######## block 1 ########
==> config.mk <==
export PLATFORM = sky130hd
export DESIGN_NAME = microwave_btn_scheduler_flat
export DESIGN_NICKNAME = d
export VERILOG_FILES = /design/src/rtl/microwave_btn_scheduler_pkg.sv /design/src/rtl/microwave_btn_scheduler_if.sv /design/src/rtl/microwave_btn_scheduler_rr_arbiter.sv /design/src/rtl/microwave_btn_scheduler.sv /design/src/flat_wrapper.sv
export SDC_FILE = /design/constraint.sdc
export NUM_CORES = 1
export LEC_CHECK = 0
export CORE_MARGIN = 5
export CORE_UTILIZATION = 58
export DETAILED_ROUTE_END_ITERATION = 16
export GPL_TIMING_DRIVEN = 1
export PLACE_DENSITY = 0.78
export SLEW_MARGIN = 20
export SYNTH_ARGS = -nofsm -noshare
export SYNTH_HDL_FRONTEND = slang
export SYNTH_SLANG_ARGS = --single-unit
==> constraint.sdc <==
create_clock -name clk -period 2.2 [get_ports clk]
set_input_delay 0.44 -clock clk [delete_from_list [all_inputs] [get_ports clk]]
set_output_delay 0.44 -clock clk [all_outputs]
set_load 0.01 [all_outputs]
==> src/rtl/microwave_btn_scheduler_pkg.sv <==
// microwave_btn_pkg
//   Shared types, defaults and helpers for the microwave panel button
//   scheduler.
//   Contents:
//     state_t              - command FSM states (IDLE, OFFER)
//     DEFAULT_TICK_DIV     - default tick period in clk cycles
//     DEFAULT_REPEAT_TICKS - default held ticks per auto-repeat event
//     MAX_BTN              - largest supported button count
//     rr_first_set()       - cyclic first-set search used by the arbiter
package microwave_btn_pkg;

  typedef enum logic {
    IDLE  = 1'b0,
    OFFER = 1'b1
  } state_t;

  localparam int DEFAULT_TICK_DIV     = 10000000;
  localparam int DEFAULT_REPEAT_TICKS = 8;
  localparam int MAX_BTN              = 8;

  // Returns the first set index of vec[n-1:0] found by walking from ptr
  // upward and wrapping at n. Returns 0 when nothing is set; callers
  // qualify the result with their own any-set flag.
  function automatic logic [2:0] rr_first_set(input logic [MAX_BTN-1:0] vec,
                                              input logic [2:0]         ptr,
                                              input int                 n);
    logic [2:0] pick;
    logic       found;
    int         idx;
    pick  = '0;
    found = 1'b0;
    for (int i = 0; i < MAX_BTN; i++) begin
      idx = int'(ptr) + i;
      if (idx >= n) idx = idx - n;
      if (i < n && !found && vec[idx[2:0]]) begin
        pick  = idx[2:0];
        found = 1'b1;
      end
    end
    return pick;
  endfunction

endpackage

==> src/rtl/microwave_btn_scheduler_if.sv <==
// microwave_btn_scheduler_if
//   Valid/ready command stream from the button scheduler to the microwave
//   control FSM.
//   Signals:
//     cmd_valid  - command offered (scheduler -> consumer)
//     cmd_ready  - consumer accepts the command (consumer -> scheduler)
//     cmd_id     - index of the granted button
//     cmd_repeat - 1 = auto-repeat event, 0 = fresh press
//   Modports: master (scheduler side), slave (consumer side).
interface microwave_btn_scheduler_if #(
  parameter int ID_W = 2
);
  logic            cmd_valid;
  logic            cmd_ready;
  logic [ID_W-1:0] cmd_id;
  logic            cmd_repeat;

  modport master (output cmd_valid, output cmd_id, output cmd_repeat,
                  input  cmd_ready);
  modport slave  (input  cmd_valid, input  cmd_id, input  cmd_repeat,
                  output cmd_ready);
endinterface

==> src/rtl/microwave_btn_scheduler_rr_arbiter.sv <==
// microwave_btn_rr_arbiter
//   Purely combinational round-robin pick over the pending vector. The
//   pointer register lives in the parent so that it only advances when a
//   grant is actually taken.
//   Ports:
//     pending     in  N_BTN - one bit per button with a queued event
//     ptr         in  ID_W  - index with highest priority this cycle
//     grant_id    out ID_W  - first pending index at or after ptr (cyclic)
//     any_pending out 1     - at least one bit of pending is set
module microwave_btn_rr_arbiter
  import microwave_btn_pkg::*;
#(
  parameter int N_BTN = 4,
  parameter int ID_W  = $clog2(N_BTN)
) (
  input  logic [N_BTN-1:0] pending,
  input  logic [ID_W-1:0]  ptr,
  output logic [ID_W-1:0]  grant_id,
  output logic             any_pending
);

  logic [MAX_BTN-1:0] vec;

  always_comb begin
    vec                = '0;
    vec[N_BTN-1:0]     = pending;
    grant_id           = ID_W'(rr_first_set(vec, 3'(ptr), N_BTN));
    any_pending        = |pending;
  end

endmodule

==> src/rtl/microwave_btn_scheduler.sv <==
// microwave_btn_scheduler
//   Shared button front-end and command scheduler for the microwave panel.
//   One tick generator serves all buttons; each button is synchronised,
//   sampled on ticks for rising edges, queued in a pending register and
//   arbitrated round-robin onto a single valid/ready command stream.
//   Optional feature: define MICROWAVE_AUTOREPEAT_EN to add per-button hold
//   counters that raise auto-repeat commands every REPEAT_TICKS held ticks.
//   Ports:
//     clk     in  1     - system clock
//     reset   in  1     - asynchronous, active-high reset
//     btn_raw in  N_BTN - raw asynchronous buttons, active-high
//     tick    out 1     - one-cycle sample strobe for other panel blocks
//     cmd     master    - command stream (cmd_valid/cmd_ready/cmd_id/cmd_repeat)
module microwave_btn_scheduler
  import microwave_btn_pkg::*;
#(
  parameter int N_BTN        = 4,
  parameter int TICK_DIV     = DEFAULT_TICK_DIV,
  parameter int REPEAT_TICKS = DEFAULT_REPEAT_TICKS
) (
  input  logic                     clk,
  input  logic                     reset,
  input  logic [N_BTN-1:0]         btn_raw,
  output logic                     tick,
  microwave_btn_scheduler_if.master cmd
);

  localparam int ID_W  = $clog2(N_BTN);
  localparam int CNT_W = $clog2(TICK_DIV);

  if (N_BTN < 2 || N_BTN > MAX_BTN) begin : g_bad_n_btn
    $error("microwave_btn_scheduler: N_BTN must be 2..8");
  end
  if (TICK_DIV < 2) begin : g_bad_tick_div
    $error("microwave_btn_scheduler: TICK_DIV must be >= 2");
  end
  if (REPEAT_TICKS < 1) begin : g_bad_repeat_ticks
    $error("microwave_btn_scheduler: REPEAT_TICKS must be >= 1");
  end

  logic [CNT_W-1:0] tick_cnt;
  logic [N_BTN-1:0] sync1, s, q1, q2;
  logic [N_BTN-1:0] press_evt, rep_evt, rep_flag;
  logic [N_BTN-1:0] pending, grant_clr, still_pending;
  logic [ID_W-1:0]  ptr, grant_id;
  logic             any_pending;
  state_t           state;
  logic             cmd_valid_q, cmd_repeat_q;
  logic [ID_W-1:0]  cmd_id_q;

  // Free-running tick divider; tick is high for the last count of a period.
  always_ff @(posedge clk or posedge reset) begin
    if (reset)                                tick_cnt <= '0;
    else if (tick_cnt == CNT_W'(TICK_DIV - 1)) tick_cnt <= '0;
    else                                      tick_cnt <= tick_cnt + 1'b1;
  end

  assign tick = (tick_cnt == CNT_W'(TICK_DIV - 1));

  // Two-flop synchroniser followed by tick-enabled samplers. Sampling only
  // on ticks is what filters bounce shorter than one tick period.
  always_ff @(posedge clk or posedge reset) begin
    if (reset) begin
      sync1 <= '0;
      s     <= '0;
      q1    <= '0;
      q2    <= '0;
    end else begin
      sync1 <= btn_raw;
      s     <= sync1;
      if (tick) begin
        q1 <= s;
        q2 <= q1;
      end
    end
  end

  assign press_evt = {N_BTN{tick}} & q1 & ~q2;

`ifdef MICROWAVE_AUTOREPEAT_EN
  localparam int HOLD_W = $clog2(REPEAT_TICKS + 1);

  // Per-button hold counter: counts ticks where the button was already held
  // on the previous tick, fires a repeat on reaching REPEAT_TICKS and
  // restarts. Any tick with the button not held clears it.
  for (genvar i = 0; i < N_BTN; i++) begin : g_hold
    logic [HOLD_W-1:0] hold_cnt;

    assign rep_evt[i] = tick & q1[i] & q2[i] &
                        (hold_cnt == HOLD_W'(REPEAT_TICKS - 1));

    always_ff @(posedge clk or posedge reset) begin
      if (reset) hold_cnt <= '0;
      else if (tick) begin
        if (!(q1[i] & q2[i]) || rep_evt[i]) hold_cnt <= '0;
        else                                hold_cnt <= hold_cnt + 1'b1;
      end
    end
  end

  // Repeat flag per pending bit: a press always marks a fresh command, a
  // repeat only marks the bit when it is not already queued, so a repeat
  // merged into a waiting press keeps the press flag.
  always_ff @(posedge clk or posedge reset) begin
    if (reset) rep_flag <= '0;
    else       rep_flag <= ~press_evt & (rep_flag | (rep_evt & ~still_pending));
  end
`else
  assign rep_evt  = '0;
  assign rep_flag = '0;
`endif

  microwave_btn_rr_arbiter #(
    .N_BTN (N_BTN),
    .ID_W  (ID_W)
  ) u_arb (
    .pending     (pending),
    .ptr         (ptr),
    .grant_id    (grant_id),
    .any_pending (any_pending)
  );

  // The bit taken by the FSM this cycle; only IDLE can take a grant.
  always_comb begin
    grant_clr = '0;
    if (state == IDLE && any_pending) grant_clr[grant_id] = 1'b1;
    still_pending = pending & ~grant_clr;
  end

  // Pending bits: new events are ORed in after the grant clear so that a
  // set and clear in the same cycle leaves the bit set.
  always_ff @(posedge clk or posedge reset) begin
    if (reset) pending <= '0;
    else       pending <= still_pending | press_evt | rep_evt;
  end

  // Command FSM. The grant is loaded in IDLE and offered from the next
  // cycle; the return to IDLE after each handshake guarantees a gap cycle.
  always_ff @(posedge clk or posedge reset) begin
    if (reset) begin
      state        <= IDLE;
      ptr          <= '0;
      cmd_valid_q  <= 1'b0;
      cmd_id_q     <= '0;
      cmd_repeat_q <= 1'b0;
    end else begin
      case (state)
        IDLE: begin
          if (any_pending) begin
            cmd_id_q     <= grant_id;
            cmd_repeat_q <= rep_flag[grant_id];
            cmd_valid_q  <= 1'b1;
            ptr          <= (grant_id == ID_W'(N_BTN - 1)) ? '0
                                                            : grant_id + 1'b1;
            state        <= OFFER;
          end
        end
        OFFER: begin
          if (cmd.cmd_ready) begin
            cmd_valid_q <= 1'b0;
            state       <= IDLE;
          end
        end
        default: state <= IDLE;
      endcase
    end
  end

  assign cmd.cmd_valid  = cmd_valid_q;
  assign cmd.cmd_id     = cmd_id_q;
  assign cmd.cmd_repeat = cmd_repeat_q;

endmodule
==> src/flat_wrapper.sv <==
// flat-port wrapper written by rule: the top's interface ports become plain ports
module microwave_btn_scheduler_flat import microwave_btn_pkg::*;
#(
  parameter int N_BTN        = 4,
  parameter int TICK_DIV     = DEFAULT_TICK_DIV,
  parameter int REPEAT_TICKS = DEFAULT_REPEAT_TICKS
)
  (clk, reset, btn_raw, tick, cmd_cmd_valid, cmd_cmd_id, cmd_cmd_repeat, cmd_cmd_ready);
  microwave_btn_scheduler_if cmd_i ();
  input  logic clk;
  input  logic reset;
  input  logic [N_BTN-1:0] btn_raw;
  output logic tick;
  output wire logic [$bits(cmd_i.cmd_valid)-1:0] cmd_cmd_valid;
  output wire logic [$bits(cmd_i.cmd_id)-1:0] cmd_cmd_id;
  output wire logic [$bits(cmd_i.cmd_repeat)-1:0] cmd_cmd_repeat;
  input wire logic [$bits(cmd_i.cmd_ready)-1:0] cmd_cmd_ready;
  assign cmd_cmd_valid = cmd_i.cmd_valid;
  assign cmd_cmd_id = cmd_i.cmd_id;
  assign cmd_cmd_repeat = cmd_i.cmd_repeat;
  assign cmd_i.cmd_ready = cmd_cmd_ready;
  microwave_btn_scheduler #(.N_BTN(N_BTN), .TICK_DIV(TICK_DIV), .REPEAT_TICKS(REPEAT_TICKS)) u_core (.clk(clk), .reset(reset), .btn_raw(btn_raw), .tick(tick), .cmd(cmd_i));
endmodule
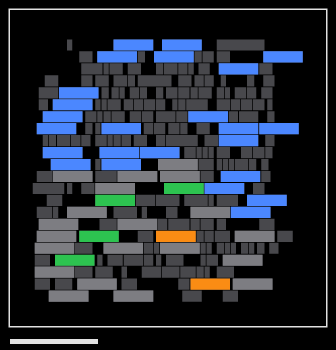
Figure 1: block 1, sequential cells coloured by netlist name.
The bar under the picture is 20 um long. Other sequential cells in the stronger grey, the rest of the logic in the fainter grey.
legend:
  green:
    signal: u_core.q2
    placed_flops: 4
  orange:
    signal: u_core.ptr
    placed_flops: 2
  blue:
    signal: u_core.tick_cnt
    placed_flops: 24
not coloured: 20

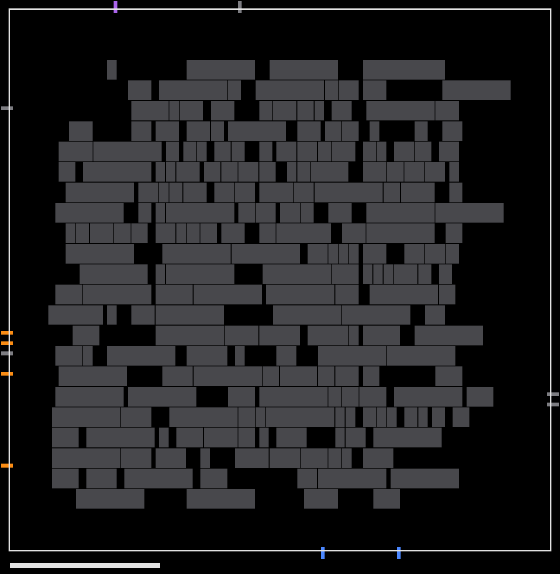
Figure 2: block 1, pin map.
The bar under the picture is 20 um long. Pins as bars across the die edge, other pins in grey.
legend:
  purple:
    port: cmd_cmd_repeat
    pins: 1
    direction: output
    edge: top
  blue:
    port: cmd_cmd_id
    pins: 2
    direction: output
    edge: bottom
  orange:
    port: btn_raw
    pins: 4
    direction: input
    edge: left

==> CHANGELOG.md <==
### Metrics

* Status: finished, final reports clean
* Detailed route wirelength on metal2 at 2.168 mm
* Final period util at 96.53%
* Initial antenna violation count at 0
* Element type at the critical path end: output pin
* Internal portion of total power at 0.001283 W
* Effective utilization at floorplan at 60.21%
* Main flop type after synthesis: dfrtp_1
* Buffers inserted by post-CTS timing repair at 0
* Clock network fraction of design power at 39.5%
* Hold slack final at 0.3638 ns
* Number of nets in the synthesized netlist at 202
* VDD IR-drop max at 448.0 uV
* Setup Crit Path Kind: register to output pin
* Post-DR vias/cell at 5.712
* Hold bufs inserted after CTS at 0
cells by family after synthesis:
family,count (synthesis),synth area share [%]
simple gates,72,18.08
flops,50,56.34
compound gates,19,5.915
xor+xnor,18,7.099
buf+inv,13,3.042
mux,12,6.535
fa+ha+maj,5,2.817
other cells,1,0.1689
through the flow:
stage	utilization [%]	worst slack, ns
after floorplan	-	0.2871
after global placement	68.49	0.03521
after detailed placement	68.49	0.01199
after CTS	71.51	0.06869
after global routing	71.71	0.007593
final	71.71	0.07641

######## block 2 ########
**src/rtl/morse_pkg.sv**
```systemverilog
// Shared types, timing multipliers and the Morse-to-ASCII table for the
// Morse key decoder.
package morse_pkg;

    typedef enum logic [1:0] {
        IDLE,
        MARK,
        SPACE,
        WORD_WAIT
    } state_t;

    localparam int DAH_THRESH_U = 2;
    localparam int LETTER_GAP_U = 2;
    localparam int WORD_GAP_U   = 5;

    localparam logic [7:0] ASCII_SPACE = 8'h20;
    localparam logic [7:0] ASCII_ERR   = 8'h3F;

    // Symbol bits hold the first element at the highest used position
    // (elements shift in at the LSB); 0 = dit, 1 = dah.
    function automatic logic [7:0] morseLookup(input logic [2:0] len,
                                               input logic [5:0] bits,
                                               input logic       ovf);
        logic [7:0] c;
        c = ASCII_ERR;
        if (!ovf) begin
            case (len)
                3'd1: begin
                    case (bits[0])
                        1'b0:    c = 8'h45; // E
                        default: c = 8'h54; // T
                    endcase
                end
                3'd2: begin
                    case (bits[1:0])
                        2'b00:   c = 8'h49; // I
                        2'b01:   c = 8'h41; // A
                        2'b10:   c = 8'h4E; // N
                        default: c = 8'h4D; // M
                    endcase
                end
                3'd3: begin
                    case (bits[2:0])
                        3'b000:  c = 8'h53; // S
                        3'b001:  c = 8'h55; // U
                        3'b010:  c = 8'h52; // R
                        3'b011:  c = 8'h57; // W
                        3'b100:  c = 8'h44; // D
                        3'b101:  c = 8'h4B; // K
                        3'b110:  c = 8'h47; // G
                        default: c = 8'h4F; // O
                    endcase
                end
                3'd4: begin
                    case (bits[3:0])
                        4'b0000: c = 8'h48; // H
                        4'b0001: c = 8'h56; // V
                        4'b0010: c = 8'h46; // F
                        4'b0100: c = 8'h4C; // L
                        4'b0110: c = 8'h50; // P
                        4'b0111: c = 8'h4A; // J
                        4'b1000: c = 8'h42; // B
                        4'b1001: c = 8'h58; // X
                        4'b1010: c = 8'h43; // C
                        4'b1011: c = 8'h59; // Y
                        4'b1100: c = 8'h5A; // Z
                        4'b1101: c = 8'h51; // Q
                        default: c = ASCII_ERR;
                    endcase
                end
                3'd5: begin
                    case (bits[4:0])
                        5'b11111: c = 8'h30;
                        5'b01111: c = 8'h31;
                        5'b00111: c = 8'h32;
                        5'b00011: c = 8'h33;
                        5'b00001: c = 8'h34;
                        5'b00000: c = 8'h35;
                        5'b10000: c = 8'h36;
                        5'b11000: c = 8'h37;
                        5'b11100: c = 8'h38;
                        5'b11110: c = 8'h39;
                        default:  c = ASCII_ERR;
                    endcase
                end
                default: c = ASCII_ERR;
            endcase
        end
        return c;
    endfunction

endpackage

```
**src/rtl/key_debouncer.sv**
```systemverilog
// Two-flop synchroniser followed by a stable-sample counter. The level,
// rise and fall outputs all update on the same clock edge.
module key_debouncer #(
    parameter int DEBOUNCE_CYCLES = 10000
) (
    input  logic clk,
    input  logic rst_n,
    input  logic key_i,
    output logic level_o,
    output logic rise_o,
    output logic fall_o
);

    localparam int CW = $clog2(DEBOUNCE_CYCLES + 1);
    localparam logic [CW-1:0] CNT_LAST = CW'(DEBOUNCE_CYCLES - 1);

    logic [1:0]    sync_q;
    logic [CW-1:0] cnt_q, cnt_d;
    logic          level_q, level_d;
    logic          rise_q, rise_d;
    logic          fall_q, fall_d;

    // Bring the raw key into the clock domain.
    always_ff @(posedge clk or negedge rst_n) begin
        if (!rst_n) sync_q <= 2'b00;
        else        sync_q <= {sync_q[0], key_i};
    end

    // Count consecutive samples that differ from the accepted level; flip on the last one.
    always_comb begin
        cnt_d   = cnt_q;
        level_d = level_q;
        rise_d  = 1'b0;
        fall_d  = 1'b0;
        if (sync_q[1] == level_q) begin
            cnt_d = '0;
        end else if (cnt_q == CNT_LAST) begin
            cnt_d   = '0;
            level_d = sync_q[1];
            rise_d  = sync_q[1];
            fall_d  = ~sync_q[1];
        end else begin
            cnt_d = cnt_q + 1'b1;
        end
    end

    // Debounce state registers.
    always_ff @(posedge clk or negedge rst_n) begin
        if (!rst_n) begin
            cnt_q   <= '0;
            level_q <= 1'b0;
            rise_q  <= 1'b0;
            fall_q  <= 1'b0;
        end else begin
            cnt_q   <= cnt_d;
            level_q <= level_d;
            rise_q  <= rise_d;
            fall_q  <= fall_d;
        end
    end

    assign level_o = level_q;
    assign rise_o  = rise_q;
    assign fall_o  = fall_q;

endmodule

```
**src/rtl/morse_key_decoder.sv**
```systemverilog
// Straight-key Morse receiver: debounces the key, times marks and gaps in
// dit units, and emits ASCII characters and word spaces with a strobe.
module morse_key_decoder
    import morse_pkg::*;
#(
    parameter int UNIT_CYCLES     = 1200000,
    parameter int DEBOUNCE_CYCLES = 10000,
    parameter int MAX_ELEMENTS    = 6
) (
    input  logic       clk,
    input  logic       rst_n,
    input  logic       key_in,
    output logic [7:0] char_data,
    output logic       char_strb,
    output logic       dit_out,
    output logic       dah_out,
    output logic       key_active,
    output logic       busy
);

    localparam int TIMER_MAX = 8 * UNIT_CYCLES;
    localparam int TW        = $clog2(TIMER_MAX + 1);

    // The timer reads k in the k-th cycle after a debounced edge, so the
    // "reaches N units" cycle is the one where it reads N*UNIT-1 and the
    // registered strobe lands exactly N*UNIT cycles after the edge.
    localparam logic [TW-1:0] T_SAT      = TW'(TIMER_MAX);
    localparam logic [TW-1:0] T_DAH      = TW'(DAH_THRESH_U * UNIT_CYCLES);
    localparam logic [TW-1:0] T_LETTER_L = TW'(LETTER_GAP_U * UNIT_CYCLES - 1);
    localparam logic [TW-1:0] T_WORD_L   = TW'(WORD_GAP_U * UNIT_CYCLES - 1);
    localparam logic [2:0]    LEN_MAX    = 3'(MAX_ELEMENTS);

    logic keyLevel, keyRise, keyFall;

    state_t                  state_q, state_d;
    logic [TW-1:0]           timer_q, timer_d;
    logic [2:0]              symLen_q, symLen_d;
    logic [MAX_ELEMENTS-1:0] symBits_q, symBits_d;
    logic                    symOvf_q, symOvf_d;
    logic [7:0]              charData_q, charData_d;
    logic                    charStrb_q, charStrb_d;
    logic                    dit_q, dit_d;
    logic                    dah_q, dah_d;
    logic [5:0]              lookupBits;
    logic                    isDah;

    key_debouncer #(
        .DEBOUNCE_CYCLES(DEBOUNCE_CYCLES)
    ) u_debouncer (
        .clk    (clk),
        .rst_n  (rst_n),
        .key_i  (key_in),
        .level_o(keyLevel),
        .rise_o (keyRise),
        .fall_o (keyFall)
    );

    // Single mark/space timer: restarts on every debounced edge, saturates at 8 units.
    always_comb begin
        timer_d = timer_q;
        if (keyRise || keyFall)  timer_d = TW'(1);
        else if (timer_q != T_SAT) timer_d = timer_q + 1'b1;
    end

    // Fit the symbol register onto the fixed-width lookup input.
    always_comb begin
        lookupBits = '0;
        for (int i = 0; i < MAX_ELEMENTS && i < 6; i++) lookupBits[i] = symBits_q[i];
    end

    assign isDah = (timer_q >= T_DAH);

    // Next-state, symbol accumulation and output pulse generation.
    always_comb begin
        state_d    = state_q;
        symLen_d   = symLen_q;
        symBits_d  = symBits_q;
        symOvf_d   = symOvf_q;
        charData_d = charData_q;
        charStrb_d = 1'b0;
        dit_d      = 1'b0;
        dah_d      = 1'b0;
        case (state_q)
            IDLE: begin
                if (keyRise) state_d = MARK;
            end
            MARK: begin
                if (keyFall) begin
                    dit_d = ~isDah;
                    dah_d = isDah;
                    if (symLen_q == LEN_MAX) begin
                        symOvf_d = 1'b1;
                    end else begin
                        symBits_d = {symBits_q[MAX_ELEMENTS-2:0], isDah};
                        symLen_d  = symLen_q + 3'd1;
                    end
                    state_d = SPACE;
                end
            end
            SPACE: begin
                if (timer_q == T_LETTER_L) begin
                    charData_d = morseLookup(symLen_q, lookupBits, symOvf_q);
                    charStrb_d = 1'b1;
                    symLen_d   = '0;
                    symBits_d  = '0;
                    symOvf_d   = 1'b0;
                    state_d    = keyRise ? MARK : WORD_WAIT;
                end else if (keyRise) begin
                    state_d = MARK;
                end
            end
            WORD_WAIT: begin
                if (timer_q == T_WORD_L) begin
                    charData_d = ASCII_SPACE;
                    charStrb_d = 1'b1;
                    state_d    = keyRise ? MARK : IDLE;
                end else if (keyRise) begin
                    state_d = MARK;
                end
            end
            default: state_d = IDLE;
        endcase
    end

    // State, timer, symbol and registered output updates.
    always_ff @(posedge clk or negedge rst_n) begin
        if (!rst_n) begin
            state_q    <= IDLE;
            timer_q    <= '0;
            symLen_q   <= '0;
            symBits_q  <= '0;
            symOvf_q   <= 1'b0;
            charData_q <= 8'h00;
            charStrb_q <= 1'b0;
            dit_q      <= 1'b0;
            dah_q      <= 1'b0;
        end else begin
            state_q    <= state_d;
            timer_q    <= timer_d;
            symLen_q   <= symLen_d;
            symBits_q  <= symBits_d;
            symOvf_q   <= symOvf_d;
            charData_q <= charData_d;
            charStrb_q <= charStrb_d;
            dit_q      <= dit_d;
            dah_q      <= dah_d;
        end
    end

    assign char_data  = charData_q;
    assign char_strb  = charStrb_q;
    assign dit_out    = dit_q;
    assign dah_out    = dah_q;
    assign key_active = keyLevel;
    assign busy       = (state_q == MARK) || (state_q == SPACE);

endmodule

```
**config.mk**
```make
export PLATFORM = sky130hd
export DESIGN_NAME = morse_key_decoder
export DESIGN_NICKNAME = d
export VERILOG_FILES = /design/src/rtl/morse_pkg.sv /design/src/rtl/key_debouncer.sv /design/src/rtl/morse_key_decoder.sv
export SDC_FILE = /design/constraint.sdc
export NUM_CORES = 1
export LEC_CHECK = 0
export CORE_MARGIN = 5
export CORE_UTILIZATION = 60
export DETAILED_ROUTE_END_ITERATION = 12
export GPL_ROUTABILITY_DRIVEN = 0
export GPL_TIMING_DRIVEN = 0
export MAX_ROUTING_LAYER = met4
export PLACE_DENSITY = 0.81
export SKIP_LAST_GASP = 1
export SLEW_MARGIN = 25
export SYNTH_ARGS = -nofsm -noshare
export SYNTH_HDL_FRONTEND = slang
export SYNTH_HIERARCHICAL = 1
export SYNTH_SLANG_ARGS = --single-unit
```
**constraint.sdc**
```tcl
create_clock -name clk -period 5.4 [get_ports clk]
set_input_delay 1.08 -clock clk [delete_from_list [all_inputs] [get_ports clk]]
set_output_delay 1.08 -clock clk [all_outputs]
set_load 0.05 [all_outputs]
```
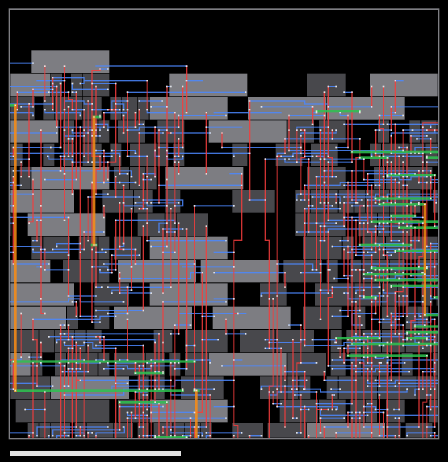
Figure 3: block 2, a small window of the routed layout.
The bar under the picture is 20 um long. Region (21, 39) to (71, 89) um. Cells in grey, sequential cells in the stronger grey; small squares are vias.
legend:
  blue:
    layer: metal 1
  orange:
    layer: metal 4
  green:
    layer: metal 3
  red:
    layer: metal 2
cells with their middle in the window: 181
sequential cells in the window: 26
netlist names of flops here include: u_debouncer/cnt_q (12), lookupBits (5), timer_q (4)
most frequent: dfrtp_1 (26), nor2_1 (23)

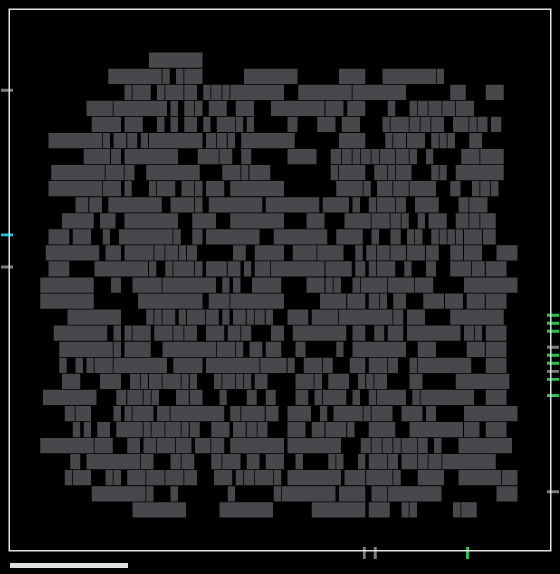
Figure 4: block 2, pin map.
The bar under the picture is 20 um long. Pins as bars across the die edge, other pins in grey.
legend:
  cyan:
    port: key_active
    pins: 1
    direction: output
    edge: left
  green:
    port: char_data
    pins: 8
    direction: output
    edge: 7 right, 1 bottom

==> CHANGELOG.md <==
### Metrics

* Count of endpoints failing setup in the final report at 0
* Most frequently used cell type in the post-synthesis netlist: dfrtp_1
* Die outline height at 91.47 um
* Chip Area, Yosys at 3983 um^2
* Status: finished, final reports clean
* Global Route Usage Sum at 22.08%
* GRT busiest layer: met2
* Detailed route wirelength on metal2 at 4.221 mm
* Slew at the pin with the worst max-slew slack at 0.7036 ns
* Worst Path Buf+Inv at 2
* Highest-count logic cell in the final layout: dfrtp_1
* Clock-cell share of area at 4.242%
* Root buffer cell: clkbuf_8
* Number of enable-type register cells in the synthesized netlist at 0
* Grt met2 use at 34.73%
* Number of maximum-capacitance constraint violations at 0
* First DRT Iteration DRCs at 238
* Leakage power summed over all cells at 1.876 nW
* Buffers inserted by post-CTS timing repair at 0
* Number of buffers inserted by port buffering at 14
* Proportion of cell area occupied by registers at 36.20%
* Post-Route WL at 8.737 mm
[power by group]
| part | internal, W | total, W | switching, W |
|---|---|---|---|
| combinational | 0.00000593 | 0.0000200 | 0.0000141 |
| sequential | 0.000482 | 0.000485 | 0.00000278 |
| clock | 0.000211 | 0.000394 | 0.000184 |
[flip-flops by register name, indices dropped and copies added, names as in the netlist]
name and count:
dah_out 1, timer_q 24, u_debouncer/fall_o 1, u_debouncer/level_o 1, u_debouncer/cnt_q 14, state_q 2, dit_out 1, symLen_q 3
char_strb 1, char_data 7, lookupBits 5, u_debouncer/rise_o 1, symOvf_q 1, u_debouncer/sync_q 2

######## block 3 ########
==> src/rtl/mux_pkg.sv <==
// Shared definitions for the registered N-way multiplexer.
//   sel_width  : select/tag width for an N-way mux ($clog2(N), at least 1)
//   chan_slice : extracts channel idx of a packed multi-channel bus
package mux_pkg;

  // Upper bounds for chan_slice; N*WIDTH must not exceed MaxBusW and WIDTH must
  // not exceed MaxWordW. Unused upper bits are constant and trimmed away.
  localparam int unsigned MaxBusW  = 4096;
  localparam int unsigned MaxWordW = 256;

  function automatic int unsigned sel_width(input int unsigned n);
    return (n < 2) ? 1 : $clog2(n);
  endfunction

  // Returns channel idx in the low bits; the caller truncates to its word width.
  function automatic logic [MaxWordW-1:0] chan_slice(input logic [MaxBusW-1:0] bus,
                                                     input int unsigned idx,
                                                     input int unsigned width);
    logic [MaxBusW-1:0] shifted;
    shifted = bus >> (idx * width);
    return shifted[MaxWordW-1:0];
  endfunction

endpackage

==> src/rtl/rr_arbiter.sv <==
// Round-robin arbiter over N request lines.
//   clk, rst   : clock, asynchronous active-high reset (pointer -> N-1)
//   req        : request per channel
//   advance    : pointer moves to the current grant (a transfer happened)
//   grant_idx  : granted channel index
//   grant_vld  : some request is granted
// The search starts one past the last granted channel and wraps N-1 -> 0.
module rr_arbiter
  import mux_pkg::*;
#(
  parameter int unsigned N = 4,
  localparam int unsigned SEL_W = sel_width(N)
) (
  input  logic             clk,
  input  logic             rst,
  input  logic [N-1:0]     req,
  input  logic             advance,
  output logic [SEL_W-1:0] grant_idx,
  output logic             grant_vld
);

  logic [SEL_W-1:0] ptr;

  // Walk candidates from farthest to nearest so the nearest requester wins.
  always_comb begin
    int unsigned cand;
    cand      = 0;
    grant_vld = 1'b0;
    grant_idx = '0;
    for (int unsigned k = N; k >= 1; k--) begin
      cand = (32'(ptr) + k) % N;
      if (|(req & (N'(1) << cand))) begin
        grant_vld = 1'b1;
        grant_idx = SEL_W'(cand);
      end
    end
  end

  always_ff @(posedge clk or posedge rst) begin
    if (rst) begin
      ptr <= SEL_W'(N - 1);
    end else if (advance) begin
      ptr <= grant_idx;
    end
  end

endmodule

==> src/rtl/mux_n_pipe.sv <==
// Registered N-way, WIDTH-bit multiplexer with valid/ready handshakes.
//   clk, rst   : clock, asynchronous active-high reset
//   in_data    : N packed channels, channel i at [i*WIDTH +: WIDTH]
//   in_valid   : channel has a word
//   in_ready   : channel word is taken this cycle if its valid is high
//   sel        : channel select
//   out_data   : registered selected word
//   out_valid  : out_data holds an unaccepted word
//   out_ready  : consumer accepts out_data this cycle
//   out_sel    : channel that produced out_data
//   sel_err    : registered pulse, sel >= N while the register was free
// Build option MUX_RR_ARB_EN: the channel is chosen by a round-robin arbiter
// over in_valid instead of sel; sel is ignored and sel_err stays 0.
module mux_n_pipe
  import mux_pkg::*;
#(
  parameter int unsigned WIDTH = 32,
  parameter int unsigned N = 4,
  localparam int unsigned SEL_W = sel_width(N)
) (
  input  logic               clk,
  input  logic               rst,
  input  logic [N*WIDTH-1:0] in_data,
  input  logic [N-1:0]       in_valid,
  output logic [N-1:0]       in_ready,
  input  logic [SEL_W-1:0]   sel,
  output logic [WIDTH-1:0]   out_data,
  output logic               out_valid,
  input  logic               out_ready,
  output logic [SEL_W-1:0]   out_sel,
  output logic               sel_err
);

  logic [WIDTH-1:0] chans [N];
  logic [WIDTH-1:0] sel_word;
  logic [SEL_W-1:0] g;
  logic             g_ok;
  logic             free;
  logic             xfer;
  logic             sel_err_d;

  for (genvar i = 0; i < N; i++) begin : g_chan
    assign chans[i] = WIDTH'(chan_slice(MaxBusW'(in_data), i, WIDTH));
  end

  assign free = !out_valid || out_ready;

`ifdef MUX_RR_ARB_EN
  logic unused_sel;
  assign unused_sel = ^sel;

  // Pointer only moves on an actual transfer, so a stall never skips a channel.
  rr_arbiter #(
    .N (N)
  ) u_arb (
    .clk       (clk),
    .rst       (rst),
    .req       (in_valid),
    .advance   (xfer),
    .grant_idx (g),
    .grant_vld (g_ok)
  );

  assign sel_err_d = 1'b0;
`else
  assign g         = sel;
  assign g_ok      = (32'(sel) < N);
  assign sel_err_d = free && !g_ok;
`endif

  always_comb begin
    in_ready = '0;
    if (free && g_ok) begin
      in_ready = N'(1) << g;
    end
  end

  assign xfer = |(in_valid & in_ready);

  always_comb begin
    sel_word = '0;
    for (int i = 0; i < N; i++) begin
      if (g == SEL_W'(i)) begin
        sel_word = chans[i];
      end
    end
  end

  // out_data/out_sel only load on a transfer, so out_ready never reaches them
  // combinationally.
  always_ff @(posedge clk or posedge rst) begin
    if (rst) begin
      out_data  <= '0;
      out_sel   <= '0;
      out_valid <= 1'b0;
      sel_err   <= 1'b0;
    end else begin
      if (xfer) begin
        out_data  <= sel_word;
        out_sel   <= g;
        out_valid <= 1'b1;
      end else if (out_ready) begin
        out_valid <= 1'b0;
      end
      sel_err <= sel_err_d;
    end
  end

endmodule

==> config.mk <==
export PLATFORM = sky130hd
export DESIGN_NAME = mux_n_pipe
export DESIGN_NICKNAME = d
export VERILOG_FILES = /design/src/rtl/mux_pkg.sv /design/src/rtl/rr_arbiter.sv /design/src/rtl/mux_n_pipe.sv
export SDC_FILE = /design/constraint.sdc
export NUM_CORES = 1
export LEC_CHECK = 0
export ABC_AREA = 1
export ABC_CLOCK_PERIOD_IN_PS = 1100
export CAP_MARGIN = 20
export CORE_MARGIN = 2
export CORE_UTILIZATION = 32
export DETAILED_ROUTE_END_ITERATION = 16
export GPL_TIMING_DRIVEN = 1
export PLACE_DENSITY_LB_ADDON = 0.3
export SLEW_MARGIN = 30
export SYNTH_ARGS = -nofsm -noshare
export SYNTH_HDL_FRONTEND = slang
export SYNTH_SLANG_ARGS = --single-unit
==> constraint.sdc <==
create_clock -name clk -period 1.1 [get_ports clk]
set_input_delay 0.11 -clock clk [delete_from_list [all_inputs] [get_ports clk]]
set_output_delay 0.11 -clock clk [all_outputs]
set_load 0.05 [all_outputs]
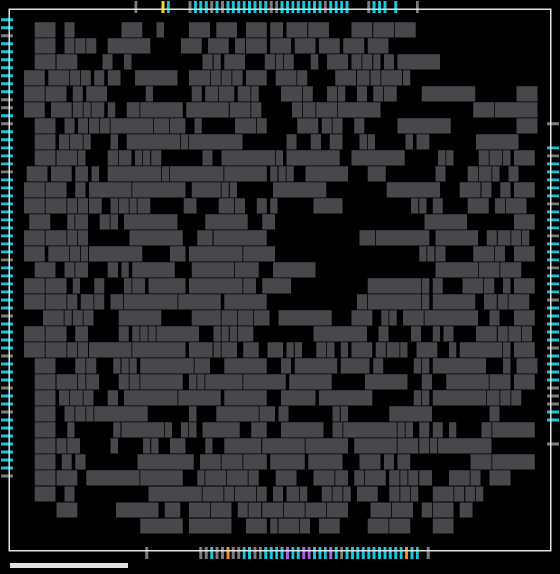
Figure 5: block 3, pin map.
The bar under the picture is 20 um long. Pins as bars across the die edge, other pins in grey.
legend:
  purple:
    port: in_ready
    pins: 4
    direction: output
    edge: bottom
  yellow:
    port: sel_err
    pins: 1
    direction: output
    edge: top
  orange:
    port: out_sel
    pins: 2
    direction: output
    edge: bottom
  cyan:
    port: in_data
    pins: 128
    direction: input
    edge: 47 left, 29 top, 26 bottom, 26 right
all pins by edge: 58 left, 43 bottom, 39 top, 37 right

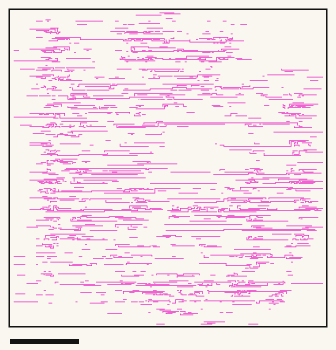
Figure 6: block 3, the metal 1 layer.
The bar under the picture is 20 um long.
wire length on this layer: 3,670 um
main direction: horizontal

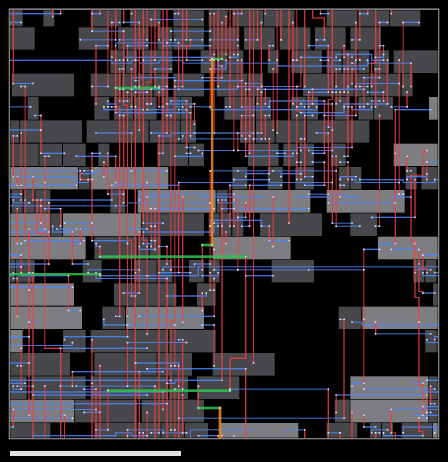
Figure 7: block 3, a small window of the routed layout.
The bar under the picture is 20 um long. Region (21, 39) to (71, 89) um. Cells in grey, sequential cells in the stronger grey; small squares are vias.
legend:
  orange:
    layer: metal 4
  green:
    layer: metal 3
  red:
    layer: metal 2
  blue:
    layer: metal 1
most frequent: clkdlybuf4s50_1 (30), nand2_1 (29), nand3_1 (21)
cells with their middle in the window: 157
netlist names of flops here include: out_data (19)
sequential cells in the window: 19

==> CHANGELOG.md <==
### Metrics

* Final Worst Setup Slack at -0.3822 ns
* Worst-Skew Late Latency at 0.28 ns
* Max Root-Sink Buffers at 2
* Hold bufs inserted after CTS at 0
* Status: finished, violations left
* Number of instances in the synthesized netlist at 357
* Antenna violation net count after detailed routing at 0
* Die X-Extent at 91.77 um
* Overall power at 0.006848 W
* Cell taking the most area after synthesis: dfrtp_1
* Floorplan Core Area at 7607 um^2
* Count of standard-cell rows at 32
* Non-filler instance count after layout at 632
* Comb pwr share at 59.2%
* RSZ-0062 raised after global routing: yes
* Simple-gate share of the synthesized area at 48.12%
* Flop Count at 35
* Register-to-Register Path Depth at 9
* Hold slack final at 0.1679 ns
* Synthesis Warnings at 0
* Post-DR vias/cell at 5.117
* Layout area overhead at 104.6%
* Violations in the final reports: negative setup slack
* Post-synthesis sequential area ratio at 35.53%
* Count of endpoints failing setup in the final report at 40
* Number of standard cells reported by yosys at 357
* Mean routed wirelength per cell at 15.18 um
[worst max-delay path, cell delays in order (launching register included)]
cell	delay [ns]
dfrtp_2	0.39
nand2_4	0.06
buf_4	0.14
buf_8	0.13
nand3_4	0.09
nand2_8	0.08
nor2_8	0.20
clkbuf_16	0.19
nand2_1	0.05
nand2_1	0.07
[cell usage after synthesis, drive strengths merged]
library cell  number
dfrtp             35
inv                7
clkbuf             9
nand4             32
nor2               5
nand2            106
buf               26
o21ai             33
nor3               3
conb               1
nand3            100
[state kept, by name (all words and copies together) (netlist names)]
signal / cells
out_data: 32
out_sel: 2
out_valid: 1

######## block 4 ########
Figure 8. Clock wires, drivers and flops (block 4).
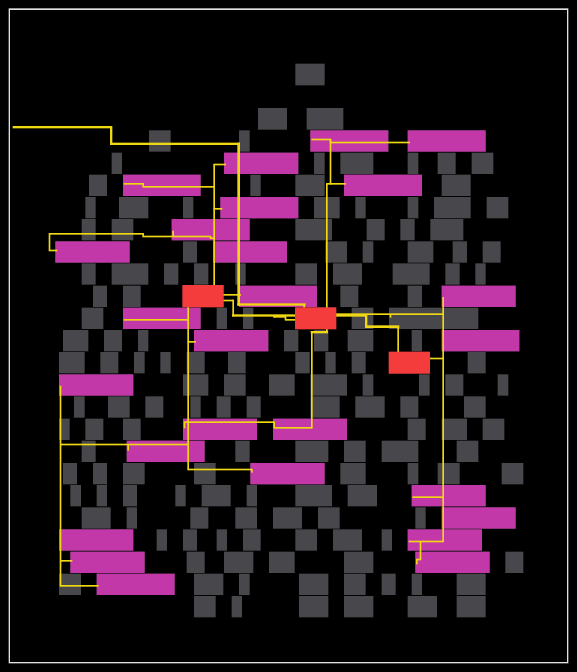
Figure 9. Sequential cells coloured by netlist name (block 4).
The bar under the picture is 20 um long. Other sequential cells in the stronger grey, the rest of the logic in the fainter grey.
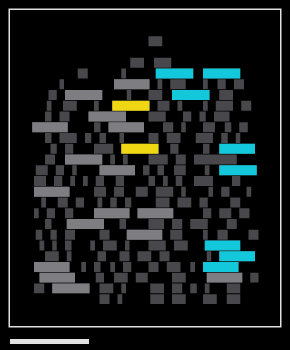
<file path="src/rtl/actuator_interlock.sv">
`default_nettype none
// ============================================================================
// Module      : actuator_interlock
// Description : Safety sequencer between processor requests and the motor /
//               valve drive pins. Keeps forward/reverse and fill/release
//               mutually exclusive. Holds the motor off for DEAD_CYCLES cycles
//               after every motor stop, and the valves off for VALVE_GAP
//               cycles after every valve close. Sets a sticky fault when a
//               conflicting request pair is sampled.
// Ports       : clk, rst_n (async, active low)
//               ena                    - gate for all requests
//               req_fill/req_release   - valve requests
//               req_forward/req_reverse- motor requests
//               fault_clr              - clears the sticky fault
//               ctrl_fill/ctrl_release/ctrl_forward/ctrl_reverse - drives
//               settling               - motor dead time or valve gap active
//               fault                  - sticky conflict flag
// Revision    : 1.0 - initial release
// ============================================================================
module actuator_interlock #(
  parameter int DEAD_CYCLES = 16,
  parameter int VALVE_GAP   = 4,
  parameter int CNT_W       = 8
) (
  input  logic clk,
  input  logic rst_n,
  input  logic ena,
  input  logic req_fill,
  input  logic req_release,
  input  logic req_forward,
  input  logic req_reverse,
  input  logic fault_clr,
  output logic ctrl_fill,
  output logic ctrl_release,
  output logic ctrl_forward,
  output logic ctrl_reverse,
  output logic settling,
  output logic fault
);

  typedef enum logic [1:0] {
    M_IDLE = 2'd0,
    M_FWD  = 2'd1,
    M_REV  = 2'd2,
    M_DEAD = 2'd3
  } motor_e;

  typedef enum logic [1:0] {
    V_IDLE = 2'd0,
    V_FILL = 2'd1,
    V_REL  = 2'd2,
    V_GAP  = 2'd3
  } valve_e;

  localparam logic [CNT_W-1:0] c_dead_init = CNT_W'(DEAD_CYCLES - 1);
  localparam logic [CNT_W-1:0] c_gap_init  = CNT_W'(VALVE_GAP - 1);
  localparam logic [CNT_W-1:0] c_cnt_one   = CNT_W'(1);

  motor_e           m_state_q, m_state_d;
  valve_e           v_state_q, v_state_d;
  logic [CNT_W-1:0] mcnt_q, mcnt_d;
  logic [CNT_W-1:0] vcnt_q, vcnt_d;
  logic             fault_q, fault_d;
  logic             fill_q, release_q, forward_q, reverse_q, settling_q;

  // Effective requests; a conflicting pair collapses to "no request".
  logic r_fill, r_rel, r_fwd, r_rev;
  logic go_fwd, go_rev, go_fill, go_rel;
  logic conflict;

  assign r_fill   = req_fill    & ena;
  assign r_rel    = req_release & ena;
  assign r_fwd    = req_forward & ena;
  assign r_rev    = req_reverse & ena;
  assign go_fwd   = r_fwd  & ~r_rev;
  assign go_rev   = r_rev  & ~r_fwd;
  assign go_fill  = r_fill & ~r_rel;
  assign go_rel   = r_rel  & ~r_fill;
  assign conflict = (r_fwd & r_rev) | (r_fill & r_rel);

  // Motor next-state
  always_comb begin
    m_state_d = m_state_q;
    mcnt_d    = mcnt_q;
    case (m_state_q)
      M_IDLE: begin
        if (go_fwd)      m_state_d = M_FWD;
        else if (go_rev) m_state_d = M_REV;
      end
      M_FWD: begin
        if (!go_fwd) begin
          m_state_d = M_DEAD;
          mcnt_d    = c_dead_init;
        end
      end
      M_REV: begin
        if (!go_rev) begin
          m_state_d = M_DEAD;
          mcnt_d    = c_dead_init;
        end
      end
      M_DEAD: begin
        if (mcnt_q != '0) begin
          mcnt_d = mcnt_q - c_cnt_one;
        end else if (go_fwd) begin
          m_state_d = M_FWD;
        end else if (go_rev) begin
          m_state_d = M_REV;
        end else begin
          m_state_d = M_IDLE;
        end
      end
      default: begin
        m_state_d = M_DEAD;
        mcnt_d    = c_dead_init;
      end
    endcase
  end

  // Valve next-state
  always_comb begin
    v_state_d = v_state_q;
    vcnt_d    = vcnt_q;
    case (v_state_q)
      V_IDLE: begin
        if (go_fill)     v_state_d = V_FILL;
        else if (go_rel) v_state_d = V_REL;
      end
      V_FILL: begin
        if (!go_fill) begin
          v_state_d = V_GAP;
          vcnt_d    = c_gap_init;
        end
      end
      V_REL: begin
        if (!go_rel) begin
          v_state_d = V_GAP;
          vcnt_d    = c_gap_init;
        end
      end
      V_GAP: begin
        if (vcnt_q != '0) begin
          vcnt_d = vcnt_q - c_cnt_one;
        end else if (go_fill) begin
          v_state_d = V_FILL;
        end else if (go_rel) begin
          v_state_d = V_REL;
        end else begin
          v_state_d = V_IDLE;
        end
      end
      default: begin
        v_state_d = V_GAP;
        vcnt_d    = c_gap_init;
      end
    endcase
  end

  // A conflict sampled at the same edge as fault_clr keeps the fault set.
  always_comb begin
    fault_d = fault_q;
    if (conflict)       fault_d = 1'b1;
    else if (fault_clr) fault_d = 1'b0;
  end

  // Drives are dedicated flops loaded from the next-state decode, so each pin
  // is a clean register output that always equals the decode of the state
  // register (no decode glitches on the physical drives).
  always_ff @(posedge clk or negedge rst_n) begin
    if (!rst_n) begin
      m_state_q  <= M_DEAD;
      v_state_q  <= V_GAP;
      mcnt_q     <= c_dead_init;
      vcnt_q     <= c_gap_init;
      fault_q    <= 1'b0;
      fill_q     <= 1'b0;
      release_q  <= 1'b0;
      forward_q  <= 1'b0;
      reverse_q  <= 1'b0;
      settling_q <= 1'b1;
    end else begin
      m_state_q  <= m_state_d;
      v_state_q  <= v_state_d;
      mcnt_q     <= mcnt_d;
      vcnt_q     <= vcnt_d;
      fault_q    <= fault_d;
      fill_q     <= (v_state_d == V_FILL);
      release_q  <= (v_state_d == V_REL);
      forward_q  <= (m_state_d == M_FWD);
      reverse_q  <= (m_state_d == M_REV);
      settling_q <= (m_state_d == M_DEAD) | (v_state_d == V_GAP);
    end
  end

  assign ctrl_fill    = fill_q;
  assign ctrl_release = release_q;
  assign ctrl_forward = forward_q;
  assign ctrl_reverse = reverse_q;
  assign settling     = settling_q;
  assign fault        = fault_q;

endmodule
`default_nettype wire

</file>
<file path="config.mk">
export PLATFORM = sky130hd
export DESIGN_NAME = actuator_interlock
export DESIGN_NICKNAME = d
export VERILOG_FILES = /design/src/rtl/actuator_interlock.sv
export SDC_FILE = /design/constraint.sdc
export NUM_CORES = 1
export LEC_CHECK = 0
export CELL_PAD_IN_SITES_DETAIL_PLACEMENT = 2
export CELL_PAD_IN_SITES_GLOBAL_PLACEMENT = 2
export CORE_ASPECT_RATIO = 1.2
export CORE_MARGIN = 5
export CORE_UTILIZATION = 38
export DETAILED_ROUTE_END_ITERATION = 6
export PLACE_DENSITY = 0.94
export SETUP_SLACK_MARGIN = 0.3
export SYNTH_ARGS = -nofsm -noshare
export SYNTH_HDL_FRONTEND = slang
export SYNTH_SLANG_ARGS = --single-unit
</file>
<file path="constraint.sdc">
create_clock -name clk -period 4.2 [get_ports clk]
set_input_delay 0.84 -clock clk [delete_from_list [all_inputs] [get_ports clk]]
set_output_delay 0.84 -clock clk [all_outputs]
set_load 0.005 [all_outputs]
</file>
==> CHANGELOG.md <==
### Metrics

* Largest driver fanout on the critical path at 11
* Final design utilization at 46.03%
* Root buffer cell: clkbuf_8
* Buffers inserted by post-CTS timing repair at 0
* Cell taking the most area after synthesis: dfrtp_1
* Power Combinational at 0.000691 W
* Final Worst Setup Slack at 1.575 ns
* Global-route wire length before repair at 7.893 mm
* Total number of vias at 1,350
* Depth of the CTS H-tree at 1
* Power dissipated in sequential cells at 0.000447 W
* Antenna violation net count after detailed routing at 0
* Setup Crit Path Kind: primary input to register
* Hold slack final at 0.5412 ns
* Metal-1 WL at 1.808 mm
* Count of standard-cell rows at 25
* Status: finished, final reports clean
* Commonest cells post-synth: dfrtp_1 (15), inv_1 (15), nor2_1 (12)
* Leakage power summed over all cells at 0.7490 nW
* Final estimated routing congestion in global placement at 0.7696
* VDD IR-drop max at 388.6 uV
* Post-DR vias/cell at 5.794
* Cell Count Post-Placement at 229
* TritonCTS Buffers at 3
* Delay contributed by the slowest stage of the critical path at 0.71 ns
* Required @ worst endpoint at 4.41 ns
* Worst slew margin relative to its limit at 24.03%
Notes on Figure 8 above:
legend:
  red:
    item: clock drivers
    count: 3
  magenta:
    item: flip-flops
    count: 26
  yellow:
    item: clock wires
    length: 373 um
routed clock nets: 4

Notes on Figure 9 above:
legend:
  cyan:
    signal: mcnt_q
    placed_flops: 8
  yellow:
    signal: m_state_q
    placed_flops: 2
not coloured: 16

-- cell families after synthesis --
| logic type | after synthesis | synth area share [%] |
|---|---|---|
| buffers and inverters | 18 | 4.516 |
| adders and majority gates | 6 | 4.839 |
| DFF | 26 | 42.82 |
| AOI/OAI and AO/OA | 46 | 20.32 |
| muxes | 4 | 2.661 |
| and+or+nand+nor | 64 | 24.84 |
-- area by class of cell --
type                    count  share of cell area, %
repair buffers             14                  7.586
multi-input cells         120                  45.03
clock inverters             1                  1.655
well taps                  54                  3.724
flip-flops and latches     26                  36.62
clock buffers               3                  2.276
inverters                  15                  3.103

######## block 5 ########
Figure 10. A small window of the routed layout (block 5).
The bar under the picture is 20 um long. Region (44, 72) to (94, 122) um. Cells in grey, sequential cells in the stronger grey; small squares are vias.
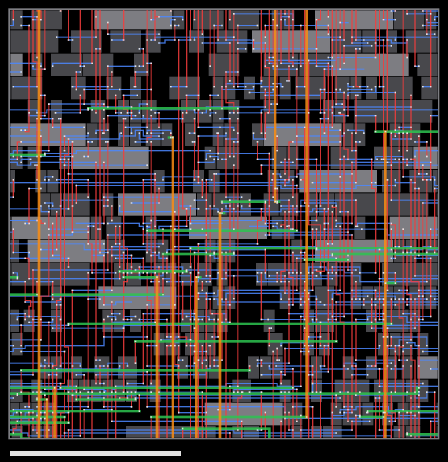
## src/rtl/fetch_ctrl_pkg.sv

```systemverilog
//------------------------------------------------------------------------------
// Module   : fetch_pkg
// Purpose  : Shared types and constants for the fetch-stage sequencer.
//            - fetch_state_t : sequencer state encoding
//            - PC_INCR       : byte step between sequential fetches
//            - INSTR_W       : default instruction width
// Revision : 1.0 - initial release
//------------------------------------------------------------------------------
`default_nettype none

package fetch_pkg;

    typedef enum logic [1:0] {
        IDLE  = 2'd0,
        REQ   = 2'd1,
        WAIT  = 2'd2,
        DRAIN = 2'd3
    } fetch_state_t;

    localparam int PC_INCR = 4;
    localparam int INSTR_W = 32;

endpackage

`default_nettype wire

```

## src/rtl/fetch_ctrl_if.sv

```systemverilog
//------------------------------------------------------------------------------
// Module   : fetch_ctrl_if
// Purpose  : Bundles the instruction-memory request/grant/response port and
//            the valid/ready delivery port toward decode.
//            master : fetch side (drives imem_req/imem_addr, if_valid/pc/instr)
//            slave  : memory + decode side (drives gnt/rvalid/rdata, if_ready)
// Revision : 1.0 - initial release
//------------------------------------------------------------------------------
`default_nettype none

interface fetch_ctrl_if
    import fetch_pkg::*;
#(
    parameter int N  = 64,
    parameter int IW = INSTR_W
) ();

    logic          imem_req;
    logic [N-1:0]  imem_addr;
    logic          imem_gnt;
    logic          imem_rvalid;
    logic [IW-1:0] imem_rdata;

    logic          if_valid;
    logic          if_ready;
    logic [N-1:0]  if_pc;
    logic [IW-1:0] if_instr;

    modport master (
        output imem_req, imem_addr, if_valid, if_pc, if_instr,
        input  imem_gnt, imem_rvalid, imem_rdata, if_ready
    );

    modport slave (
        input  imem_req, imem_addr, if_valid, if_pc, if_instr,
        output imem_gnt, imem_rvalid, imem_rdata, if_ready
    );

endinterface

`default_nettype wire

```

## src/rtl/fetch_ctrl_out_reg.sv

```systemverilog
//------------------------------------------------------------------------------
// Module   : fetch_out_reg
// Purpose  : One-entry valid/ready holding register feeding decode.
//            load  : capture load_pc/load_instr and raise valid (wins over clear)
//            clear : drop valid, payload keeps its last value
//            neither: hold everything
// Ports    : clk, reset (async, active-high), load, clear, load_pc,
//            load_instr, valid, pc, instr
// Revision : 1.0 - initial release
//------------------------------------------------------------------------------
`default_nettype none

module fetch_out_reg #(
    parameter int N  = 64,
    parameter int IW = 32
) (
    input  logic          clk,
    input  logic          reset,
    input  logic          load,
    input  logic          clear,
    input  logic [N-1:0]  load_pc,
    input  logic [IW-1:0] load_instr,
    output logic          valid,
    output logic [N-1:0]  pc,
    output logic [IW-1:0] instr
);

    logic          r_valid;
    logic [N-1:0]  r_pc;
    logic [IW-1:0] r_instr;

    always_ff @(posedge clk or posedge reset) begin
        if (reset) begin
            r_valid <= 1'b0;
            r_pc    <= '0;
            r_instr <= '0;
        end else begin
            if (load) begin
                r_valid <= 1'b1;
                r_pc    <= load_pc;
                r_instr <= load_instr;
            end else if (clear) begin
                r_valid <= 1'b0;
            end
        end
    end

    assign valid = r_valid;
    assign pc    = r_pc;
    assign instr = r_instr;

endmodule

`default_nettype wire

```

## src/rtl/fetch_ctrl.sv

```systemverilog
//------------------------------------------------------------------------------
// Module   : fetch_ctrl
// Purpose  : Fetch-stage sequencer. Owns the PC, issues one instruction-memory
//            transaction at a time and hands results to decode through a
//            one-entry valid/ready register. Redirects flush the output and
//            retarget the PC; an in-flight response is drained and dropped.
// Ports    : clk, reset (async, active-high)
//            redirect_valid, redirect_addr : branch/flush redirect
//            bus (fetch_ctrl_if.master)    : imem req/gnt/rvalid + decode port
//            perf_fetched, perf_stall      : only with FETCH_PERF_CNT_EN
// Config   : `define FETCH_PERF_CNT_EN adds saturating 32-bit delivery and
//            stall counters.
// Revision : 1.0 - initial release
//------------------------------------------------------------------------------
`default_nettype none

module fetch_ctrl
    import fetch_pkg::*;
#(
    parameter int           N        = 64,
    parameter int           IW       = INSTR_W,
    parameter logic [N-1:0] RESET_PC = '0
) (
    input  logic         clk,
    input  logic         reset,
    input  logic         redirect_valid,
    input  logic [N-1:0] redirect_addr,
    fetch_ctrl_if.master bus
`ifdef FETCH_PERF_CNT_EN
    ,
    output logic [31:0]  perf_fetched,
    output logic [31:0]  perf_stall
`endif
);

    localparam logic [N-1:0] c_pc_incr = N'(PC_INCR);

    fetch_state_t  r_state;
    fetch_state_t  w_state_nxt;
    logic [N-1:0]  r_pc;
    logic          w_req;
    logic          w_load;
    logic          w_clear;
    logic          w_if_valid;
    logic [N-1:0]  w_if_pc;
    logic [IW-1:0] w_if_instr;

    // State register
    always_ff @(posedge clk or posedge reset) begin
        if (reset) begin
            r_state <= IDLE;
        end else begin
            r_state <= w_state_nxt;
        end
    end

    // Next-state logic. A redirect in REQ needs no explicit term: it masks
    // the request, so the state simply stays in REQ at the new pc.
    always_comb begin
        w_state_nxt = r_state;
        case (r_state)
            IDLE:  w_state_nxt = REQ;
            REQ:   if (w_req && bus.imem_gnt) w_state_nxt = WAIT;
            // A response coinciding with a redirect completes the
            // transaction, so there is nothing left to drain.
            WAIT:  if (bus.imem_rvalid)       w_state_nxt = REQ;
                   else if (redirect_valid)   w_state_nxt = DRAIN;
            // The stale response ends the drain; any redirect meanwhile only
            // retargets the pc.
            DRAIN: if (bus.imem_rvalid)       w_state_nxt = REQ;
            default: w_state_nxt = IDLE;
        endcase
    end

    // Output logic
    always_comb begin
        w_req  = 1'b0;
        w_load = 1'b0;
        case (r_state)
            // Only request when the output slot is free or being freed, so
            // a returning instruction always has somewhere to land.
            REQ:  w_req  = (!w_if_valid || bus.if_ready) && !redirect_valid;
            WAIT: w_load = bus.imem_rvalid && !redirect_valid;
            default: ;
        endcase
    end

    assign w_clear       = redirect_valid || (w_if_valid && bus.if_ready);
    assign bus.imem_req  = w_req;
    assign bus.imem_addr = w_req ? r_pc : '0;

    // Program counter; wraps naturally at 2^N.
    always_ff @(posedge clk or posedge reset) begin
        if (reset) begin
            r_pc <= RESET_PC;
        end else if (redirect_valid) begin
            r_pc <= redirect_addr;
        end else if (w_load) begin
            r_pc <= r_pc + c_pc_incr;
        end
    end

    fetch_out_reg #(
        .N  (N),
        .IW (IW)
    ) u_out_reg (
        .clk        (clk),
        .reset      (reset),
        .load       (w_load),
        .clear      (w_clear),
        .load_pc    (r_pc),
        .load_instr (bus.imem_rdata),
        .valid      (w_if_valid),
        .pc         (w_if_pc),
        .instr      (w_if_instr)
    );

    assign bus.if_valid = w_if_valid;
    assign bus.if_pc    = w_if_pc;
    assign bus.if_instr = w_if_instr;

`ifdef FETCH_PERF_CNT_EN
    logic [31:0] r_perf_fetched;
    logic [31:0] r_perf_stall;

    always_ff @(posedge clk or posedge reset) begin
        if (reset) begin
            r_perf_fetched <= '0;
            r_perf_stall   <= '0;
        end else begin
            if (w_if_valid && bus.if_ready && (r_perf_fetched != '1)) begin
                r_perf_fetched <= r_perf_fetched + 32'd1;
            end
            if (w_if_valid && !bus.if_ready && (r_perf_stall != '1)) begin
                r_perf_stall <= r_perf_stall + 32'd1;
            end
        end
    end

    assign perf_fetched = r_perf_fetched;
    assign perf_stall   = r_perf_stall;
`endif

endmodule

`default_nettype wire

```

## src/flat_wrapper.sv

```systemverilog
// flat-port wrapper written by rule: the top's interface ports become plain ports
module fetch_ctrl_flat import fetch_pkg::*;
#(
    parameter int           N        = 64,
    parameter int           IW       = INSTR_W,
    parameter logic [N-1:0] RESET_PC = '0
)
  (clk, reset, redirect_valid, redirect_addr, bus_imem_req, bus_imem_addr, bus_if_valid, bus_if_pc, bus_if_instr, bus_imem_gnt, bus_imem_rvalid, bus_imem_rdata, bus_if_ready);
  fetch_ctrl_if #(.N(N), .IW(IW)) bus_i ();
  input  logic clk;
  input  logic reset;
  input  logic redirect_valid;
  input  logic [N-1:0] redirect_addr;
  output wire logic [$bits(bus_i.imem_req)-1:0] bus_imem_req;
  output wire logic [$bits(bus_i.imem_addr)-1:0] bus_imem_addr;
  output wire logic [$bits(bus_i.if_valid)-1:0] bus_if_valid;
  output wire logic [$bits(bus_i.if_pc)-1:0] bus_if_pc;
  output wire logic [$bits(bus_i.if_instr)-1:0] bus_if_instr;
  input wire logic [$bits(bus_i.imem_gnt)-1:0] bus_imem_gnt;
  input wire logic [$bits(bus_i.imem_rvalid)-1:0] bus_imem_rvalid;
  input wire logic [$bits(bus_i.imem_rdata)-1:0] bus_imem_rdata;
  input wire logic [$bits(bus_i.if_ready)-1:0] bus_if_ready;
  assign bus_imem_req = bus_i.imem_req;
  assign bus_imem_addr = bus_i.imem_addr;
  assign bus_if_valid = bus_i.if_valid;
  assign bus_if_pc = bus_i.if_pc;
  assign bus_if_instr = bus_i.if_instr;
  assign bus_i.imem_gnt = bus_imem_gnt;
  assign bus_i.imem_rvalid = bus_imem_rvalid;
  assign bus_i.imem_rdata = bus_imem_rdata;
  assign bus_i.if_ready = bus_if_ready;
  fetch_ctrl #(.N(N), .IW(IW), .RESET_PC(RESET_PC)) u_core (.clk(clk), .reset(reset), .redirect_valid(redirect_valid), .redirect_addr(redirect_addr), .bus(bus_i));
endmodule
```

## config.mk

```make
export PLATFORM = sky130hd
export DESIGN_NAME = fetch_ctrl_flat
export DESIGN_NICKNAME = d
export VERILOG_FILES = /design/src/rtl/fetch_ctrl_pkg.sv /design/src/rtl/fetch_ctrl_if.sv /design/src/rtl/fetch_ctrl_out_reg.sv /design/src/rtl/fetch_ctrl.sv /design/src/flat_wrapper.sv
export SDC_FILE = /design/constraint.sdc
export NUM_CORES = 1
export LEC_CHECK = 0
export ABC_AREA = 1
export CORE_MARGIN = 4
export CORE_UTILIZATION = 52
export CTS_CLUSTER_SIZE = 40
export DETAILED_ROUTE_END_ITERATION = 10
export MAX_ROUTING_LAYER = met4
export PLACE_DENSITY = 0.87
export SLEW_MARGIN = 20
export SYNTH_ARGS = -nofsm -noshare
export SYNTH_HDL_FRONTEND = slang
export SYNTH_SLANG_ARGS = --single-unit
```

## constraint.sdc

```tcl
create_clock -name clk -period 9.3 [get_ports clk]
set_clock_uncertainty 0.1 [all_clocks]
set_input_delay 0.93 -clock clk [delete_from_list [all_inputs] [get_ports clk]]
set_output_delay 0.93 -clock clk [all_outputs]
set_load 0.1 [all_outputs]
```

==> CHANGELOG.md <==
### Metrics

* Antenna violation net count after detailed routing at 0
* Highest-count logic cell in the final layout: nand2_1
* Number of buffers inserted by port buffering at 263
* Status: finished, final reports clean
* Family with the most delay on the worst path: buffers and inverters
* Die outline height at 138.0 um
* Critical Path Start Type: primary input
* Post-DR vias/cell at 5.388
* Critical path endpoint: bus_imem_addr[27]
* Post-Route WL at 28.22 mm
* Cell taking the most area after synthesis: dfrtp_1
* Cell Chain, Critical Path: buf_2 > buf_4 > inv_1 > nand3_2 > buf_4 > nor2_1 > clkdlybuf4s50_1
* Setup Crit Path Kind: primary input to output pin
* Drt drc at 0
* Effective utilization at floorplan at 53.02%
* Total area of multi-input combinational cells at 4048 um^2
* Netlist cell types at 37
* Instance count along the most critical hold path at 2
* Chip Area, Yosys at 8792 um^2
* Leakage power summed over all cells at 5.537 nW
* Main flop type after synthesis: dfrtp_1
About Figure 10:
legend:
  green:
    layer: metal 3
  blue:
    layer: metal 1
  orange:
    layer: metal 4
  red:
    layer: metal 2
netlist names of flops here include: u_core.r_pc (11), u_core.u_out_reg.pc (5)
cells with their middle in the window: 250
sequential cells in the window: 16
most frequent: nand2_1 (82), nor2_1 (38), inv_1 (27)

## per-layer routing
layer  vias up  GRT usage (%)
met5         -              -
met4         0          8.944
met3        56          4.316
met2       461          47.58
met1      4300          40.45
li1       4364              -
## worst register-to-register path: stages, from the launching register on
cell     delay [ns]
dfrtp_1        0.39
inv_1          0.06
ha_1           0.23
nand2_2        0.24
nor2_4         0.07
inv_4          0.43
buf_4          0.80
nor2_1         0.20
a22oi_1        0.23
nand2_1        0.09

######## block 6 ########
===== config.mk =====
export PLATFORM = sky130hd
export DESIGN_NAME = mem_access_seq
export DESIGN_NICKNAME = d
export VERILOG_FILES = /design/src/rtl/mem_access_seq_pkg.sv /design/src/rtl/mem_access_seq_byte_lane.sv /design/src/rtl/mem_access_seq.sv
export SDC_FILE = /design/constraint.sdc
export NUM_CORES = 1
export LEC_CHECK = 0
export CAP_MARGIN = 20
export CELL_PAD_IN_SITES_DETAIL_PLACEMENT = 0
export CELL_PAD_IN_SITES_GLOBAL_PLACEMENT = 1
export CORE_UTILIZATION = 34
export DETAILED_ROUTE_END_ITERATION = 6
export PLACE_DENSITY = 0.83
export SYNTH_ARGS = -nofsm -noshare
export SYNTH_HDL_FRONTEND = slang
export SYNTH_SLANG_ARGS = --single-unit

===== constraint.sdc =====
create_clock -name clk -period 2.8 [get_ports clk]
set_clock_uncertainty 0.2 [all_clocks]
set_input_delay 0.7 -clock clk [delete_from_list [all_inputs] [get_ports clk]]
set_output_delay 0.7 -clock clk [all_outputs]
set_load 0.02 [all_outputs]

===== src/rtl/mem_access_seq_pkg.sv =====
// Shared LC-3b memory-sequencer types: request record, sequencer state encoding
// and byte-lane helpers.
package lc3b_types;

  localparam int LC3B_DATA_WIDTH   = 16;
  localparam int LC3B_ADDR_WIDTH   = 16;
  localparam int LC3B_MAX_INDIRECT = 1;
  localparam int LC3B_IND_WIDTH    = $clog2(LC3B_MAX_INDIRECT + 1);

  function automatic int lc3b_byte_lanes(input int data_width);
    return data_width / 8;
  endfunction

  localparam int LC3B_BYTE_LANES = lc3b_byte_lanes(LC3B_DATA_WIDTH);

  typedef struct packed {
    logic                       write;
    logic                       byte_acc;
    logic [LC3B_IND_WIDTH-1:0]  indirect;
    logic [LC3B_ADDR_WIDTH-1:0] addr;
    logic [LC3B_DATA_WIDTH-1:0] wdata;
  } lc3b_mem_req;

  typedef enum logic [2:0] {
    S_IDLE    = 3'd0,
    S_PTR_RD  = 3'd1,
    S_DATA_RD = 3'd2,
    S_DATA_WR = 3'd3,
    S_RESP    = 3'd4
  } lc3b_memseq_state;

endpackage


===== src/rtl/mem_access_seq_byte_lane.sv =====
// Byte-lane steering: load-byte extraction (zero-extended), store-byte
// replication across all lanes, and one-hot write enable.
module mem_byte_lane
  import lc3b_types::*;
#(
  parameter int  DATA_WIDTH = 8 * LC3B_BYTE_LANES,
  localparam int NL         = lc3b_byte_lanes(DATA_WIDTH),
  localparam int LW         = $clog2(NL)
) (
  input  logic [LW-1:0]         i_lane,
  input  logic [DATA_WIDTH-1:0] i_rdata,
  input  logic [7:0]            i_wbyte,
  output logic [DATA_WIDTH-1:0] o_rbyte,
  output logic [DATA_WIDTH-1:0] o_wrep,
  output logic [NL-1:0]         o_byte_en
);

  always_comb begin
    o_rbyte      = '0;
    o_rbyte[7:0] = i_rdata[{i_lane, 3'b000} +: 8];
  end

  assign o_wrep    = {NL{i_wbyte}};
  assign o_byte_en = {{(NL-1){1'b0}}, 1'b1} << i_lane;

endmodule


===== src/rtl/mem_access_seq.sv =====
// Memory-access sequencer between the multicycle control FSM and the memory port:
// pointer chasing, byte-lane steering and a per-access response timeout.
module mem_access_seq
  import lc3b_types::*;
#(
  parameter int  DATA_WIDTH     = 16,
  parameter int  ADDR_WIDTH     = 16,
  parameter int  MAX_INDIRECT   = 1,
  parameter int  TIMEOUT_CYCLES = 255,
  localparam int IW             = (MAX_INDIRECT < 1) ? 1 : $clog2(MAX_INDIRECT + 1)
) (
  input  logic                    clk,
  input  logic                    reset,
  input  logic                    req_valid,
  output logic                    req_ready,
  input  logic                    req_write,
  input  logic                    req_byte,
  input  logic [IW-1:0]           req_indirect,
  input  logic [ADDR_WIDTH-1:0]   req_addr,
  input  logic [DATA_WIDTH-1:0]   req_wdata,
  output logic                    rsp_valid,
  output logic [DATA_WIDTH-1:0]   rsp_rdata,
  output logic                    rsp_error,
  output logic [ADDR_WIDTH-1:0]   mem_address,
  output logic                    mem_read,
  output logic                    mem_write,
  output logic [DATA_WIDTH/8-1:0] mem_byte_enable,
  output logic [DATA_WIDTH-1:0]   mem_wdata,
  input  logic [DATA_WIDTH-1:0]   mem_rdata,
  input  logic                    mem_resp
);

  localparam int NL = lc3b_byte_lanes(DATA_WIDTH);
  localparam int LW = $clog2(NL);
  localparam int TW = (TIMEOUT_CYCLES < 2) ? 1 : $clog2(TIMEOUT_CYCLES + 1);
  localparam logic [TW-1:0] TMO_LAST = TW'((TIMEOUT_CYCLES > 0) ? TIMEOUT_CYCLES - 1 : 0);
  localparam logic [IW-1:0] MAX_IND  = IW'(MAX_INDIRECT);

  lc3b_memseq_state r_state, w_next;

  logic                  r_write;
  logic                  r_byte;
  logic [IW-1:0]         r_depth;
  logic [ADDR_WIDTH-1:0] r_addr;
  logic [DATA_WIDTH-1:0] r_wdata;
  logic [TW-1:0]         r_tmo;
  logic [DATA_WIDTH-1:0] r_rdata;
  logic                  r_error;

  logic                  w_access;
  logic                  w_tmo_hit;
  logic                  w_illegal;
  logic [ADDR_WIDTH-1:0] w_addr_even;
  logic [DATA_WIDTH-1:0] w_rbyte;
  logic [DATA_WIDTH-1:0] w_wrep;
  logic [NL-1:0]         w_byte_en;

  assign w_access    = (r_state == S_PTR_RD) || (r_state == S_DATA_RD) || (r_state == S_DATA_WR);
  // A response arriving on the last allowed cycle wins over the timeout.
  assign w_tmo_hit   = (TIMEOUT_CYCLES != 0) && w_access && !mem_resp && (r_tmo == TMO_LAST);
  assign w_illegal   = req_indirect > MAX_IND;
  assign w_addr_even = {r_addr[ADDR_WIDTH-1:1], 1'b0};

  mem_byte_lane #(.DATA_WIDTH(DATA_WIDTH)) u_byte_lane (
    .i_lane   (r_addr[LW-1:0]),
    .i_rdata  (mem_rdata),
    .i_wbyte  (r_wdata[7:0]),
    .o_rbyte  (w_rbyte),
    .o_wrep   (w_wrep),
    .o_byte_en(w_byte_en)
  );

  always_ff @(posedge clk or posedge reset) begin
    if (reset) r_state <= S_IDLE;
    else       r_state <= w_next;
  end

  always_comb begin
    w_next          = r_state;
    req_ready       = 1'b0;
    rsp_valid       = 1'b0;
    mem_read        = 1'b0;
    mem_write       = 1'b0;
    mem_address     = '0;
    mem_wdata       = '0;
    mem_byte_enable = '1;
    case (r_state)
      S_IDLE: begin
        req_ready = 1'b1;
        if (req_valid) begin
          if (w_illegal)                 w_next = S_RESP;
          else if (req_indirect != '0)   w_next = S_PTR_RD;
          else if (req_write)            w_next = S_DATA_WR;
          else                           w_next = S_DATA_RD;
        end
      end
      S_PTR_RD: begin
        mem_read    = 1'b1;
        mem_address = w_addr_even;
        if (mem_resp) begin
          if (r_depth != IW'(1)) w_next = S_PTR_RD;
          else if (r_write)      w_next = S_DATA_WR;
          else                   w_next = S_DATA_RD;
        end else if (w_tmo_hit) begin
          w_next = S_RESP;
        end
      end
      S_DATA_RD: begin
        mem_read    = 1'b1;
        mem_address = r_byte ? r_addr : w_addr_even;
        if (mem_resp || w_tmo_hit) w_next = S_RESP;
      end
      S_DATA_WR: begin
        mem_write       = 1'b1;
        mem_address     = r_byte ? r_addr : w_addr_even;
        mem_wdata       = r_byte ? w_wrep : r_wdata;
        mem_byte_enable = r_byte ? w_byte_en : '1;
        if (mem_resp || w_tmo_hit) w_next = S_RESP;
      end
      S_RESP: begin
        rsp_valid = 1'b1;
        w_next    = S_IDLE;
      end
      default: w_next = S_IDLE;
    endcase
  end

  always_ff @(posedge clk or posedge reset) begin
    if (reset) begin
      r_write <= 1'b0;
      r_byte  <= 1'b0;
      r_depth <= '0;
      r_addr  <= '0;
      r_wdata <= '0;
      r_tmo   <= '0;
      r_rdata <= '0;
      r_error <= 1'b0;
    end else begin
      // Cleared outside access states and on every response, so each access starts from zero.
      r_tmo <= (w_access && !mem_resp) ? r_tmo + 1'b1 : '0;
      case (r_state)
        S_IDLE: begin
          if (req_valid) begin
            r_write <= req_write;
            r_byte  <= req_byte;
            r_depth <= req_indirect;
            r_addr  <= req_addr;
            r_wdata <= req_wdata;
            if (w_illegal) r_error <= 1'b1;
          end
        end
        S_PTR_RD: begin
          if (mem_resp) begin
            r_addr  <= ADDR_WIDTH'(mem_rdata);
            r_depth <= r_depth - 1'b1;
          end else if (w_tmo_hit) begin
            r_error <= 1'b1;
          end
        end
        S_DATA_RD: begin
          if (mem_resp) begin
            r_rdata <= r_byte ? w_rbyte : mem_rdata;
            r_error <= 1'b0;
          end else if (w_tmo_hit) begin
            r_error <= 1'b1;
          end
        end
        S_DATA_WR: begin
          if (mem_resp)       r_error <= 1'b0;
          else if (w_tmo_hit) r_error <= 1'b1;
        end
        default: ;
      endcase
    end
  end

  assign rsp_rdata = r_rdata;
  assign rsp_error = r_error;

endmodule


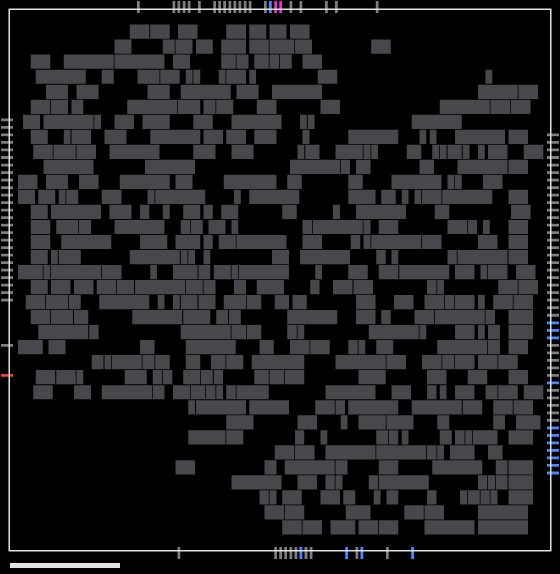
Figure 11: block 6, pin map.
The bar under the picture is 20 um long. Pins as bars across the die edge, other pins in grey.
legend:
  red:
    port: req_write
    pins: 1
    direction: input
    edge: left
  blue:
    port: mem_address
    pins: 16
    direction: output
    edge: 11 right, 4 bottom, 1 top
  magenta:
    port: mem_byte_enable
    pins: 2
    direction: output
    edge: top
all pins by edge: 46 right, 27 left, 23 top, 14 bottom

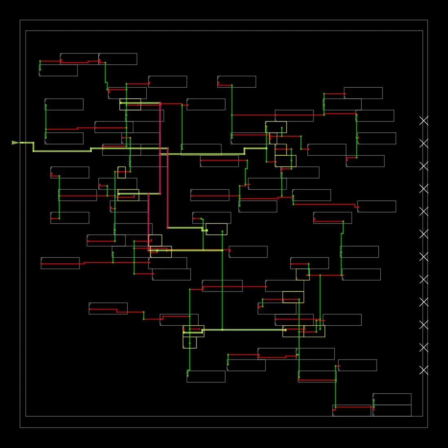
Figure 12: block 6, clock routing.
Flop Count: 63
tally of clock buffers in the finished layout: 10
clock sinks: 63
Worst-Skew Late Latency: 0.34 ns
TritonCTS Buffers: 9

==> CHANGELOG.md <==
### Metrics

* Status: finished, violations left
* Violations in the final reports: design-rule violations
* Synth Cell Area at 3118 um^2
* Nonclk inv count at 3
* M1 GR Usage at 23.70%
* Post-DR vias/cell at 4.862
* Sw frac at 39.89%
* Slew at the pin with the worst max-slew slack at 0.4618 ns
* Clock-cell share of area at 3.943%
* Floorplan Core Area at 8806 um^2
* Share of final layout cell area taken by non-clock buffers at 27.14%
* Proportion of synthesized flip-flops having asynchronous set or reset at 100.0%
* Met3 usage at 5.154%
* Drt drc at 24
* Power density over the cells at 1006 nW/um^2
* Number of tap cells inserted at 108
* Critical register-to-register path endpoint: r_addr[10]
* Register-to-Register Path Depth at 5
* GRT busiest layer: met2
* Number of filler instances in the final layout at 805
* Post-Route WL at 8.117 mm
* Count of standard-cell rows at 34
* Detailed route wirelength on metal2 at 3.863 mm
* Global Route Usage Sum at 17.76%
* Commonest cells post-synth: dfrtp_1 (63), nand2_1 (43), mux2i_1 (32)
* Footprint of the flip-flops and latches at 1579 um^2
==> power groups by stage <==
| stage | Combinational, W | Sequential [W] | Clock, W |
|---|---|---|---|
| 2_1_floorplan | 0.00136 | 0.00159 | 0 |
| 3_3_place_gp | 0.00230 | 0.00155 | 0 |
| 3_5_place_dp | 0.00233 | 0.00157 | 0 |
| 4_1_cts | 0.00232 | 0.00155 | 0.000759 |
| 5_1_grt | 0.00254 | 0.00162 | 0.000807 |
| 6_report | 0.00233 | 0.00156 | 0.000737 |

######## block 7 ########
Figure 13. Pin map (block 7).
The bar under the picture is 200 um long. Pins as bars across the die edge, other pins in grey.
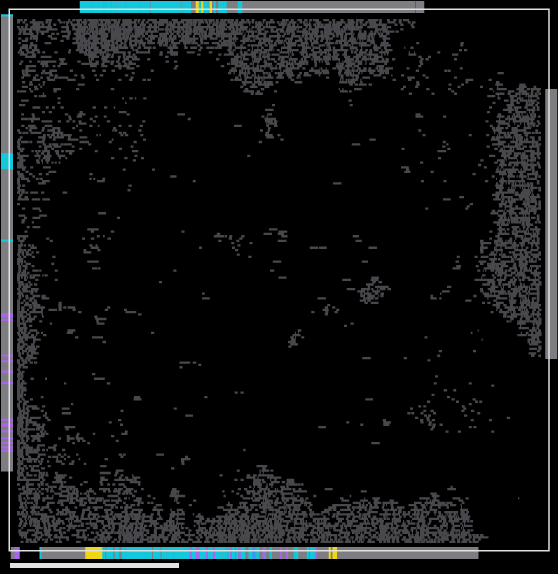
Figure 14. The metal 1 layer (block 7).
The bar under the picture is 200 um long.
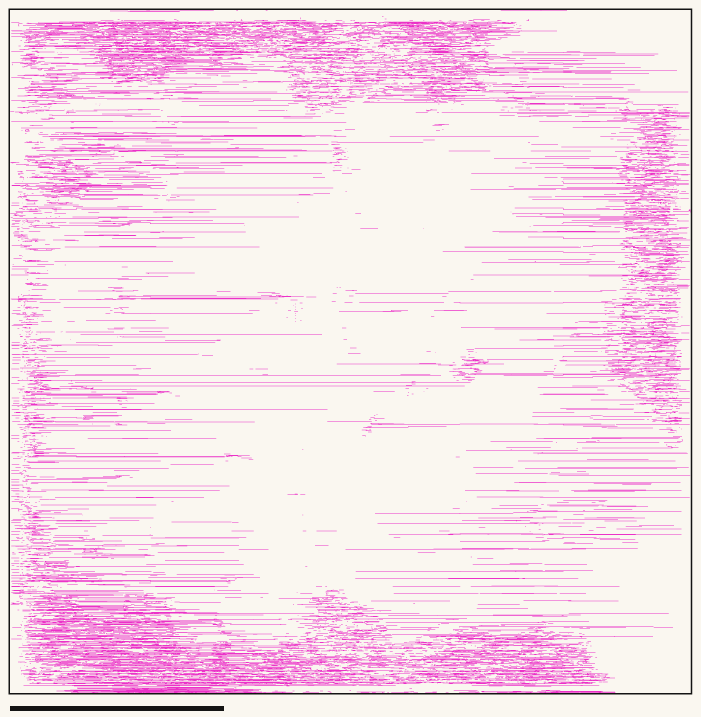
## config.mk

```make
export PLATFORM = sky130hd
export DESIGN_NAME = mm_arb
export DESIGN_NICKNAME = d
export VERILOG_FILES = /design/src/rtl/mm_arb.sv
export SDC_FILE = /design/constraint.sdc
export NUM_CORES = 1
export LEC_CHECK = 0
export CAP_MARGIN = 20
export CORE_AREA = 8 8 629 631
export CTS_BUF_LIST = sky130_fd_sc_hd__clkbuf_4 sky130_fd_sc_hd__clkbuf_8 sky130_fd_sc_hd__clkbuf_16
export DETAILED_ROUTE_END_ITERATION = 10
export DIE_AREA = 0 0 637 639
export GPL_TIMING_DRIVEN = 0
export HOLD_SLACK_MARGIN = 0.15
export SLEW_MARGIN = 25
export SYNTH_ARGS = -nofsm -noshare
export SYNTH_HDL_FRONTEND = slang
export SYNTH_SLANG_ARGS = --single-unit
```

## constraint.sdc

```tcl
create_clock -name clk -period 1.62 [get_ports clk]
set_input_delay 0.243 -clock clk [delete_from_list [all_inputs] [get_ports clk]]
set_output_delay 0.243 -clock clk [all_outputs]
set_load 0.02 [all_outputs]
```

## src/rtl/mm_arb.sv

```systemverilog
// mm_arb: two-requester round-robin arbiter in front of a line-based main memory.
// Build option: define MM_ARB_TIMEOUT_EN to add a watchdog that aborts a wait
// state after TIMEOUT cycles and pulses timeout_err.
//
// state   | meaning
// --------+----------------------------------------------------
// IDLE    | nothing outstanding; may grant one requester
// RD_WAIT | read command issued, waiting for mm_valid
// WR_WAIT | write command issued, waiting for mm_ready

module mm_arb #(
    parameter int TIMEOUT = 64
) (
    input  logic         clk,
    input  logic         reset,
    input  logic [31:0]  c0_a,
    input  logic         c0_read,
    input  logic         c0_write,
    input  logic [255:0] c0_wd,
    output logic [255:0] c0_rd,
    output logic         c0_rd_valid,
    output logic         c0_ready,
    input  logic [31:0]  c1_a,
    input  logic         c1_read,
    input  logic         c1_write,
    input  logic [255:0] c1_wd,
    output logic [255:0] c1_rd,
    output logic         c1_rd_valid,
    output logic         c1_ready,
    output logic [26:0]  mm_a,
    output logic         mm_read,
    output logic         mm_write,
    output logic [255:0] mm_wd,
    input  logic [255:0] mm_rd,
    input  logic         mm_valid,
    input  logic         mm_ready,
    output logic         timeout_err
);

    typedef enum logic [1:0] {IDLE, RD_WAIT, WR_WAIT} state_t;

    state_t state, state_nxt;
    logic   rr_c1;       // 1: c1 wins the next tie
    logic   gnt_id;      // owner of the outstanding transaction
    logic   grant, gnt_sel, gnt_rd, rd_done, tmo_abort, tmo_hit;
    logic   c0_pend, c1_pend;
    logic   unused_addr_bits;

    assign c0_pend = c0_read | c0_write;
    assign c1_pend = c1_read | c1_write;

    // Line offset bits are don't-care on the request side.
    assign unused_addr_bits = ^{c0_a[4:0], c1_a[4:0]};

    // State register.
    always_ff @(posedge clk or negedge reset) begin
        if (!reset) state <= IDLE;
        else        state <= state_nxt;
    end

    // Next state and grant decision; read beats write within one requester.
    always_comb begin
        state_nxt = state;
        grant     = 1'b0;
        gnt_sel   = 1'b0;
        gnt_rd    = 1'b0;
        rd_done   = 1'b0;
        tmo_abort = 1'b0;
        case (state)
            IDLE: begin
                if (mm_ready && (c0_pend || c1_pend)) begin
                    grant     = 1'b1;
                    gnt_sel   = (c0_pend && c1_pend) ? rr_c1 : c1_pend;
                    gnt_rd    = gnt_sel ? c1_read : c0_read;
                    state_nxt = gnt_rd ? RD_WAIT : WR_WAIT;
                end
            end
            RD_WAIT: begin
                if (mm_valid) begin
                    rd_done   = 1'b1;
                    state_nxt = IDLE;
                end else if (tmo_hit) begin
                    tmo_abort = 1'b1;
                    state_nxt = IDLE;
                end
            end
            WR_WAIT: begin
                if (mm_ready) begin
                    state_nxt = IDLE;
                end else if (tmo_hit) begin
                    tmo_abort = 1'b1;
                    state_nxt = IDLE;
                end
            end
            default: state_nxt = IDLE;
        endcase
    end

    // Command/data registers, one-cycle pulses and read-return capture.
    always_ff @(posedge clk or negedge reset) begin
        if (!reset) begin
            mm_a        <= '0;
            mm_wd       <= '0;
            mm_read     <= 1'b0;
            mm_write    <= 1'b0;
            c0_ready    <= 1'b0;
            c1_ready    <= 1'b0;
            c0_rd_valid <= 1'b0;
            c1_rd_valid <= 1'b0;
            c0_rd       <= '0;
            c1_rd       <= '0;
            rr_c1       <= 1'b0;
            gnt_id      <= 1'b0;
        end else begin
            mm_read     <= 1'b0;
            mm_write    <= 1'b0;
            c0_ready    <= 1'b0;
            c1_ready    <= 1'b0;
            c0_rd_valid <= 1'b0;
            c1_rd_valid <= 1'b0;
            if (grant) begin
                mm_a     <= gnt_sel ? c1_a[31:5] : c0_a[31:5];
                mm_wd    <= gnt_sel ? c1_wd : c0_wd;
                mm_read  <= gnt_rd;
                mm_write <= ~gnt_rd;
                c0_ready <= ~gnt_sel;
                c1_ready <= gnt_sel;
                gnt_id   <= gnt_sel;
                rr_c1    <= ~gnt_sel;
            end
            if (rd_done) begin
                if (gnt_id) begin
                    c1_rd       <= mm_rd;
                    c1_rd_valid <= 1'b1;
                end else begin
                    c0_rd       <= mm_rd;
                    c0_rd_valid <= 1'b1;
                end
            end
        end
    end

`ifdef MM_ARB_TIMEOUT_EN
    localparam int CNT_W = (TIMEOUT > 1) ? $clog2(TIMEOUT) : 1;

    logic [CNT_W-1:0] wd_cnt;

    // Reaching zero while still waiting means TIMEOUT cycles have elapsed.
    assign tmo_hit = (state != IDLE) && (wd_cnt == '0);

    // Watchdog down-counter, reloaded on every grant; abort pulse register.
    always_ff @(posedge clk or negedge reset) begin
        if (!reset) begin
            wd_cnt      <= '0;
            timeout_err <= 1'b0;
        end else begin
            timeout_err <= tmo_abort;
            if (grant)
                wd_cnt <= CNT_W'(TIMEOUT - 1);
            else if ((state != IDLE) && (wd_cnt != '0))
                wd_cnt <= wd_cnt - 1'b1;
        end
    end
`else
    logic unused_cfg;

    assign tmo_hit     = 1'b0;
    assign timeout_err = 1'b0;
    assign unused_cfg  = ^{tmo_abort, (TIMEOUT != 0)};
`endif

endmodule

```

==> CHANGELOG.md <==
### Metrics

* Count of standard-cell rows at 228
* Final-report hold violation count at 248
* Depth of the CTS H-tree at 3
* Tally of clock buffers in the finished layout at 145
* Post-detail-place hpwl at 315.4 mm
* Status: finished, violations left
* Die X-Extent at 637 um
* Overall chip area at 407,000 um^2
* VDD IR-drop max at 1099 uV
* Violations in the final reports: negative hold slack, negative setup slack
* Hold slack final at -0.7579 ns
* Critical path endpoint: c0_rd[92]
* Buffers inserted by post-CTS timing repair at 24
* Power density over the cells at 1850 nW/um^2
* Clock-cell share of area at 5.402%
* Simple-gate share of the synthesized area at 14.98%
* Synth Cell Area at 31,540 um^2
* Most frequently used cell type in the post-synthesis netlist: dfrtp_1
* Non-filler instance count after layout at 10,417
* Non-clock buffer count at 2,622
* Count of endpoints failing setup in the final report at 1,592
* Largest non-sequential cell family by area: simple AND/OR/NAND/NOR gates
* Effective utilization at floorplan at 8.196%
* Number of enable-type register cells in the synthesized netlist at 0
* Overall power at 0.1255 W
* Post-DR vias/cell at 3.327
* Final Worst Setup Slack at -0.5400 ns
## Picture notes: Figure 13
legend:
  blue:
    port: c1_ready
    pins: 1
    direction: output
    edge: bottom
  purple:
    port: c1_a
    pins: 32
    direction: input
    edge: 17 bottom, 15 left
  cyan:
    port: c1_wd
    pins: 256
    direction: input
    edge: 127 bottom, 114 top, 15 left
  yellow:
    port: mm_a
    pins: 27
    direction: output
    edge: 23 bottom, 4 top
all pins by edge: 573 bottom, 438 top, 397 left, 234 right

## Picture notes: Figure 14
main direction: horizontal
wire length on this layer: 114 mm
longest straight run: 370 um
share of all routed wire: 31%

[power breakdown]
group	internal [W]	switching [W]
clock network	0.0148	0.0105
registers	0.0301	0.00609
logic	0.0239	0.0401
total	0.0688	0.0566
[metal layers]
| layer | vias to the layer above | global-route usage, % | part of all wire, % |
|---|---|---|---|
| li1 | 14252 | - | - |
| met1 | 17318 | 15.96 | 31 |
| met2 | 2260 | 32.82 | 54 |
| met3 | 754 | 6.201 | 9.1 |
| met4 | 78 | 7.875 | 6.0 |
| met5 | - | 0 | 0.14 |

######## block 8 ########
Figure 15. The metal 1 layer (block 8).
The bar under the picture is 50 um long.
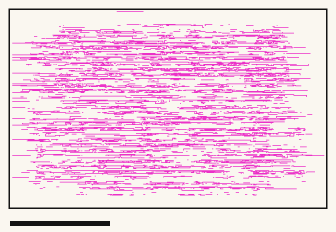
Figure 16. A small window of the routed layout (block 8).
The bar under the picture is 20 um long. Region (54, 44) to (104, 94) um. Cells in grey, sequential cells in the stronger grey; small squares are vias.
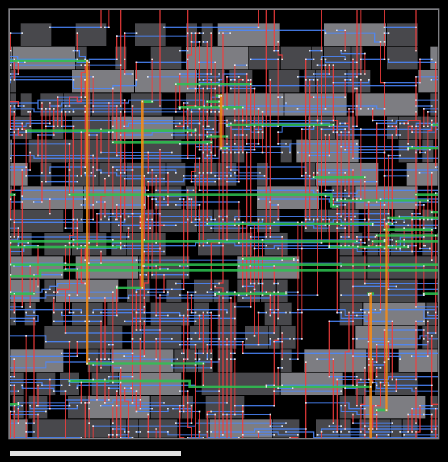
===== src/rtl/spi_pkg.sv =====
// ----------------------------------------------------------------------------
// spi_pkg: constants, types and the MISO bit-select helper shared by SPI blocks
// Revision: 1.0
// ----------------------------------------------------------------------------
`default_nettype none

package spi_pkg;

    localparam logic       SPI_CLOCK_IDLE = 1'b1;
    localparam int         BYTES_PER_WORD = 4;
    localparam logic [7:0] SPI_FILL_BYTE  = 8'hFF;

    typedef enum logic [0:0] {
        IDLE   = 1'b0,
        ACTIVE = 1'b1
    } slave_state_e;

    typedef logic [31:0] spi_word_t;
    typedef logic [2:0]  spi_bcnt_t;

    // Bytes at or beyond the word's valid count go out as the fill byte.
    function automatic logic tx_bit(input spi_word_t w, input spi_bcnt_t nvalid,
                                    input logic [1:0] byte_idx, input logic [2:0] bit_idx);
        if ({1'b0, byte_idx} >= nvalid) begin
            return SPI_FILL_BYTE[bit_idx];
        end
        return w[{byte_idx, bit_idx}];
    endfunction

endpackage

`default_nettype wire


===== src/rtl/spi_slave_control_if.sv =====
// ----------------------------------------------------------------------------
// spi_slave_control_if: word-side tx holding / rx valid-ack handshake bundle
// Revision: 1.0
// ----------------------------------------------------------------------------
`default_nettype none

interface spi_slave_control_if;
    import spi_pkg::*;

    spi_word_t tx_data_i;
    spi_bcnt_t tx_bytes_valid_i;
    logic      tx_load_i;
    logic      tx_ready_o;
    spi_word_t rx_data_o;
    spi_bcnt_t rx_bytes_valid_o;
    logic      rx_valid_o;
    logic      rx_ack_i;
    logic      rx_overrun_o;

    modport slave (
        input  tx_data_i, tx_bytes_valid_i, tx_load_i, rx_ack_i,
        output tx_ready_o, rx_data_o, rx_bytes_valid_o, rx_valid_o, rx_overrun_o
    );

    modport master (
        output tx_data_i, tx_bytes_valid_i, tx_load_i, rx_ack_i,
        input  tx_ready_o, rx_data_o, rx_bytes_valid_o, rx_valid_o, rx_overrun_o
    );

endinterface

`default_nettype wire


===== src/rtl/spi_sync_edge.sv =====
// ----------------------------------------------------------------------------
// spi_sync_edge: SYNC_STAGES-deep synchroniser with rise/fall pulses (SYNC_STAGES >= 2)
// Revision: 1.0
// ----------------------------------------------------------------------------
`default_nettype none

module spi_sync_edge #(
    parameter int   SYNC_STAGES = 2,
    parameter logic RESET_VAL   = 1'b1
) (
    input  wire logic clk_i,
    input  wire logic rst_i,
    input  wire logic d_i,
    output logic      rise_o,
    output logic      fall_o
);

    logic [SYNC_STAGES-1:0] sync_q;
    logic                   prev_q;

    always_ff @(posedge clk_i) begin
        if (rst_i) begin
            sync_q <= {SYNC_STAGES{RESET_VAL}};
            prev_q <= RESET_VAL;
        end else begin
            sync_q <= {sync_q[SYNC_STAGES-2:0], d_i};
            prev_q <= sync_q[SYNC_STAGES-1];
        end
    end

    assign rise_o =  sync_q[SYNC_STAGES-1] & ~prev_q;
    assign fall_o = ~sync_q[SYNC_STAGES-1] &  prev_q;

endmodule

`default_nettype wire


===== src/rtl/spi_slave_control.sv =====
// ----------------------------------------------------------------------------
// spi_slave_control: oversampled SPI responder packing rx bytes into words and
// serialising a one-deep tx holding register.  Revision: 1.0
// ----------------------------------------------------------------------------
`default_nettype none

module spi_slave_control
    import spi_pkg::*;
#(
    parameter int SYNC_STAGES = 2
) (
    input  wire logic          clk_i,
    input  wire logic          rst_i,
    input  wire logic          spi_clk_i,
    input  wire logic          spi_cs_n_i,
    input  wire logic          spi_mosi_i,
    output logic               spi_miso_o,
    output logic               frame_err_o,
    output logic               busy_o,
    spi_slave_control_if.slave bus
);

    logic clk_rise_w, clk_fall_w, cs_rise_w, cs_fall_w, mosi_w;
    logic [SYNC_STAGES-1:0] mosi_sync_q;

    spi_sync_edge #(.SYNC_STAGES(SYNC_STAGES), .RESET_VAL(SPI_CLOCK_IDLE)) u_clk_sync (
        .clk_i(clk_i), .rst_i(rst_i), .d_i(spi_clk_i), .rise_o(clk_rise_w), .fall_o(clk_fall_w)
    );

    // Reset to the asserted level so a cs_n held low across reset never looks like a new frame.
    spi_sync_edge #(.SYNC_STAGES(SYNC_STAGES), .RESET_VAL(1'b0)) u_cs_sync (
        .clk_i(clk_i), .rst_i(rst_i), .d_i(spi_cs_n_i), .rise_o(cs_rise_w), .fall_o(cs_fall_w)
    );

    assign mosi_w = mosi_sync_q[SYNC_STAGES-1];

    slave_state_e state_q, state_d;
    logic [2:0]   bit_cnt_q, bit_cnt_d;
    logic [1:0]   byte_cnt_q, byte_cnt_d;
    spi_bcnt_t    fill_q, fill_d;
    logic [7:0]   rx_byte_q, rx_byte_d;
    spi_word_t    word_q, word_d, shift_q, shift_d, hold_q, hold_d;
    spi_bcnt_t    shift_nv_q, shift_nv_d, hold_nv_q, hold_nv_d;
    logic         hold_full_q, hold_full_d, miso_q, miso_d, frame_err_q, frame_err_d;
    spi_word_t    rx_data_q, rx_data_d, reload_word_w, pub_data_w;
    spi_bcnt_t    rx_bv_q, rx_bv_d, reload_nv_w, pub_bv_w;
    logic         rx_valid_q, rx_valid_d, overrun_q, overrun_d, reload_w, publish_w;

    assign reload_word_w = hold_full_q ? hold_q : '1;
    assign reload_nv_w   = hold_full_q ? hold_nv_q : 3'd0;

    always_ff @(posedge clk_i) begin
        if (rst_i) begin
            mosi_sync_q <= '1;
            state_q     <= IDLE;
            bit_cnt_q   <= '0;
            byte_cnt_q  <= '0;
            fill_q      <= '0;
            rx_byte_q   <= '0;
            word_q      <= '0;
            shift_q     <= '1;
            shift_nv_q  <= '0;
            hold_q      <= '0;
            hold_nv_q   <= '0;
            hold_full_q <= 1'b0;
            miso_q      <= 1'b1;
            frame_err_q <= 1'b0;
            rx_data_q   <= '0;
            rx_bv_q     <= '0;
            rx_valid_q  <= 1'b0;
            overrun_q   <= 1'b0;
        end else begin
            mosi_sync_q <= {mosi_sync_q[SYNC_STAGES-2:0], spi_mosi_i};
            state_q     <= state_d;
            bit_cnt_q   <= bit_cnt_d;
            byte_cnt_q  <= byte_cnt_d;
            fill_q      <= fill_d;
            rx_byte_q   <= rx_byte_d;
            word_q      <= word_d;
            shift_q     <= shift_d;
            shift_nv_q  <= shift_nv_d;
            hold_q      <= hold_d;
            hold_nv_q   <= hold_nv_d;
            hold_full_q <= hold_full_d;
            miso_q      <= miso_d;
            frame_err_q <= frame_err_d;
            rx_data_q   <= rx_data_d;
            rx_bv_q     <= rx_bv_d;
            rx_valid_q  <= rx_valid_d;
            overrun_q   <= overrun_d;
        end
    end

    always_comb begin
        state_d     = state_q;
        bit_cnt_d   = bit_cnt_q;
        byte_cnt_d  = byte_cnt_q;
        fill_d      = fill_q;
        rx_byte_d   = rx_byte_q;
        word_d      = word_q;
        miso_d      = miso_q;
        frame_err_d = 1'b0;
        reload_w    = 1'b0;
        publish_w   = 1'b0;
        pub_data_w  = word_q;
        pub_bv_w    = fill_q;

        case (state_q)
            IDLE: begin
                miso_d = 1'b1;
                if (cs_fall_w) begin
                    state_d    = ACTIVE;
                    bit_cnt_d  = '0;
                    byte_cnt_d = '0;
                    fill_d     = '0;
                    word_d     = '0;
                    reload_w   = 1'b1;
                    miso_d     = tx_bit(reload_word_w, reload_nv_w, 2'd0, 3'd0);
                end
            end
            ACTIVE: begin
                if (cs_rise_w) begin
                    state_d     = IDLE;
                    miso_d      = 1'b1;
                    publish_w   = (fill_q != 3'd0);
                    frame_err_d = (bit_cnt_q != 3'd0);
                end else if (clk_rise_w) begin
                    // bit_cnt counts sampled bits; the falling edge drives the bit it points at.
                    rx_byte_d[bit_cnt_q] = mosi_w;
                    bit_cnt_d            = bit_cnt_q + 3'd1;
                    if (bit_cnt_q == 3'd7) begin
                        word_d[{fill_q[1:0], 3'b000} +: 8] = rx_byte_d;
                        fill_d     = fill_q + 3'd1;
                        byte_cnt_d = byte_cnt_q + 2'd1;
                        reload_w   = (byte_cnt_q == 2'd3);
                        if (fill_d == 3'(BYTES_PER_WORD)) begin
                            publish_w  = 1'b1;
                            pub_data_w = word_d;
                            pub_bv_w   = fill_d;
                            fill_d     = '0;
                            word_d     = '0;
                        end
                    end
                end else if (clk_fall_w) begin
                    miso_d = tx_bit(shift_q, shift_nv_q, byte_cnt_q, bit_cnt_q);
                end
            end
            default: state_d = IDLE;
        endcase

        shift_d     = shift_q;
        shift_nv_d  = shift_nv_q;
        hold_d      = hold_q;
        hold_nv_d   = hold_nv_q;
        hold_full_d = hold_full_q;
        if (reload_w) begin
            shift_d     = reload_word_w;
            shift_nv_d  = reload_nv_w;
            hold_full_d = 1'b0;
        end
        if (bus.tx_load_i && !hold_full_q) begin
            hold_d      = bus.tx_data_i;
            hold_nv_d   = bus.tx_bytes_valid_i;
            hold_full_d = 1'b1;
        end

        rx_data_d  = rx_data_q;
        rx_bv_d    = rx_bv_q;
        rx_valid_d = rx_valid_q;
        overrun_d  = overrun_q;
        if (publish_w) begin
            rx_data_d  = pub_data_w;
            rx_bv_d    = pub_bv_w;
            rx_valid_d = 1'b1;
            if (rx_valid_q && !bus.rx_ack_i) begin
                overrun_d = 1'b1;
            end
        end else if (bus.rx_ack_i) begin
            rx_valid_d = 1'b0;
        end
    end

    assign spi_miso_o           = miso_q;
    assign frame_err_o          = frame_err_q;
    assign busy_o               = (state_q == ACTIVE);
    assign bus.tx_ready_o       = ~hold_full_q;
    assign bus.rx_data_o        = rx_data_q;
    assign bus.rx_bytes_valid_o = rx_bv_q;
    assign bus.rx_valid_o       = rx_valid_q;
    assign bus.rx_overrun_o     = overrun_q;

endmodule

`default_nettype wire


===== src/flat_wrapper.sv =====
// flat-port wrapper written by rule: the top's interface ports become plain ports
module spi_slave_control_flat import spi_pkg::*;
#(
    parameter int SYNC_STAGES = 2
)
  (clk_i, rst_i, spi_clk_i, spi_cs_n_i, spi_mosi_i, spi_miso_o, frame_err_o, busy_o, bus_tx_data_i, bus_tx_bytes_valid_i, bus_tx_load_i, bus_rx_ack_i, bus_tx_ready_o, bus_rx_data_o, bus_rx_bytes_valid_o, bus_rx_valid_o, bus_rx_overrun_o);
  spi_slave_control_if bus_i ();
  input  wire logic clk_i;
  input  wire logic rst_i;
  input  wire logic spi_clk_i;
  input  wire logic spi_cs_n_i;
  input  wire logic spi_mosi_i;
  output logic spi_miso_o;
  output logic frame_err_o;
  output logic busy_o;
  input wire logic [$bits(bus_i.tx_data_i)-1:0] bus_tx_data_i;
  input wire logic [$bits(bus_i.tx_bytes_valid_i)-1:0] bus_tx_bytes_valid_i;
  input wire logic [$bits(bus_i.tx_load_i)-1:0] bus_tx_load_i;
  input wire logic [$bits(bus_i.rx_ack_i)-1:0] bus_rx_ack_i;
  output wire logic [$bits(bus_i.tx_ready_o)-1:0] bus_tx_ready_o;
  output wire logic [$bits(bus_i.rx_data_o)-1:0] bus_rx_data_o;
  output wire logic [$bits(bus_i.rx_bytes_valid_o)-1:0] bus_rx_bytes_valid_o;
  output wire logic [$bits(bus_i.rx_valid_o)-1:0] bus_rx_valid_o;
  output wire logic [$bits(bus_i.rx_overrun_o)-1:0] bus_rx_overrun_o;
  assign bus_i.tx_data_i = bus_tx_data_i;
  assign bus_i.tx_bytes_valid_i = bus_tx_bytes_valid_i;
  assign bus_i.tx_load_i = bus_tx_load_i;
  assign bus_i.rx_ack_i = bus_rx_ack_i;
  assign bus_tx_ready_o = bus_i.tx_ready_o;
  assign bus_rx_data_o = bus_i.rx_data_o;
  assign bus_rx_bytes_valid_o = bus_i.rx_bytes_valid_o;
  assign bus_rx_valid_o = bus_i.rx_valid_o;
  assign bus_rx_overrun_o = bus_i.rx_overrun_o;
  spi_slave_control #(.SYNC_STAGES(SYNC_STAGES)) u_core (.clk_i(clk_i), .rst_i(rst_i), .spi_clk_i(spi_clk_i), .spi_cs_n_i(spi_cs_n_i), .spi_mosi_i(spi_mosi_i), .spi_miso_o(spi_miso_o), .frame_err_o(frame_err_o), .busy_o(busy_o), .bus(bus_i));
endmodule

===== config.mk =====
export PLATFORM = sky130hd
export DESIGN_NAME = spi_slave_control_flat
export DESIGN_NICKNAME = d
export VERILOG_FILES = /design/src/rtl/spi_pkg.sv /design/src/rtl/spi_slave_control_if.sv /design/src/rtl/spi_sync_edge.sv /design/src/rtl/spi_slave_control.sv /design/src/flat_wrapper.sv
export SDC_FILE = /design/constraint.sdc
export NUM_CORES = 1
export LEC_CHECK = 0
export ABC_AREA = 0
export CORE_ASPECT_RATIO = 0.6
export CORE_MARGIN = 5
export CORE_UTILIZATION = 55
export CTS_CLUSTER_SIZE = 30
export DETAILED_ROUTE_END_ITERATION = 16
export GPL_ROUTABILITY_DRIVEN = 0
export PLACE_DENSITY_LB_ADDON = 0.08
export SYNTH_ARGS = -nofsm -noshare
export SYNTH_HDL_FRONTEND = slang
export SYNTH_HIERARCHICAL = 1
export SYNTH_SLANG_ARGS = --single-unit

===== constraint.sdc =====
create_clock -name clk_i -period 5.99 [get_ports clk_i]
set_clock_uncertainty 0.15 [all_clocks]
set_input_delay 0.8985 -clock clk_i [delete_from_list [all_inputs] [get_ports clk_i]]
set_output_delay 0.8985 -clock clk_i [all_outputs]
set_load 0.05 [all_outputs]

==> CHANGELOG.md <==
### Metrics

* Pre-CTS setup slack at 2.507 ns
* Grt met2 use at 33.13%
* Antenna diode count at 0
* Largest driver fanout on the critical path at 67
* Status: finished, final reports clean
* Final critical path time including I/O delays and setup at 3.534 ns
* Number of enable-type register cells in the synthesized netlist at 0
* Tally of clock buffers in the finished layout at 19
* Top cells by area: dfxtp_1 (46%), nand2_1 (7.7%), nor2_1 (4.5%)
* Largest non-sequential cell family by area: simple AND/OR/NAND/NOR gates
* Worst Path Buf+Inv at 0
* Pin count of the biggest net entering global routing at 133
* Met3 usage at 6.391%
* Highest Clock Rate at 283.0 MHz
* Root buffer cell: clkbuf_16
* Global Route Usage Sum at 23.58%
* Congestion Overflow GR at 0
* Clock network fraction of design power at 49.4%
* Final period util at 58.99%
* Non-filler instance count after layout at 1,101
* Non-clock buffer count at 87
* Min-Delay Endpoint: u_core/u_clk_sync/sync_q[1]
* Setup Total Neg Slack at 0 ns
* Adder and majority gate portion of the synthesized area at 2.577%
* Number of standard cells reported by yosys at 880
* Portion of synthesized cell area occupied by the leading cell type at 45.91%
* Count of standard-cell rows at 32
* RSZ-0062 raised after global routing: no
* Highest routed layer: met4
About Figure 15:
nets with wire on the layer: 904
main direction: horizontal
wire length on this layer: 9,020 um
share of all routed wire: 49%

About Figure 16:
legend:
  blue:
    layer: metal 1
  green:
    layer: metal 3
  red:
    layer: metal 2
  orange:
    layer: metal 4
netlist names of flops here include: u_core/word_q (8), u_core/bus.rx_data_o (7), u_core/rx_byte_q (4)
cells with their middle in the window: 196
most frequent: dfxtp_1 (32), nor2_1 (29), nand2_1 (20)
sequential cells in the window: 32

[flip-flops by register name, summed over array words and instances, names as in the netlist, 3 cells and up]
signal and cells:
u_core/rx_byte_q 8, u_core/bus.rx_bytes_valid_o 3, u_core/shift_q 32, u_core/hold_nv_q 3, u_core/word_q 32, u_core/hold_q 32
u_core/shift_nv_q 3, u_core/bus.rx_data_o 32, u_core/fill_q 3, u_core/bit_cnt_q 3
[worst register-to-register path: cells and delay by family, from the launching register on]
kind            cells  cell delay [ns]
flops               1             0.90
fa+ha+maj           2             0.45
simple gates        4             1.63
compound gates      1             0.30

######## block 9 ########
Figure 17. Sequential cells coloured by netlist name (block 9).
The bar under the picture is 50 um long. Other sequential cells in the stronger grey, the rest of the logic in the fainter grey.
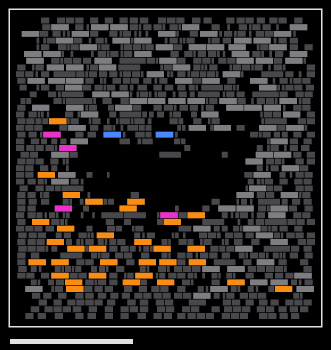
Figure 18. The metal 1 layer (block 9).
The bar under the picture is 50 um long.
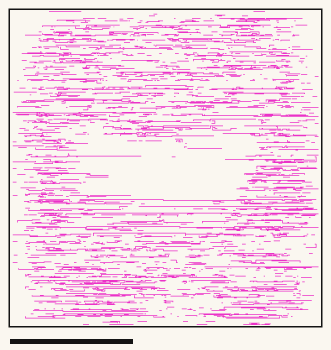
==> config.mk <==
export PLATFORM = sky130hd
export DESIGN_NAME = urv_dm_arbiter
export DESIGN_NICKNAME = d
export VERILOG_FILES = /design/src/rtl/urv_dm_arb_pkg.sv /design/src/rtl/urv_dm_arb_timeout.sv /design/src/rtl/urv_dm_arbiter.sv
export SDC_FILE = /design/constraint.sdc
export NUM_CORES = 1
export LEC_CHECK = 0
export CORE_AREA = 2 2 124 126
export DETAILED_ROUTE_END_ITERATION = 12
export DIE_AREA = 0 0 126 128
export GPL_TIMING_DRIVEN = 0
export HOLD_SLACK_MARGIN = 0.03
export PLACE_DENSITY = 0.8
export SLEW_MARGIN = 15
export SYNTH_ARGS = -nofsm -noshare
export SYNTH_HDL_FRONTEND = slang
export SYNTH_HIERARCHICAL = 1
export SYNTH_SLANG_ARGS = --single-unit
export TNS_END_PERCENT = 5
==> constraint.sdc <==
create_clock -name clk_i -period 2.2 [get_ports clk_i]
set_input_delay 0.44 -clock clk_i [delete_from_list [all_inputs] [get_ports clk_i]]
set_output_delay 0.44 -clock clk_i [all_outputs]
set_load 0.02 [all_outputs]
==> src/rtl/urv_dm_arb_pkg.sv <==
// Shared encodings for the uRV data-memory arbiter.
// State and owner constants, plus the width of the optional wait-state counter.
package urv_dm_arb_pkg;

    typedef enum logic [1:0] {
        IDLE  = 2'd0,
        ISSUE = 2'd1,
        WAIT  = 2'd2,
        DONE  = 2'd3
    } arb_state_t;

    localparam logic OWNER_P0 = 1'b0;
    localparam logic OWNER_P1 = 1'b1;

    localparam int TMO_CNT_W = 16;

endpackage

==> src/rtl/urv_dm_arb_timeout.sv <==
// Wait-state counter for the data-memory arbiter.
// It is only instantiated when URV_DM_ARB_TIMEOUT_EN is defined.
module urv_dm_arb_timeout
    import urv_dm_arb_pkg::*;
#(
    parameter int g_limit = 255
) (
    input  logic clk_i,
    input  logic rst_n_i,
    input  logic clear_i,
    input  logic en_i,
    output logic expired_o
);

    logic [TMO_CNT_W-1:0] cnt;

    always_ff @(posedge clk_i) begin
        if (!rst_n_i || clear_i)
            cnt <= '0;
        else if (en_i)
            cnt <= cnt + 1'b1;
    end

    // The counter starts at 0 in the first enabled cycle. It expires on the
    // g_limit-th enabled cycle.
    assign expired_o = en_i && (cnt == TMO_CNT_W'(g_limit - 1));

endmodule

==> src/rtl/urv_dm_arbiter.sv <==
// Two-master arbiter for the uRV data-memory port (port 0 = exec stage, port 1 = debug/DMA).
// Define URV_DM_ARB_TIMEOUT_EN to abort a wait after g_timeout_cycles and flag pN_err_o.
module urv_dm_arbiter
    import urv_dm_arb_pkg::*;
#(
    parameter int g_round_robin    = 0,
    parameter int g_timeout_cycles = 255
) (
    input  logic        clk_i,
    input  logic        rst_n_i,
    input  logic        p0_req_i,
    input  logic        p0_we_i,
    input  logic [31:0] p0_addr_i,
    input  logic [31:0] p0_data_i,
    input  logic [3:0]  p0_sel_i,
    output logic        p0_done_o,
    output logic [31:0] p0_data_o,
    output logic        p0_err_o,
    input  logic        p1_req_i,
    input  logic        p1_we_i,
    input  logic [31:0] p1_addr_i,
    input  logic [31:0] p1_data_i,
    input  logic [3:0]  p1_sel_i,
    output logic        p1_done_o,
    output logic [31:0] p1_data_o,
    output logic        p1_err_o,
    output logic [31:0] dm_addr_o,
    output logic [31:0] dm_data_s_o,
    output logic [3:0]  dm_data_select_o,
    output logic        dm_load_o,
    output logic        dm_store_o,
    input  logic [31:0] dm_data_l_i,
    input  logic        dm_load_done_i,
    input  logic        dm_store_done_i,
    output logic        arb_busy_o,
    output logic        arb_owner_o
);

    arb_state_t  state, state_nxt;
    logic        owner, win;
    logic        we_q;
    logic [31:0] addr_q, wdata_q;
    logic [3:0]  sel_q;
    logic [31:0] p0_rdata_q, p1_rdata_q;
    logic        p0_err_q, p1_err_q;
    logic        mem_done, tmo_expired, finish;

    if (g_timeout_cycles < 1 || g_timeout_cycles > 65535) begin : g_bad_timeout
        $error("urv_dm_arbiter: g_timeout_cycles must be 1..65535");
    end

    // The owner register holds the last owner, so round-robin uses its inverse.
    always_comb begin
        win = p1_req_i ? OWNER_P1 : OWNER_P0;
        if (p0_req_i && p1_req_i)
            win = (g_round_robin != 0) ? ~owner : OWNER_P0;
    end

    assign mem_done = we_q ? dm_store_done_i : dm_load_done_i;
    assign finish   = (state == WAIT) && (mem_done || tmo_expired);

`ifdef URV_DM_ARB_TIMEOUT_EN
    urv_dm_arb_timeout #(
        .g_limit (g_timeout_cycles)
    ) u_timeout (
        .clk_i     (clk_i),
        .rst_n_i   (rst_n_i),
        .clear_i   (state == ISSUE),
        .en_i      (state == WAIT),
        .expired_o (tmo_expired)
    );
`else
    assign tmo_expired = 1'b0;
`endif

    always_comb begin
        state_nxt = state;
        case (state)
            IDLE:    if (p0_req_i || p1_req_i) state_nxt = ISSUE;
            ISSUE:   state_nxt = WAIT;
            WAIT:    if (mem_done || tmo_expired) state_nxt = DONE;
            DONE:    state_nxt = IDLE;
            default: state_nxt = IDLE;
        endcase
    end

    always_ff @(posedge clk_i) begin
        if (!rst_n_i) begin
            state      <= IDLE;
            owner      <= OWNER_P1;
            we_q       <= 1'b0;
            addr_q     <= '0;
            wdata_q    <= '0;
            sel_q      <= '0;
            p0_rdata_q <= '0;
            p1_rdata_q <= '0;
            p0_err_q   <= 1'b0;
            p1_err_q   <= 1'b0;
        end else begin
            state <= state_nxt;
            if (state == IDLE && (p0_req_i || p1_req_i)) begin
                owner   <= win;
                we_q    <= win ? p1_we_i   : p0_we_i;
                addr_q  <= win ? p1_addr_i : p0_addr_i;
                wdata_q <= win ? p1_data_i : p0_data_i;
                sel_q   <= win ? p1_sel_i  : p0_sel_i;
            end
            // A timeout abort returns zero data with the error flag set.
            if (finish) begin
                if (owner == OWNER_P1) begin
                    p1_rdata_q <= mem_done ? dm_data_l_i : 32'h0;
                    p1_err_q   <= !mem_done;
                end else begin
                    p0_rdata_q <= mem_done ? dm_data_l_i : 32'h0;
                    p0_err_q   <= !mem_done;
                end
            end
        end
    end

    assign dm_load_o        = (state == ISSUE) && !we_q;
    assign dm_store_o       = (state == ISSUE) && we_q;
    assign dm_addr_o        = addr_q;
    assign dm_data_s_o      = wdata_q;
    assign dm_data_select_o = sel_q;

    assign p0_done_o   = (state == DONE) && (owner == OWNER_P0);
    assign p1_done_o   = (state == DONE) && (owner == OWNER_P1);
    assign p0_data_o   = p0_rdata_q;
    assign p1_data_o   = p1_rdata_q;
    assign p0_err_o    = p0_err_q;
    assign p1_err_o    = p1_err_q;
    assign arb_busy_o  = (state != IDLE);
    assign arb_owner_o = owner;

endmodule

==> CHANGELOG.md <==
### Metrics

* Status: finished, final reports clean
* Final period util at 94.46%
* Post-Layout Inst Area at 9722 um^2
* Startpoint of the worst hold path: p0_err_o
* Total area of multi-input combinational cells at 2653 um^2
* Hold bufs inserted after CTS at 0
* Largest driver fanout on the critical path at 6
* Top cells by area: dfxtp_1 (48%), mux2i_1 (24%), a211oi_1 (9.1%)
* Congestion Overflow GR at 0
* Critical path endpoint: arb_busy_o
* Depth of the CTS H-tree at 4
* Layout area overhead at 70.17%
* Critical Path Start Type: register
* Effective utilization at floorplan at 38.43%
* Final critical path time including I/O delays and setup at 2.078 ns
* Fraction of area in multi-input gates at 27.28%
* Antenna violation net count after detailed routing at 0
## Picture notes: Figure 17
legend:
  orange:
    signal: dm_addr_o
    placed_flops: 32
  magenta:
    signal: dm_data_select_o
    placed_flops: 4
    where: left middle
  blue:
    signal: state
    placed_flops: 2
not coloured: 100

## Picture notes: Figure 18
main direction: horizontal
nets with wire on the layer: 969
longest straight run: 55.7 um

[logic make-up after synthesis]
logic type                 Yosys count  synth area share, %
and+or+nand+nor                    179                12.20
AOI/OAI and AO/OA                   74                9.702
muxes                              135                23.65
adders and majority gates            4               0.8761
buffers and inverters               53                5.212
DFF                                138                48.36
[where the power goes]
group          switching [W]  leakage [nW]  internal [W]
sequential          0.000298          1.13       0.00304
clock                0.00112         0.300       0.00190
combinational        0.00211          2.72       0.00179
[layer usage]
layer | track usage (%) | vias up
li1 | - | 2685
met1 | 28.94 | 2485
met2 | 38.87 | 198
met3 | 5.509 | 50
met4 | 10.86 | 0
met5 | 0 | -

######## block 10 ########
Figure 19. Signal metal coverage by tile (block 10).
The bar under the picture is 20 um long. The die is cut into 14 by 14 equal tiles; dark blue is low, red is high, scaled to the fullest tile. Values are wire area over tile area, all layers added.
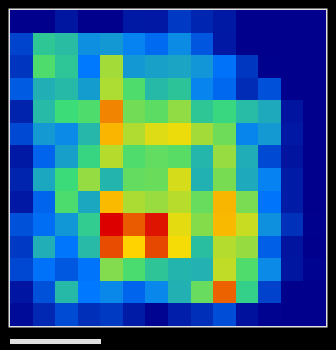
Figure 20. Pin map (block 10).
The bar under the picture is 20 um long. Pins as bars across the die edge, other pins in grey.
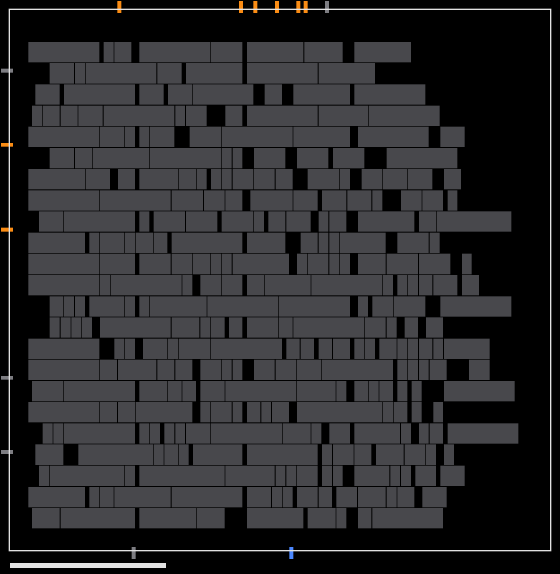
Figure 21. Sequential cells coloured by netlist name (block 10).
The bar under the picture is 20 um long. Other sequential cells in the stronger grey, the rest of the logic in the fainter grey.
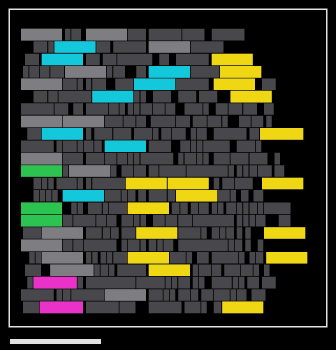
--- config.mk ---
export PLATFORM = sky130hd
export DESIGN_NAME = uart_rx_flat
export DESIGN_NICKNAME = d
export VERILOG_FILES = /design/src/rtl/uart_pkg.sv /design/src/rtl/uart_rx_if.sv /design/src/rtl/uart_rx_sync.sv /design/src/rtl/uart_rx.sv /design/src/flat_wrapper.sv
export SDC_FILE = /design/constraint.sdc
export NUM_CORES = 1
export LEC_CHECK = 0
export ABC_AREA = 1
export CORE_MARGIN = 2
export CORE_UTILIZATION = 53
export CTS_CLUSTER_SIZE = 16
export DETAILED_ROUTE_END_ITERATION = 12
export PLACE_DENSITY = 0.85
export SYNTH_ARGS = -nofsm -noshare
export SYNTH_HDL_FRONTEND = slang
export SYNTH_HIERARCHICAL = 1
export SYNTH_SLANG_ARGS = --single-unit
--- constraint.sdc ---
create_clock -name clk -period 1.4 [get_ports clk]
set_clock_uncertainty 0.05 [all_clocks]
set_input_delay 0.21 -clock clk [delete_from_list [all_inputs] [get_ports clk]]
set_output_delay 0.21 -clock clk [all_outputs]
set_load 0.1 [all_outputs]
--- src/rtl/uart_pkg.sv ---
// Shared UART definitions: FSM state encoding, frame width and baud-divider helper.
// Used by both the receiver and transmitter so their state names line up.
package uart_pkg;

    localparam int DATA_BITS = 8;
    localparam int TICK_W    = 16;

    typedef enum logic [2:0] {
        ST_IDLE    = 3'd0,
        ST_START   = 3'd1,
        ST_DATA    = 3'd2,
        ST_STOP    = 3'd3,
        ST_CLEANUP = 3'd4
    } uart_state_e;

    // Clock cycles per serial bit; integer division, remainder dropped.
    function automatic int ticks_per_bit(input int clk_freq, input int baud);
        return clk_freq / baud;
    endfunction

endpackage

--- src/rtl/uart_rx_if.sv ---
// Receiver-side UART signals: serial pin in, framed byte and status strobes out.
// The receiver takes the master modport; the consumer side takes slave.
interface uart_rx_if;
    import uart_pkg::*;

    logic                 rx;
    logic [DATA_BITS-1:0] rx_data;
    logic                 rx_valid;
    logic                 rx_frame_err;
    logic                 rx_busy;

    modport master (
        input  rx,
        output rx_data,
        output rx_valid,
        output rx_frame_err,
        output rx_busy
    );

    modport slave (
        output rx,
        input  rx_data,
        input  rx_valid,
        input  rx_frame_err,
        input  rx_busy
    );

endinterface

--- src/rtl/uart_rx_sync.sv ---
// Multi-flop synchronizer for an asynchronous input pin; resets to RESET_VAL
// so an idle-high line does not look like activity coming out of reset.
module uart_rx_sync #(
    parameter int   STAGES    = 2,
    parameter logic RESET_VAL = 1'b1
) (
    input  logic clk,
    input  logic rst,
    input  logic d,
    output logic q
);

    logic [STAGES-1:0] sync_q;
    logic [STAGES-1:0] sync_d;

    always_comb begin
        sync_d = {sync_q[STAGES-2:0], d};
    end

    always_ff @(posedge clk or posedge rst) begin
        if (rst) begin
            sync_q <= {STAGES{RESET_VAL}};
        end else begin
            sync_q <= sync_d;
        end
    end

    assign q = sync_q[STAGES-1];

endmodule

--- src/rtl/uart_rx.sv ---
// UART 8N1 receiver: start-bit qualification at mid-bit, LSB-first data
// sampling at bit centres, stop-bit check and one-cycle valid/error strobes.
module uart_rx
    import uart_pkg::*;
#(
    parameter int CLK_FREQ  = 50000000,
    parameter int BAUD_RATE = 9600
) (
    input  logic     clk,
    input  logic     rst,
    uart_rx_if.master bus
);

    localparam int TICKS_PER_BIT = ticks_per_bit(CLK_FREQ, BAUD_RATE);
    localparam int HALF_BIT      = TICKS_PER_BIT / 2;

    localparam logic [TICK_W-1:0] TICK_BIT_LAST  = TICK_W'(TICKS_PER_BIT - 1);
    localparam logic [TICK_W-1:0] TICK_HALF_LAST = TICK_W'(HALF_BIT - 1);
    localparam logic [2:0]        BIT_LAST       = 3'(DATA_BITS - 1);

    logic rx_s;

    uart_rx_sync #(
        .STAGES    (2),
        .RESET_VAL (1'b1)
    ) u_sync (
        .clk (clk),
        .rst (rst),
        .d   (bus.rx),
        .q   (rx_s)
    );

    uart_state_e          state_q,     state_d;
    logic [TICK_W-1:0]    tick_cnt_q,  tick_cnt_d;
    logic [2:0]           bit_cnt_q,   bit_cnt_d;
    logic [DATA_BITS-1:0] shift_q,     shift_d;
    logic [DATA_BITS-1:0] rx_data_q,   rx_data_d;
    logic                 rx_valid_q,  rx_valid_d;
    logic                 rx_ferr_q,   rx_ferr_d;
    logic                 rx_busy_q,   rx_busy_d;

    always_comb begin
        state_d    = state_q;
        tick_cnt_d = tick_cnt_q + 1'b1;
        bit_cnt_d  = bit_cnt_q;
        shift_d    = shift_q;
        rx_data_d  = rx_data_q;
        rx_valid_d = 1'b0;
        rx_ferr_d  = 1'b0;

        unique case (state_q)
            ST_IDLE: begin
                tick_cnt_d = '0;
                if (!rx_s) begin
                    state_d = ST_START;
                end
            end

            // A start bit that is high again at its centre was a glitch.
            ST_START: begin
                if (tick_cnt_q == TICK_HALF_LAST) begin
                    tick_cnt_d = '0;
                    bit_cnt_d  = '0;
                    state_d    = rx_s ? ST_IDLE : ST_DATA;
                end
            end

            ST_DATA: begin
                if (tick_cnt_q == TICK_BIT_LAST) begin
                    tick_cnt_d = '0;
                    shift_d    = {rx_s, shift_q[DATA_BITS-1:1]};
                    bit_cnt_d  = bit_cnt_q + 1'b1;
                    if (bit_cnt_q == BIT_LAST) begin
                        state_d = ST_STOP;
                    end
                end
            end

            ST_STOP: begin
                if (tick_cnt_q == TICK_BIT_LAST) begin
                    tick_cnt_d = '0;
                    state_d    = ST_CLEANUP;
                    if (rx_s) begin
                        rx_data_d  = shift_q;
                        rx_valid_d = 1'b1;
                    end else begin
                        rx_ferr_d  = 1'b1;
                    end
                end
            end

            // Hold off while the line is low so a break is not read as a start.
            ST_CLEANUP: begin
                tick_cnt_d = '0;
                if (rx_s) begin
                    state_d = ST_IDLE;
                end
            end

            default: begin
                tick_cnt_d = '0;
                state_d    = ST_IDLE;
            end
        endcase

        rx_busy_d = (state_d != ST_IDLE);
    end

    always_ff @(posedge clk or posedge rst) begin
        if (rst) begin
            state_q    <= ST_IDLE;
            tick_cnt_q <= '0;
            bit_cnt_q  <= '0;
            shift_q    <= '0;
            rx_data_q  <= '0;
            rx_valid_q <= 1'b0;
            rx_ferr_q  <= 1'b0;
            rx_busy_q  <= 1'b0;
        end else begin
            state_q    <= state_d;
            tick_cnt_q <= tick_cnt_d;
            bit_cnt_q  <= bit_cnt_d;
            shift_q    <= shift_d;
            rx_data_q  <= rx_data_d;
            rx_valid_q <= rx_valid_d;
            rx_ferr_q  <= rx_ferr_d;
            rx_busy_q  <= rx_busy_d;
        end
    end

    assign bus.rx_data      = rx_data_q;
    assign bus.rx_valid     = rx_valid_q;
    assign bus.rx_frame_err = rx_ferr_q;
    assign bus.rx_busy      = rx_busy_q;

endmodule
--- src/flat_wrapper.sv ---
// flat-port wrapper written by rule: the top's interface ports become plain ports
module uart_rx_flat import uart_pkg::*;
#(
    parameter int CLK_FREQ  = 50000000,
    parameter int BAUD_RATE = 9600
)
  (clk, rst, bus_rx, bus_rx_data, bus_rx_valid, bus_rx_frame_err, bus_rx_busy);
  uart_rx_if bus_i ();
  input  logic clk;
  input  logic rst;
  input wire logic [$bits(bus_i.rx)-1:0] bus_rx;
  output wire logic [$bits(bus_i.rx_data)-1:0] bus_rx_data;
  output wire logic [$bits(bus_i.rx_valid)-1:0] bus_rx_valid;
  output wire logic [$bits(bus_i.rx_frame_err)-1:0] bus_rx_frame_err;
  output wire logic [$bits(bus_i.rx_busy)-1:0] bus_rx_busy;
  assign bus_i.rx = bus_rx;
  assign bus_rx_data = bus_i.rx_data;
  assign bus_rx_valid = bus_i.rx_valid;
  assign bus_rx_frame_err = bus_i.rx_frame_err;
  assign bus_rx_busy = bus_i.rx_busy;
  uart_rx #(.CLK_FREQ(CLK_FREQ), .BAUD_RATE(BAUD_RATE)) u_core (.clk(clk), .rst(rst), .bus(bus_i));
endmodule
==> CHANGELOG.md <==
### Metrics

* Status: finished, violations left
* Violations in the final reports: negative setup slack
* Depth of the CTS H-tree at 2
* Synth Cell Area at 2262 um^2
* Count of endpoints failing setup in the final report at 40
* Number of enable-type register cells in the synthesized netlist at 0
* Mean routed wirelength per cell at 17.93 um
* Main flop type after synthesis: dfrtp_1
* Share of cell area taken by muxes after synthesis at 0%
* Number of nets in the final layout at 313
* Comb pwr share at 1.6%
* Delay contributed by the slowest stage of the critical path at 0.40 ns
* Largest driver fanout on the critical path at 12
* Register-to-Register Path Depth at 9
* Worst Path Buf+Inv at 2
* Ports placed on the boundary at 14
* Final Worst Setup Slack at -0.2768 ns
* Pin count of the biggest net entering global routing at 42
* Setup slack, reg-to-reg at -0.28 ns
* Overall power at 0.002461 W
* Number of buffers inserted by port buffering at 13
* Register with the most flip-flops: u_core/tick_cnt_q
* Post-Layout Inst Area at 3238 um^2
* Overall chip area at 4807 um^2
* Cell repeated most along the worst path: nand2_2
* Proportion of synthesized flip-flops having asynchronous set or reset at 100.0%
* Slew at the pin with the worst max-slew slack at 0.3577 ns
* Portion of synthesized cell area occupied by the leading cell type at 45.35%
Notes on Figure 19 above:
emptiest ninth of the die: top right
mean over tiles: 0.22
fullest tile: 0.69
tiles over half the peak: 27%
densest ninth of the die: middle

Notes on Figure 20 above:
legend:
  orange:
    port: bus_rx_data
    pins: 8
    direction: output
    edge: 6 top, 2 left
  blue:
    port: bus_rx_frame_err
    pins: 1
    direction: output
    edge: bottom
all pins by edge: 7 top, 5 left, 2 bottom

Notes on Figure 21 above:
legend:
  green:
    signal: u_core/bit_cnt_q
    placed_flops: 3
  yellow:
    signal: u_core/tick_cnt_q
    placed_flops: 16
  cyan:
    signal: u_core/bus.rx_data
    placed_flops: 8
  magenta:
    signal: u_core/u_sync/sync_q
    placed_flops: 2

[cell type report]
type / count / area share [%]
clock buffer: 5 / 2.125
clock inverter: 3 / 2.087
inverter: 36 / 4.289
multi-input combinational: 169 / 35.78
sequential: 43 / 33.38
tap: 50 / 1.932
timing repair buffer: 52 / 20.40
[layer usage]
metal	routed length, um	up-vias
met2	3274	92
met3	295	41
li1	-	907
met1	2460	980
met4	390	0
met5	0	-

######## block 11 ########
`src/rtl/spi_pkg.sv`:
```
// Types shared between the SPI write buffer and the register-write controller.
package spi_pkg;

  typedef enum logic [0:0] {
    IDLE = 1'b0,
    REQ  = 1'b1
  } wctrl_state_e;

  typedef struct packed {
    logic [15:0] addr;
    logic [15:0] data;
  } wr_entry_t;

  localparam int ENTRY_W = $bits(wr_entry_t);

endpackage

```
`src/rtl/spi_reg_wctrl_if.sv`:
```
// Write-request and register-bus signals of spi_reg_wctrl; "slave" is the controller side.
interface spi_reg_wctrl_if #(
  parameter int DEPTH = 4
);
  localparam int LW = $clog2(DEPTH) + 1;

  logic          wr_vld;
  logic [15:0]   wr_addr;
  logic [15:0]   wr_data;
  logic          wr_full;
  logic [LW-1:0] wr_level;
  logic          reg_req;
  logic [15:0]   reg_addr;
  logic [15:0]   reg_wdata;
  logic          reg_ack;
  logic          busy;
  logic          err_clr;
  logic          ovf_err;
  logic          align_err;
  logic          tout_err;

  modport master (
    output wr_vld, wr_addr, wr_data, reg_ack, err_clr,
    input  wr_full, wr_level, reg_req, reg_addr, reg_wdata, busy,
    input  ovf_err, align_err, tout_err
  );

  modport slave (
    input  wr_vld, wr_addr, wr_data, reg_ack, err_clr,
    output wr_full, wr_level, reg_req, reg_addr, reg_wdata, busy,
    output ovf_err, align_err, tout_err
  );

endinterface

```
`src/rtl/spi_wq_fifo.sv`:
```
// Synchronous FIFO, DEPTH a power of two; push when full and pop when empty are ignored.
// Head is read combinationally from storage, level/full/empty come straight from registers.
module spi_wq_fifo #(
  parameter int DEPTH = 4,
  parameter int W     = 32
) (
  input  logic                     clk_i,
  input  logic                     rst_i,
  input  logic                     push_i,
  input  logic [W-1:0]             push_dat_i,
  input  logic                     pop_i,
  output logic [W-1:0]             head_o,
  output logic                     full_o,
  output logic                     empty_o,
  output logic [$clog2(DEPTH):0]   level_o
);
  localparam int AW = $clog2(DEPTH);
  localparam int LW = AW + 1;

  logic [W-1:0]  mem_q [DEPTH];
  logic [AW-1:0] wr_ptr_q, wr_ptr_d;
  logic [AW-1:0] rd_ptr_q, rd_ptr_d;
  logic [LW-1:0] level_q, level_d;
  logic          do_push, do_pop;

  assign full_o  = (level_q == LW'(DEPTH));
  assign empty_o = (level_q == '0);
  assign do_push = push_i && !full_o;
  assign do_pop  = pop_i && !empty_o;

  always_comb begin
    wr_ptr_d = wr_ptr_q;
    rd_ptr_d = rd_ptr_q;
    level_d  = level_q;
    if (do_push) wr_ptr_d = wr_ptr_q + AW'(1);
    if (do_pop)  rd_ptr_d = rd_ptr_q + AW'(1);
    if (do_push && !do_pop)      level_d = level_q + LW'(1);
    else if (!do_push && do_pop) level_d = level_q - LW'(1);
  end

  always_ff @(posedge clk_i) begin
    if (rst_i) begin
      wr_ptr_q <= '0;
      rd_ptr_q <= '0;
      level_q  <= '0;
    end else begin
      wr_ptr_q <= wr_ptr_d;
      rd_ptr_q <= rd_ptr_d;
      level_q  <= level_d;
    end
  end

  always_ff @(posedge clk_i) begin
    if (do_push) mem_q[wr_ptr_q] <= push_dat_i;
  end

  assign head_o  = mem_q[rd_ptr_q];
  assign level_o = level_q;

endmodule

```
`src/rtl/spi_reg_wctrl.sv`:
```
// Queues SPI register writes and issues them one at a time on a req/ack register bus.
// Odd addresses are discarded, overflowing pushes dropped, unacked requests abandoned after TOUT_CYC cycles.
module spi_reg_wctrl
  import spi_pkg::*;
#(
  parameter int DEPTH    = 4,
  parameter int TOUT_CYC = 255
) (
  input  logic            clk_sys,
  input  logic            rst_sys,
  spi_reg_wctrl_if.slave  bus
);
  localparam int LW = $clog2(DEPTH) + 1;
  localparam int CW = $clog2(TOUT_CYC);

  wr_entry_t     push_ent;
  wr_entry_t     head;
  logic          full, empty;
  logic [LW-1:0] level;
  logic          push, pop;

  wctrl_state_e  state_q;
  logic          req_q;
  logic [15:0]   addr_q, wdata_q;
  logic [CW-1:0] cnt_q;
  logic          ovf_q, ovf_d;
  logic          align_q, align_d;
  logic          tout_q, tout_d;

  logic          cnt_last, ack_done, align_set, tout_set, ovf_set;

  assign push_ent = '{addr: bus.wr_addr, data: bus.wr_data};
  assign push     = bus.wr_vld && !full;

  spi_wq_fifo #(
    .DEPTH (DEPTH),
    .W     (ENTRY_W)
  ) u_fifo (
    .clk_i      (clk_sys),
    .rst_i      (rst_sys),
    .push_i     (push),
    .push_dat_i (push_ent),
    .pop_i      (pop),
    .head_o     (head),
    .full_o     (full),
    .empty_o    (empty),
    .level_o    (level)
  );

  // Ack on the last allowed cycle wins over the timeout.
  assign cnt_last  = (cnt_q == CW'(TOUT_CYC - 1));
  assign ack_done  = (state_q == REQ) && bus.reg_ack;
  assign tout_set  = (state_q == REQ) && !bus.reg_ack && cnt_last;
  assign align_set = (state_q == IDLE) && !empty && head.addr[0];
  assign ovf_set   = bus.wr_vld && full;
  assign pop       = ack_done || tout_set || align_set;

  always_ff @(posedge clk_sys) begin
    if (rst_sys) begin
      state_q <= IDLE;
      req_q   <= 1'b0;
      addr_q  <= '0;
      wdata_q <= '0;
      cnt_q   <= '0;
    end else begin
      case (state_q)
        IDLE: begin
          if (!empty && !head.addr[0]) begin
            addr_q  <= head.addr;
            wdata_q <= head.data;
            req_q   <= 1'b1;
            cnt_q   <= '0;
            state_q <= REQ;
          end
        end
        REQ: begin
          if (bus.reg_ack || cnt_last) begin
            req_q   <= 1'b0;
            cnt_q   <= '0;
            state_q <= IDLE;
          end else begin
            cnt_q <= cnt_q + CW'(1);
          end
        end
        default: state_q <= IDLE;
      endcase
    end
  end

  assign ovf_d   = ovf_set   || (ovf_q   && !bus.err_clr);
  assign align_d = align_set || (align_q && !bus.err_clr);
  assign tout_d  = tout_set  || (tout_q  && !bus.err_clr);

  always_ff @(posedge clk_sys) begin
    if (rst_sys) begin
      ovf_q   <= 1'b0;
      align_q <= 1'b0;
      tout_q  <= 1'b0;
    end else begin
      ovf_q   <= ovf_d;
      align_q <= align_d;
      tout_q  <= tout_d;
    end
  end

  assign bus.wr_full   = full;
  assign bus.wr_level  = level;
  assign bus.reg_req   = req_q;
  assign bus.reg_addr  = addr_q;
  assign bus.reg_wdata = wdata_q;
  assign bus.busy      = !empty || req_q;
  assign bus.ovf_err   = ovf_q;
  assign bus.align_err = align_q;
  assign bus.tout_err  = tout_q;

endmodule

```
`src/flat_wrapper.sv`:
```
// flat-port wrapper written by rule: the top's interface ports become plain ports
module spi_reg_wctrl_flat import spi_pkg::*;
#(
  parameter int DEPTH    = 4,
  parameter int TOUT_CYC = 255
)
  (clk_sys, rst_sys, bus_wr_vld, bus_wr_addr, bus_wr_data, bus_reg_ack, bus_err_clr, bus_wr_full, bus_wr_level, bus_reg_req, bus_reg_addr, bus_reg_wdata, bus_busy, bus_ovf_err, bus_align_err, bus_tout_err);
  spi_reg_wctrl_if #(.DEPTH(DEPTH)) bus_i ();
  input  logic clk_sys;
  input  logic rst_sys;
  input wire logic [$bits(bus_i.wr_vld)-1:0] bus_wr_vld;
  input wire logic [$bits(bus_i.wr_addr)-1:0] bus_wr_addr;
  input wire logic [$bits(bus_i.wr_data)-1:0] bus_wr_data;
  input wire logic [$bits(bus_i.reg_ack)-1:0] bus_reg_ack;
  input wire logic [$bits(bus_i.err_clr)-1:0] bus_err_clr;
  output wire logic [$bits(bus_i.wr_full)-1:0] bus_wr_full;
  output wire logic [$bits(bus_i.wr_level)-1:0] bus_wr_level;
  output wire logic [$bits(bus_i.reg_req)-1:0] bus_reg_req;
  output wire logic [$bits(bus_i.reg_addr)-1:0] bus_reg_addr;
  output wire logic [$bits(bus_i.reg_wdata)-1:0] bus_reg_wdata;
  output wire logic [$bits(bus_i.busy)-1:0] bus_busy;
  output wire logic [$bits(bus_i.ovf_err)-1:0] bus_ovf_err;
  output wire logic [$bits(bus_i.align_err)-1:0] bus_align_err;
  output wire logic [$bits(bus_i.tout_err)-1:0] bus_tout_err;
  assign bus_i.wr_vld = bus_wr_vld;
  assign bus_i.wr_addr = bus_wr_addr;
  assign bus_i.wr_data = bus_wr_data;
  assign bus_i.reg_ack = bus_reg_ack;
  assign bus_i.err_clr = bus_err_clr;
  assign bus_wr_full = bus_i.wr_full;
  assign bus_wr_level = bus_i.wr_level;
  assign bus_reg_req = bus_i.reg_req;
  assign bus_reg_addr = bus_i.reg_addr;
  assign bus_reg_wdata = bus_i.reg_wdata;
  assign bus_busy = bus_i.busy;
  assign bus_ovf_err = bus_i.ovf_err;
  assign bus_align_err = bus_i.align_err;
  assign bus_tout_err = bus_i.tout_err;
  spi_reg_wctrl #(.DEPTH(DEPTH), .TOUT_CYC(TOUT_CYC)) u_core (.clk_sys(clk_sys), .rst_sys(rst_sys), .bus(bus_i));
endmodule
```
`config.mk`:
```
export PLATFORM = sky130hd
export DESIGN_NAME = spi_reg_wctrl_flat
export DESIGN_NICKNAME = d
export VERILOG_FILES = /design/src/rtl/spi_pkg.sv /design/src/rtl/spi_reg_wctrl_if.sv /design/src/rtl/spi_wq_fifo.sv /design/src/rtl/spi_reg_wctrl.sv /design/src/flat_wrapper.sv
export SDC_FILE = /design/constraint.sdc
export NUM_CORES = 1
export LEC_CHECK = 0
export CAP_MARGIN = 10
export CORE_MARGIN = 10
export CORE_UTILIZATION = 25
export DETAILED_ROUTE_END_ITERATION = 7
export GPL_TIMING_DRIVEN = 0
export PLACE_DENSITY = 0.52
export SETUP_SLACK_MARGIN = 0.1
export SLEW_MARGIN = 20
export SYNTH_ARGS = -nofsm -noshare
export SYNTH_HDL_FRONTEND = slang
export SYNTH_SLANG_ARGS = --single-unit
```
`constraint.sdc`:
```
create_clock -name clk_sys -period 3.35 [get_ports clk_sys]
set_input_delay 0.67 -clock clk_sys [delete_from_list [all_inputs] [get_ports clk_sys]]
set_output_delay 0.67 -clock clk_sys [all_outputs]
set_load 0.1 [all_outputs]
```
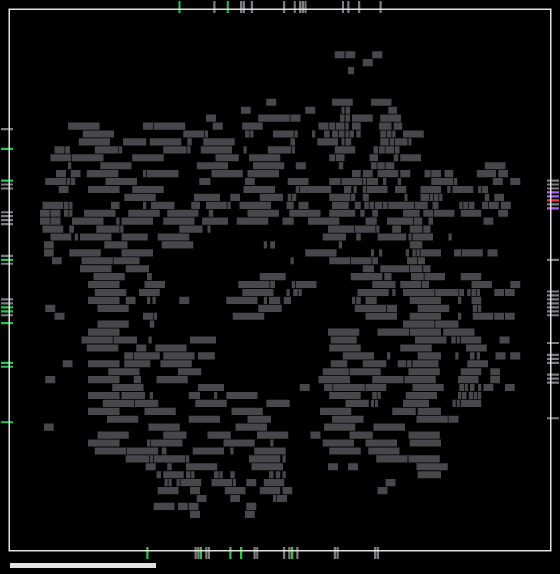
Figure 22: block 11, pin map.
The bar under the picture is 50 um long. Pins as bars across the die edge, other pins in grey.
legend:
  purple:
    port: bus_wr_level
    pins: 3
    direction: output
    edge: right
  green:
    port: bus_wr_data
    pins: 16
    direction: input
    edge: 9 left, 5 bottom, 2 top
  red:
    port: bus_wr_full
    pins: 1
    direction: output
    edge: right

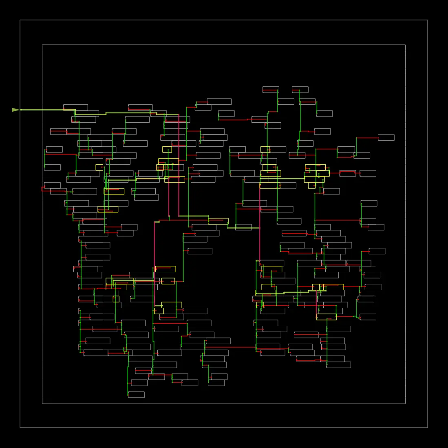
Figure 23: block 11, clock routing.
tally of clock buffers in the finished layout: 17
clock sinks: 182
TritonCTS Buffers: 17
Worst-Skew Late Latency: 0.43 ns
final clock skew: 0.01485 ns

==> CHANGELOG.md <==
### Metrics

* Reg2reg start: u_core.cnt_q[0]
* Most area-hungry cell class in the final design: registers
* Hold bufs inserted after CTS at 0
* Startpoint of the worst hold path: u_core.bus.reg_addr[5]
* Synth Cell Area at 6837 um^2
* Initial antenna violation count at 1
* Grt met2 use at 15.95%
* Total area of multi-input combinational cells at 1784 um^2
* Compound-cell area share of the yosys netlist at 4.813%
* Setup Crit Path Kind: register to output pin
* Chip Area, Yosys at 6837 um^2
* First DRT Iteration DRCs at 180
* Mean area per synthesized cell at 15.94 um^2
* Leakage power summed over all cells at 2.822 nW
* Worst slew margin relative to its limit at 30.97%
* Final estimated routing congestion in global placement at 0.6932
* Group with the largest share of power: sequential cells
* Number of standard cells reported by yosys at 429
* Global-route wire length before repair at 24.36 mm
* Detailed route wirelength on metal2 at 7.890 mm
* Required @ worst endpoint at 2.68 ns
* Power dissipated in sequential cells at 0.00292 W
* Post-detail-place hpwl at 10.81 mm
* CP max-delay cell: clkdlybuf4s50_1
* Quantity of gates resized following cts at 1
* Number of filler instances in the final layout at 2,599
* Largest driver fanout on the critical path at 6
* Status: finished, final reports clean
* Number of instances in the synthesized netlist at 429
## worst register-to-register path, stage by stage (launching register included)
cell	delay, ns
dfxtp_1	0.42
inv_1	0.10
ha_1	0.20
and4_1	0.24
a21oi_1	0.27
o31ai_1	0.17
inv_1	0.10
ha_1	0.17
inv_1	0.06
fa_1	0.37
xor2_1	0.16
or3_1	0.30
a21oi_1	0.15

######## block 12 ########
Figure 24. Clock routing (block 12).
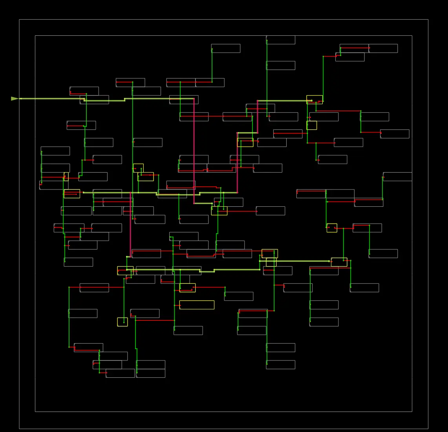
Figure 25. Sequential cells coloured by netlist name (block 12).
The bar under the picture is 50 um long. Other sequential cells in the stronger grey, the rest of the logic in the fainter grey.
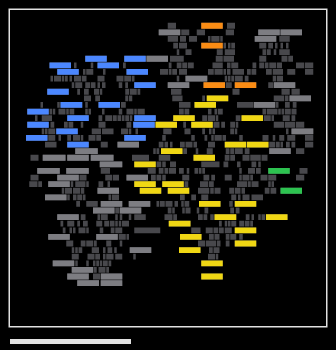
## src/rtl/stopwatch_pkg.sv

```systemverilog
// rtl/stopwatch_pkg.sv - state encoding, BCD digit limits and BCD increment for stopwatch_ctrl
package stopwatch_pkg;

    typedef enum logic [1:0] {
        ST_IDLE  = 2'b00,
        ST_RUN   = 2'b01,
        ST_PAUSE = 2'b10
    } sw_state_t;

    localparam logic [3:0] SEC_ONES_MAX = 4'd9;
    localparam logic [3:0] SEC_TENS_MAX = 4'd5;
    localparam logic [3:0] MIN_ONES_MAX = 4'd9;
    localparam logic [3:0] MIN_TENS_MAX = 4'd5;

    typedef struct packed {
        logic [3:0] min_tens;
        logic [3:0] min_ones;
        logic [3:0] sec_tens;
        logic [3:0] sec_ones;
    } bcd_time_t;

    // Limits are compared with >= so a corrupted digit still wraps back into BCD range.
    function automatic bcd_time_t bcd_inc(input bcd_time_t t);
        bcd_time_t n;
        n = t;
        if (t.sec_ones >= SEC_ONES_MAX) begin
            n.sec_ones = '0;
            if (t.sec_tens >= SEC_TENS_MAX) begin
                n.sec_tens = '0;
                if (t.min_ones >= MIN_ONES_MAX) begin
                    n.min_ones = '0;
                    if (t.min_tens >= MIN_TENS_MAX) begin
                        n.min_tens = '0;
                    end else begin
                        n.min_tens = t.min_tens + 4'd1;
                    end
                end else begin
                    n.min_ones = t.min_ones + 4'd1;
                end
            end else begin
                n.sec_tens = t.sec_tens + 4'd1;
            end
        end else begin
            n.sec_ones = t.sec_ones + 4'd1;
        end
        return n;
    endfunction

endpackage

```

## src/rtl/key_debounce.sv

```systemverilog
// rtl/key_debounce.sv - 2-flop synchronizer, level debouncer and press (falling-edge) pulse for one key
module key_debounce #(
    parameter int DEBOUNCE_CYCLES = 500000
) (
    input  logic clk,
    input  logic rst,
    input  logic key_n,
    output logic press
);

    localparam int CNT_W = (DEBOUNCE_CYCLES > 1) ? $clog2(DEBOUNCE_CYCLES + 1) : 1;
    localparam logic [CNT_W-1:0] CNT_LAST = CNT_W'(DEBOUNCE_CYCLES - 1);

    logic             sync0;
    logic             sync1;
    logic             level;
    logic [CNT_W-1:0] cnt;

    // cnt tracks consecutive samples that disagree with the accepted level; any agreeing sample restarts it.
    always_ff @(posedge clk or posedge rst) begin
        if (rst) begin
            sync0 <= 1'b1;
            sync1 <= 1'b1;
            level <= 1'b1;
            cnt   <= '0;
            press <= 1'b0;
        end else begin
            sync0 <= key_n;
            sync1 <= sync0;
            press <= 1'b0;
            if (sync1 == level) begin
                cnt <= '0;
            end else if (cnt == CNT_LAST) begin
                level <= sync1;
                cnt   <= '0;
                press <= ~sync1;
            end else begin
                cnt <= cnt + 1'b1;
            end
        end
    end

endmodule

```

## src/rtl/stopwatch_ctrl.sv

```systemverilog
// rtl/stopwatch_ctrl.sv - mm:ss stopwatch with start/pause and reset keys; lap freeze under STOPWATCH_LAP_EN
module stopwatch_ctrl
    import stopwatch_pkg::*;
#(
    parameter int CLK_HZ          = 50000000,
    parameter int DEBOUNCE_CYCLES = 500000
) (
    input  logic       clk_50MHz,
    input  logic       rst,
    input  logic       key_start_n,
    input  logic       key_reset_n,
`ifdef STOPWATCH_LAP_EN
    input  logic       key_lap_n,
    output logic       lap_active,
`endif
    output logic [3:0] sec_ones,
    output logic [3:0] sec_tens,
    output logic [3:0] min_ones,
    output logic [3:0] min_tens,
    output logic [1:0] state,
    output logic       tick_1hz
);

    localparam int PRESC_W = (CLK_HZ > 1) ? $clog2(CLK_HZ) : 1;
    localparam logic [PRESC_W-1:0] PRESC_MAX = PRESC_W'(CLK_HZ - 1);

    logic               start_press;
    logic               reset_press;
    sw_state_t          state_q;
    sw_state_t          state_d;
    logic [PRESC_W-1:0] presc_q;
    bcd_time_t          time_q;
    bcd_time_t          disp;

    key_debounce #(.DEBOUNCE_CYCLES(DEBOUNCE_CYCLES)) u_key_start (
        .clk   (clk_50MHz),
        .rst   (rst),
        .key_n (key_start_n),
        .press (start_press)
    );

    key_debounce #(.DEBOUNCE_CYCLES(DEBOUNCE_CYCLES)) u_key_reset (
        .clk   (clk_50MHz),
        .rst   (rst),
        .key_n (key_reset_n),
        .press (reset_press)
    );

    always_ff @(posedge clk_50MHz or posedge rst) begin
        if (rst) begin
            state_q <= ST_IDLE;
        end else begin
            state_q <= state_d;
        end
    end

    always_comb begin
        state_d = state_q;
        if (reset_press) begin
            state_d = ST_IDLE;
        end else if (start_press) begin
            case (state_q)
                ST_IDLE:  state_d = ST_RUN;
                ST_RUN:   state_d = ST_PAUSE;
                ST_PAUSE: state_d = ST_RUN;
                default:  state_d = ST_IDLE;
            endcase
        end
    end

    // A second is only counted if it is not being discarded by a reset press in the same cycle.
    assign tick_1hz = (state_q == ST_RUN) && (presc_q == PRESC_MAX) && !reset_press;

    always_ff @(posedge clk_50MHz or posedge rst) begin
        if (rst) begin
            presc_q <= '0;
        end else if (reset_press) begin
            presc_q <= '0;
        end else if (state_q == ST_RUN) begin
            presc_q <= (presc_q == PRESC_MAX) ? '0 : presc_q + 1'b1;
        end
    end

    always_ff @(posedge clk_50MHz or posedge rst) begin
        if (rst) begin
            time_q <= '0;
        end else if (reset_press) begin
            time_q <= '0;
        end else if (tick_1hz) begin
            time_q <= bcd_inc(time_q);
        end
    end

`ifdef STOPWATCH_LAP_EN
    logic      lap_press;
    bcd_time_t lap_snap;

    key_debounce #(.DEBOUNCE_CYCLES(DEBOUNCE_CYCLES)) u_key_lap (
        .clk   (clk_50MHz),
        .rst   (rst),
        .key_n (key_lap_n),
        .press (lap_press)
    );

    // The snapshot register keeps its last value after release; only lap_active gates its use.
    always_ff @(posedge clk_50MHz or posedge rst) begin
        if (rst) begin
            lap_active <= 1'b0;
            lap_snap   <= '0;
        end else if (reset_press) begin
            lap_active <= 1'b0;
        end else if (lap_press) begin
            if (lap_active) begin
                lap_active <= 1'b0;
            end else if (state_q == ST_RUN) begin
                lap_snap   <= time_q;
                lap_active <= 1'b1;
            end
        end
    end

    assign disp = lap_active ? lap_snap : time_q;
`else
    assign disp = time_q;
`endif

    assign state    = state_q;
    assign sec_ones = disp.sec_ones;
    assign sec_tens = disp.sec_tens;
    assign min_ones = disp.min_ones;
    assign min_tens = disp.min_tens;

endmodule

```

## config.mk

```make
export PLATFORM = sky130hd
export DESIGN_NAME = stopwatch_ctrl
export DESIGN_NICKNAME = d
export VERILOG_FILES = /design/src/rtl/stopwatch_pkg.sv /design/src/rtl/key_debounce.sv /design/src/rtl/stopwatch_ctrl.sv
export SDC_FILE = /design/constraint.sdc
export NUM_CORES = 1
export LEC_CHECK = 0
export CAP_MARGIN = 25
export CORE_MARGIN = 5
export CORE_UTILIZATION = 33
export CTS_BUF_LIST = sky130_fd_sc_hd__clkbuf_8
export CTS_CLUSTER_SIZE = 30
export DETAILED_ROUTE_END_ITERATION = 10
export HOLD_SLACK_MARGIN = 0.08
export PLACE_DENSITY = 0.56
export SYNTH_ARGS = -nofsm -noshare
export SYNTH_HDL_FRONTEND = slang
export SYNTH_SLANG_ARGS = --single-unit
```

## constraint.sdc

```tcl
create_clock -name clk_50MHz -period 3.2 [get_ports clk_50MHz]
set_input_delay 0.64 -clock clk_50MHz [delete_from_list [all_inputs] [get_ports clk_50MHz]]
set_output_delay 0.64 -clock clk_50MHz [all_outputs]
set_load 0.02 [all_outputs]
```

==> CHANGELOG.md <==
### Metrics

* Number of filler instances in the final layout at 1,416
* Proportion of synthesized flip-flops having asynchronous set or reset at 100.0%
* Number of enable-type register cells in the synthesized netlist at 0
* Cell taking the most area after synthesis: dfrtp_1
* Largest driver fanout on the critical path at 5
* Warning total across the stage logs at 34
* GRT busiest layer: met2
* Instance count on the critical path at 6
* Non-clock buffer count at 29
* RSZ-0062 raised after global routing: no
* Power dissipated in sequential cells at 0.00116 W
* Power Combinational at 0.0000484 W
* Most area-hungry cell class in the final design: multi-input combinational cells
* Status: finished, final reports clean
* Pins Over Slew Limit at 0
Notes on Figure 24 above:
tally of clock buffers in the finished layout: 9
final clock skew: 0.01250 ns
Worst-Skew Late Latency: 0.37 ns
TritonCTS Buffers: 9

Notes on Figure 25 above:
legend:
  yellow:
    signal: presc_q
    placed_flops: 26
  blue:
    signal: u_key_reset.cnt
    placed_flops: 19
  orange:
    signal: min_ones
    placed_flops: 4
  green:
    signal: state
    placed_flops: 2
not coloured: 39

==> per-layer routing <==
layer / part of all wire [%] / routed length (um) / vias up
li1: - / - / 1830
met5: 0 / 0 / -
met4: 1.2 / 121 / 0
met3: 3.7 / 364 / 12
met2: 48 / 4744 / 48
met1: 47 / 4601 / 1803
==> kinds of logic after synthesis <==
group	synth area share (%)
multiplexers	2.386
buffers and inverters	3.513
AND-OR/OR-AND	10.02
adder cells (fa/ha/maj)	3.933
XOR/XNOR	6.974
flip-flops	47.35
AND/OR/NAND/NOR	25.83

######## block 13 ########
Figure 26. Signal metal coverage by tile (block 13).
The bar under the picture is 20 um long. The die is cut into 13 by 13 equal tiles; dark blue is low, red is high, scaled to the fullest tile. Values are wire area over tile area, all layers added.
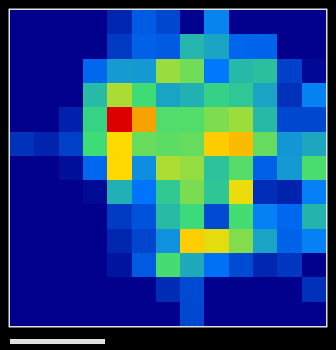
Figure 27. Clock routing (block 13).
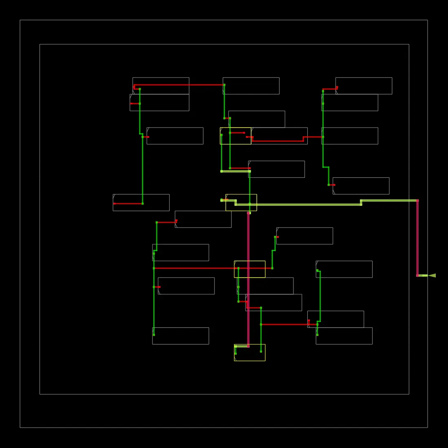
`src/rtl/ternary_operand_loader.sv`:
```
// Serial-to-parallel loader: gathers two N-trit operands one trit per beat and holds them in two-rail form.
// Optional invalid-trit scrubbing and sticky error flag enabled by defining TERNARY_TRIT_CHECK_EN.
module ternary_operand_loader #(
   parameter int N = 4
) (
   input  logic         clk,
   input  logic         rst_n,
   input  logic         clr,
   input  logic         in_valid,
   output logic         in_ready,
   input  logic         in_t0,
   input  logic         in_t1,
   output logic         out_valid,
   input  logic         out_ready,
   output logic [N-1:0] a0,
   output logic [N-1:0] a1,
   output logic [N-1:0] b0,
   output logic [N-1:0] b1,
   output logic         err
);

   localparam int CW = (N > 1) ? $clog2(N) : 1;
   localparam logic [CW-1:0] LAST = CW'(N - 1);

   typedef enum logic [1:0] {
      FILL_A,
      FILL_B,
      HOLD
   } stateT;

   stateT         state;
   logic [CW-1:0] cnt;
   logic          beat;
   logic          storeT0;
   logic          storeT1;

   // A beat offered in a clear cycle is discarded, never stored.
   assign beat = in_valid & in_ready & ~clr;

`ifdef TERNARY_TRIT_CHECK_EN
   logic badTrit;
   logic errReg;

   assign badTrit = in_t0 & in_t1;
   assign storeT0 = in_t0 & ~badTrit;
   assign storeT1 = in_t1 & ~badTrit;
   assign err     = errReg;

   // Sticky flag: any accepted 11 trit latches it until clear or reset.
   always_ff @(posedge clk or negedge rst_n) begin
      if (!rst_n) begin
         errReg <= 1'b0;
      end else if (clr) begin
         errReg <= 1'b0;
      end else if (beat && badTrit) begin
         errReg <= 1'b1;
      end
   end
`else
   assign storeT0 = in_t0;
   assign storeT1 = in_t1;
   assign err     = 1'b0;
`endif

   // Fill A, fill B, then hold both operands until the consumer handshakes.
   // in_ready and out_valid are registered alongside the state so they never glitch.
   always_ff @(posedge clk or negedge rst_n) begin
      if (!rst_n) begin
         state     <= FILL_A;
         cnt       <= '0;
         a0        <= '0;
         a1        <= '0;
         b0        <= '0;
         b1        <= '0;
         out_valid <= 1'b0;
         in_ready  <= 1'b1;
      end else if (clr) begin
         state     <= FILL_A;
         cnt       <= '0;
         a0        <= '0;
         a1        <= '0;
         b0        <= '0;
         b1        <= '0;
         out_valid <= 1'b0;
         in_ready  <= 1'b1;
      end else begin
         case (state)
            FILL_A: begin
               if (beat) begin
                  a0[cnt] <= storeT0;
                  a1[cnt] <= storeT1;
                  if (cnt == LAST) begin
                     cnt   <= '0;
                     state <= FILL_B;
                  end else begin
                     cnt <= cnt + CW'(1);
                  end
               end
            end
            FILL_B: begin
               if (beat) begin
                  b0[cnt] <= storeT0;
                  b1[cnt] <= storeT1;
                  if (cnt == LAST) begin
                     cnt       <= '0;
                     state     <= HOLD;
                     in_ready  <= 1'b0;
                     out_valid <= 1'b1;
                  end else begin
                     cnt <= cnt + CW'(1);
                  end
               end
            end
            HOLD: begin
               // Operand rails are left untouched; the next fill overwrites them trit by trit.
               if (out_ready) begin
                  state     <= FILL_A;
                  cnt       <= '0;
                  out_valid <= 1'b0;
                  in_ready  <= 1'b1;
               end
            end
            default: begin
               state     <= FILL_A;
               cnt       <= '0;
               out_valid <= 1'b0;
               in_ready  <= 1'b1;
            end
         endcase
      end
   end

endmodule

```
`config.mk`:
```
export PLATFORM = sky130hd
export DESIGN_NAME = ternary_operand_loader
export DESIGN_NICKNAME = d
export VERILOG_FILES = /design/src/rtl/ternary_operand_loader.sv
export SDC_FILE = /design/constraint.sdc
export NUM_CORES = 1
export LEC_CHECK = 0
export ABC_AREA = 0
export CAP_MARGIN = 20
export CORE_MARGIN = 3
export CORE_UTILIZATION = 30
export CTS_BUF_LIST = sky130_fd_sc_hd__clkbuf_4 sky130_fd_sc_hd__clkbuf_8 sky130_fd_sc_hd__clkbuf_16
export CTS_CLUSTER_SIZE = 10
export DETAILED_ROUTE_END_ITERATION = 10
export PLACE_DENSITY = 0.64
export SLEW_MARGIN = 40
export SYNTH_ARGS = -nofsm -noshare
export SYNTH_HDL_FRONTEND = slang
export SYNTH_SLANG_ARGS = --single-unit
```
`constraint.sdc`:
```
create_clock -name clk -period 3.06 [get_ports clk]
set_input_delay 0.459 -clock clk [delete_from_list [all_inputs] [get_ports clk]]
set_output_delay 0.459 -clock clk [all_outputs]
set_load 0.01 [all_outputs]
```
==> CHANGELOG.md <==
### Metrics

* Netlist cell types at 25
* Hold bufs inserted after CTS at 0
* Final-report hold violation count at 0
* Layout area overhead at 28.59%
* Share of the synthesized netlist area taken by xor and xnor gates at 0.7973%
* RSZ-0062 raised after global routing: no
* Status: finished, final reports clean
* Highest routed layer: met4
* Chip Area, Yosys at 1099 um^2
* Number of buffers inserted by port buffering at 24
* Combinational gate count at 68
* Element type at the critical path end: register
* Antenna diode count at 0
* Non-filler instance count after layout at 166
* Required @ worst endpoint at 3.26 ns
* Initial antenna violation count at 0
* Die X-Extent at 66.52 um
* Highest-count logic cell in the final layout: clkdlybuf4s50_1
* Non-clock buffer count at 24
* Flop Count at 22
* Proportion of cell area occupied by registers at 39.06%
* Max Root-Sink Buffers at 2
Notes on Figure 26 above:
densest ninth of the die: middle
fullest tile: 0.35
emptiest ninth of the die: bottom left
mean over tiles: 0.076
tiles over half the peak: 18%

Notes on Figure 27 above:
final clock skew: 0.001044 ns
Worst-Skew Late Latency: 0.26 ns
TritonCTS Buffers: 3

## registers in the layout, indices dropped and copies added (netlist names)
signal,flops
cnt,2
a1,4
out_valid,1
b1,4
in_ready,1
b0,4
a0,4
state,2
## worst max-delay path, cell delays in order
cell	delay, ns
clkdlybuf4s50_1	0.69
or4b_4	0.65
a21bo_4	0.20
a22o_1	0.12
## power by group
| part | internal, W | switching, W | total, W |
|---|---|---|---|
| clock network | 0.000115 | 0.0000891 | 0.000204 |
| logic | 0.0000298 | 0.0000319 | 0.0000617 |
| registers | 0.000297 | 0.00000565 | 0.000303 |
| total | 0.000441 | 0.000127 | 0.000568 |

######## block 14 ########
$ cat config.mk
export PLATFORM = sky130hd
export DESIGN_NAME = dmux_pipeline_scheduler_flat
export DESIGN_NICKNAME = d
export VERILOG_FILES = /design/src/rtl/dmux_pipeline_scheduler_if.sv /design/src/rtl/dmux_pipeline_scheduler.sv /design/src/flat_wrapper.sv
export SDC_FILE = /design/constraint.sdc
export NUM_CORES = 1
export LEC_CHECK = 0
export CELL_PAD_IN_SITES_DETAIL_PLACEMENT = 0
export CELL_PAD_IN_SITES_GLOBAL_PLACEMENT = 1
export CORE_UTILIZATION = 43
export CTS_BUF_LIST = sky130_fd_sc_hd__clkbuf_8
export CTS_CLUSTER_DIAMETER = 200
export CTS_CLUSTER_SIZE = 8
export DETAILED_ROUTE_END_ITERATION = 6
export GPL_TIMING_DRIVEN = 0
export PLACE_DENSITY = 0.95
export SLEW_MARGIN = 20
export SYNTH_ARGS = -nofsm -noshare
export SYNTH_HDL_FRONTEND = slang
export SYNTH_SLANG_ARGS = --single-unit
$ cat constraint.sdc
create_clock -name clk -period 4.8 [get_ports clk]
set_clock_uncertainty 0.05 [all_clocks]
set_input_delay 0.72 -clock clk [delete_from_list [all_inputs] [get_ports clk]]
set_output_delay 0.72 -clock clk [all_outputs]
set_load 0.01 [all_outputs]
$ cat src/rtl/dmux_pipeline_scheduler_if.sv
`default_nettype none
// ============================================================================
// Module   : dmux_pipeline_scheduler_if
// Purpose  : Tagged input stream, demux issue bus, per-output valid strobes
//            and credit returns shared between the scheduler and its peers.
// Revision : 1.0 - initial release
// ============================================================================
interface dmux_pipeline_scheduler_if #(
   parameter int WIDTH        = 8,
   parameter int OUTPUT_COUNT = 4
);
   localparam int SEL_W = $clog2(OUTPUT_COUNT);

   logic                    in_valid;
   logic                    in_ready;
   logic [WIDTH-1:0]        in_data;
   logic [SEL_W-1:0]        in_dest;
   logic [SEL_W-1:0]        dmux_sel;
   logic [WIDTH-1:0]        dmux_in;
   logic [OUTPUT_COUNT-1:0] out_valid;
   logic [OUTPUT_COUNT-1:0] credit_return;

   // Producer / consumer side
   modport master (
      output in_valid, in_data, in_dest, credit_return,
      input  in_ready, dmux_sel, dmux_in, out_valid
   );

   // Scheduler side
   modport slave (
      input  in_valid, in_data, in_dest, credit_return,
      output in_ready, dmux_sel, dmux_in, out_valid
   );
endinterface
`default_nettype wire

$ cat src/rtl/dmux_pipeline_scheduler.sv
`default_nettype none
// ============================================================================
// Module   : dmux_pipeline_scheduler
// Purpose  : Issue controller for dmux_pipeline. Accepts a tagged stream,
//            drives the demux sel/in bus, strobes a one-hot out_valid aligned
//            to the demux latency and throttles issue with per-output credits.
// Revision : 1.0 - initial release
// ============================================================================
module dmux_pipeline_scheduler #(
   parameter int WIDTH        = 8,
   parameter int OUTPUT_COUNT = 4,
   parameter int LATENCY      = 2,
   parameter int CREDITS      = 2
) (
   input  wire                      clk,
   input  wire                      rst,
   input  wire                      enable_i,
   input  wire                      flush_req_i,
   output logic                     busy_o,
   output logic                     flush_done_o,
   output logic                     err_dest_o,
   output logic                     err_credit_o,
   dmux_pipeline_scheduler_if.slave bus
);
   localparam int SEL_W    = $clog2(OUTPUT_COUNT);
   localparam int CREDIT_W = $clog2(CREDITS + 1);
   localparam int FLIGHT_W = $clog2(LATENCY + 2);
   localparam logic [CREDIT_W-1:0] C_CREDIT_MAX = CREDIT_W'(CREDITS);

   typedef enum logic [1:0] {
      ST_IDLE  = 2'd0,
      ST_RUN   = 2'd1,
      ST_DRAIN = 2'd2
   } state_t;

   state_t                  state_q;
   logic                    flush_done_q;
   logic [SEL_W-1:0]        dmux_sel_q;
   logic [WIDTH-1:0]        dmux_in_q;
   logic [OUTPUT_COUNT-1:0] out_valid_q;
   logic [OUTPUT_COUNT-1:0] out_valid_d;
   logic [LATENCY:0]        tok_vld_q;
   logic [SEL_W-1:0]        tok_dest_q [LATENCY+1];
   logic [FLIGHT_W-1:0]     in_flight_q;
   logic                    err_dest_q;
   logic                    err_credit_q;
   logic [OUTPUT_COUNT-1:0] has_credit_w;
   logic [OUTPUT_COUNT-1:0] sat_hit_w;
   logic                    dest_ok_w;
   logic                    credit_ok_w;
   logic                    in_ready_w;
   logic                    issue_w;
   logic                    drop_w;
   logic                    retire_w;

   // Range-check the presented tag and look up its credit; independent of in_valid
   always_comb begin
      dest_ok_w   = (int'(bus.in_dest) < OUTPUT_COUNT);
      credit_ok_w = 1'b0;
      for (int i = 0; i < OUTPUT_COUNT; i++) begin
         if (bus.in_dest == SEL_W'(i) && has_credit_w[i]) credit_ok_w = 1'b1;
      end
      // Out-of-range tags are always accepted so they can be dropped and flagged
      in_ready_w = (state_q == ST_RUN) && (!dest_ok_w || credit_ok_w);
      issue_w    = bus.in_valid && in_ready_w && dest_ok_w;
      drop_w     = bus.in_valid && in_ready_w && !dest_ok_w;
      retire_w   = tok_vld_q[LATENCY];
   end

   // Decode the token leaving the delay line into a one-hot strobe
   always_comb begin
      out_valid_d = '0;
      for (int i = 0; i < OUTPUT_COUNT; i++) begin
         if (retire_w && tok_dest_q[LATENCY] == SEL_W'(i)) out_valid_d[i] = 1'b1;
      end
   end

   generate
      for (genvar gi = 0; gi < OUTPUT_COUNT; gi++) begin : g_credit
         logic [CREDIT_W-1:0] cnt_q;
         logic                take_w;
         logic                give_w;

         assign take_w           = issue_w && (bus.in_dest == SEL_W'(gi));
         assign give_w           = bus.credit_return[gi];
         assign has_credit_w[gi] = (cnt_q != '0);
         assign sat_hit_w[gi]    = give_w && !take_w && (cnt_q == C_CREDIT_MAX);

         // Per-output credit counter; a take and a give in one cycle cancel
         always_ff @(posedge clk or posedge rst) begin
            if (rst) begin
               cnt_q <= C_CREDIT_MAX;
            end else if (take_w && !give_w) begin
               cnt_q <= cnt_q - CREDIT_W'(1);
            end else if (give_w && !take_w && cnt_q != C_CREDIT_MAX) begin
               cnt_q <= cnt_q + CREDIT_W'(1);
            end
         end
      end
   endgenerate

   // Run/drain sequencing; flush_done is a registered one-cycle pulse
   always_ff @(posedge clk or posedge rst) begin
      if (rst) begin
         state_q      <= ST_IDLE;
         flush_done_q <= 1'b0;
      end else begin
         flush_done_q <= 1'b0;
         case (state_q)
            ST_IDLE: begin
               if (flush_req_i) flush_done_q <= 1'b1;
               else if (enable_i) state_q <= ST_RUN;
            end
            ST_RUN: begin
               if (flush_req_i || !enable_i) state_q <= ST_DRAIN;
            end
            ST_DRAIN: begin
               if (in_flight_q == '0) begin
                  state_q      <= ST_IDLE;
                  flush_done_q <= 1'b1;
               end
            end
            default: state_q <= ST_IDLE;
         endcase
      end
   end

   // Issue bus, token delay line, aligned out_valid, in-flight count and error flags
   always_ff @(posedge clk or posedge rst) begin
      if (rst) begin
         dmux_sel_q   <= '0;
         dmux_in_q    <= '0;
         out_valid_q  <= '0;
         tok_vld_q    <= '0;
         in_flight_q  <= '0;
         err_dest_q   <= 1'b0;
         err_credit_q <= 1'b0;
         for (int k = 0; k <= LATENCY; k++) tok_dest_q[k] <= '0;
      end else begin
         if (issue_w) begin
            dmux_sel_q <= bus.in_dest;
            dmux_in_q  <= bus.in_data;
         end else begin
            dmux_in_q  <= '0;
         end
         tok_vld_q[0]  <= issue_w;
         tok_dest_q[0] <= issue_w ? bus.in_dest : '0;
         for (int k = 1; k <= LATENCY; k++) begin
            tok_vld_q[k]  <= tok_vld_q[k-1];
            tok_dest_q[k] <= tok_dest_q[k-1];
         end
         out_valid_q <= out_valid_d;
         if (issue_w && !retire_w)      in_flight_q <= in_flight_q + FLIGHT_W'(1);
         else if (!issue_w && retire_w) in_flight_q <= in_flight_q - FLIGHT_W'(1);
         if (drop_w)       err_dest_q   <= 1'b1;
         if (|sat_hit_w)   err_credit_q <= 1'b1;
      end
   end

   assign bus.in_ready  = in_ready_w;
   assign bus.dmux_sel  = dmux_sel_q;
   assign bus.dmux_in   = dmux_in_q;
   assign bus.out_valid = out_valid_q;
   assign busy_o        = (in_flight_q != '0) || (state_q != ST_IDLE);
   assign flush_done_o  = flush_done_q;
   assign err_dest_o    = err_dest_q;
   assign err_credit_o  = err_credit_q;

endmodule
`default_nettype wire

$ cat src/flat_wrapper.sv
// flat-port wrapper written by rule: the top's interface ports become plain ports
module dmux_pipeline_scheduler_flat 
#(
   parameter int WIDTH        = 8,
   parameter int OUTPUT_COUNT = 4,
   parameter int LATENCY      = 2,
   parameter int CREDITS      = 2
)
  (clk, rst, enable_i, flush_req_i, busy_o, flush_done_o, err_dest_o, err_credit_o, bus_in_valid, bus_in_data, bus_in_dest, bus_credit_return, bus_in_ready, bus_dmux_sel, bus_dmux_in, bus_out_valid);
  dmux_pipeline_scheduler_if #(.WIDTH(WIDTH), .OUTPUT_COUNT(OUTPUT_COUNT)) bus_i ();
  input  wire clk;
  input  wire rst;
  input  wire enable_i;
  input  wire flush_req_i;
  output logic busy_o;
  output logic flush_done_o;
  output logic err_dest_o;
  output logic err_credit_o;
  input wire logic [$bits(bus_i.in_valid)-1:0] bus_in_valid;
  input wire logic [$bits(bus_i.in_data)-1:0] bus_in_data;
  input wire logic [$bits(bus_i.in_dest)-1:0] bus_in_dest;
  input wire logic [$bits(bus_i.credit_return)-1:0] bus_credit_return;
  output wire logic [$bits(bus_i.in_ready)-1:0] bus_in_ready;
  output wire logic [$bits(bus_i.dmux_sel)-1:0] bus_dmux_sel;
  output wire logic [$bits(bus_i.dmux_in)-1:0] bus_dmux_in;
  output wire logic [$bits(bus_i.out_valid)-1:0] bus_out_valid;
  assign bus_i.in_valid = bus_in_valid;
  assign bus_i.in_data = bus_in_data;
  assign bus_i.in_dest = bus_in_dest;
  assign bus_i.credit_return = bus_credit_return;
  assign bus_in_ready = bus_i.in_ready;
  assign bus_dmux_sel = bus_i.dmux_sel;
  assign bus_dmux_in = bus_i.dmux_in;
  assign bus_out_valid = bus_i.out_valid;
  dmux_pipeline_scheduler #(.WIDTH(WIDTH), .OUTPUT_COUNT(OUTPUT_COUNT), .LATENCY(LATENCY), .CREDITS(CREDITS)) u_core (.clk(clk), .rst(rst), .enable_i(enable_i), .flush_req_i(flush_req_i), .busy_o(busy_o), .flush_done_o(flush_done_o), .err_dest_o(err_dest_o), .err_credit_o(err_credit_o), .bus(bus_i));
endmodule
==> CHANGELOG.md <==
### Metrics

* Cell repeated most along the worst path: clkdlybuf4s50_1
* Cell Count Post-Placement at 222
* Top cells by area: dfrtp_1 (52%), dfstp_2 (6.6%), and2_1 (3.9%)
* Chip Area, Yosys at 1603 um^2
* Largest non-sequential cell family by area: simple AND/OR/NAND/NOR gates
* Antenna violation net count after detailed routing at 0
* Number of nets in the synthesized netlist at 161
* TritonCTS Buffers at 5
* Top Layout Cells: clkdlybuf4s50_1 (35), dfrtp_1 (33), nor2_1 (14)
* Power Combinational at 0.000282 W
* Highest-count logic cell in the final layout: clkdlybuf4s50_1
* Netlist cell types at 42
* Comb pwr share at 27.5%
* Slew at the pin with the worst max-slew slack at 0.7485 ns
* Status: finished, final reports clean
* Post-DR vias/cell at 5.157
* Startpoint of the worst hold path: u_core.tok_vld_q[0]
* Vias in the first global route at 1,220
* Total number of vias at 1,186
* Clock Power at 0.000273 W
* Final critical path time including I/O delays and setup at 3.345 ns
* Register-to-Register Path Depth at 7
* Adder and majority gate portion of the synthesized area at 0.7806%
* Quantity of gates resized following cts at 0
* Clock sinks at 37
* Start point of the critical path: bus_in_dest[1]
* Instance count on the critical path at 4
* Global Route Usage Sum at 18.19%
* Final Worst Setup Slack at 1.455 ns
* Hold bufs inserted after CTS at 0
==> final cells by class <==
type	count	area, um^2	share of cell area [%]
Buffer	5	31.28	1.471
Multi-Input combinational cell	94	621.8	29.25
Timing Repair Buffer	35	350.3	16.48
Sequential cell	37	930.9	43.79
Clock inverter	3	46.29	2.178
Inverter	5	18.77	0.8829
Clock buffer	5	68.82	3.237
Tap cell	46	57.56	2.707
==> layer usage <==
layer / global-route usage [%] / wire length [um]
met1: 19.64 / 1310
met2: 31.85 / 1673
met3: 5.254 / 123
met4: 9.593 / 85
met5: 0 / 0
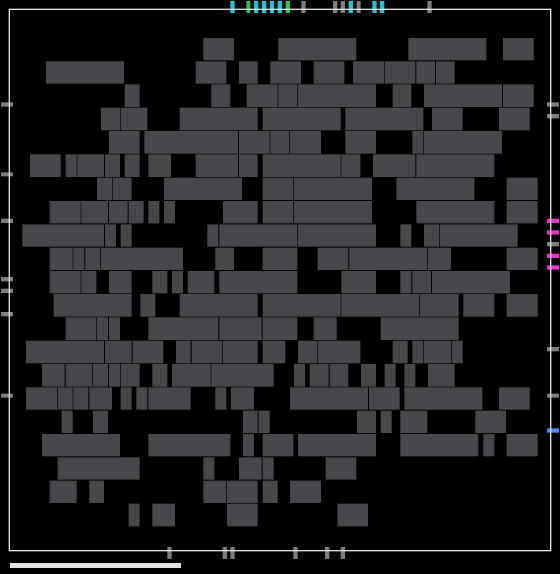
Figure 28: block 14, pin map.
The bar under the picture is 20 um long. Pins as bars across the die edge, other pins in grey.
legend:
  green:
    port: bus_dmux_sel
    pins: 2
    direction: output
    edge: top
  magenta:
    port: bus_out_valid
    pins: 4
    direction: output
    edge: right
  blue:
    port: rst
    pins: 1
    direction: input
    edge: right
  cyan:
    port: bus_in_data
    pins: 8
    direction: input
    edge: top

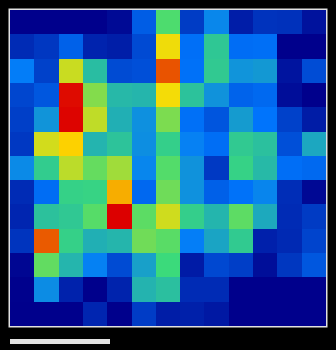
Figure 29: block 14, signal metal coverage by tile.
The bar under the picture is 20 um long. The die is cut into 13 by 13 equal tiles; dark blue is low, red is high, scaled to the fullest tile. Values are wire area over tile area, all layers added.
nearly empty tiles: 14%
emptiest ninth of the die: bottom right
tiles over half the peak: 16%
fullest tile: 0.46
densest ninth of the die: left middle
mean over tiles: 0.13


######## block 15 ########
Figure 30. Pin map (block 15).
The bar under the picture is 20 um long. Pins as bars across the die edge, other pins in grey.
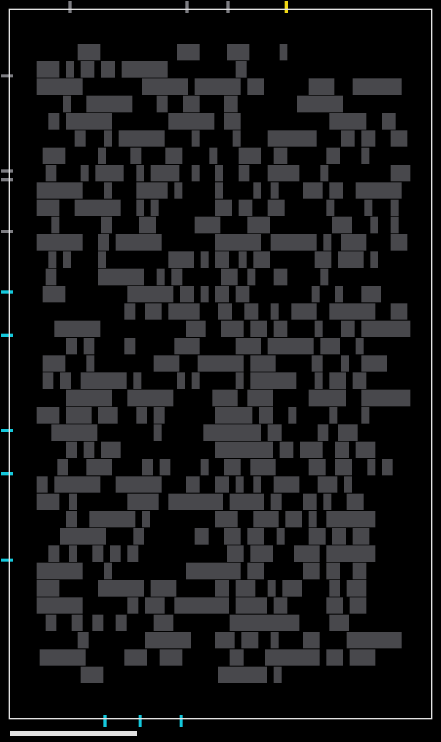
`config.mk`:
```
export PLATFORM = sky130hd
export DESIGN_NAME = uart_rx
export DESIGN_NICKNAME = d
export VERILOG_FILES = /design/src/rtl/uart_pkg.sv /design/src/rtl/uart_sync2.sv /design/src/rtl/uart_rx.sv
export SDC_FILE = /design/constraint.sdc
export NUM_CORES = 1
export LEC_CHECK = 0
export ABC_AREA = 1
export CAP_MARGIN = 20
export CELL_PAD_IN_SITES_DETAIL_PLACEMENT = 1
export CELL_PAD_IN_SITES_GLOBAL_PLACEMENT = 2
export CORE_ASPECT_RATIO = 1.75
export CORE_MARGIN = 3
export CORE_UTILIZATION = 31
export CTS_CLUSTER_DIAMETER = 30
export CTS_CLUSTER_SIZE = 10
export DETAILED_ROUTE_END_ITERATION = 6
export PLACE_DENSITY_LB_ADDON = 0.12
export SYNTH_ARGS = -nofsm -noshare
export SYNTH_HDL_FRONTEND = slang
export SYNTH_SLANG_ARGS = --single-unit
```
`constraint.sdc`:
```
create_clock -name clk -period 1.52 [get_ports clk]
set_input_delay 0.152 -clock clk [delete_from_list [all_inputs] [get_ports clk]]
set_output_delay 0.152 -clock clk [all_outputs]
set_load 0.005 [all_outputs]
```
`src/rtl/uart_pkg.sv`:
```
// Purpose: shared types and constants for the UART receiver.
// Latency: n/a (package only).
// Backpressure: n/a (package only).
// Optional feature macro: UART_RX_PARITY_EN adds the PARITY state to the enum.
package uart_pkg;

  localparam int DEFAULT_CLKS_PER_BIT = 434;  // 50 MHz / 115200 baud
  localparam int DATA_BITS            = 8;

  typedef enum logic [2:0] {
    ST_IDLE,
    ST_START,
    ST_DATA,
`ifdef UART_RX_PARITY_EN
    ST_PARITY,
`endif
    ST_STOP,
    ST_BREAK
  } state_e;

  // Returns 1 when data plus its parity bit carry an odd number of ones,
  // i.e. the even-parity check has failed.
  function automatic logic even_parity_bad(input logic [DATA_BITS-1:0] data,
                                           input logic par_bit);
    return ^{data, par_bit};
  endfunction

endpackage

```
`src/rtl/uart_sync2.sv`:
```
// Purpose: two-flop synchronizer for an asynchronous level, resets to 1 (UART idle).
// Latency: 2 clk cycles from d to q.
// Backpressure: none; free-running.
// Ports: clk, rst (sync, active-high), d (async in), q (synchronized out).
module uart_sync2 (
  input  logic clk,
  input  logic rst,
  input  logic d,
  output logic q
);

  logic meta_q, meta_d;
  logic sync_q, sync_d;

  always_comb begin
    meta_d = d;
    sync_d = meta_q;
  end

  always_ff @(posedge clk) begin
    if (rst) begin
      meta_q <= 1'b1;
      sync_q <= 1'b1;
    end else begin
      meta_q <= meta_d;
      sync_q <= sync_d;
    end
  end

  assign q = sync_q;

endmodule

```
`src/rtl/uart_rx.sv`:
```
// Purpose: UART receiver, 8 data bits LSB first, optional even parity, 1 stop bit.
// Latency: byte presented on the cycle after the stop-bit mid-sample (+2 cycles input sync).
// Backpressure: none into the line; an unconsumed byte is overwritten and overrun pulses.
// Ports: clk, rst (sync, active-high), rxd (async serial, idle high),
//        rx_data/rx_valid/rx_ready (valid-ready byte output),
//        frame_err/overrun/parity_err (one-cycle status pulses).
// Optional feature macro: UART_RX_PARITY_EN (even parity bit between data and stop).
module uart_rx
  import uart_pkg::*;
#(
  parameter int CLKS_PER_BIT = DEFAULT_CLKS_PER_BIT
) (
  input  logic                 clk,
  input  logic                 rst,
  input  logic                 rxd,
  output logic [DATA_BITS-1:0] rx_data,
  output logic                 rx_valid,
  input  logic                 rx_ready,
  output logic                 frame_err,
  output logic                 overrun,
  output logic                 parity_err
);

  localparam logic [15:0] LAST = 16'(CLKS_PER_BIT - 1);
  // Start bit is checked at its middle; every later sample lands one full
  // bit period after the previous one, so they stay mid-bit too.
  localparam logic [15:0] HALF = 16'((CLKS_PER_BIT - 1) >> 1);

  logic rxd_s;

  uart_sync2 u_sync (
    .clk (clk),
    .rst (rst),
    .d   (rxd),
    .q   (rxd_s)
  );

  state_e               state_q,     state_d;
  logic [15:0]          cnt_q,       cnt_d;
  logic [2:0]           bit_cnt_q,   bit_cnt_d;
  logic [DATA_BITS-1:0] shift_q,     shift_d;
  logic [DATA_BITS-1:0] rx_data_q,   rx_data_d;
  logic                 rx_valid_q,  rx_valid_d;
  logic                 frame_err_q, frame_err_d;
  logic                 overrun_q,   overrun_d;
`ifdef UART_RX_PARITY_EN
  logic                 parity_err_q, parity_err_d;
  logic                 par_bad_q,    par_bad_d;   // current frame failed parity
`endif

  logic sample;
  logic deliver;
  logic handshake;

  always_comb begin
    state_d     = state_q;
    shift_d     = shift_q;
    bit_cnt_d   = bit_cnt_q;
    frame_err_d = 1'b0;
    deliver     = 1'b0;
`ifdef UART_RX_PARITY_EN
    parity_err_d = 1'b0;
    par_bad_d    = par_bad_q;
`endif
    sample = (cnt_q == LAST);

    case (state_q)
      ST_IDLE: begin
        bit_cnt_d = '0;
`ifdef UART_RX_PARITY_EN
        par_bad_d = 1'b0;
`endif
        if (!rxd_s) state_d = ST_START;
      end
      ST_START: begin
        if (cnt_q == HALF) state_d = rxd_s ? ST_IDLE : ST_DATA;
      end
      ST_DATA: begin
        if (sample) begin
          shift_d   = {rxd_s, shift_q[DATA_BITS-1:1]};
          bit_cnt_d = bit_cnt_q + 3'd1;
          if (bit_cnt_q == 3'(DATA_BITS - 1)) begin
`ifdef UART_RX_PARITY_EN
            state_d = ST_PARITY;
`else
            state_d = ST_STOP;
`endif
          end
        end
      end
`ifdef UART_RX_PARITY_EN
      ST_PARITY: begin
        if (sample) begin
          if (even_parity_bad(shift_q, rxd_s)) begin
            parity_err_d = 1'b1;
            par_bad_d    = 1'b1;
          end
          state_d = ST_STOP;
        end
      end
`endif
      ST_STOP: begin
        if (sample) begin
          if (rxd_s) begin
            state_d = ST_IDLE;
`ifdef UART_RX_PARITY_EN
            deliver = !par_bad_q;
`else
            deliver = 1'b1;
`endif
          end else begin
            frame_err_d = 1'b1;
            state_d     = ST_BREAK;
          end
        end
      end
      ST_BREAK: begin
        // Line held low: wait for it to return high before hunting for a start.
        if (rxd_s) state_d = ST_IDLE;
      end
      default: state_d = ST_IDLE;
    endcase

    // Counter restarts on any state change and only runs in timed states.
    if ((state_d != state_q) || (state_q == ST_IDLE) || (state_q == ST_BREAK) || sample) begin
      cnt_d = '0;
    end else begin
      cnt_d = cnt_q + 16'd1;
    end
  end

  // Output register: a delivery always wins, so the newest byte is kept;
  // overrun flags only a byte that was dropped without being accepted.
  always_comb begin
    handshake  = rx_valid_q && rx_ready;
    rx_data_d  = rx_data_q;
    rx_valid_d = rx_valid_q && !handshake;
    overrun_d  = 1'b0;
    if (deliver) begin
      rx_data_d  = shift_q;
      rx_valid_d = 1'b1;
      overrun_d  = rx_valid_q && !handshake;
    end
  end

  always_ff @(posedge clk) begin
    if (rst) begin
      state_q     <= ST_IDLE;
      cnt_q       <= '0;
      bit_cnt_q   <= '0;
      shift_q     <= '0;
      rx_data_q   <= '0;
      rx_valid_q  <= 1'b0;
      frame_err_q <= 1'b0;
      overrun_q   <= 1'b0;
`ifdef UART_RX_PARITY_EN
      parity_err_q <= 1'b0;
      par_bad_q    <= 1'b0;
`endif
    end else begin
      state_q     <= state_d;
      cnt_q       <= cnt_d;
      bit_cnt_q   <= bit_cnt_d;
      shift_q     <= shift_d;
      rx_data_q   <= rx_data_d;
      rx_valid_q  <= rx_valid_d;
      frame_err_q <= frame_err_d;
      overrun_q   <= overrun_d;
`ifdef UART_RX_PARITY_EN
      parity_err_q <= parity_err_d;
      par_bad_q    <= par_bad_d;
`endif
    end
  end

  assign rx_data   = rx_data_q;
  assign rx_valid  = rx_valid_q;
  assign frame_err = frame_err_q;
  assign overrun   = overrun_q;
`ifdef UART_RX_PARITY_EN
  assign parity_err = parity_err_q;
`else
  assign parity_err = 1'b0;
`endif

endmodule
```
==> CHANGELOG.md <==
### Metrics

* Number of enable-type register cells in the synthesized netlist at 0
* Worst Path Buf+Inv at 3
* Status: finished, violations left
* Group with the largest share of power: sequential cells
* Critical path endpoint: cnt_q[4]
* TritonCTS clock tree: done
* Tally of clock buffers in the finished layout at 5
* Start point of the critical path: cnt_q[1]
* Post-DR vias/cell at 4.573
* Violations in the final reports: negative setup slack
* Total number of vias at 1,724
* Final Worst Setup Slack at -0.001057 ns
* Delay contributed by the slowest stage of the critical path at 0.36 ns
* Clock Power at 0.000879 W
* Portion of synthesized cell area occupied by the leading cell type at 43.79%
* Global-route wire length before repair at 8.645 mm
* Number of nets in the synthesized netlist at 254
* Count of endpoints failing setup in the final report at 2
* Warning total across the stage logs at 30
* Netlist cell types at 32
* Fraction of area in multi-input gates at 39.72%
* Share of the synthesized netlist area taken by xor and xnor gates at 6.238%
## Picture notes: Figure 30
legend:
  cyan:
    port: rx_data
    pins: 8
    direction: output
    edge: 5 left, 3 bottom
  yellow:
    port: parity_err
    pins: 1
    direction: output
    edge: top

stage by stage:
step           setup WS (ns)  utilization (%)  hold slack [ns]  std cells  cell area [um^2]
2_1_floorplan        0.04012                -           0.2558        245              1966
3_5_place_dp         -0.1217            40.52           0.4080        363              2439
4_1_cts            -0.007641            45.72           0.3973        377              2751
3_3_place_gp        -0.08514            40.52           0.3930        363              2439
6_report           -0.001057            47.32           0.4098        377              2848
5_1_grt              -0.1063            47.32           0.4246        377              2848
layer usage:
metal,global-route usage [%],wire length (um),vias up
met4,6.106,99,0
met3,2.825,88,7
met2,28.93,2911,14
met5,0,0,-
li1,-,-,874
met1,15.14,1850,829

######## block 16 ########
Figure 31. Pin map (block 16).
The bar under the picture is 50 um long. Pins as bars across the die edge, other pins in grey.
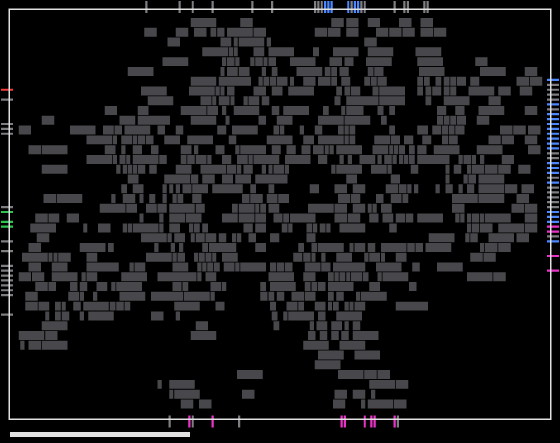
Figure 32. Clock routing (block 16).
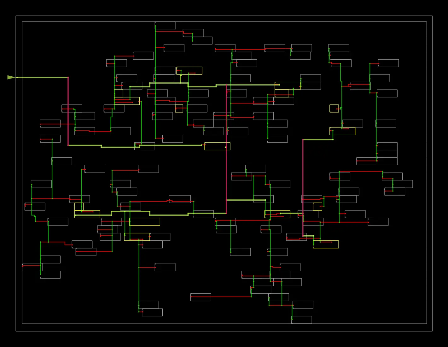
Figure 33. A small window of the routed layout (block 16).
The bar under the picture is 20 um long. Region (50, 55) to (100, 105) um. Cells in grey, sequential cells in the stronger grey; small squares are vias.
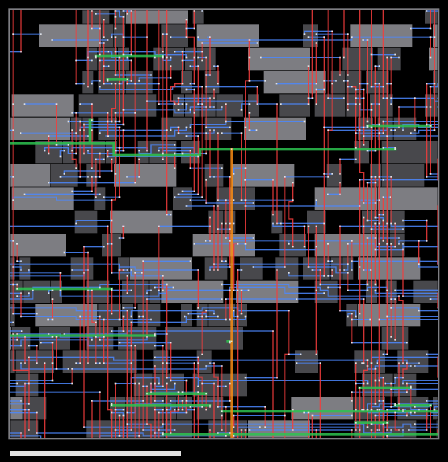
**src/rtl/timing_pattern_gen.sv**
```systemverilog
// Raster timing generator with registered sync/DE outputs
// and a small set of built-in test patterns.
module timing_pattern_gen #(
  parameter int H_ACTIVE = 640,
  parameter int H_FP     = 16,
  parameter int H_SYNC   = 96,
  parameter int H_BP     = 48,
  parameter int V_ACTIVE = 480,
  parameter int V_FP     = 10,
  parameter int V_SYNC   = 2,
  parameter int V_BP     = 33,
  parameter bit HS_POL   = 1'b0,
  parameter bit VS_POL   = 1'b0,
  parameter int CNT_W    = 12
) (
  input  logic             i_pixclk,
  input  logic             i_reset,
  input  logic [2:0]       i_mode,
  input  logic [23:0]      i_solid,
  output logic             o_hsync,
  output logic             o_vsync,
  output logic             o_de,
  output logic [CNT_W-1:0] o_x,
  output logic [CNT_W-1:0] o_y,
  output logic             o_newline,
  output logic             o_newframe,
  output logic [7:0]       o_red,
  output logic [7:0]       o_grn,
  output logic [7:0]       o_blu,
  output logic [7:0]       o_frame_cnt
);

  localparam logic [CNT_W-1:0] HA  = CNT_W'(H_ACTIVE);
  localparam logic [CNT_W-1:0] HS0 = CNT_W'(H_ACTIVE + H_FP);
  localparam logic [CNT_W-1:0] HS1 = CNT_W'(H_ACTIVE + H_FP + H_SYNC);
  localparam logic [CNT_W-1:0] HT1 =
    CNT_W'(H_ACTIVE + H_FP + H_SYNC + H_BP - 1);
  localparam logic [CNT_W-1:0] VA  = CNT_W'(V_ACTIVE);
  localparam logic [CNT_W-1:0] VS0 = CNT_W'(V_ACTIVE + V_FP);
  localparam logic [CNT_W-1:0] VS1 = CNT_W'(V_ACTIVE + V_FP + V_SYNC);
  localparam logic [CNT_W-1:0] VT1 =
    CNT_W'(V_ACTIVE + V_FP + V_SYNC + V_BP - 1);
  localparam int               BW   = H_ACTIVE / 8;
  localparam logic [CNT_W-1:0] BW1  = CNT_W'((BW > 0) ? BW - 1 : 0);
  localparam logic [3:0]       IDX0 = (BW == 0) ? 4'd8 : 4'd0;
  localparam logic [CNT_W-1:0] ONE  = CNT_W'(1);

  logic [CNT_W-1:0] h_q, h_d, v_q, v_d;
  logic [CNT_W-1:0] bcnt_q, bcnt_d;
  logic [3:0]       bidx_q, bidx_d;
  logic [2:0]       mode_q, mode_d;
  logic [7:0]       fc_q, fc_d;
  logic [7:0]       frame_q, frame_d;
  logic             de_q, de_d, hs_q, hs_d, vs_q, vs_d;
  logic             nl_q, nl_d, nf_q, nf_d;
  logic [CNT_W-1:0] x_q, x_d, y_q, y_d;
  logic [23:0]      rgb_q, rgb_d;

  logic             h_end, v_end, f_end, active;
  logic [23:0]      bar_rgb, pat_rgb;
  logic [7:0]       diff;

  always_comb begin
    h_end   = (h_q == HT1);
    v_end   = (v_q == VT1);
    f_end   = h_end && v_end;
    active  = (h_q < HA) && (v_q < VA);
    h_d     = h_end ? '0 : h_q + ONE;
    v_d     = v_q;
    if (h_end) v_d = v_end ? '0 : v_q + ONE;
    mode_d  = f_end ? i_mode : mode_q;
    fc_d    = f_end ? fc_q + 8'd1 : fc_q;
    frame_d = nf_q ? frame_q + 8'd1 : frame_q;
    // Bar index tracks h without a divider; index 8 means past the bars
    bcnt_d  = bcnt_q;
    bidx_d  = bidx_q;
    if (h_end) begin
      bcnt_d = '0;
      bidx_d = IDX0;
    end else if (bidx_q < 4'd8) begin
      if (bcnt_q == BW1) begin
        bcnt_d = '0;
        bidx_d = bidx_q + 4'd1;
      end else begin
        bcnt_d = bcnt_q + ONE;
      end
    end
    case (bidx_q)
      4'd0:    bar_rgb = 24'hFFFFFF;
      4'd1:    bar_rgb = 24'hFFFF00;
      4'd2:    bar_rgb = 24'h00FFFF;
      4'd3:    bar_rgb = 24'h00FF00;
      4'd4:    bar_rgb = 24'hFF00FF;
      4'd5:    bar_rgb = 24'hFF0000;
      4'd6:    bar_rgb = 24'h0000FF;
      default: bar_rgb = 24'h000000;
    endcase
    diff = h_q[7:0] - fc_q;
    case (mode_q)
      3'd0:    pat_rgb = i_solid;
      3'd1:    pat_rgb = bar_rgb;
      3'd2:    pat_rgb = (h_q[4] ^ v_q[4]) ? 24'hFFFFFF : 24'h0;
      3'd3:    pat_rgb = {3{h_q[7:0]}};
      3'd4:    pat_rgb = {3{v_q[7:0]}};
      3'd5:    pat_rgb = (diff < 8'd16) ? 24'hFFFFFF : 24'h0000FF;
      default: pat_rgb = 24'h000000;
    endcase
    de_d  = active;
    hs_d  = ((h_q >= HS0) && (h_q < HS1)) ? HS_POL : ~HS_POL;
    vs_d  = ((v_q >= VS0) && (v_q < VS1)) ? VS_POL : ~VS_POL;
    x_d   = active ? h_q : '0;
    y_d   = active ? v_q : '0;
    rgb_d = active ? pat_rgb : 24'h0;
    nl_d  = h_end;
    nf_d  = f_end;
  end

  always_ff @(posedge i_pixclk) begin
    if (i_reset) begin
      h_q     <= '0;
      v_q     <= '0;
      bcnt_q  <= '0;
      bidx_q  <= IDX0;
      mode_q  <= '0;
      fc_q    <= '0;
      frame_q <= '0;
      de_q    <= 1'b0;
      hs_q    <= ~HS_POL;
      vs_q    <= ~VS_POL;
      x_q     <= '0;
      y_q     <= '0;
      rgb_q   <= '0;
      nl_q    <= 1'b0;
      nf_q    <= 1'b0;
    end else begin
      h_q     <= h_d;
      v_q     <= v_d;
      bcnt_q  <= bcnt_d;
      bidx_q  <= bidx_d;
      mode_q  <= mode_d;
      fc_q    <= fc_d;
      frame_q <= frame_d;
      de_q    <= de_d;
      hs_q    <= hs_d;
      vs_q    <= vs_d;
      x_q     <= x_d;
      y_q     <= y_d;
      rgb_q   <= rgb_d;
      nl_q    <= nl_d;
      nf_q    <= nf_d;
    end
  end

  assign o_hsync     = hs_q;
  assign o_vsync     = vs_q;
  assign o_de        = de_q;
  assign o_x         = x_q;
  assign o_y         = y_q;
  assign o_newline   = nl_q;
  assign o_newframe  = nf_q;
  assign o_red       = rgb_q[23:16];
  assign o_grn       = rgb_q[15:8];
  assign o_blu       = rgb_q[7:0];
  assign o_frame_cnt = frame_q;

endmodule

```
**config.mk**
```make
export PLATFORM = sky130hd
export DESIGN_NAME = timing_pattern_gen
export DESIGN_NICKNAME = d
export VERILOG_FILES = /design/src/rtl/timing_pattern_gen.sv
export SDC_FILE = /design/constraint.sdc
export NUM_CORES = 1
export LEC_CHECK = 0
export CAP_MARGIN = 5
export CORE_ASPECT_RATIO = 0.75
export CORE_MARGIN = 2
export CORE_UTILIZATION = 30
export DETAILED_ROUTE_END_ITERATION = 10
export GPL_ROUTABILITY_DRIVEN = 0
export SKIP_CTS_REPAIR_TIMING = 1
export SYNTH_ARGS = -nofsm -noshare
export SYNTH_HDL_FRONTEND = slang
export SYNTH_SLANG_ARGS = --single-unit
export TNS_END_PERCENT = 30
```
**constraint.sdc**
```tcl
create_clock -name i_pixclk -period 2.62 [get_ports i_pixclk]
set_clock_uncertainty 0.05 [all_clocks]
set_input_delay 0.393 -clock i_pixclk [delete_from_list [all_inputs] [get_ports i_pixclk]]
set_output_delay 0.393 -clock i_pixclk [all_outputs]
set_load 0.005 [all_outputs]
```
==> CHANGELOG.md <==
### Metrics

* Most area-hungry cell class in the final design: multi-input combinational cells
* Global-route wire length before repair at 19.52 mm
* Highest Clock Rate at 410.7 MHz
* Highest-count logic cell in the final layout: dfxtp_1
* Clock network fraction of design power at 42.1%
* Number of optimization iterations in the first detailed-route pass at 4
* Status: finished, final reports clean
* Final period util at 92.94%
* Cell taking the most area after synthesis: dfxtp_1
* Netlist cell types at 48
* Number of nets in the final layout at 683
* Die outline height at 113.6 um
* Final-report hold violation count at 0
* Pre-CTS setup slack at 0.09359 ns
* Placement Cell Area at 5998 um^2
* VDD IR-drop max at 311.3 uV
* Post-DR vias/cell at 4.750
* Pin count of the biggest net entering global routing at 28
* Post-synth regs at 112
* Chip Area, Yosys at 4808 um^2
* Post-detail-place hpwl at 9.018 mm
* Fraction of area in multi-input gates at 37.25%
* Antenna violation net count after detailed routing at 0
* Critical path endpoint: rgb_q[12]
* Cell Chain, Critical Path: inv_1 > ha_1 > a21oi_1 > o21ai_1 > a221o_1 > xor2_1 > or4_1 > buf_4 > o21ai_0
Notes on Figure 31 above:
legend:
  green:
    port: i_mode
    pins: 3
    direction: input
    edge: left
  blue:
    port: i_solid
    pins: 24
    direction: input
    edge: 18 right, 6 top
  red:
    port: i_pixclk
    pins: 1
    direction: input
    edge: left
  magenta:
    port: o_y
    pins: 12
    direction: output
    edge: 8 bottom, 4 right

Notes on Figure 32 above:
tally of clock buffers in the finished layout: 10
Flop Count: 112
TritonCTS Buffers: 9
Worst-Skew Late Latency: 0.36 ns
Clock Power: 0.00145 W

Notes on Figure 33 above:
legend:
  green:
    layer: metal 3
  red:
    layer: metal 2
  orange:
    layer: metal 4
  blue:
    layer: metal 1
netlist names of flops here include: bcnt_q (10), h_q (5), bidx_q (4)
most frequent: dfxtp_1 (27), nor2_1 (24), nand2_1 (13)
sequential cells in the window: 27
cells with their middle in the window: 163

sequential cells by signal (all words and copies together) (netlist names):
name / count
rgb_q: 24
bcnt_q: 12
h_q: 12
o_x: 12
o_y: 12
v_q: 12
fc_q: 8
o_frame_cnt: 8
bidx_q: 4
mode_q: 3
o_de: 1
o_hsync: 1
o_newframe: 1
o_newline: 1
o_vsync: 1
per-layer routing:
layer	GRT usage [%]	wire [um]
met1	20.44	6037
met2	22.01	5292
met3	4.320	758
met4	4.403	193
met5	0	0

######## block 17 ########
Figure 34. Sequential cells coloured by netlist name (block 17).
The bar under the picture is 50 um long. Other sequential cells in the stronger grey, the rest of the logic in the fainter grey.
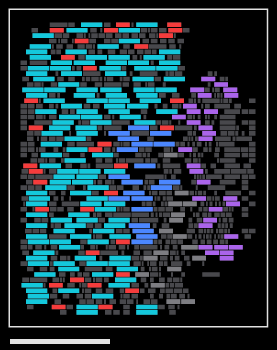
Figure 35. A small window of the routed layout (block 17).
The bar under the picture is 20 um long. Region (39, 86) to (89, 136) um. Cells in grey, sequential cells in the stronger grey; small squares are vias.
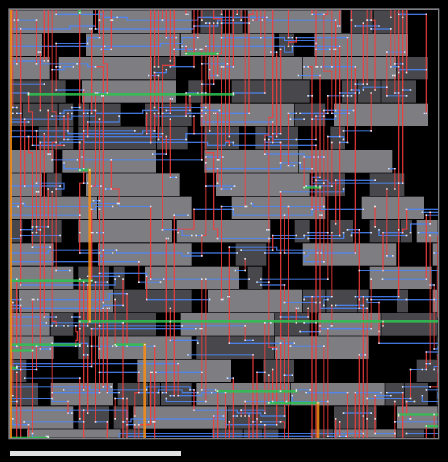
Figure 36. Clock routing (block 17).
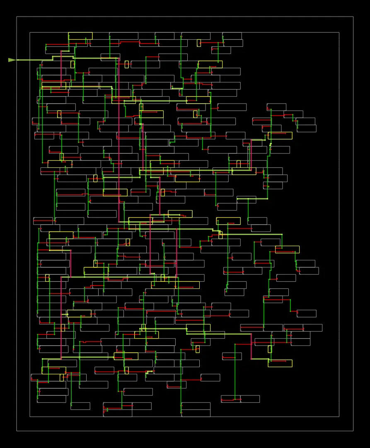
[config.mk]
export PLATFORM = sky130hd
export DESIGN_NAME = rf_writeback
export DESIGN_NICKNAME = d
export VERILOG_FILES = /design/src/rtl/rf_writeback.sv
export SDC_FILE = /design/constraint.sdc
export NUM_CORES = 1
export LEC_CHECK = 0
export CORE_ASPECT_RATIO = 1.25
export CORE_MARGIN = 5
export CORE_UTILIZATION = 55
export CTS_CLUSTER_SIZE = 10
export DETAILED_ROUTE_END_ITERATION = 16
export GPL_ROUTABILITY_DRIVEN = 0
export PLACE_DENSITY = 0.8
export SLEW_MARGIN = 20
export SYNTH_ARGS = -nofsm -noshare
export SYNTH_HDL_FRONTEND = slang
export SYNTH_SLANG_ARGS = --single-unit
[constraint.sdc]
create_clock -name i_clk -period 8.13 [get_ports i_clk]
set_input_delay 1.626 -clock i_clk [delete_from_list [all_inputs] [get_ports i_clk]]
set_output_delay 1.626 -clock i_clk [all_outputs]
set_load 0.1 [all_outputs]
[src/rtl/rf_writeback.sv]
// rf_writeback: write-back stage and register scoreboard.
// The ALU and load results are each buffered in a small FIFO. A round-robin
// arbiter pops one head per cycle into a registered register-file write port.
// A per-register busy vector is set by decode on issue and cleared on commit.

`ifndef RF_WRITE
`define RF_WRITE 1'b1
`endif
`ifndef RF_NOP
`define RF_NOP 1'b0
`endif

module rf_writeback #(
  parameter int unsigned LEN   = 32,
  parameter int unsigned DEPTH = 2
) (
  input  logic           i_clk,
  input  logic           i_rst,
  input  logic           i_rdy_in,
  input  logic           i_alu_valid,
  input  logic [4:0]     i_alu_rd,
  input  logic [LEN-1:0] i_alu_data,
  output logic           o_alu_ready,
  input  logic           i_mem_valid,
  input  logic [4:0]     i_mem_rd,
  input  logic [LEN-1:0] i_mem_data,
  output logic           o_mem_ready,
  input  logic           i_issue_valid,
  input  logic [4:0]     i_issue_rd,
  input  logic [4:0]     i_rs1,
  input  logic [4:0]     i_rs2,
  output logic           o_rs1_busy,
  output logic           o_rs2_busy,
  output logic           o_rf_signal,
  output logic [4:0]     o_rf_rd,
  output logic [LEN-1:0] o_rf_data
);

  localparam int unsigned PtrW = (DEPTH > 1) ? $clog2(DEPTH) : 1;
  localparam int unsigned CntW = $clog2(DEPTH + 1);

  // Source index 0 is the ALU, index 1 is the load/store unit.
  logic [1:0]     w_in_valid;
  logic [4:0]     w_in_rd     [2];
  logic [LEN-1:0] w_in_data   [2];
  logic [1:0]     w_ready;
  logic [1:0]     w_push;
  logic [1:0]     w_nonempty;
  logic [1:0]     w_grant;
  logic [4:0]     w_head_rd   [2];
  logic [LEN-1:0] w_head_data [2];
  logic [4:0]     w_sel_rd;
  logic [LEN-1:0] w_sel_data;
  logic [31:0]    w_busy_nxt;

  logic           r_last_mem;
  logic           r_rf_signal;
  logic [4:0]     r_rf_rd;
  logic [LEN-1:0] r_rf_data;
  logic [31:0]    r_busy;

  assign w_in_valid   = {i_mem_valid, i_alu_valid};
  assign w_in_rd[0]   = i_alu_rd;
  assign w_in_rd[1]   = i_mem_rd;
  assign w_in_data[0] = i_alu_data;
  assign w_in_data[1] = i_mem_data;

  for (genvar s = 0; s < 2; s++) begin : g_fifo
    logic [4:0]      r_rd   [DEPTH];
    logic [LEN-1:0]  r_data [DEPTH];
    logic [PtrW-1:0] r_wptr;
    logic [PtrW-1:0] r_rptr;
    logic [CntW-1:0] r_count;

    // Ready looks only at the current count, so a full FIFO refuses even if it pops.
    assign w_nonempty[s]  = (r_count != '0);
    assign w_ready[s]     = i_rdy_in && (r_count < CntW'(DEPTH));
    assign w_push[s]      = w_in_valid[s] && w_ready[s];
    assign w_head_rd[s]   = r_rd[r_rptr];
    assign w_head_data[s] = r_data[r_rptr];

    // Circular buffer; the pop is the arbiter grant, frozen with the global enable
    always_ff @(posedge i_clk) begin
      if (!i_rst) begin
        r_wptr  <= '0;
        r_rptr  <= '0;
        r_count <= '0;
      end else if (i_rdy_in) begin
        if (w_push[s]) begin
          r_rd[r_wptr]   <= w_in_rd[s];
          r_data[r_wptr] <= w_in_data[s];
          r_wptr         <= (r_wptr == PtrW'(DEPTH - 1)) ? '0 : r_wptr + PtrW'(1);
        end
        if (w_grant[s]) begin
          r_rptr <= (r_rptr == PtrW'(DEPTH - 1)) ? '0 : r_rptr + PtrW'(1);
        end
        r_count <= r_count + CntW'(w_push[s]) - CntW'(w_grant[s]);
      end
    end
  end

  assign o_alu_ready = w_ready[0];
  assign o_mem_ready = w_ready[1];

  // Round-robin: with both heads present, favour the source not granted last
  always_comb begin
    w_grant = 2'b00;
    unique case (w_nonempty)
      2'b01:   w_grant = 2'b01;
      2'b10:   w_grant = 2'b10;
      2'b11:   w_grant = r_last_mem ? 2'b01 : 2'b10;
      default: w_grant = 2'b00;
    endcase
  end

  assign w_sel_rd   = w_grant[1] ? w_head_rd[1]   : w_head_rd[0];
  assign w_sel_data = w_grant[1] ? w_head_data[1] : w_head_data[0];

  // Registered write port; an x0 head is consumed as a grant but never written
  always_ff @(posedge i_clk) begin
    if (!i_rst) begin
      r_last_mem  <= 1'b0;
      r_rf_signal <= `RF_NOP;
      r_rf_rd     <= '0;
      r_rf_data   <= '0;
    end else if (i_rdy_in) begin
      r_rf_signal <= `RF_NOP;
      if (w_grant != 2'b00) begin
        r_last_mem <= w_grant[1];
        if (w_sel_rd != 5'd0) begin
          r_rf_signal <= `RF_WRITE;
          r_rf_rd     <= w_sel_rd;
          r_rf_data   <= w_sel_data;
        end
      end
    end
  end

  // Scoreboard next state: commit clears first, then issue sets, so set wins
  always_comb begin
    w_busy_nxt = r_busy;
    if (r_rf_signal == `RF_WRITE) begin
      w_busy_nxt[r_rf_rd] = 1'b0;
    end
    if (i_issue_valid) begin
      w_busy_nxt[i_issue_rd] = 1'b1;
    end
    w_busy_nxt[0] = 1'b0;
  end

  // Scoreboard register, cleared on the same edge the register file commits
  always_ff @(posedge i_clk) begin
    if (!i_rst) begin
      r_busy <= '0;
    end else if (i_rdy_in) begin
      r_busy <= w_busy_nxt;
    end
  end

  assign o_rs1_busy  = (i_rs1 != 5'd0) && r_busy[i_rs1];
  assign o_rs2_busy  = (i_rs2 != 5'd0) && r_busy[i_rs2];
  assign o_rf_signal = r_rf_signal;
  assign o_rf_rd     = r_rf_rd;
  assign o_rf_data   = r_rf_data;

endmodule

==> CHANGELOG.md <==
### Metrics

* Post-synthesis sequential area ratio at 62.42%
* Power density over the cells at 323.2 nW/um^2
* Status: finished, final reports clean
* Count of endpoints failing setup in the final report at 0
* Antenna violation net count after detailed routing at 0
* Sw frac at 37.91%
* Clock input transition at the sequential cells of the worst setup and hold paths at 0.06 ns
* Commonest cells post-synth: edfxtp_1 (148), dfxtp_1 (80), nand2_1 (76)
* Warning total across the stage logs at 28
* Number of maximum-capacitance constraint violations at 0
* Vias in the first global route at 7,045
* Family with the most delay on the worst path: buffers and inverters
* Cell taking the most area after synthesis: edfxtp_1
* Simple-gate share of the synthesized area at 8.797%
* Top Layout Cells: edfxtp_1 (148), clkdlybuf4s50_1 (135), dfxtp_1 (78)
* Final Worst Setup Slack at 1.771 ns
* Power Combinational at 0.00135 W
* Highest routed layer: met5
* Metal-1 WL at 8.955 mm
* Worst-Skew Late Latency at 0.52 ns
* Total number of vias at 6,576
* Arr. time, crit path at 4.73 ns
About Figure 34:
legend:
  blue:
    signal: g_fifo.r_rd
    placed_flops: 20
    where: middle
  cyan:
    signal: g_fifo.r_data
    placed_flops: 128
  red:
    signal: o_rf_data
    placed_flops: 32
  purple:
    signal: r_busy
    placed_flops: 31

About Figure 35:
legend:
  red:
    layer: metal 2
  green:
    layer: metal 3
  orange:
    layer: metal 4
  blue:
    layer: metal 1
cells with their middle in the window: 107
netlist names of flops here include: g_fifo.r_data (28), g_fifo.r_rd (7), o_rf_data (5)
most frequent: edfxtp_1 (35), mux2i_1 (18), nand3_1 (10)
sequential cells in the window: 42

About Figure 36:
final clock skew: 0.02185 ns
Clock Power: 0.00104 W

## final timing paths
kind | from | slack (ns) | end | cells after the start
worst max-delay path | i_rs1[0] | 1.77 | o_rs1_busy | 5
worst min-delay path | o_rf_data[31] | 0.47 | o_rf_data[31] | 2
worst max register to register | g_fifo[1].r_count[1] | 5.03 | o_rf_data[11] | 5
worst min register to register | o_rf_data[31] | 0.47 | o_rf_data[31] | 2
## layer usage
metal | GRT usage, % | vias up
met5 | 0 | -
met4 | 8.104 | 4
met3 | 4.530 | 68
li1 | - | 2977
met2 | 39.03 | 291
met1 | 26.96 | 3236

######## block 18 ########
Figure 37. The metal 1 layer (block 18).
The bar under the picture is 20 um long.
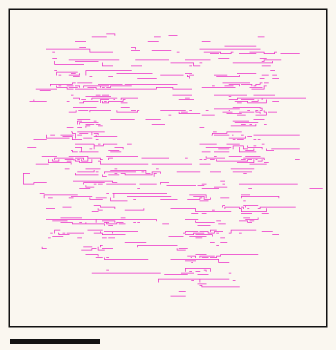
Figure 38. Clock routing (block 18).
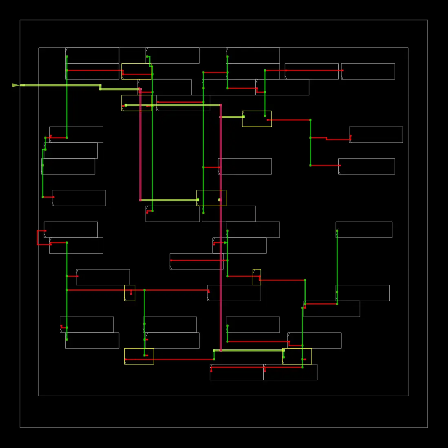
--- src/rtl/reset_seq_pkg.sv ---
// Shared types for the board reset sequencer: FSM states, reset-cause codes
// and a small elaboration-time helper.
package reset_seq_pkg;

  typedef enum logic [1:0] {
    WAIT_LOCK = 2'd0,
    HOLD      = 2'd1,
    RELEASE   = 2'd2,
    RUN       = 2'd3
  } state_t;

  typedef logic [2:0] cause_t;

  localparam cause_t CAUSE_POR  = 3'd0;
  localparam cause_t CAUSE_LOCK = 3'd1;
  localparam cause_t CAUSE_BTN  = 3'd2;
  localparam cause_t CAUSE_SOFT = 3'd3;
  localparam cause_t CAUSE_WDT  = 3'd4;

  function automatic int max_int(input int a, input int b);
    return (a > b) ? a : b;
  endfunction

endpackage

--- src/rtl/reset_sequencer_debouncer.sv ---
// Button conditioner: 2-FF synchroniser followed by a stable-count filter.
// o_level follows the synced input after DEBOUNCE_CYCLES stable cycles; o_rise pulses on its rising edge.
module reset_sequencer_debouncer #(
  parameter int DEBOUNCE_CYCLES = 250000
) (
  input  logic clk,
  input  logic i_rst,
  input  logic i_btn,
  output logic o_level,
  output logic o_rise
);

  localparam int CW = $clog2(DEBOUNCE_CYCLES + 1);
  localparam logic [CW-1:0] CNT_LAST = CW'(DEBOUNCE_CYCLES - 1);

  logic          r_meta;
  logic          r_sync;
  logic          r_level;
  logic          r_rise;
  logic [CW-1:0] r_cnt;

  // NOTE: sequential state uses non-blocking assignments so every flop samples pre-edge values.
  always_ff @(posedge clk or posedge i_rst) begin
    if (i_rst) begin
      r_meta  <= 1'b0;
      r_sync  <= 1'b0;
      r_level <= 1'b0;
      r_rise  <= 1'b0;
      r_cnt   <= '0;
    end else begin
      r_meta <= i_btn;
      r_sync <= r_meta;
      r_rise <= 1'b0;
      if (r_sync != r_level) begin
        if (r_cnt == CNT_LAST) begin
          r_level <= r_sync;
          r_rise  <= r_sync;
          r_cnt   <= '0;
        end else begin
          r_cnt <= r_cnt + 1'b1;
        end
      end else begin
        r_cnt <= '0;
      end
    end
  end

  assign o_level = r_level;
  assign o_rise  = r_rise;

endmodule

--- src/rtl/reset_sequencer.sv ---
// Board reset controller: waits for PLL lock, then releases NUM_OUT resets in order.
// Optional watchdog trigger enabled by defining RESET_SEQ_WATCHDOG_EN.
module reset_sequencer
  import reset_seq_pkg::*;
#(
  parameter int NUM_OUT         = 3,
  parameter int HOLD_CYCLES     = 32,
  parameter int STAGE_GAP       = 16,
  parameter int DEBOUNCE_CYCLES = 250000,
  parameter int WDT_CYCLES      = 16777216
) (
  input  logic               clk,
  input  logic               reset_i,
  input  logic               locked_i,
  input  logic               btn_i,
  input  logic               soft_reset_i,
  input  logic               wdt_kick_i,
  output logic [NUM_OUT-1:0] reset_o,
  output logic               done_o,
  output logic [2:0]         cause_o
);

  localparam int CW = $clog2(max_int(HOLD_CYCLES, STAGE_GAP) + 1);
  localparam logic [CW-1:0] HOLD_LAST = CW'(HOLD_CYCLES - 1);
  localparam logic [CW-1:0] GAP_LAST  = CW'(STAGE_GAP - 1);

  state_t             r_state, w_state_nxt;
  logic [CW-1:0]      r_cnt, w_cnt_nxt;
  logic [NUM_OUT-1:0] r_reset, w_reset_nxt, w_reset_shift;
  logic               r_done, w_done_nxt;
  cause_t             r_cause, w_cause_nxt;
  logic               r_lock_meta, r_lock_sync;
  logic               w_btn_level, w_btn_rise;
  logic               w_wdt_expire;

  always_ff @(posedge clk or posedge reset_i) begin
    if (reset_i) begin
      r_lock_meta <= 1'b0;
      r_lock_sync <= 1'b0;
    end else begin
      r_lock_meta <= locked_i;
      r_lock_sync <= r_lock_meta;
    end
  end

  reset_sequencer_debouncer #(
    .DEBOUNCE_CYCLES(DEBOUNCE_CYCLES)
  ) u_btn_debounce (
    .clk    (clk),
    .i_rst  (reset_i),
    .i_btn  (btn_i),
    .o_level(w_btn_level),
    .o_rise (w_btn_rise)
  );

`ifdef RESET_SEQ_WATCHDOG_EN
  localparam int WW = $clog2(WDT_CYCLES + 1);
  localparam logic [WW-1:0] WDT_LAST = WW'(WDT_CYCLES - 1);
  logic [WW-1:0] r_wdt_cnt;

  always_ff @(posedge clk or posedge reset_i) begin
    if (reset_i) begin
      r_wdt_cnt <= '0;
    end else if ((w_state_nxt != RUN) || wdt_kick_i) begin
      r_wdt_cnt <= '0;
    end else begin
      r_wdt_cnt <= r_wdt_cnt + 1'b1;
    end
  end

  assign w_wdt_expire = (r_state == RUN) && !wdt_kick_i && (r_wdt_cnt == WDT_LAST);
`else
  logic w_unused_kick;
  assign w_unused_kick = wdt_kick_i;
  assign w_wdt_expire  = 1'b0;
`endif

  // Outputs are released LSB first, so each release is a left shift of the mask.
  assign w_reset_shift = r_reset << 1;

  // NOTE: every next-state variable gets a default first so no latch is inferred.
  always_comb begin
    w_state_nxt = r_state;
    w_cnt_nxt   = r_cnt;
    w_reset_nxt = r_reset;
    w_done_nxt  = r_done;
    w_cause_nxt = r_cause;

    unique case (r_state)
      WAIT_LOCK: begin
        w_reset_nxt = '1;
        w_done_nxt  = 1'b0;
        w_cnt_nxt   = '0;
        if (r_lock_sync) w_state_nxt = HOLD;
      end
      HOLD, RELEASE: begin
        if ((r_state == HOLD) && w_btn_level) begin
          w_cnt_nxt = '0;
        end else if (r_cnt == ((r_state == HOLD) ? HOLD_LAST : GAP_LAST)) begin
          w_cnt_nxt   = '0;
          w_reset_nxt = w_reset_shift;
          if (w_reset_shift == '0) begin
            w_state_nxt = RUN;
            w_done_nxt  = 1'b1;
          end else begin
            w_state_nxt = RELEASE;
          end
        end else begin
          w_cnt_nxt = r_cnt + 1'b1;
        end
      end
      RUN: begin
        w_cnt_nxt = '0;
      end
      default: w_state_nxt = WAIT_LOCK;
    endcase

    if (r_state != WAIT_LOCK) begin
      if (!r_lock_sync) begin
        w_state_nxt = WAIT_LOCK;
        w_cause_nxt = CAUSE_LOCK;
      end else if (w_btn_rise) begin
        w_state_nxt = HOLD;
        w_cause_nxt = CAUSE_BTN;
      end else if (soft_reset_i) begin
        w_state_nxt = HOLD;
        w_cause_nxt = CAUSE_SOFT;
      end else if (w_wdt_expire) begin
        w_state_nxt = HOLD;
        w_cause_nxt = CAUSE_WDT;
      end
      if (!r_lock_sync || w_btn_rise || soft_reset_i || w_wdt_expire) begin
        w_reset_nxt = '1;
        w_done_nxt  = 1'b0;
        w_cnt_nxt   = '0;
      end
    end
  end

  always_ff @(posedge clk or posedge reset_i) begin
    if (reset_i) begin
      r_state <= WAIT_LOCK;
      r_cnt   <= '0;
      r_reset <= '1;
      r_done  <= 1'b0;
      r_cause <= CAUSE_POR;
    end else begin
      r_state <= w_state_nxt;
      r_cnt   <= w_cnt_nxt;
      r_reset <= w_reset_nxt;
      r_done  <= w_done_nxt;
      r_cause <= w_cause_nxt;
    end
  end

  assign reset_o = r_reset;
  assign done_o  = r_done;
  assign cause_o = r_cause;

endmodule

--- config.mk ---
export PLATFORM = sky130hd
export DESIGN_NAME = reset_sequencer
export DESIGN_NICKNAME = d
export VERILOG_FILES = /design/src/rtl/reset_seq_pkg.sv /design/src/rtl/reset_sequencer_debouncer.sv /design/src/rtl/reset_sequencer.sv
export SDC_FILE = /design/constraint.sdc
export NUM_CORES = 1
export LEC_CHECK = 0
export CORE_MARGIN = 3
export CORE_UTILIZATION = 45
export DETAILED_ROUTE_END_ITERATION = 10
export GPL_TIMING_DRIVEN = 0
export PLACE_DENSITY_LB_ADDON = 0.2
export SLEW_MARGIN = 20
export SYNTH_ARGS = -nofsm -noshare
export SYNTH_HDL_FRONTEND = slang
export SYNTH_SLANG_ARGS = --single-unit
--- constraint.sdc ---
create_clock -name clk -period 3.25 [get_ports clk]
set_clock_uncertainty 0.2 [all_clocks]
set_input_delay 0.65 -clock clk [delete_from_list [all_inputs] [get_ports clk]]
set_output_delay 0.65 -clock clk [all_outputs]
set_load 0.01 [all_outputs]
==> CHANGELOG.md <==
### Metrics

* Register with the most flip-flops: u_btn_debounce.r_cnt
* Placement Cell Area at 2006 um^2
* Buffers inserted by post-CTS timing repair at 0
* Final critical path time including I/O delays and setup at 2.358 ns
* Initial antenna violation count at 0
* First DRT Iteration DRCs at 54
* Largest non-sequential cell family by area: simple AND/OR/NAND/NOR gates
* Overall chip area at 4906 um^2
* Status: finished, final reports clean
* Final-report hold violation count at 0
* Metal-1 WL at 1.383 mm
* Clock-cell share of area at 4.356%
* Highest routed layer: met4
* Die outline height at 70.04 um
* Met3 WL at 112 um
## Picture notes: Figure 37
share of all routed wire: 44%
nets with wire on the layer: 186
main direction: horizontal
longest straight run: 24.4 um

## Picture notes: Figure 38
clock sinks: 38
Clock Power: 0.000328 W

-- power by group through the flow --
stage               combinational, W  sequential, W  clock (W)
floorplan                   0.000175       0.000591          0
global placement            0.000271       0.000586          0
detailed placement          0.000278       0.000591          0
CTS                         0.000278       0.000583   0.000347
global route                0.000309       0.000592   0.000364
finish                      0.000277       0.000582   0.000328
-- critical path, stage by stage, from the launching register on --
cell and delay, ns:
dfrtp_1 0.43, or4b_1 0.55, or4_4 0.56, o21ai_4 0.28, buf_6 0.18, nor2_1 0.05

######## block 19 ########
Figure 39. Pin map (block 19).
The bar under the picture is 20 um long. Pins as bars across the die edge, other pins in grey.
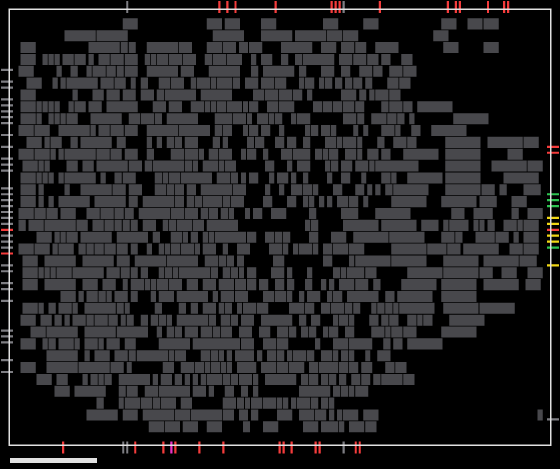
Figure 40. Clock routing (block 19).
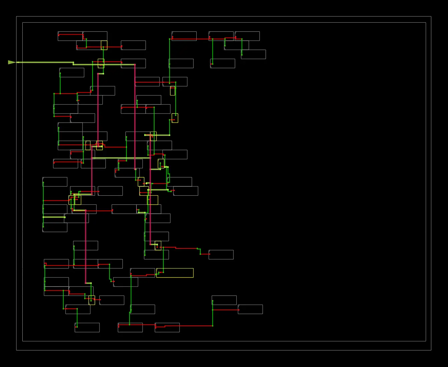
File: src/rtl/lfsr_counter_gen.sv
// rtl/lfsr_counter_gen.sv - up/down counter and Fibonacci LFSR with wrap pulse and wrapping tap window
// Optional all-zero LFSR recovery: define LFSR_COUNTER_GEN_LOCKUP_EN.
module lfsr_counter_gen #(
    parameter int                WIDTH = 32,
    parameter logic [WIDTH-1:0]  TAPS  = WIDTH'(32'h80200003),
    parameter int                WIN   = 4
) (
    input  logic                       clk,
    input  logic                       rst_n,
    input  logic                       en,
    input  logic [1:0]                 mode,
    input  logic                       load,
    input  logic [WIDTH-1:0]           load_value,
    input  logic [$clog2(WIDTH)-1:0]   tap_index,
    output logic [WIDTH-1:0]           out,
    output logic [WIN-1:0]             tap_output,
    output logic                       wrap,
    output logic                       lockup
);

    localparam int IW = $clog2(WIDTH);

    localparam logic [1:0] MODE_UP   = 2'b00;
    localparam logic [1:0] MODE_DOWN = 2'b01;
    localparam logic [1:0] MODE_LFSR = 2'b10;
    localparam logic [1:0] MODE_HOLD = 2'b11;

    logic [WIDTH-1:0] out_q, out_d;
    logic [WIDTH-1:0] seed_q, seed_d;
    logic             wrap_q, wrap_d;
    logic             fb;
    logic [WIDTH-1:0] lfsr_next;

`ifdef LFSR_COUNTER_GEN_LOCKUP_EN
    logic             lockup_q, lockup_d;
    logic             lfsr_stuck;
`endif

    always_comb begin
        fb        = ^(out_q & TAPS);
        lfsr_next = {out_q[WIDTH-2:0], fb};
`ifdef LFSR_COUNTER_GEN_LOCKUP_EN
        // An all-zero state would shift zeros forever; restart from all ones.
        lfsr_stuck = (out_q == '0);
        if (lfsr_stuck) begin
            lfsr_next = '1;
        end
`endif
    end

    always_comb begin
        out_d    = out_q;
        seed_d   = seed_q;
        wrap_d   = 1'b0;
`ifdef LFSR_COUNTER_GEN_LOCKUP_EN
        lockup_d = lockup_q;
`endif
        if (load) begin
            out_d    = load_value;
            seed_d   = load_value;
`ifdef LFSR_COUNTER_GEN_LOCKUP_EN
            lockup_d = 1'b0;
`endif
        end else if (en && (mode != MODE_HOLD)) begin
            case (mode)
                MODE_UP: begin
                    out_d  = out_q + WIDTH'(1);
                    wrap_d = &out_q;
                end
                MODE_DOWN: begin
                    out_d  = out_q - WIDTH'(1);
                    wrap_d = (out_q == '0);
                end
                MODE_LFSR: begin
                    out_d  = lfsr_next;
                    wrap_d = (lfsr_next == seed_q);
`ifdef LFSR_COUNTER_GEN_LOCKUP_EN
                    if (lfsr_stuck) begin
                        lockup_d = 1'b1;
                    end
`endif
                end
                default: begin
                    out_d = out_q;
                end
            endcase
        end
    end

    always_ff @(posedge clk) begin
        if (!rst_n) begin
            out_q    <= '1;
            seed_q   <= '1;
            wrap_q   <= 1'b0;
`ifdef LFSR_COUNTER_GEN_LOCKUP_EN
            lockup_q <= 1'b0;
`endif
        end else begin
            out_q    <= out_d;
            seed_q   <= seed_d;
            wrap_q   <= wrap_d;
`ifdef LFSR_COUNTER_GEN_LOCKUP_EN
            lockup_q <= lockup_d;
`endif
        end
    end

    // Window position reduced modulo WIDTH so it wraps past the MSB.
    always_comb begin
        logic [31:0] pos;
        tap_output = '0;
        pos        = '0;
        for (int i = 0; i < WIN; i++) begin
            pos           = (32'(tap_index) + 32'(i)) % 32'(WIDTH);
            tap_output[i] = out_q[pos[IW-1:0]];
        end
    end

    assign out  = out_q;
    assign wrap = wrap_q;
`ifdef LFSR_COUNTER_GEN_LOCKUP_EN
    assign lockup = lockup_q;
`else
    assign lockup = 1'b0;
`endif

endmodule

File: config.mk
export PLATFORM = sky130hd
export DESIGN_NAME = lfsr_counter_gen
export DESIGN_NICKNAME = d
export VERILOG_FILES = /design/src/rtl/lfsr_counter_gen.sv
export SDC_FILE = /design/constraint.sdc
export NUM_CORES = 1
export LEC_CHECK = 0
export CAP_MARGIN = 10
export CORE_ASPECT_RATIO = 0.8
export CORE_MARGIN = 1.5
export CORE_UTILIZATION = 55
export CTS_BUF_LIST = sky130_fd_sc_hd__clkbuf_2
export CTS_CLUSTER_DIAMETER = 120
export CTS_CLUSTER_SIZE = 10
export DETAILED_ROUTE_END_ITERATION = 12
export MAX_ROUTING_LAYER = met4
export PLACE_DENSITY = 0.88
export SLEW_MARGIN = 20
export SYNTH_ARGS = -nofsm -noshare
export SYNTH_HDL_FRONTEND = slang
export SYNTH_SLANG_ARGS = --single-unit
File: constraint.sdc
create_clock -name clk -period 17.9 [get_ports clk]
set_input_delay 5.37 -clock clk [delete_from_list [all_inputs] [get_ports clk]]
set_output_delay 5.37 -clock clk [all_outputs]
set_load 0.05 [all_outputs]
==> CHANGELOG.md <==
### Metrics

* Overall chip area at 12,360 um^2
* Highest routed layer: met4
* Share of final-layout standard cells stronger than drive strength 1 at 11.51%
* Number of buffers inserted by port buffering at 79
* Required @ worst endpoint at 12.53 ns
* Quantity of gates resized following cts at 0
* TritonCTS clock tree: done
* Number of nets in the final layout at 879
* First DRT Iteration DRCs at 965
* Final clock skew at 0.02996 ns
* Sequential cell fraction of total power at 39.6%
* Portion of synthesized cell area occupied by the leading cell type at 20.22%
* Pin count of the biggest net entering global routing at 59
* Root buffer cell: clkbuf_2
* Initial antenna violation count at 0
* Antenna violation net count after detailed routing at 0
* Nonclk inv count at 15
* Status: finished, final reports clean
* Min-Delay Endpoint: seed_q[4]
* Number of optimization iterations in the first detailed-route pass at 6
* Grt met2 use at 51.51%
* Proportion of cell area occupied by registers at 17.93%
* Critical Path Start Type: primary input
* Share of final layout cell area taken by non-clock buffers at 12.83%
About Figure 39:
legend:
  yellow:
    port: tap_index
    pins: 5
    direction: input
    edge: right
  red:
    port: out
    pins: 32
    direction: output
    edge: 14 top, 13 bottom, 3 right, 2 left
  magenta:
    port: en
    pins: 1
    direction: input
    edge: bottom
  green:
    port: tap_output
    pins: 4
    direction: output
    edge: right
all pins by edge: 35 left, 17 bottom, 16 top, 13 right

About Figure 40:
Clock Power: 0.0000865 W
clock sinks: 65
TritonCTS Buffers: 9

state kept, by name, indices dropped and copies added (netlist names):
register and flops:
out 32, seed_q 32, wrap 1
metrics by stage:
stage / util, % / hold WS, ns / area, um^2
2_1_floorplan: - / 0.4419 / 6435
4_1_cts: 63.24 / 0.4846 / 7256
5_1_grt: 63.24 / 0.5108 / 7256
6_report: 63.24 / 0.4794 / 7256
3_5_place_dp: 62.29 / 0.4607 / 7147
3_3_place_gp: 62.29 / 0.4521 / 7147

######## block 20 ########
Figure 41. The metal 1 layer (block 20).
The bar under the picture is 20 um long.
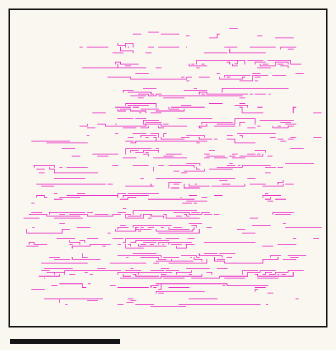
Figure 42. Signal metal coverage by tile (block 20).
The bar under the picture is 20 um long. The die is cut into 11 by 11 equal tiles; dark blue is low, red is high, scaled to the fullest tile. Values are wire area over tile area, all layers added.
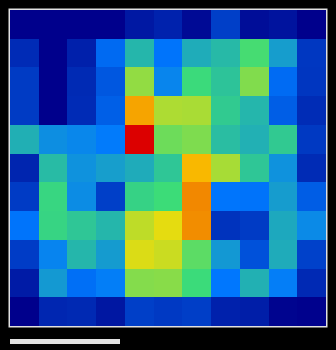
==> src/rtl/uart_pkg.sv <==
// rtl/uart_pkg.sv - shared UART state encodings, parity modes and parity helper
package uart_pkg;

    typedef enum logic [2:0] {
        ST_IDLE   = 3'd0,
        ST_START  = 3'd1,
        ST_DATA   = 3'd2,
        ST_PARITY = 3'd3,
        ST_STOP   = 3'd4,
        ST_BREAK  = 3'd5
    } uart_state_e;

    localparam int PAR_NONE = 0;
    localparam int PAR_ODD  = 1;
    localparam int PAR_EVEN = 2;

    // data_xor is the XOR-reduction of the data word, par_bit the received parity bit
    function automatic logic parity_error(input int mode, input logic data_xor, input logic par_bit);
        logic ones_odd;
        ones_odd = data_xor ^ par_bit;
        case (mode)
            PAR_ODD:  parity_error = ~ones_odd;
            PAR_EVEN: parity_error = ones_odd;
            default:  parity_error = 1'b0;
        endcase
    endfunction

endpackage

==> src/rtl/sync_2ff.sv <==
// rtl/sync_2ff.sv - two-flop synchroniser for an asynchronous single-bit input
module sync_2ff #(
    parameter logic RESET_VAL = 1'b1
) (
    input  logic clk_i,
    input  logic reset_i,
    input  logic d_i,
    output logic q_o
);

    logic meta_q;
    logic sync_q;

    always_ff @(posedge clk_i) begin
        if (reset_i) begin
            meta_q <= RESET_VAL;
            sync_q <= RESET_VAL;
        end else begin
            meta_q <= d_i;
            sync_q <= meta_q;
        end
    end

    assign q_o = sync_q;

endmodule

==> src/rtl/uart_rx_param.sv <==
// rtl/uart_rx_param.sv - parametrised UART receiver with error flags and valid/ready output
module uart_rx_param
    import uart_pkg::*;
#(
    parameter int CLKS_PER_BIT = 87,
    parameter int DATA_BITS    = 8,
    parameter int PARITY       = 0,
    parameter int STOP_BITS    = 1
) (
    input  logic                 clk,
    input  logic                 reset,
    input  logic                 rx_pin,
    output logic [DATA_BITS-1:0] rx_data,
    output logic                 rx_valid,
    input  logic                 rx_ready,
    output logic                 parity_err,
    output logic                 frame_err,
    output logic                 overrun,
    output logic                 busy
);

    localparam int HALF = CLKS_PER_BIT / 2;
    localparam int CW   = $clog2(CLKS_PER_BIT);
    localparam int BW   = $clog2(DATA_BITS + 1);

    localparam logic [CW-1:0] CNT_LAST  = CW'(CLKS_PER_BIT - 1);
    localparam logic [CW-1:0] CNT_HALF  = CW'(HALF - 1);
    localparam logic [BW-1:0] BIT_LAST  = BW'(DATA_BITS - 1);
    localparam logic [BW-1:0] STOP_LAST = BW'(STOP_BITS - 1);

    logic                 rx_s;
    uart_state_e          state_q,   state_d;
    logic [CW-1:0]        cnt_q,     cnt_d;
    logic [BW-1:0]        idx_q,     idx_d;
    logic [DATA_BITS-1:0] shreg_q,   shreg_d;
    logic                 perr_q,    perr_d;
    logic                 ferr_q,    ferr_d;
    logic                 deliver_q, deliver_d;

    logic [DATA_BITS-1:0] rx_data_q;
    logic                 rx_valid_q;
    logic                 parity_err_q;
    logic                 frame_err_q;
    logic                 overrun_q;

    sync_2ff #(
        .RESET_VAL (1'b1)
    ) u_sync (
        .clk_i   (clk),
        .reset_i (reset),
        .d_i     (rx_pin),
        .q_o     (rx_s)
    );

    always_ff @(posedge clk) begin
        if (reset) begin
            state_q   <= ST_IDLE;
            cnt_q     <= '0;
            idx_q     <= '0;
            shreg_q   <= '0;
            perr_q    <= 1'b0;
            ferr_q    <= 1'b0;
            deliver_q <= 1'b0;
        end else begin
            state_q   <= state_d;
            cnt_q     <= cnt_d;
            idx_q     <= idx_d;
            shreg_q   <= shreg_d;
            perr_q    <= perr_d;
            ferr_q    <= ferr_d;
            deliver_q <= deliver_d;
        end
    end

    always_comb begin
        state_d   = state_q;
        cnt_d     = cnt_q;
        idx_d     = idx_q;
        shreg_d   = shreg_q;
        perr_d    = perr_q;
        ferr_d    = ferr_q;
        deliver_d = 1'b0;

        case (state_q)
            ST_IDLE: begin
                cnt_d = '0;
                // Flags clear only when a new frame starts, so a pending delivery still sees them
                if (!rx_s) begin
                    state_d = ST_START;
                    perr_d  = 1'b0;
                    ferr_d  = 1'b0;
                end
            end

            ST_START: begin
                if (cnt_q == CNT_HALF) begin
                    cnt_d   = '0;
                    idx_d   = '0;
                    state_d = rx_s ? ST_IDLE : ST_DATA;
                end else begin
                    cnt_d = cnt_q + 1'b1;
                end
            end

            ST_DATA: begin
                if (cnt_q == CNT_LAST) begin
                    cnt_d   = '0;
                    shreg_d = {rx_s, shreg_q[DATA_BITS-1:1]};
                    if (idx_q == BIT_LAST) begin
                        idx_d   = '0;
                        state_d = (PARITY != PAR_NONE) ? ST_PARITY : ST_STOP;
                    end else begin
                        idx_d = idx_q + 1'b1;
                    end
                end else begin
                    cnt_d = cnt_q + 1'b1;
                end
            end

            ST_PARITY: begin
                if (cnt_q == CNT_LAST) begin
                    cnt_d   = '0;
                    idx_d   = '0;
                    perr_d  = parity_error(PARITY, ^shreg_q, rx_s);
                    state_d = ST_STOP;
                end else begin
                    cnt_d = cnt_q + 1'b1;
                end
            end

            ST_STOP: begin
                if (cnt_q == CNT_LAST) begin
                    cnt_d = '0;
                    if (!rx_s) begin
                        ferr_d = 1'b1;
                    end
                    if (idx_q == STOP_LAST) begin
                        idx_d     = '0;
                        deliver_d = 1'b1;
                        state_d   = rx_s ? ST_IDLE : ST_BREAK;
                    end else begin
                        idx_d = idx_q + 1'b1;
                    end
                end else begin
                    cnt_d = cnt_q + 1'b1;
                end
            end

            ST_BREAK: begin
                cnt_d = '0;
                if (rx_s) begin
                    state_d = ST_IDLE;
                end
            end

            default: begin
                state_d = ST_IDLE;
                cnt_d   = '0;
                idx_d   = '0;
            end
        endcase
    end

    // A held word is never overwritten: a new frame either loads into a free/accepted slot or is dropped
    always_ff @(posedge clk) begin
        if (reset) begin
            rx_data_q    <= '0;
            rx_valid_q   <= 1'b0;
            parity_err_q <= 1'b0;
            frame_err_q  <= 1'b0;
            overrun_q    <= 1'b0;
        end else begin
            overrun_q <= deliver_q & rx_valid_q & ~rx_ready;
            if (deliver_q && (!rx_valid_q || rx_ready)) begin
                rx_data_q    <= shreg_q;
                parity_err_q <= perr_q;
                frame_err_q  <= ferr_q;
                rx_valid_q   <= 1'b1;
            end else if (rx_valid_q && rx_ready) begin
                rx_valid_q <= 1'b0;
            end
        end
    end

    assign rx_data    = rx_data_q;
    assign rx_valid   = rx_valid_q;
    assign parity_err = parity_err_q;
    assign frame_err  = frame_err_q;
    assign overrun    = overrun_q;
    assign busy       = (state_q != ST_IDLE);

endmodule
==> config.mk <==
export PLATFORM = sky130hd
export DESIGN_NAME = uart_rx_param
export DESIGN_NICKNAME = d
export VERILOG_FILES = /design/src/rtl/uart_pkg.sv /design/src/rtl/sync_2ff.sv /design/src/rtl/uart_rx_param.sv
export SDC_FILE = /design/constraint.sdc
export NUM_CORES = 1
export LEC_CHECK = 0
export CORE_MARGIN = 2
export CORE_UTILIZATION = 58
export DETAILED_ROUTE_END_ITERATION = 6
export PLACE_DENSITY = 0.81
export SLEW_MARGIN = 20
export SYNTH_ARGS = -nofsm -noshare
export SYNTH_HDL_FRONTEND = slang
export SYNTH_SLANG_ARGS = --single-unit
==> constraint.sdc <==
create_clock -name clk -period 4.1 [get_ports clk]
set_clock_uncertainty 0.15 [all_clocks]
set_input_delay 0.82 -clock clk [delete_from_list [all_inputs] [get_ports clk]]
set_output_delay 0.82 -clock clk [all_outputs]
set_load 0.05 [all_outputs]
==> CHANGELOG.md <==
### Metrics

* Status: finished, final reports clean
* Top Layout Cells: dfxtp_1 (37), nor2_1 (24), a21oi_1 (15), clkdlybuf4s50_1 (15), nand2_1 (13)
* Highest routed layer: met4
* Most area-hungry cell class in the final design: multi-input combinational cells
* Number of buffers inserted by port buffering at 15
* Quantity of gates resized following cts at 0
* Mean area per synthesized cell at 8.928 um^2
* TritonCTS clock tree: done
* Number of enable-type register cells in the synthesized netlist at 0
* Largest driver fanout on the critical path at 10
* Share of final layout cell area taken by non-clock buffers at 9.268%
* Vias in the first global route at 1,227
* Sequential cell fraction of total power at 53.8%
* Delay contributed by the slowest stage of the critical path at 0.71 ns
* Leakage power summed over all cells at 0.7371 nW
* Power density over the cells at 397.7 nW/um^2
* Root buffer cell: clkbuf_4
* Worst slew margin relative to its limit at 58.32%
* Power Combinational at 0.000150 W
* Post-Layout Inst Area at 1863 um^2
* Ports placed on the boundary at 17
* Reg2reg start: idx_q[0]
* Comb pwr share at 20.3%
* Non-clock buffer count at 18
Notes on Figure 41 above:
longest straight run: 15.2 um
share of all routed wire: 45%

Notes on Figure 42 above:
fullest tile: 0.47
emptiest ninth of the die: top left
mean over tiles: 0.14
densest ninth of the die: middle

state kept, by name, summed over array words and instances (netlist names):
name           flops
overrun            1
rx_data            8
shreg_q            8
frame_err          1
state_q            3
u_sync.q_o         1
deliver_q          1
idx_q              4
u_sync.meta_q      1
rx_valid           1
cnt_q              7
ferr_q             1
critical path: cells and delay by family (launching register included):
family                 cells  cell delay [ns]
buffers and inverters      1             0.71
DFF                        1             0.42
and+or+nand+nor            1             0.43

######## block 21 ########
--- src/rtl/row_access_seq.sv ---
// row_access_seq: row access sequencer for a 64-row SRAM-style array.
// Steps each accepted request through precharge, wordline, optional sense
// and done phases, driving the row address to the 6-to-64 decoder.
//
// Parameters:
//   T_PRE  precharge phase length in cycles (1..15)
//   T_WL   wordline phase length in cycles (1..15)
//
// Ports:
//   clk        single clock, rising edge
//   rst_n      synchronous active-low reset
//   req_valid  request present
//   req_ready  block can accept a request (IDLE only)
//   req_addr   target row
//   req_we     1 = write, 0 = read
//   req_len    burst length minus 1 (used only with ROW_SEQ_BURST_EN)
//   row_addr   registered row to decoder in_addr
//   pre_n      bitline precharge, active-low
//   wl_en      wordline enable
//   sae        sense-amp enable (reads)
//   wr_en      write-driver enable (writes)
//   busy       access in progress
//   done       one-cycle pulse at the end of each row access
//
// Configuration macro:
//   ROW_SEQ_BURST_EN  when defined, each request performs req_len+1
//                     consecutive row accesses; otherwise exactly one.

module row_access_seq #(
  parameter int unsigned T_PRE = 1,
  parameter int unsigned T_WL  = 2
) (
  input  logic       clk,
  input  logic       rst_n,
  input  logic       req_valid,
  output logic       req_ready,
  input  logic [5:0] req_addr,
  input  logic       req_we,
  input  logic [2:0] req_len,
  output logic [5:0] row_addr,
  output logic       pre_n,
  output logic       wl_en,
  output logic       sae,
  output logic       wr_en,
  output logic       busy,
  output logic       done
);

  localparam int unsigned ADDR_W = 6;
  localparam int unsigned CNT_W  = 4;
  localparam int unsigned LEN_W  = 3;

  localparam logic [CNT_W-1:0] PRE_LOAD = CNT_W'(T_PRE - 1);
  localparam logic [CNT_W-1:0] WL_LOAD  = CNT_W'(T_WL - 1);

  typedef enum logic [2:0] {
    IDLE  = 3'd0,
    PRE   = 3'd1,
    WL    = 3'd2,
    SENSE = 3'd3,
    DONE  = 3'd4
  } state_e;

  state_e              state_q, state_d;
  logic [CNT_W-1:0]    cnt_q, cnt_d;
  logic [ADDR_W-1:0]   row_addr_q, row_addr_d;
  logic                we_q, we_d;
  logic                req_ready_q, req_ready_d;
  logic                pre_n_q, pre_n_d;
  logic                wl_en_q, wl_en_d;
  logic                sae_q, sae_d;
  logic                wr_en_q, wr_en_d;
  logic                busy_q, busy_d;
  logic                done_q, done_d;
  logic                accept_c;
  logic                last_access_c;

`ifdef ROW_SEQ_BURST_EN
  logic [LEN_W-1:0]    burst_q, burst_d;
`else
  // req_len has no function without burst support.
  logic                unused_req_len_c;
  assign unused_req_len_c = ^req_len;
`endif

  assign accept_c = req_valid && req_ready_q;

`ifdef ROW_SEQ_BURST_EN
  assign last_access_c = (burst_q == LEN_W'(0));
`else
  assign last_access_c = 1'b1;
`endif

  // Next-state, datapath and registered-output decode.
  always_comb begin
    state_d    = state_q;
    cnt_d      = cnt_q;
    row_addr_d = row_addr_q;
    we_d       = we_q;
`ifdef ROW_SEQ_BURST_EN
    burst_d    = burst_q;
`endif

    unique case (state_q)
      IDLE: begin
        if (accept_c) begin
          row_addr_d = req_addr;
          we_d       = req_we;
`ifdef ROW_SEQ_BURST_EN
          burst_d    = req_len;
`endif
          cnt_d      = PRE_LOAD;
          state_d    = PRE;
        end
      end
      PRE: begin
        if (cnt_q == CNT_W'(0)) begin
          cnt_d   = WL_LOAD;
          state_d = WL;
        end else begin
          cnt_d = cnt_q - CNT_W'(1);
        end
      end
      WL: begin
        if (cnt_q == CNT_W'(0)) begin
          cnt_d   = CNT_W'(0);
          state_d = we_q ? DONE : SENSE;
        end else begin
          cnt_d = cnt_q - CNT_W'(1);
        end
      end
      SENSE: begin
        state_d = DONE;
      end
      DONE: begin
        if (last_access_c) begin
          state_d = IDLE;
        end else begin
          // Next row of the burst; 6-bit add wraps 63 -> 0.
          row_addr_d = row_addr_q + ADDR_W'(1);
`ifdef ROW_SEQ_BURST_EN
          burst_d    = burst_q - LEN_W'(1);
`endif
          cnt_d      = PRE_LOAD;
          state_d    = PRE;
        end
      end
      default: begin
        state_d = IDLE;
      end
    endcase

    // Outputs are decoded from the next state so they register in step
    // with the state they describe.
    req_ready_d = (state_d == IDLE);
    busy_d      = (state_d != IDLE);
    pre_n_d     = (state_d != PRE);
    wl_en_d     = (state_d == WL);
    wr_en_d     = (state_d == WL) && we_d;
    sae_d       = (state_d == SENSE);
    done_d      = (state_d == DONE);
  end

  // State and output registers with synchronous reset.
  always_ff @(posedge clk) begin
    if (!rst_n) begin
      state_q     <= IDLE;
      cnt_q       <= '0;
      row_addr_q  <= '0;
      we_q        <= 1'b0;
      req_ready_q <= 1'b0;
      busy_q      <= 1'b0;
      pre_n_q     <= 1'b1;
      wl_en_q     <= 1'b0;
      wr_en_q     <= 1'b0;
      sae_q       <= 1'b0;
      done_q      <= 1'b0;
`ifdef ROW_SEQ_BURST_EN
      burst_q     <= '0;
`endif
    end else begin
      state_q     <= state_d;
      cnt_q       <= cnt_d;
      row_addr_q  <= row_addr_d;
      we_q        <= we_d;
      req_ready_q <= req_ready_d;
      busy_q      <= busy_d;
      pre_n_q     <= pre_n_d;
      wl_en_q     <= wl_en_d;
      wr_en_q     <= wr_en_d;
      sae_q       <= sae_d;
      done_q      <= done_d;
`ifdef ROW_SEQ_BURST_EN
      burst_q     <= burst_d;
`endif
    end
  end

  assign req_ready = req_ready_q;
  assign busy      = busy_q;
  assign row_addr  = row_addr_q;
  assign pre_n     = pre_n_q;
  assign wl_en     = wl_en_q;
  assign wr_en     = wr_en_q;
  assign sae       = sae_q;
  assign done      = done_q;

  // Electrical safety: never precharge into an open wordline, never sense
  // while the write drivers are on.
  always_ff @(posedge clk) begin
    if (rst_n) begin
      assert (!(!pre_n_q && wl_en_q));
      assert (!(sae_q && wr_en_q));
    end
  end

endmodule

--- config.mk ---
export PLATFORM = sky130hd
export DESIGN_NAME = row_access_seq
export DESIGN_NICKNAME = d
export VERILOG_FILES = /design/src/rtl/row_access_seq.sv
export SDC_FILE = /design/constraint.sdc
export NUM_CORES = 1
export LEC_CHECK = 0
export CAP_MARGIN = 40
export CORE_UTILIZATION = 46
export DETAILED_ROUTE_END_ITERATION = 10
export PLACE_DENSITY_LB_ADDON = 0.12
export SLEW_MARGIN = 20
export SYNTH_ARGS = -nofsm -noshare
export SYNTH_HDL_FRONTEND = slang
export SYNTH_SLANG_ARGS = --single-unit
--- constraint.sdc ---
create_clock -name clk -period 2.3 [get_ports clk]
set_clock_uncertainty 0.05 [all_clocks]
set_input_delay 0.46 -clock clk [delete_from_list [all_inputs] [get_ports clk]]
set_output_delay 0.46 -clock clk [all_outputs]
set_load 0.005 [all_outputs]
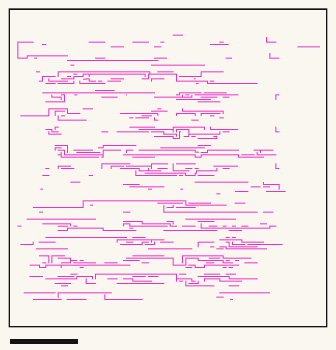
Figure 43: block 21, the metal 1 layer.
The bar under the picture is 10 um long.
longest straight run: 16.6 um
wire length on this layer: 903 um

==> CHANGELOG.md <==
### Metrics

* RSZ-0062 raised after global routing: no
* Non-filler instance count after layout at 147
* Vias in the first global route at 774
* Max reg flops at 6
* Highest Clock Rate at 557.0 MHz
* Global Route Usage Sum at 21.04%
* Number of buffers inserted by port buffering at 22
* Total number of vias at 826
* Adder and majority gate portion of the synthesized area at 2.717%
* Cell taking the most area after synthesis: dfxtp_1
* Footprint of the flip-flops and latches at 420.4 um^2
* Setup Total Neg Slack at 0 ns
* Power Combinational at 0.000428 W
* Chip Area, Yosys at 920.9 um^2
* HP Class: register to register
* Placement Cell Area at 1139 um^2
* Min-Delay Endpoint: row_addr[5]
* Leakage power summed over all cells at 0.4219 nW
* Flop Count at 21
* Status: finished, final reports clean
* Start point of the critical path: cnt_q[0]
* Final design utilization at 64.72%
* Number of tap cells inserted at 25
* Layout area overhead at 26.63%
* Compound-cell area share of the yosys netlist at 21.06%
* Cell Count Post-Placement at 143
* Power density over the cells at 940.1 nW/um^2
* Post-Layout Inst Area at 1166 um^2
* Count of endpoints failing setup in the final report at 0
* Number of optimization iterations in the first detailed-route pass at 4
==> logic make-up after synthesis <==
group / Yosys count
adders and majority gates: 2
xor gates and xnor gates: 1
buffers and inverters: 13
and+or+nand+nor: 32
muxes: 1
AOI/OAI and AO/OA: 32
DFF: 21
==> critical path: cells and delay by family, from the launching register on <==
family	cells	cell delay, ns
flops	1	0.35
simple gates	1	0.29
buf+inv	2	0.32
fa+ha+maj	1	0.14
mux	1	0.35
compound gates	1	0.20
==> routing by layer <==
metal	share of wire, %	vias to the layer above	wire (um)
met3	3.2	4	63
met5	0	-	0
met1	46	385	903
li1	-	418	-
met4	2.0	0	39
met2	49	19	976

######## block 22 ########
Figure 44. Pin map (block 22).
The bar under the picture is 50 um long. Pins as bars across the die edge, other pins in grey.
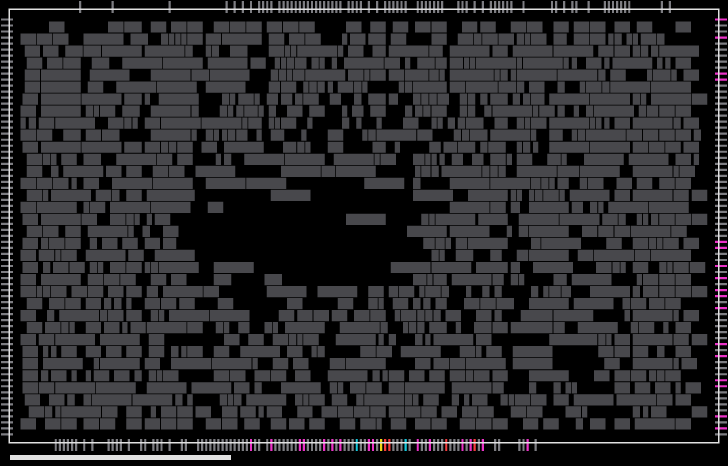
Figure 45. Clock routing (block 22).
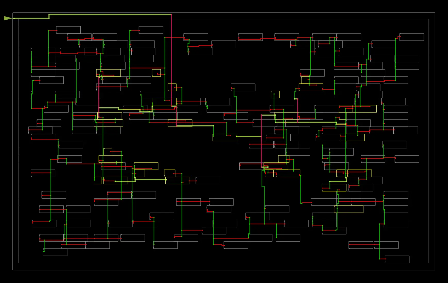
Figure 46. Sequential cells coloured by netlist name (block 22).
The bar under the picture is 50 um long. Other sequential cells in the stronger grey, the rest of the logic in the fainter grey.
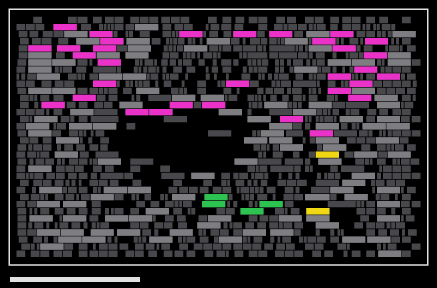
$ cat config.mk
export PLATFORM = sky130hd
export DESIGN_NAME = dm_arbiter_flat
export DESIGN_NICKNAME = d
export VERILOG_FILES = /design/src/rtl/dm_arbiter_if.sv /design/src/rtl/dm_arbiter.sv /design/src/flat_wrapper.sv
export SDC_FILE = /design/constraint.sdc
export NUM_CORES = 1
export LEC_CHECK = 0
export CAP_MARGIN = 5
export CORE_ASPECT_RATIO = 0.6
export CORE_MARGIN = 2
export CORE_UTILIZATION = 45
export DETAILED_ROUTE_END_ITERATION = 8
export MAX_ROUTING_LAYER = met4
export PLACE_DENSITY = 0.87
export SYNTH_ARGS = -nofsm -noshare
export SYNTH_HDL_FRONTEND = slang
export SYNTH_SLANG_ARGS = --single-unit
$ cat constraint.sdc
create_clock -name clk -period 3.5 [get_ports clk]
set_clock_uncertainty 0.05 [all_clocks]
set_input_delay 0.875 -clock clk [delete_from_list [all_inputs] [get_ports clk]]
set_output_delay 0.875 -clock clk [all_outputs]
set_load 0.05 [all_outputs]
$ cat src/rtl/dm_arbiter_if.sv
// Requester-side bus for one data-memory port: request, access attributes,
// and the ack/err/rdata completion returned by the arbiter.
interface dm_arbiter_if;
  logic        req;
  logic        we;
  logic [1:0]  size;
  logic        sign;
  logic [31:0] addr;
  logic [31:0] wdata;
  logic        ack;
  logic        err;
  logic [31:0] rdata;

  modport master (
    output req, we, size, sign, addr, wdata,
    input  ack, err, rdata
  );

  modport slave (
    input  req, we, size, sign, addr, wdata,
    output ack, err, rdata
  );
endinterface

$ cat src/rtl/dm_arbiter.sv
// Two-port arbiter in front of the single-port data memory: grants one access
// per two cycles, drives byte enables/write strobe and extends load data.
module dm_arbiter #(
  parameter bit          STRICT_P0 = 1'b0,
  parameter int unsigned MAX_WAIT  = 4
) (
  input  logic        clk,
  input  logic        reset,
  dm_arbiter_if.slave p0,
  dm_arbiter_if.slave p1,
  output logic [31:0] dm_addr,
  output logic [3:0]  dm_be,
  output logic [31:0] dm_datain,
  output logic        dm_memwrite,
  input  logic [31:0] dm_dataout
);

  typedef enum logic {IDLE, ACCESS} state_t;

  localparam logic [3:0] MAX_WAIT_C = 4'(MAX_WAIT);

  state_t      state;
  logic        last_grant;
  logic [3:0]  wait_cnt;
  logic        lat_id;
  logic        lat_we;
  logic [1:0]  lat_size;
  logic        lat_sign;
  logic        lat_err;
  logic [31:0] lat_addr;
  logic [31:0] lat_wdata;
  logic [1:0]  ack_q;
  logic [1:0]  err_q;
  logic [31:0] rdata0_q;
  logic [31:0] rdata1_q;

  logic        cand0;
  logic        cand1;
  logic        tie;
  logic        grant_id;
  logic        sel_we;
  logic [1:0]  sel_size;
  logic        sel_sign;
  logic [31:0] sel_addr;
  logic [31:0] sel_wdata;
  logic        sel_err;
  logic [3:0]  sel_be;
  logic [7:0]  lane_byte;
  logic [15:0] lane_half;
  logic [31:0] load_data;

  function automatic logic [3:0] byte_enables(input logic [1:0] size, input logic [1:0] a);
    case (size)
      2'b00:   return 4'b0001 << a;
      2'b01:   return a[1] ? 4'b1100 : 4'b0011;
      2'b10:   return 4'b1111;
      default: return 4'b0000;
    endcase
  endfunction

  function automatic logic access_error(input logic [1:0] size, input logic [1:0] a);
    return (size == 2'b01 && a[0]) || (size == 2'b10 && a != 2'b00) || (size == 2'b11);
  endfunction

  // A port whose ack is showing this cycle is masked so a late-dropping req is not served twice.
  always_comb begin
    cand0    = p0.req & ~ack_q[0];
    cand1    = p1.req & ~ack_q[1];
    tie      = cand0 & cand1;
    grant_id = cand1 & ~cand0;
    if (tie) begin
      grant_id = STRICT_P0 ? (wait_cnt == MAX_WAIT_C) : ~last_grant;
    end
    sel_we    = grant_id ? p1.we    : p0.we;
    sel_size  = grant_id ? p1.size  : p0.size;
    sel_sign  = grant_id ? p1.sign  : p0.sign;
    sel_addr  = grant_id ? p1.addr  : p0.addr;
    sel_wdata = grant_id ? p1.wdata : p0.wdata;
    sel_err   = access_error(sel_size, sel_addr[1:0]);
    sel_be    = byte_enables(sel_size, sel_addr[1:0]);
  end

  always_comb begin
    lane_byte = dm_dataout[{lat_addr[1:0], 3'b000} +: 8];
    lane_half = lat_addr[1] ? dm_dataout[31:16] : dm_dataout[15:0];
    case (lat_size)
      2'b00:   load_data = {{24{lat_sign & lane_byte[7]}}, lane_byte};
      2'b01:   load_data = {{16{lat_sign & lane_half[15]}}, lane_half};
      default: load_data = dm_dataout;
    endcase
  end

  // Byte enables and strobe are computed at grant and registered, so they are
  // live only during ACCESS and drop asynchronously with reset.
  always_ff @(posedge clk or negedge reset) begin
    if (!reset) begin
      state       <= IDLE;
      last_grant  <= 1'b1;
      wait_cnt    <= 4'd0;
      lat_id      <= 1'b0;
      lat_we      <= 1'b0;
      lat_size    <= 2'b00;
      lat_sign    <= 1'b0;
      lat_err     <= 1'b0;
      lat_addr    <= 32'd0;
      lat_wdata   <= 32'd0;
      ack_q       <= 2'b00;
      err_q       <= 2'b00;
      rdata0_q    <= 32'd0;
      rdata1_q    <= 32'd0;
      dm_be       <= 4'b0000;
      dm_memwrite <= 1'b0;
    end else begin
      ack_q <= 2'b00;
      err_q <= 2'b00;
      case (state)
        IDLE: begin
          if (cand0 || cand1) begin
            lat_id      <= grant_id;
            lat_we      <= sel_we;
            lat_size    <= sel_size;
            lat_sign    <= sel_sign;
            lat_err     <= sel_err;
            lat_addr    <= sel_addr;
            lat_wdata   <= sel_wdata;
            last_grant  <= grant_id;
            dm_be       <= sel_be;
            dm_memwrite <= sel_we & ~sel_err;
            state       <= ACCESS;
            if (grant_id) begin
              wait_cnt <= 4'd0;
            end else if (tie && wait_cnt != 4'hF) begin
              wait_cnt <= wait_cnt + 4'd1;
            end
          end
        end
        ACCESS: begin
          dm_be          <= 4'b0000;
          dm_memwrite    <= 1'b0;
          ack_q[lat_id]  <= 1'b1;
          err_q[lat_id]  <= lat_err;
          if (!lat_we && !lat_err) begin
            if (lat_id) begin
              rdata1_q <= load_data;
            end else begin
              rdata0_q <= load_data;
            end
          end
          state <= IDLE;
        end
        default: state <= IDLE;
      endcase
    end
  end

  assign dm_addr   = lat_addr;
  assign dm_datain = lat_wdata;
  assign p0.ack    = ack_q[0];
  assign p0.err    = err_q[0];
  assign p0.rdata  = rdata0_q;
  assign p1.ack    = ack_q[1];
  assign p1.err    = err_q[1];
  assign p1.rdata  = rdata1_q;

endmodule

$ cat src/flat_wrapper.sv
// flat-port wrapper written by rule: the top's interface ports become plain ports
module dm_arbiter_flat 
#(
  parameter bit          STRICT_P0 = 1'b0,
  parameter int unsigned MAX_WAIT  = 4
)
  (clk, reset, dm_addr, dm_be, dm_datain, dm_memwrite, dm_dataout, p0_req, p0_we, p0_size, p0_sign, p0_addr, p0_wdata, p0_ack, p0_err, p0_rdata, p1_req, p1_we, p1_size, p1_sign, p1_addr, p1_wdata, p1_ack, p1_err, p1_rdata);
  dm_arbiter_if p0_i ();
  dm_arbiter_if p1_i ();
  input  logic clk;
  input  logic reset;
  output logic [31:0] dm_addr;
  output logic [3:0] dm_be;
  output logic [31:0] dm_datain;
  output logic dm_memwrite;
  input  logic [31:0] dm_dataout;
  input wire logic [$bits(p0_i.req)-1:0] p0_req;
  input wire logic [$bits(p0_i.we)-1:0] p0_we;
  input wire logic [$bits(p0_i.size)-1:0] p0_size;
  input wire logic [$bits(p0_i.sign)-1:0] p0_sign;
  input wire logic [$bits(p0_i.addr)-1:0] p0_addr;
  input wire logic [$bits(p0_i.wdata)-1:0] p0_wdata;
  output wire logic [$bits(p0_i.ack)-1:0] p0_ack;
  output wire logic [$bits(p0_i.err)-1:0] p0_err;
  output wire logic [$bits(p0_i.rdata)-1:0] p0_rdata;
  input wire logic [$bits(p1_i.req)-1:0] p1_req;
  input wire logic [$bits(p1_i.we)-1:0] p1_we;
  input wire logic [$bits(p1_i.size)-1:0] p1_size;
  input wire logic [$bits(p1_i.sign)-1:0] p1_sign;
  input wire logic [$bits(p1_i.addr)-1:0] p1_addr;
  input wire logic [$bits(p1_i.wdata)-1:0] p1_wdata;
  output wire logic [$bits(p1_i.ack)-1:0] p1_ack;
  output wire logic [$bits(p1_i.err)-1:0] p1_err;
  output wire logic [$bits(p1_i.rdata)-1:0] p1_rdata;
  assign p0_i.req = p0_req;
  assign p0_i.we = p0_we;
  assign p0_i.size = p0_size;
  assign p0_i.sign = p0_sign;
  assign p0_i.addr = p0_addr;
  assign p0_i.wdata = p0_wdata;
  assign p0_ack = p0_i.ack;
  assign p0_err = p0_i.err;
  assign p0_rdata = p0_i.rdata;
  assign p1_i.req = p1_req;
  assign p1_i.we = p1_we;
  assign p1_i.size = p1_size;
  assign p1_i.sign = p1_sign;
  assign p1_i.addr = p1_addr;
  assign p1_i.wdata = p1_wdata;
  assign p1_ack = p1_i.ack;
  assign p1_err = p1_i.err;
  assign p1_rdata = p1_i.rdata;
  dm_arbiter #(.STRICT_P0(STRICT_P0), .MAX_WAIT(MAX_WAIT)) u_core (.clk(clk), .reset(reset), .p0(p0_i), .p1(p1_i), .dm_addr(dm_addr), .dm_be(dm_be), .dm_datain(dm_datain), .dm_memwrite(dm_memwrite), .dm_dataout(dm_dataout));
endmodule
==> CHANGELOG.md <==
### Metrics

* Status: finished, final reports clean
* Arr. time, crit path at 1.67 ns
* Post-Layout Inst Area at 10,450 um^2
* Mean routed wirelength per cell at 18.74 um
* Share of the synthesized netlist area taken by xor and xnor gates at 0%
* Top cells by area: dfrtp_1 (55%), mux2i_1 (10%), o21ai_0 (8.4%)
* Non-filler instance count after layout at 1,149
* Effective utilization at floorplan at 45.78%
* Post-DR vias/cell at 5.227
* Final Worst Setup Slack at 0.9005 ns
* Depth of the CTS H-tree at 4
* Portion of synthesized cell area occupied by the leading cell type at 54.74%
* Highest-count logic cell in the final layout: clkdlybuf4s50_1
* Number of maximum-capacitance constraint violations at 0
* Switching power summed over all nets at 0.005985 W
* Most frequently used cell type in the post-synthesis netlist: dfrtp_1
* Register-to-Register Path Depth at 6
* Synth Cell Area at 6583 um^2
* Grt met2 use at 45.05%
* Share of cell area taken by muxes after synthesis at 14.83%
* Mean area per synthesized cell at 10.30 um^2
About Figure 44:
legend:
  cyan:
    port: p1_size
    pins: 2
    direction: input
    edge: bottom
  red:
    port: dm_be
    pins: 4
    direction: output
    edge: bottom
  yellow:
    port: dm_memwrite
    pins: 1
    direction: output
    edge: bottom
  magenta:
    port: p0_addr
    pins: 32
    direction: input
    edge: 17 right, 15 bottom
all pins by edge: 96 bottom, 73 top, 70 left, 70 right

About Figure 45:
Flop Count: 145
Worst-Skew Late Latency: 0.41 ns
TritonCTS Buffers: 17

About Figure 46:
legend:
  green:
    signal: u_core.dm_be
    placed_flops: 4
    where: bottom middle
  yellow:
    signal: u_core.ack_q
    placed_flops: 2
  magenta:
    signal: u_core.p1.rdata
    placed_flops: 32

## area by class of cell
class | instances | area (um^2)
tap | 198 | 247.7
multi-input combinational | 450 | 2746
inverter | 3 | 11.26
fill | 1056 | 3933
sequential | 145 | 3630
antenna | 1 | 2.502
timing repair buffer | 320 | 3199
clock inverter | 14 | 170.2
clock buffer | 18 | 439.2
## power by group through the flow
stage               Combinational (W)  Clock, W  Sequential, W
floorplan                     0.00185         0        0.00572
global placement              0.00689         0        0.00302
detailed placement            0.00701         0        0.00305
CTS                           0.00702   0.00189        0.00304
global route                  0.00738   0.00198        0.00315
finish                        0.00702   0.00187        0.00305


==> notes/layouts.md <==
Pictures saved along the way, in no particular order.

Clock routing.
(a)
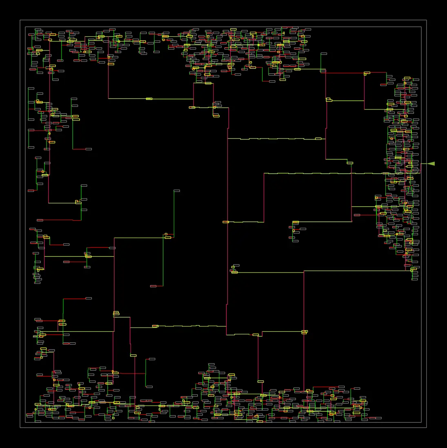
(b)
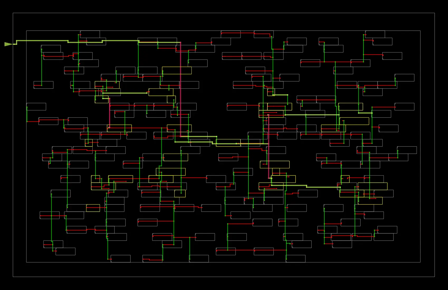
(c)
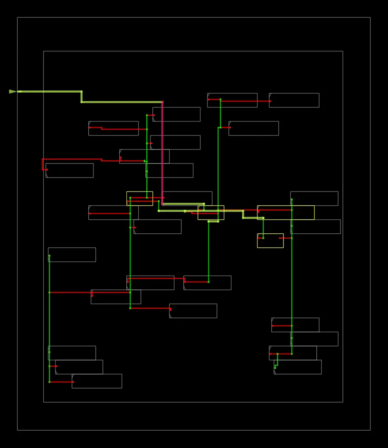
(d)
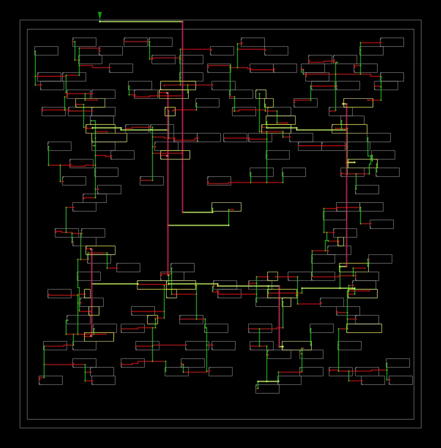
(e)
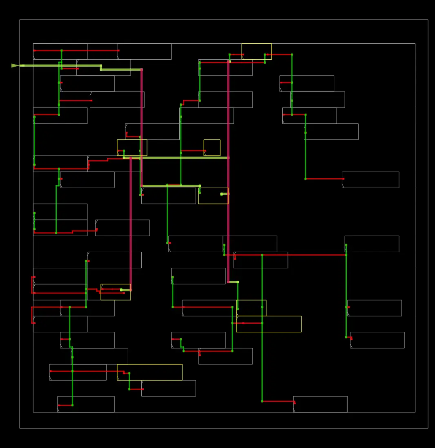
(f)
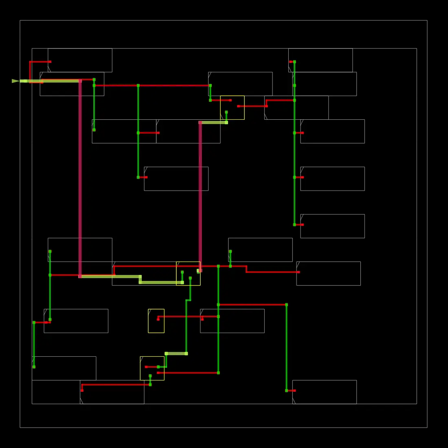
(c) is block 4.
(b) is block 8.
(e) is block 10.
(d) is block 9.
(f) is block 21.
(a) is block 7.


==> screenshots <==
Sequential cells coloured by netlist name.
panel A
The bar under the picture is 10 um long. Other sequential cells in the stronger grey, the rest of the logic in the fainter grey.
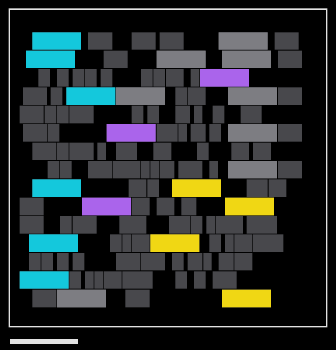
panel B
The bar under the picture is 20 um long. Other sequential cells in the stronger grey, the rest of the logic in the fainter grey.
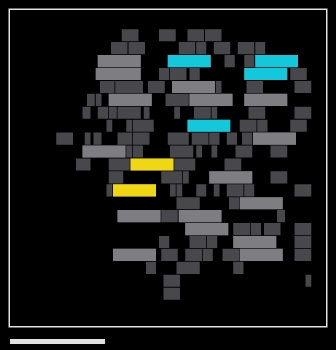
panel C
The bar under the picture is 20 um long. Other sequential cells in the stronger grey, the rest of the logic in the fainter grey.
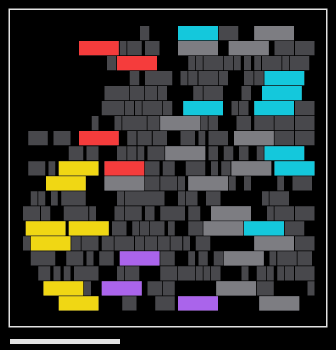
panel D
The bar under the picture is 50 um long. Other sequential cells in the stronger grey, the rest of the logic in the fainter grey.
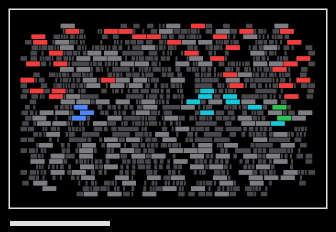
panel E
The bar under the picture is 200 um long. Other sequential cells in the stronger grey, the rest of the logic in the fainter grey.
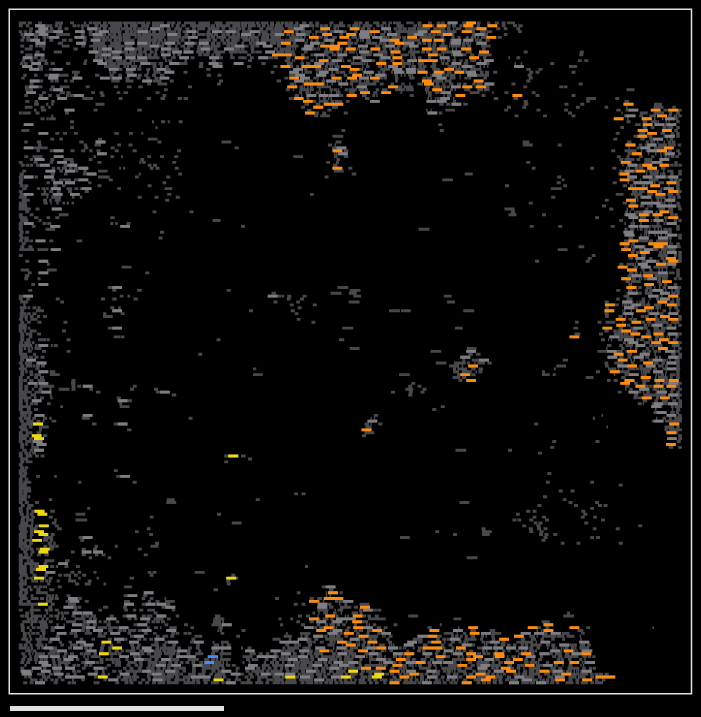
panel F
The bar under the picture is 20 um long. Other sequential cells in the stronger grey, the rest of the logic in the fainter grey.
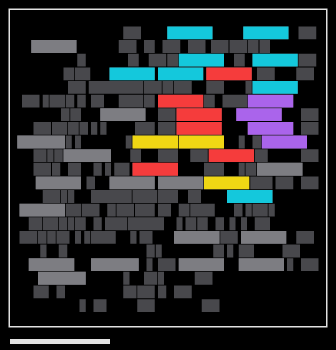
Panel D is block 8.
Panel C is block 20.
Panel F is block 14.
Panel B is block 13.
Panel A is block 21.
Panel E is block 7.

No activity file was given, so power comes from the tool's default toggle rates.
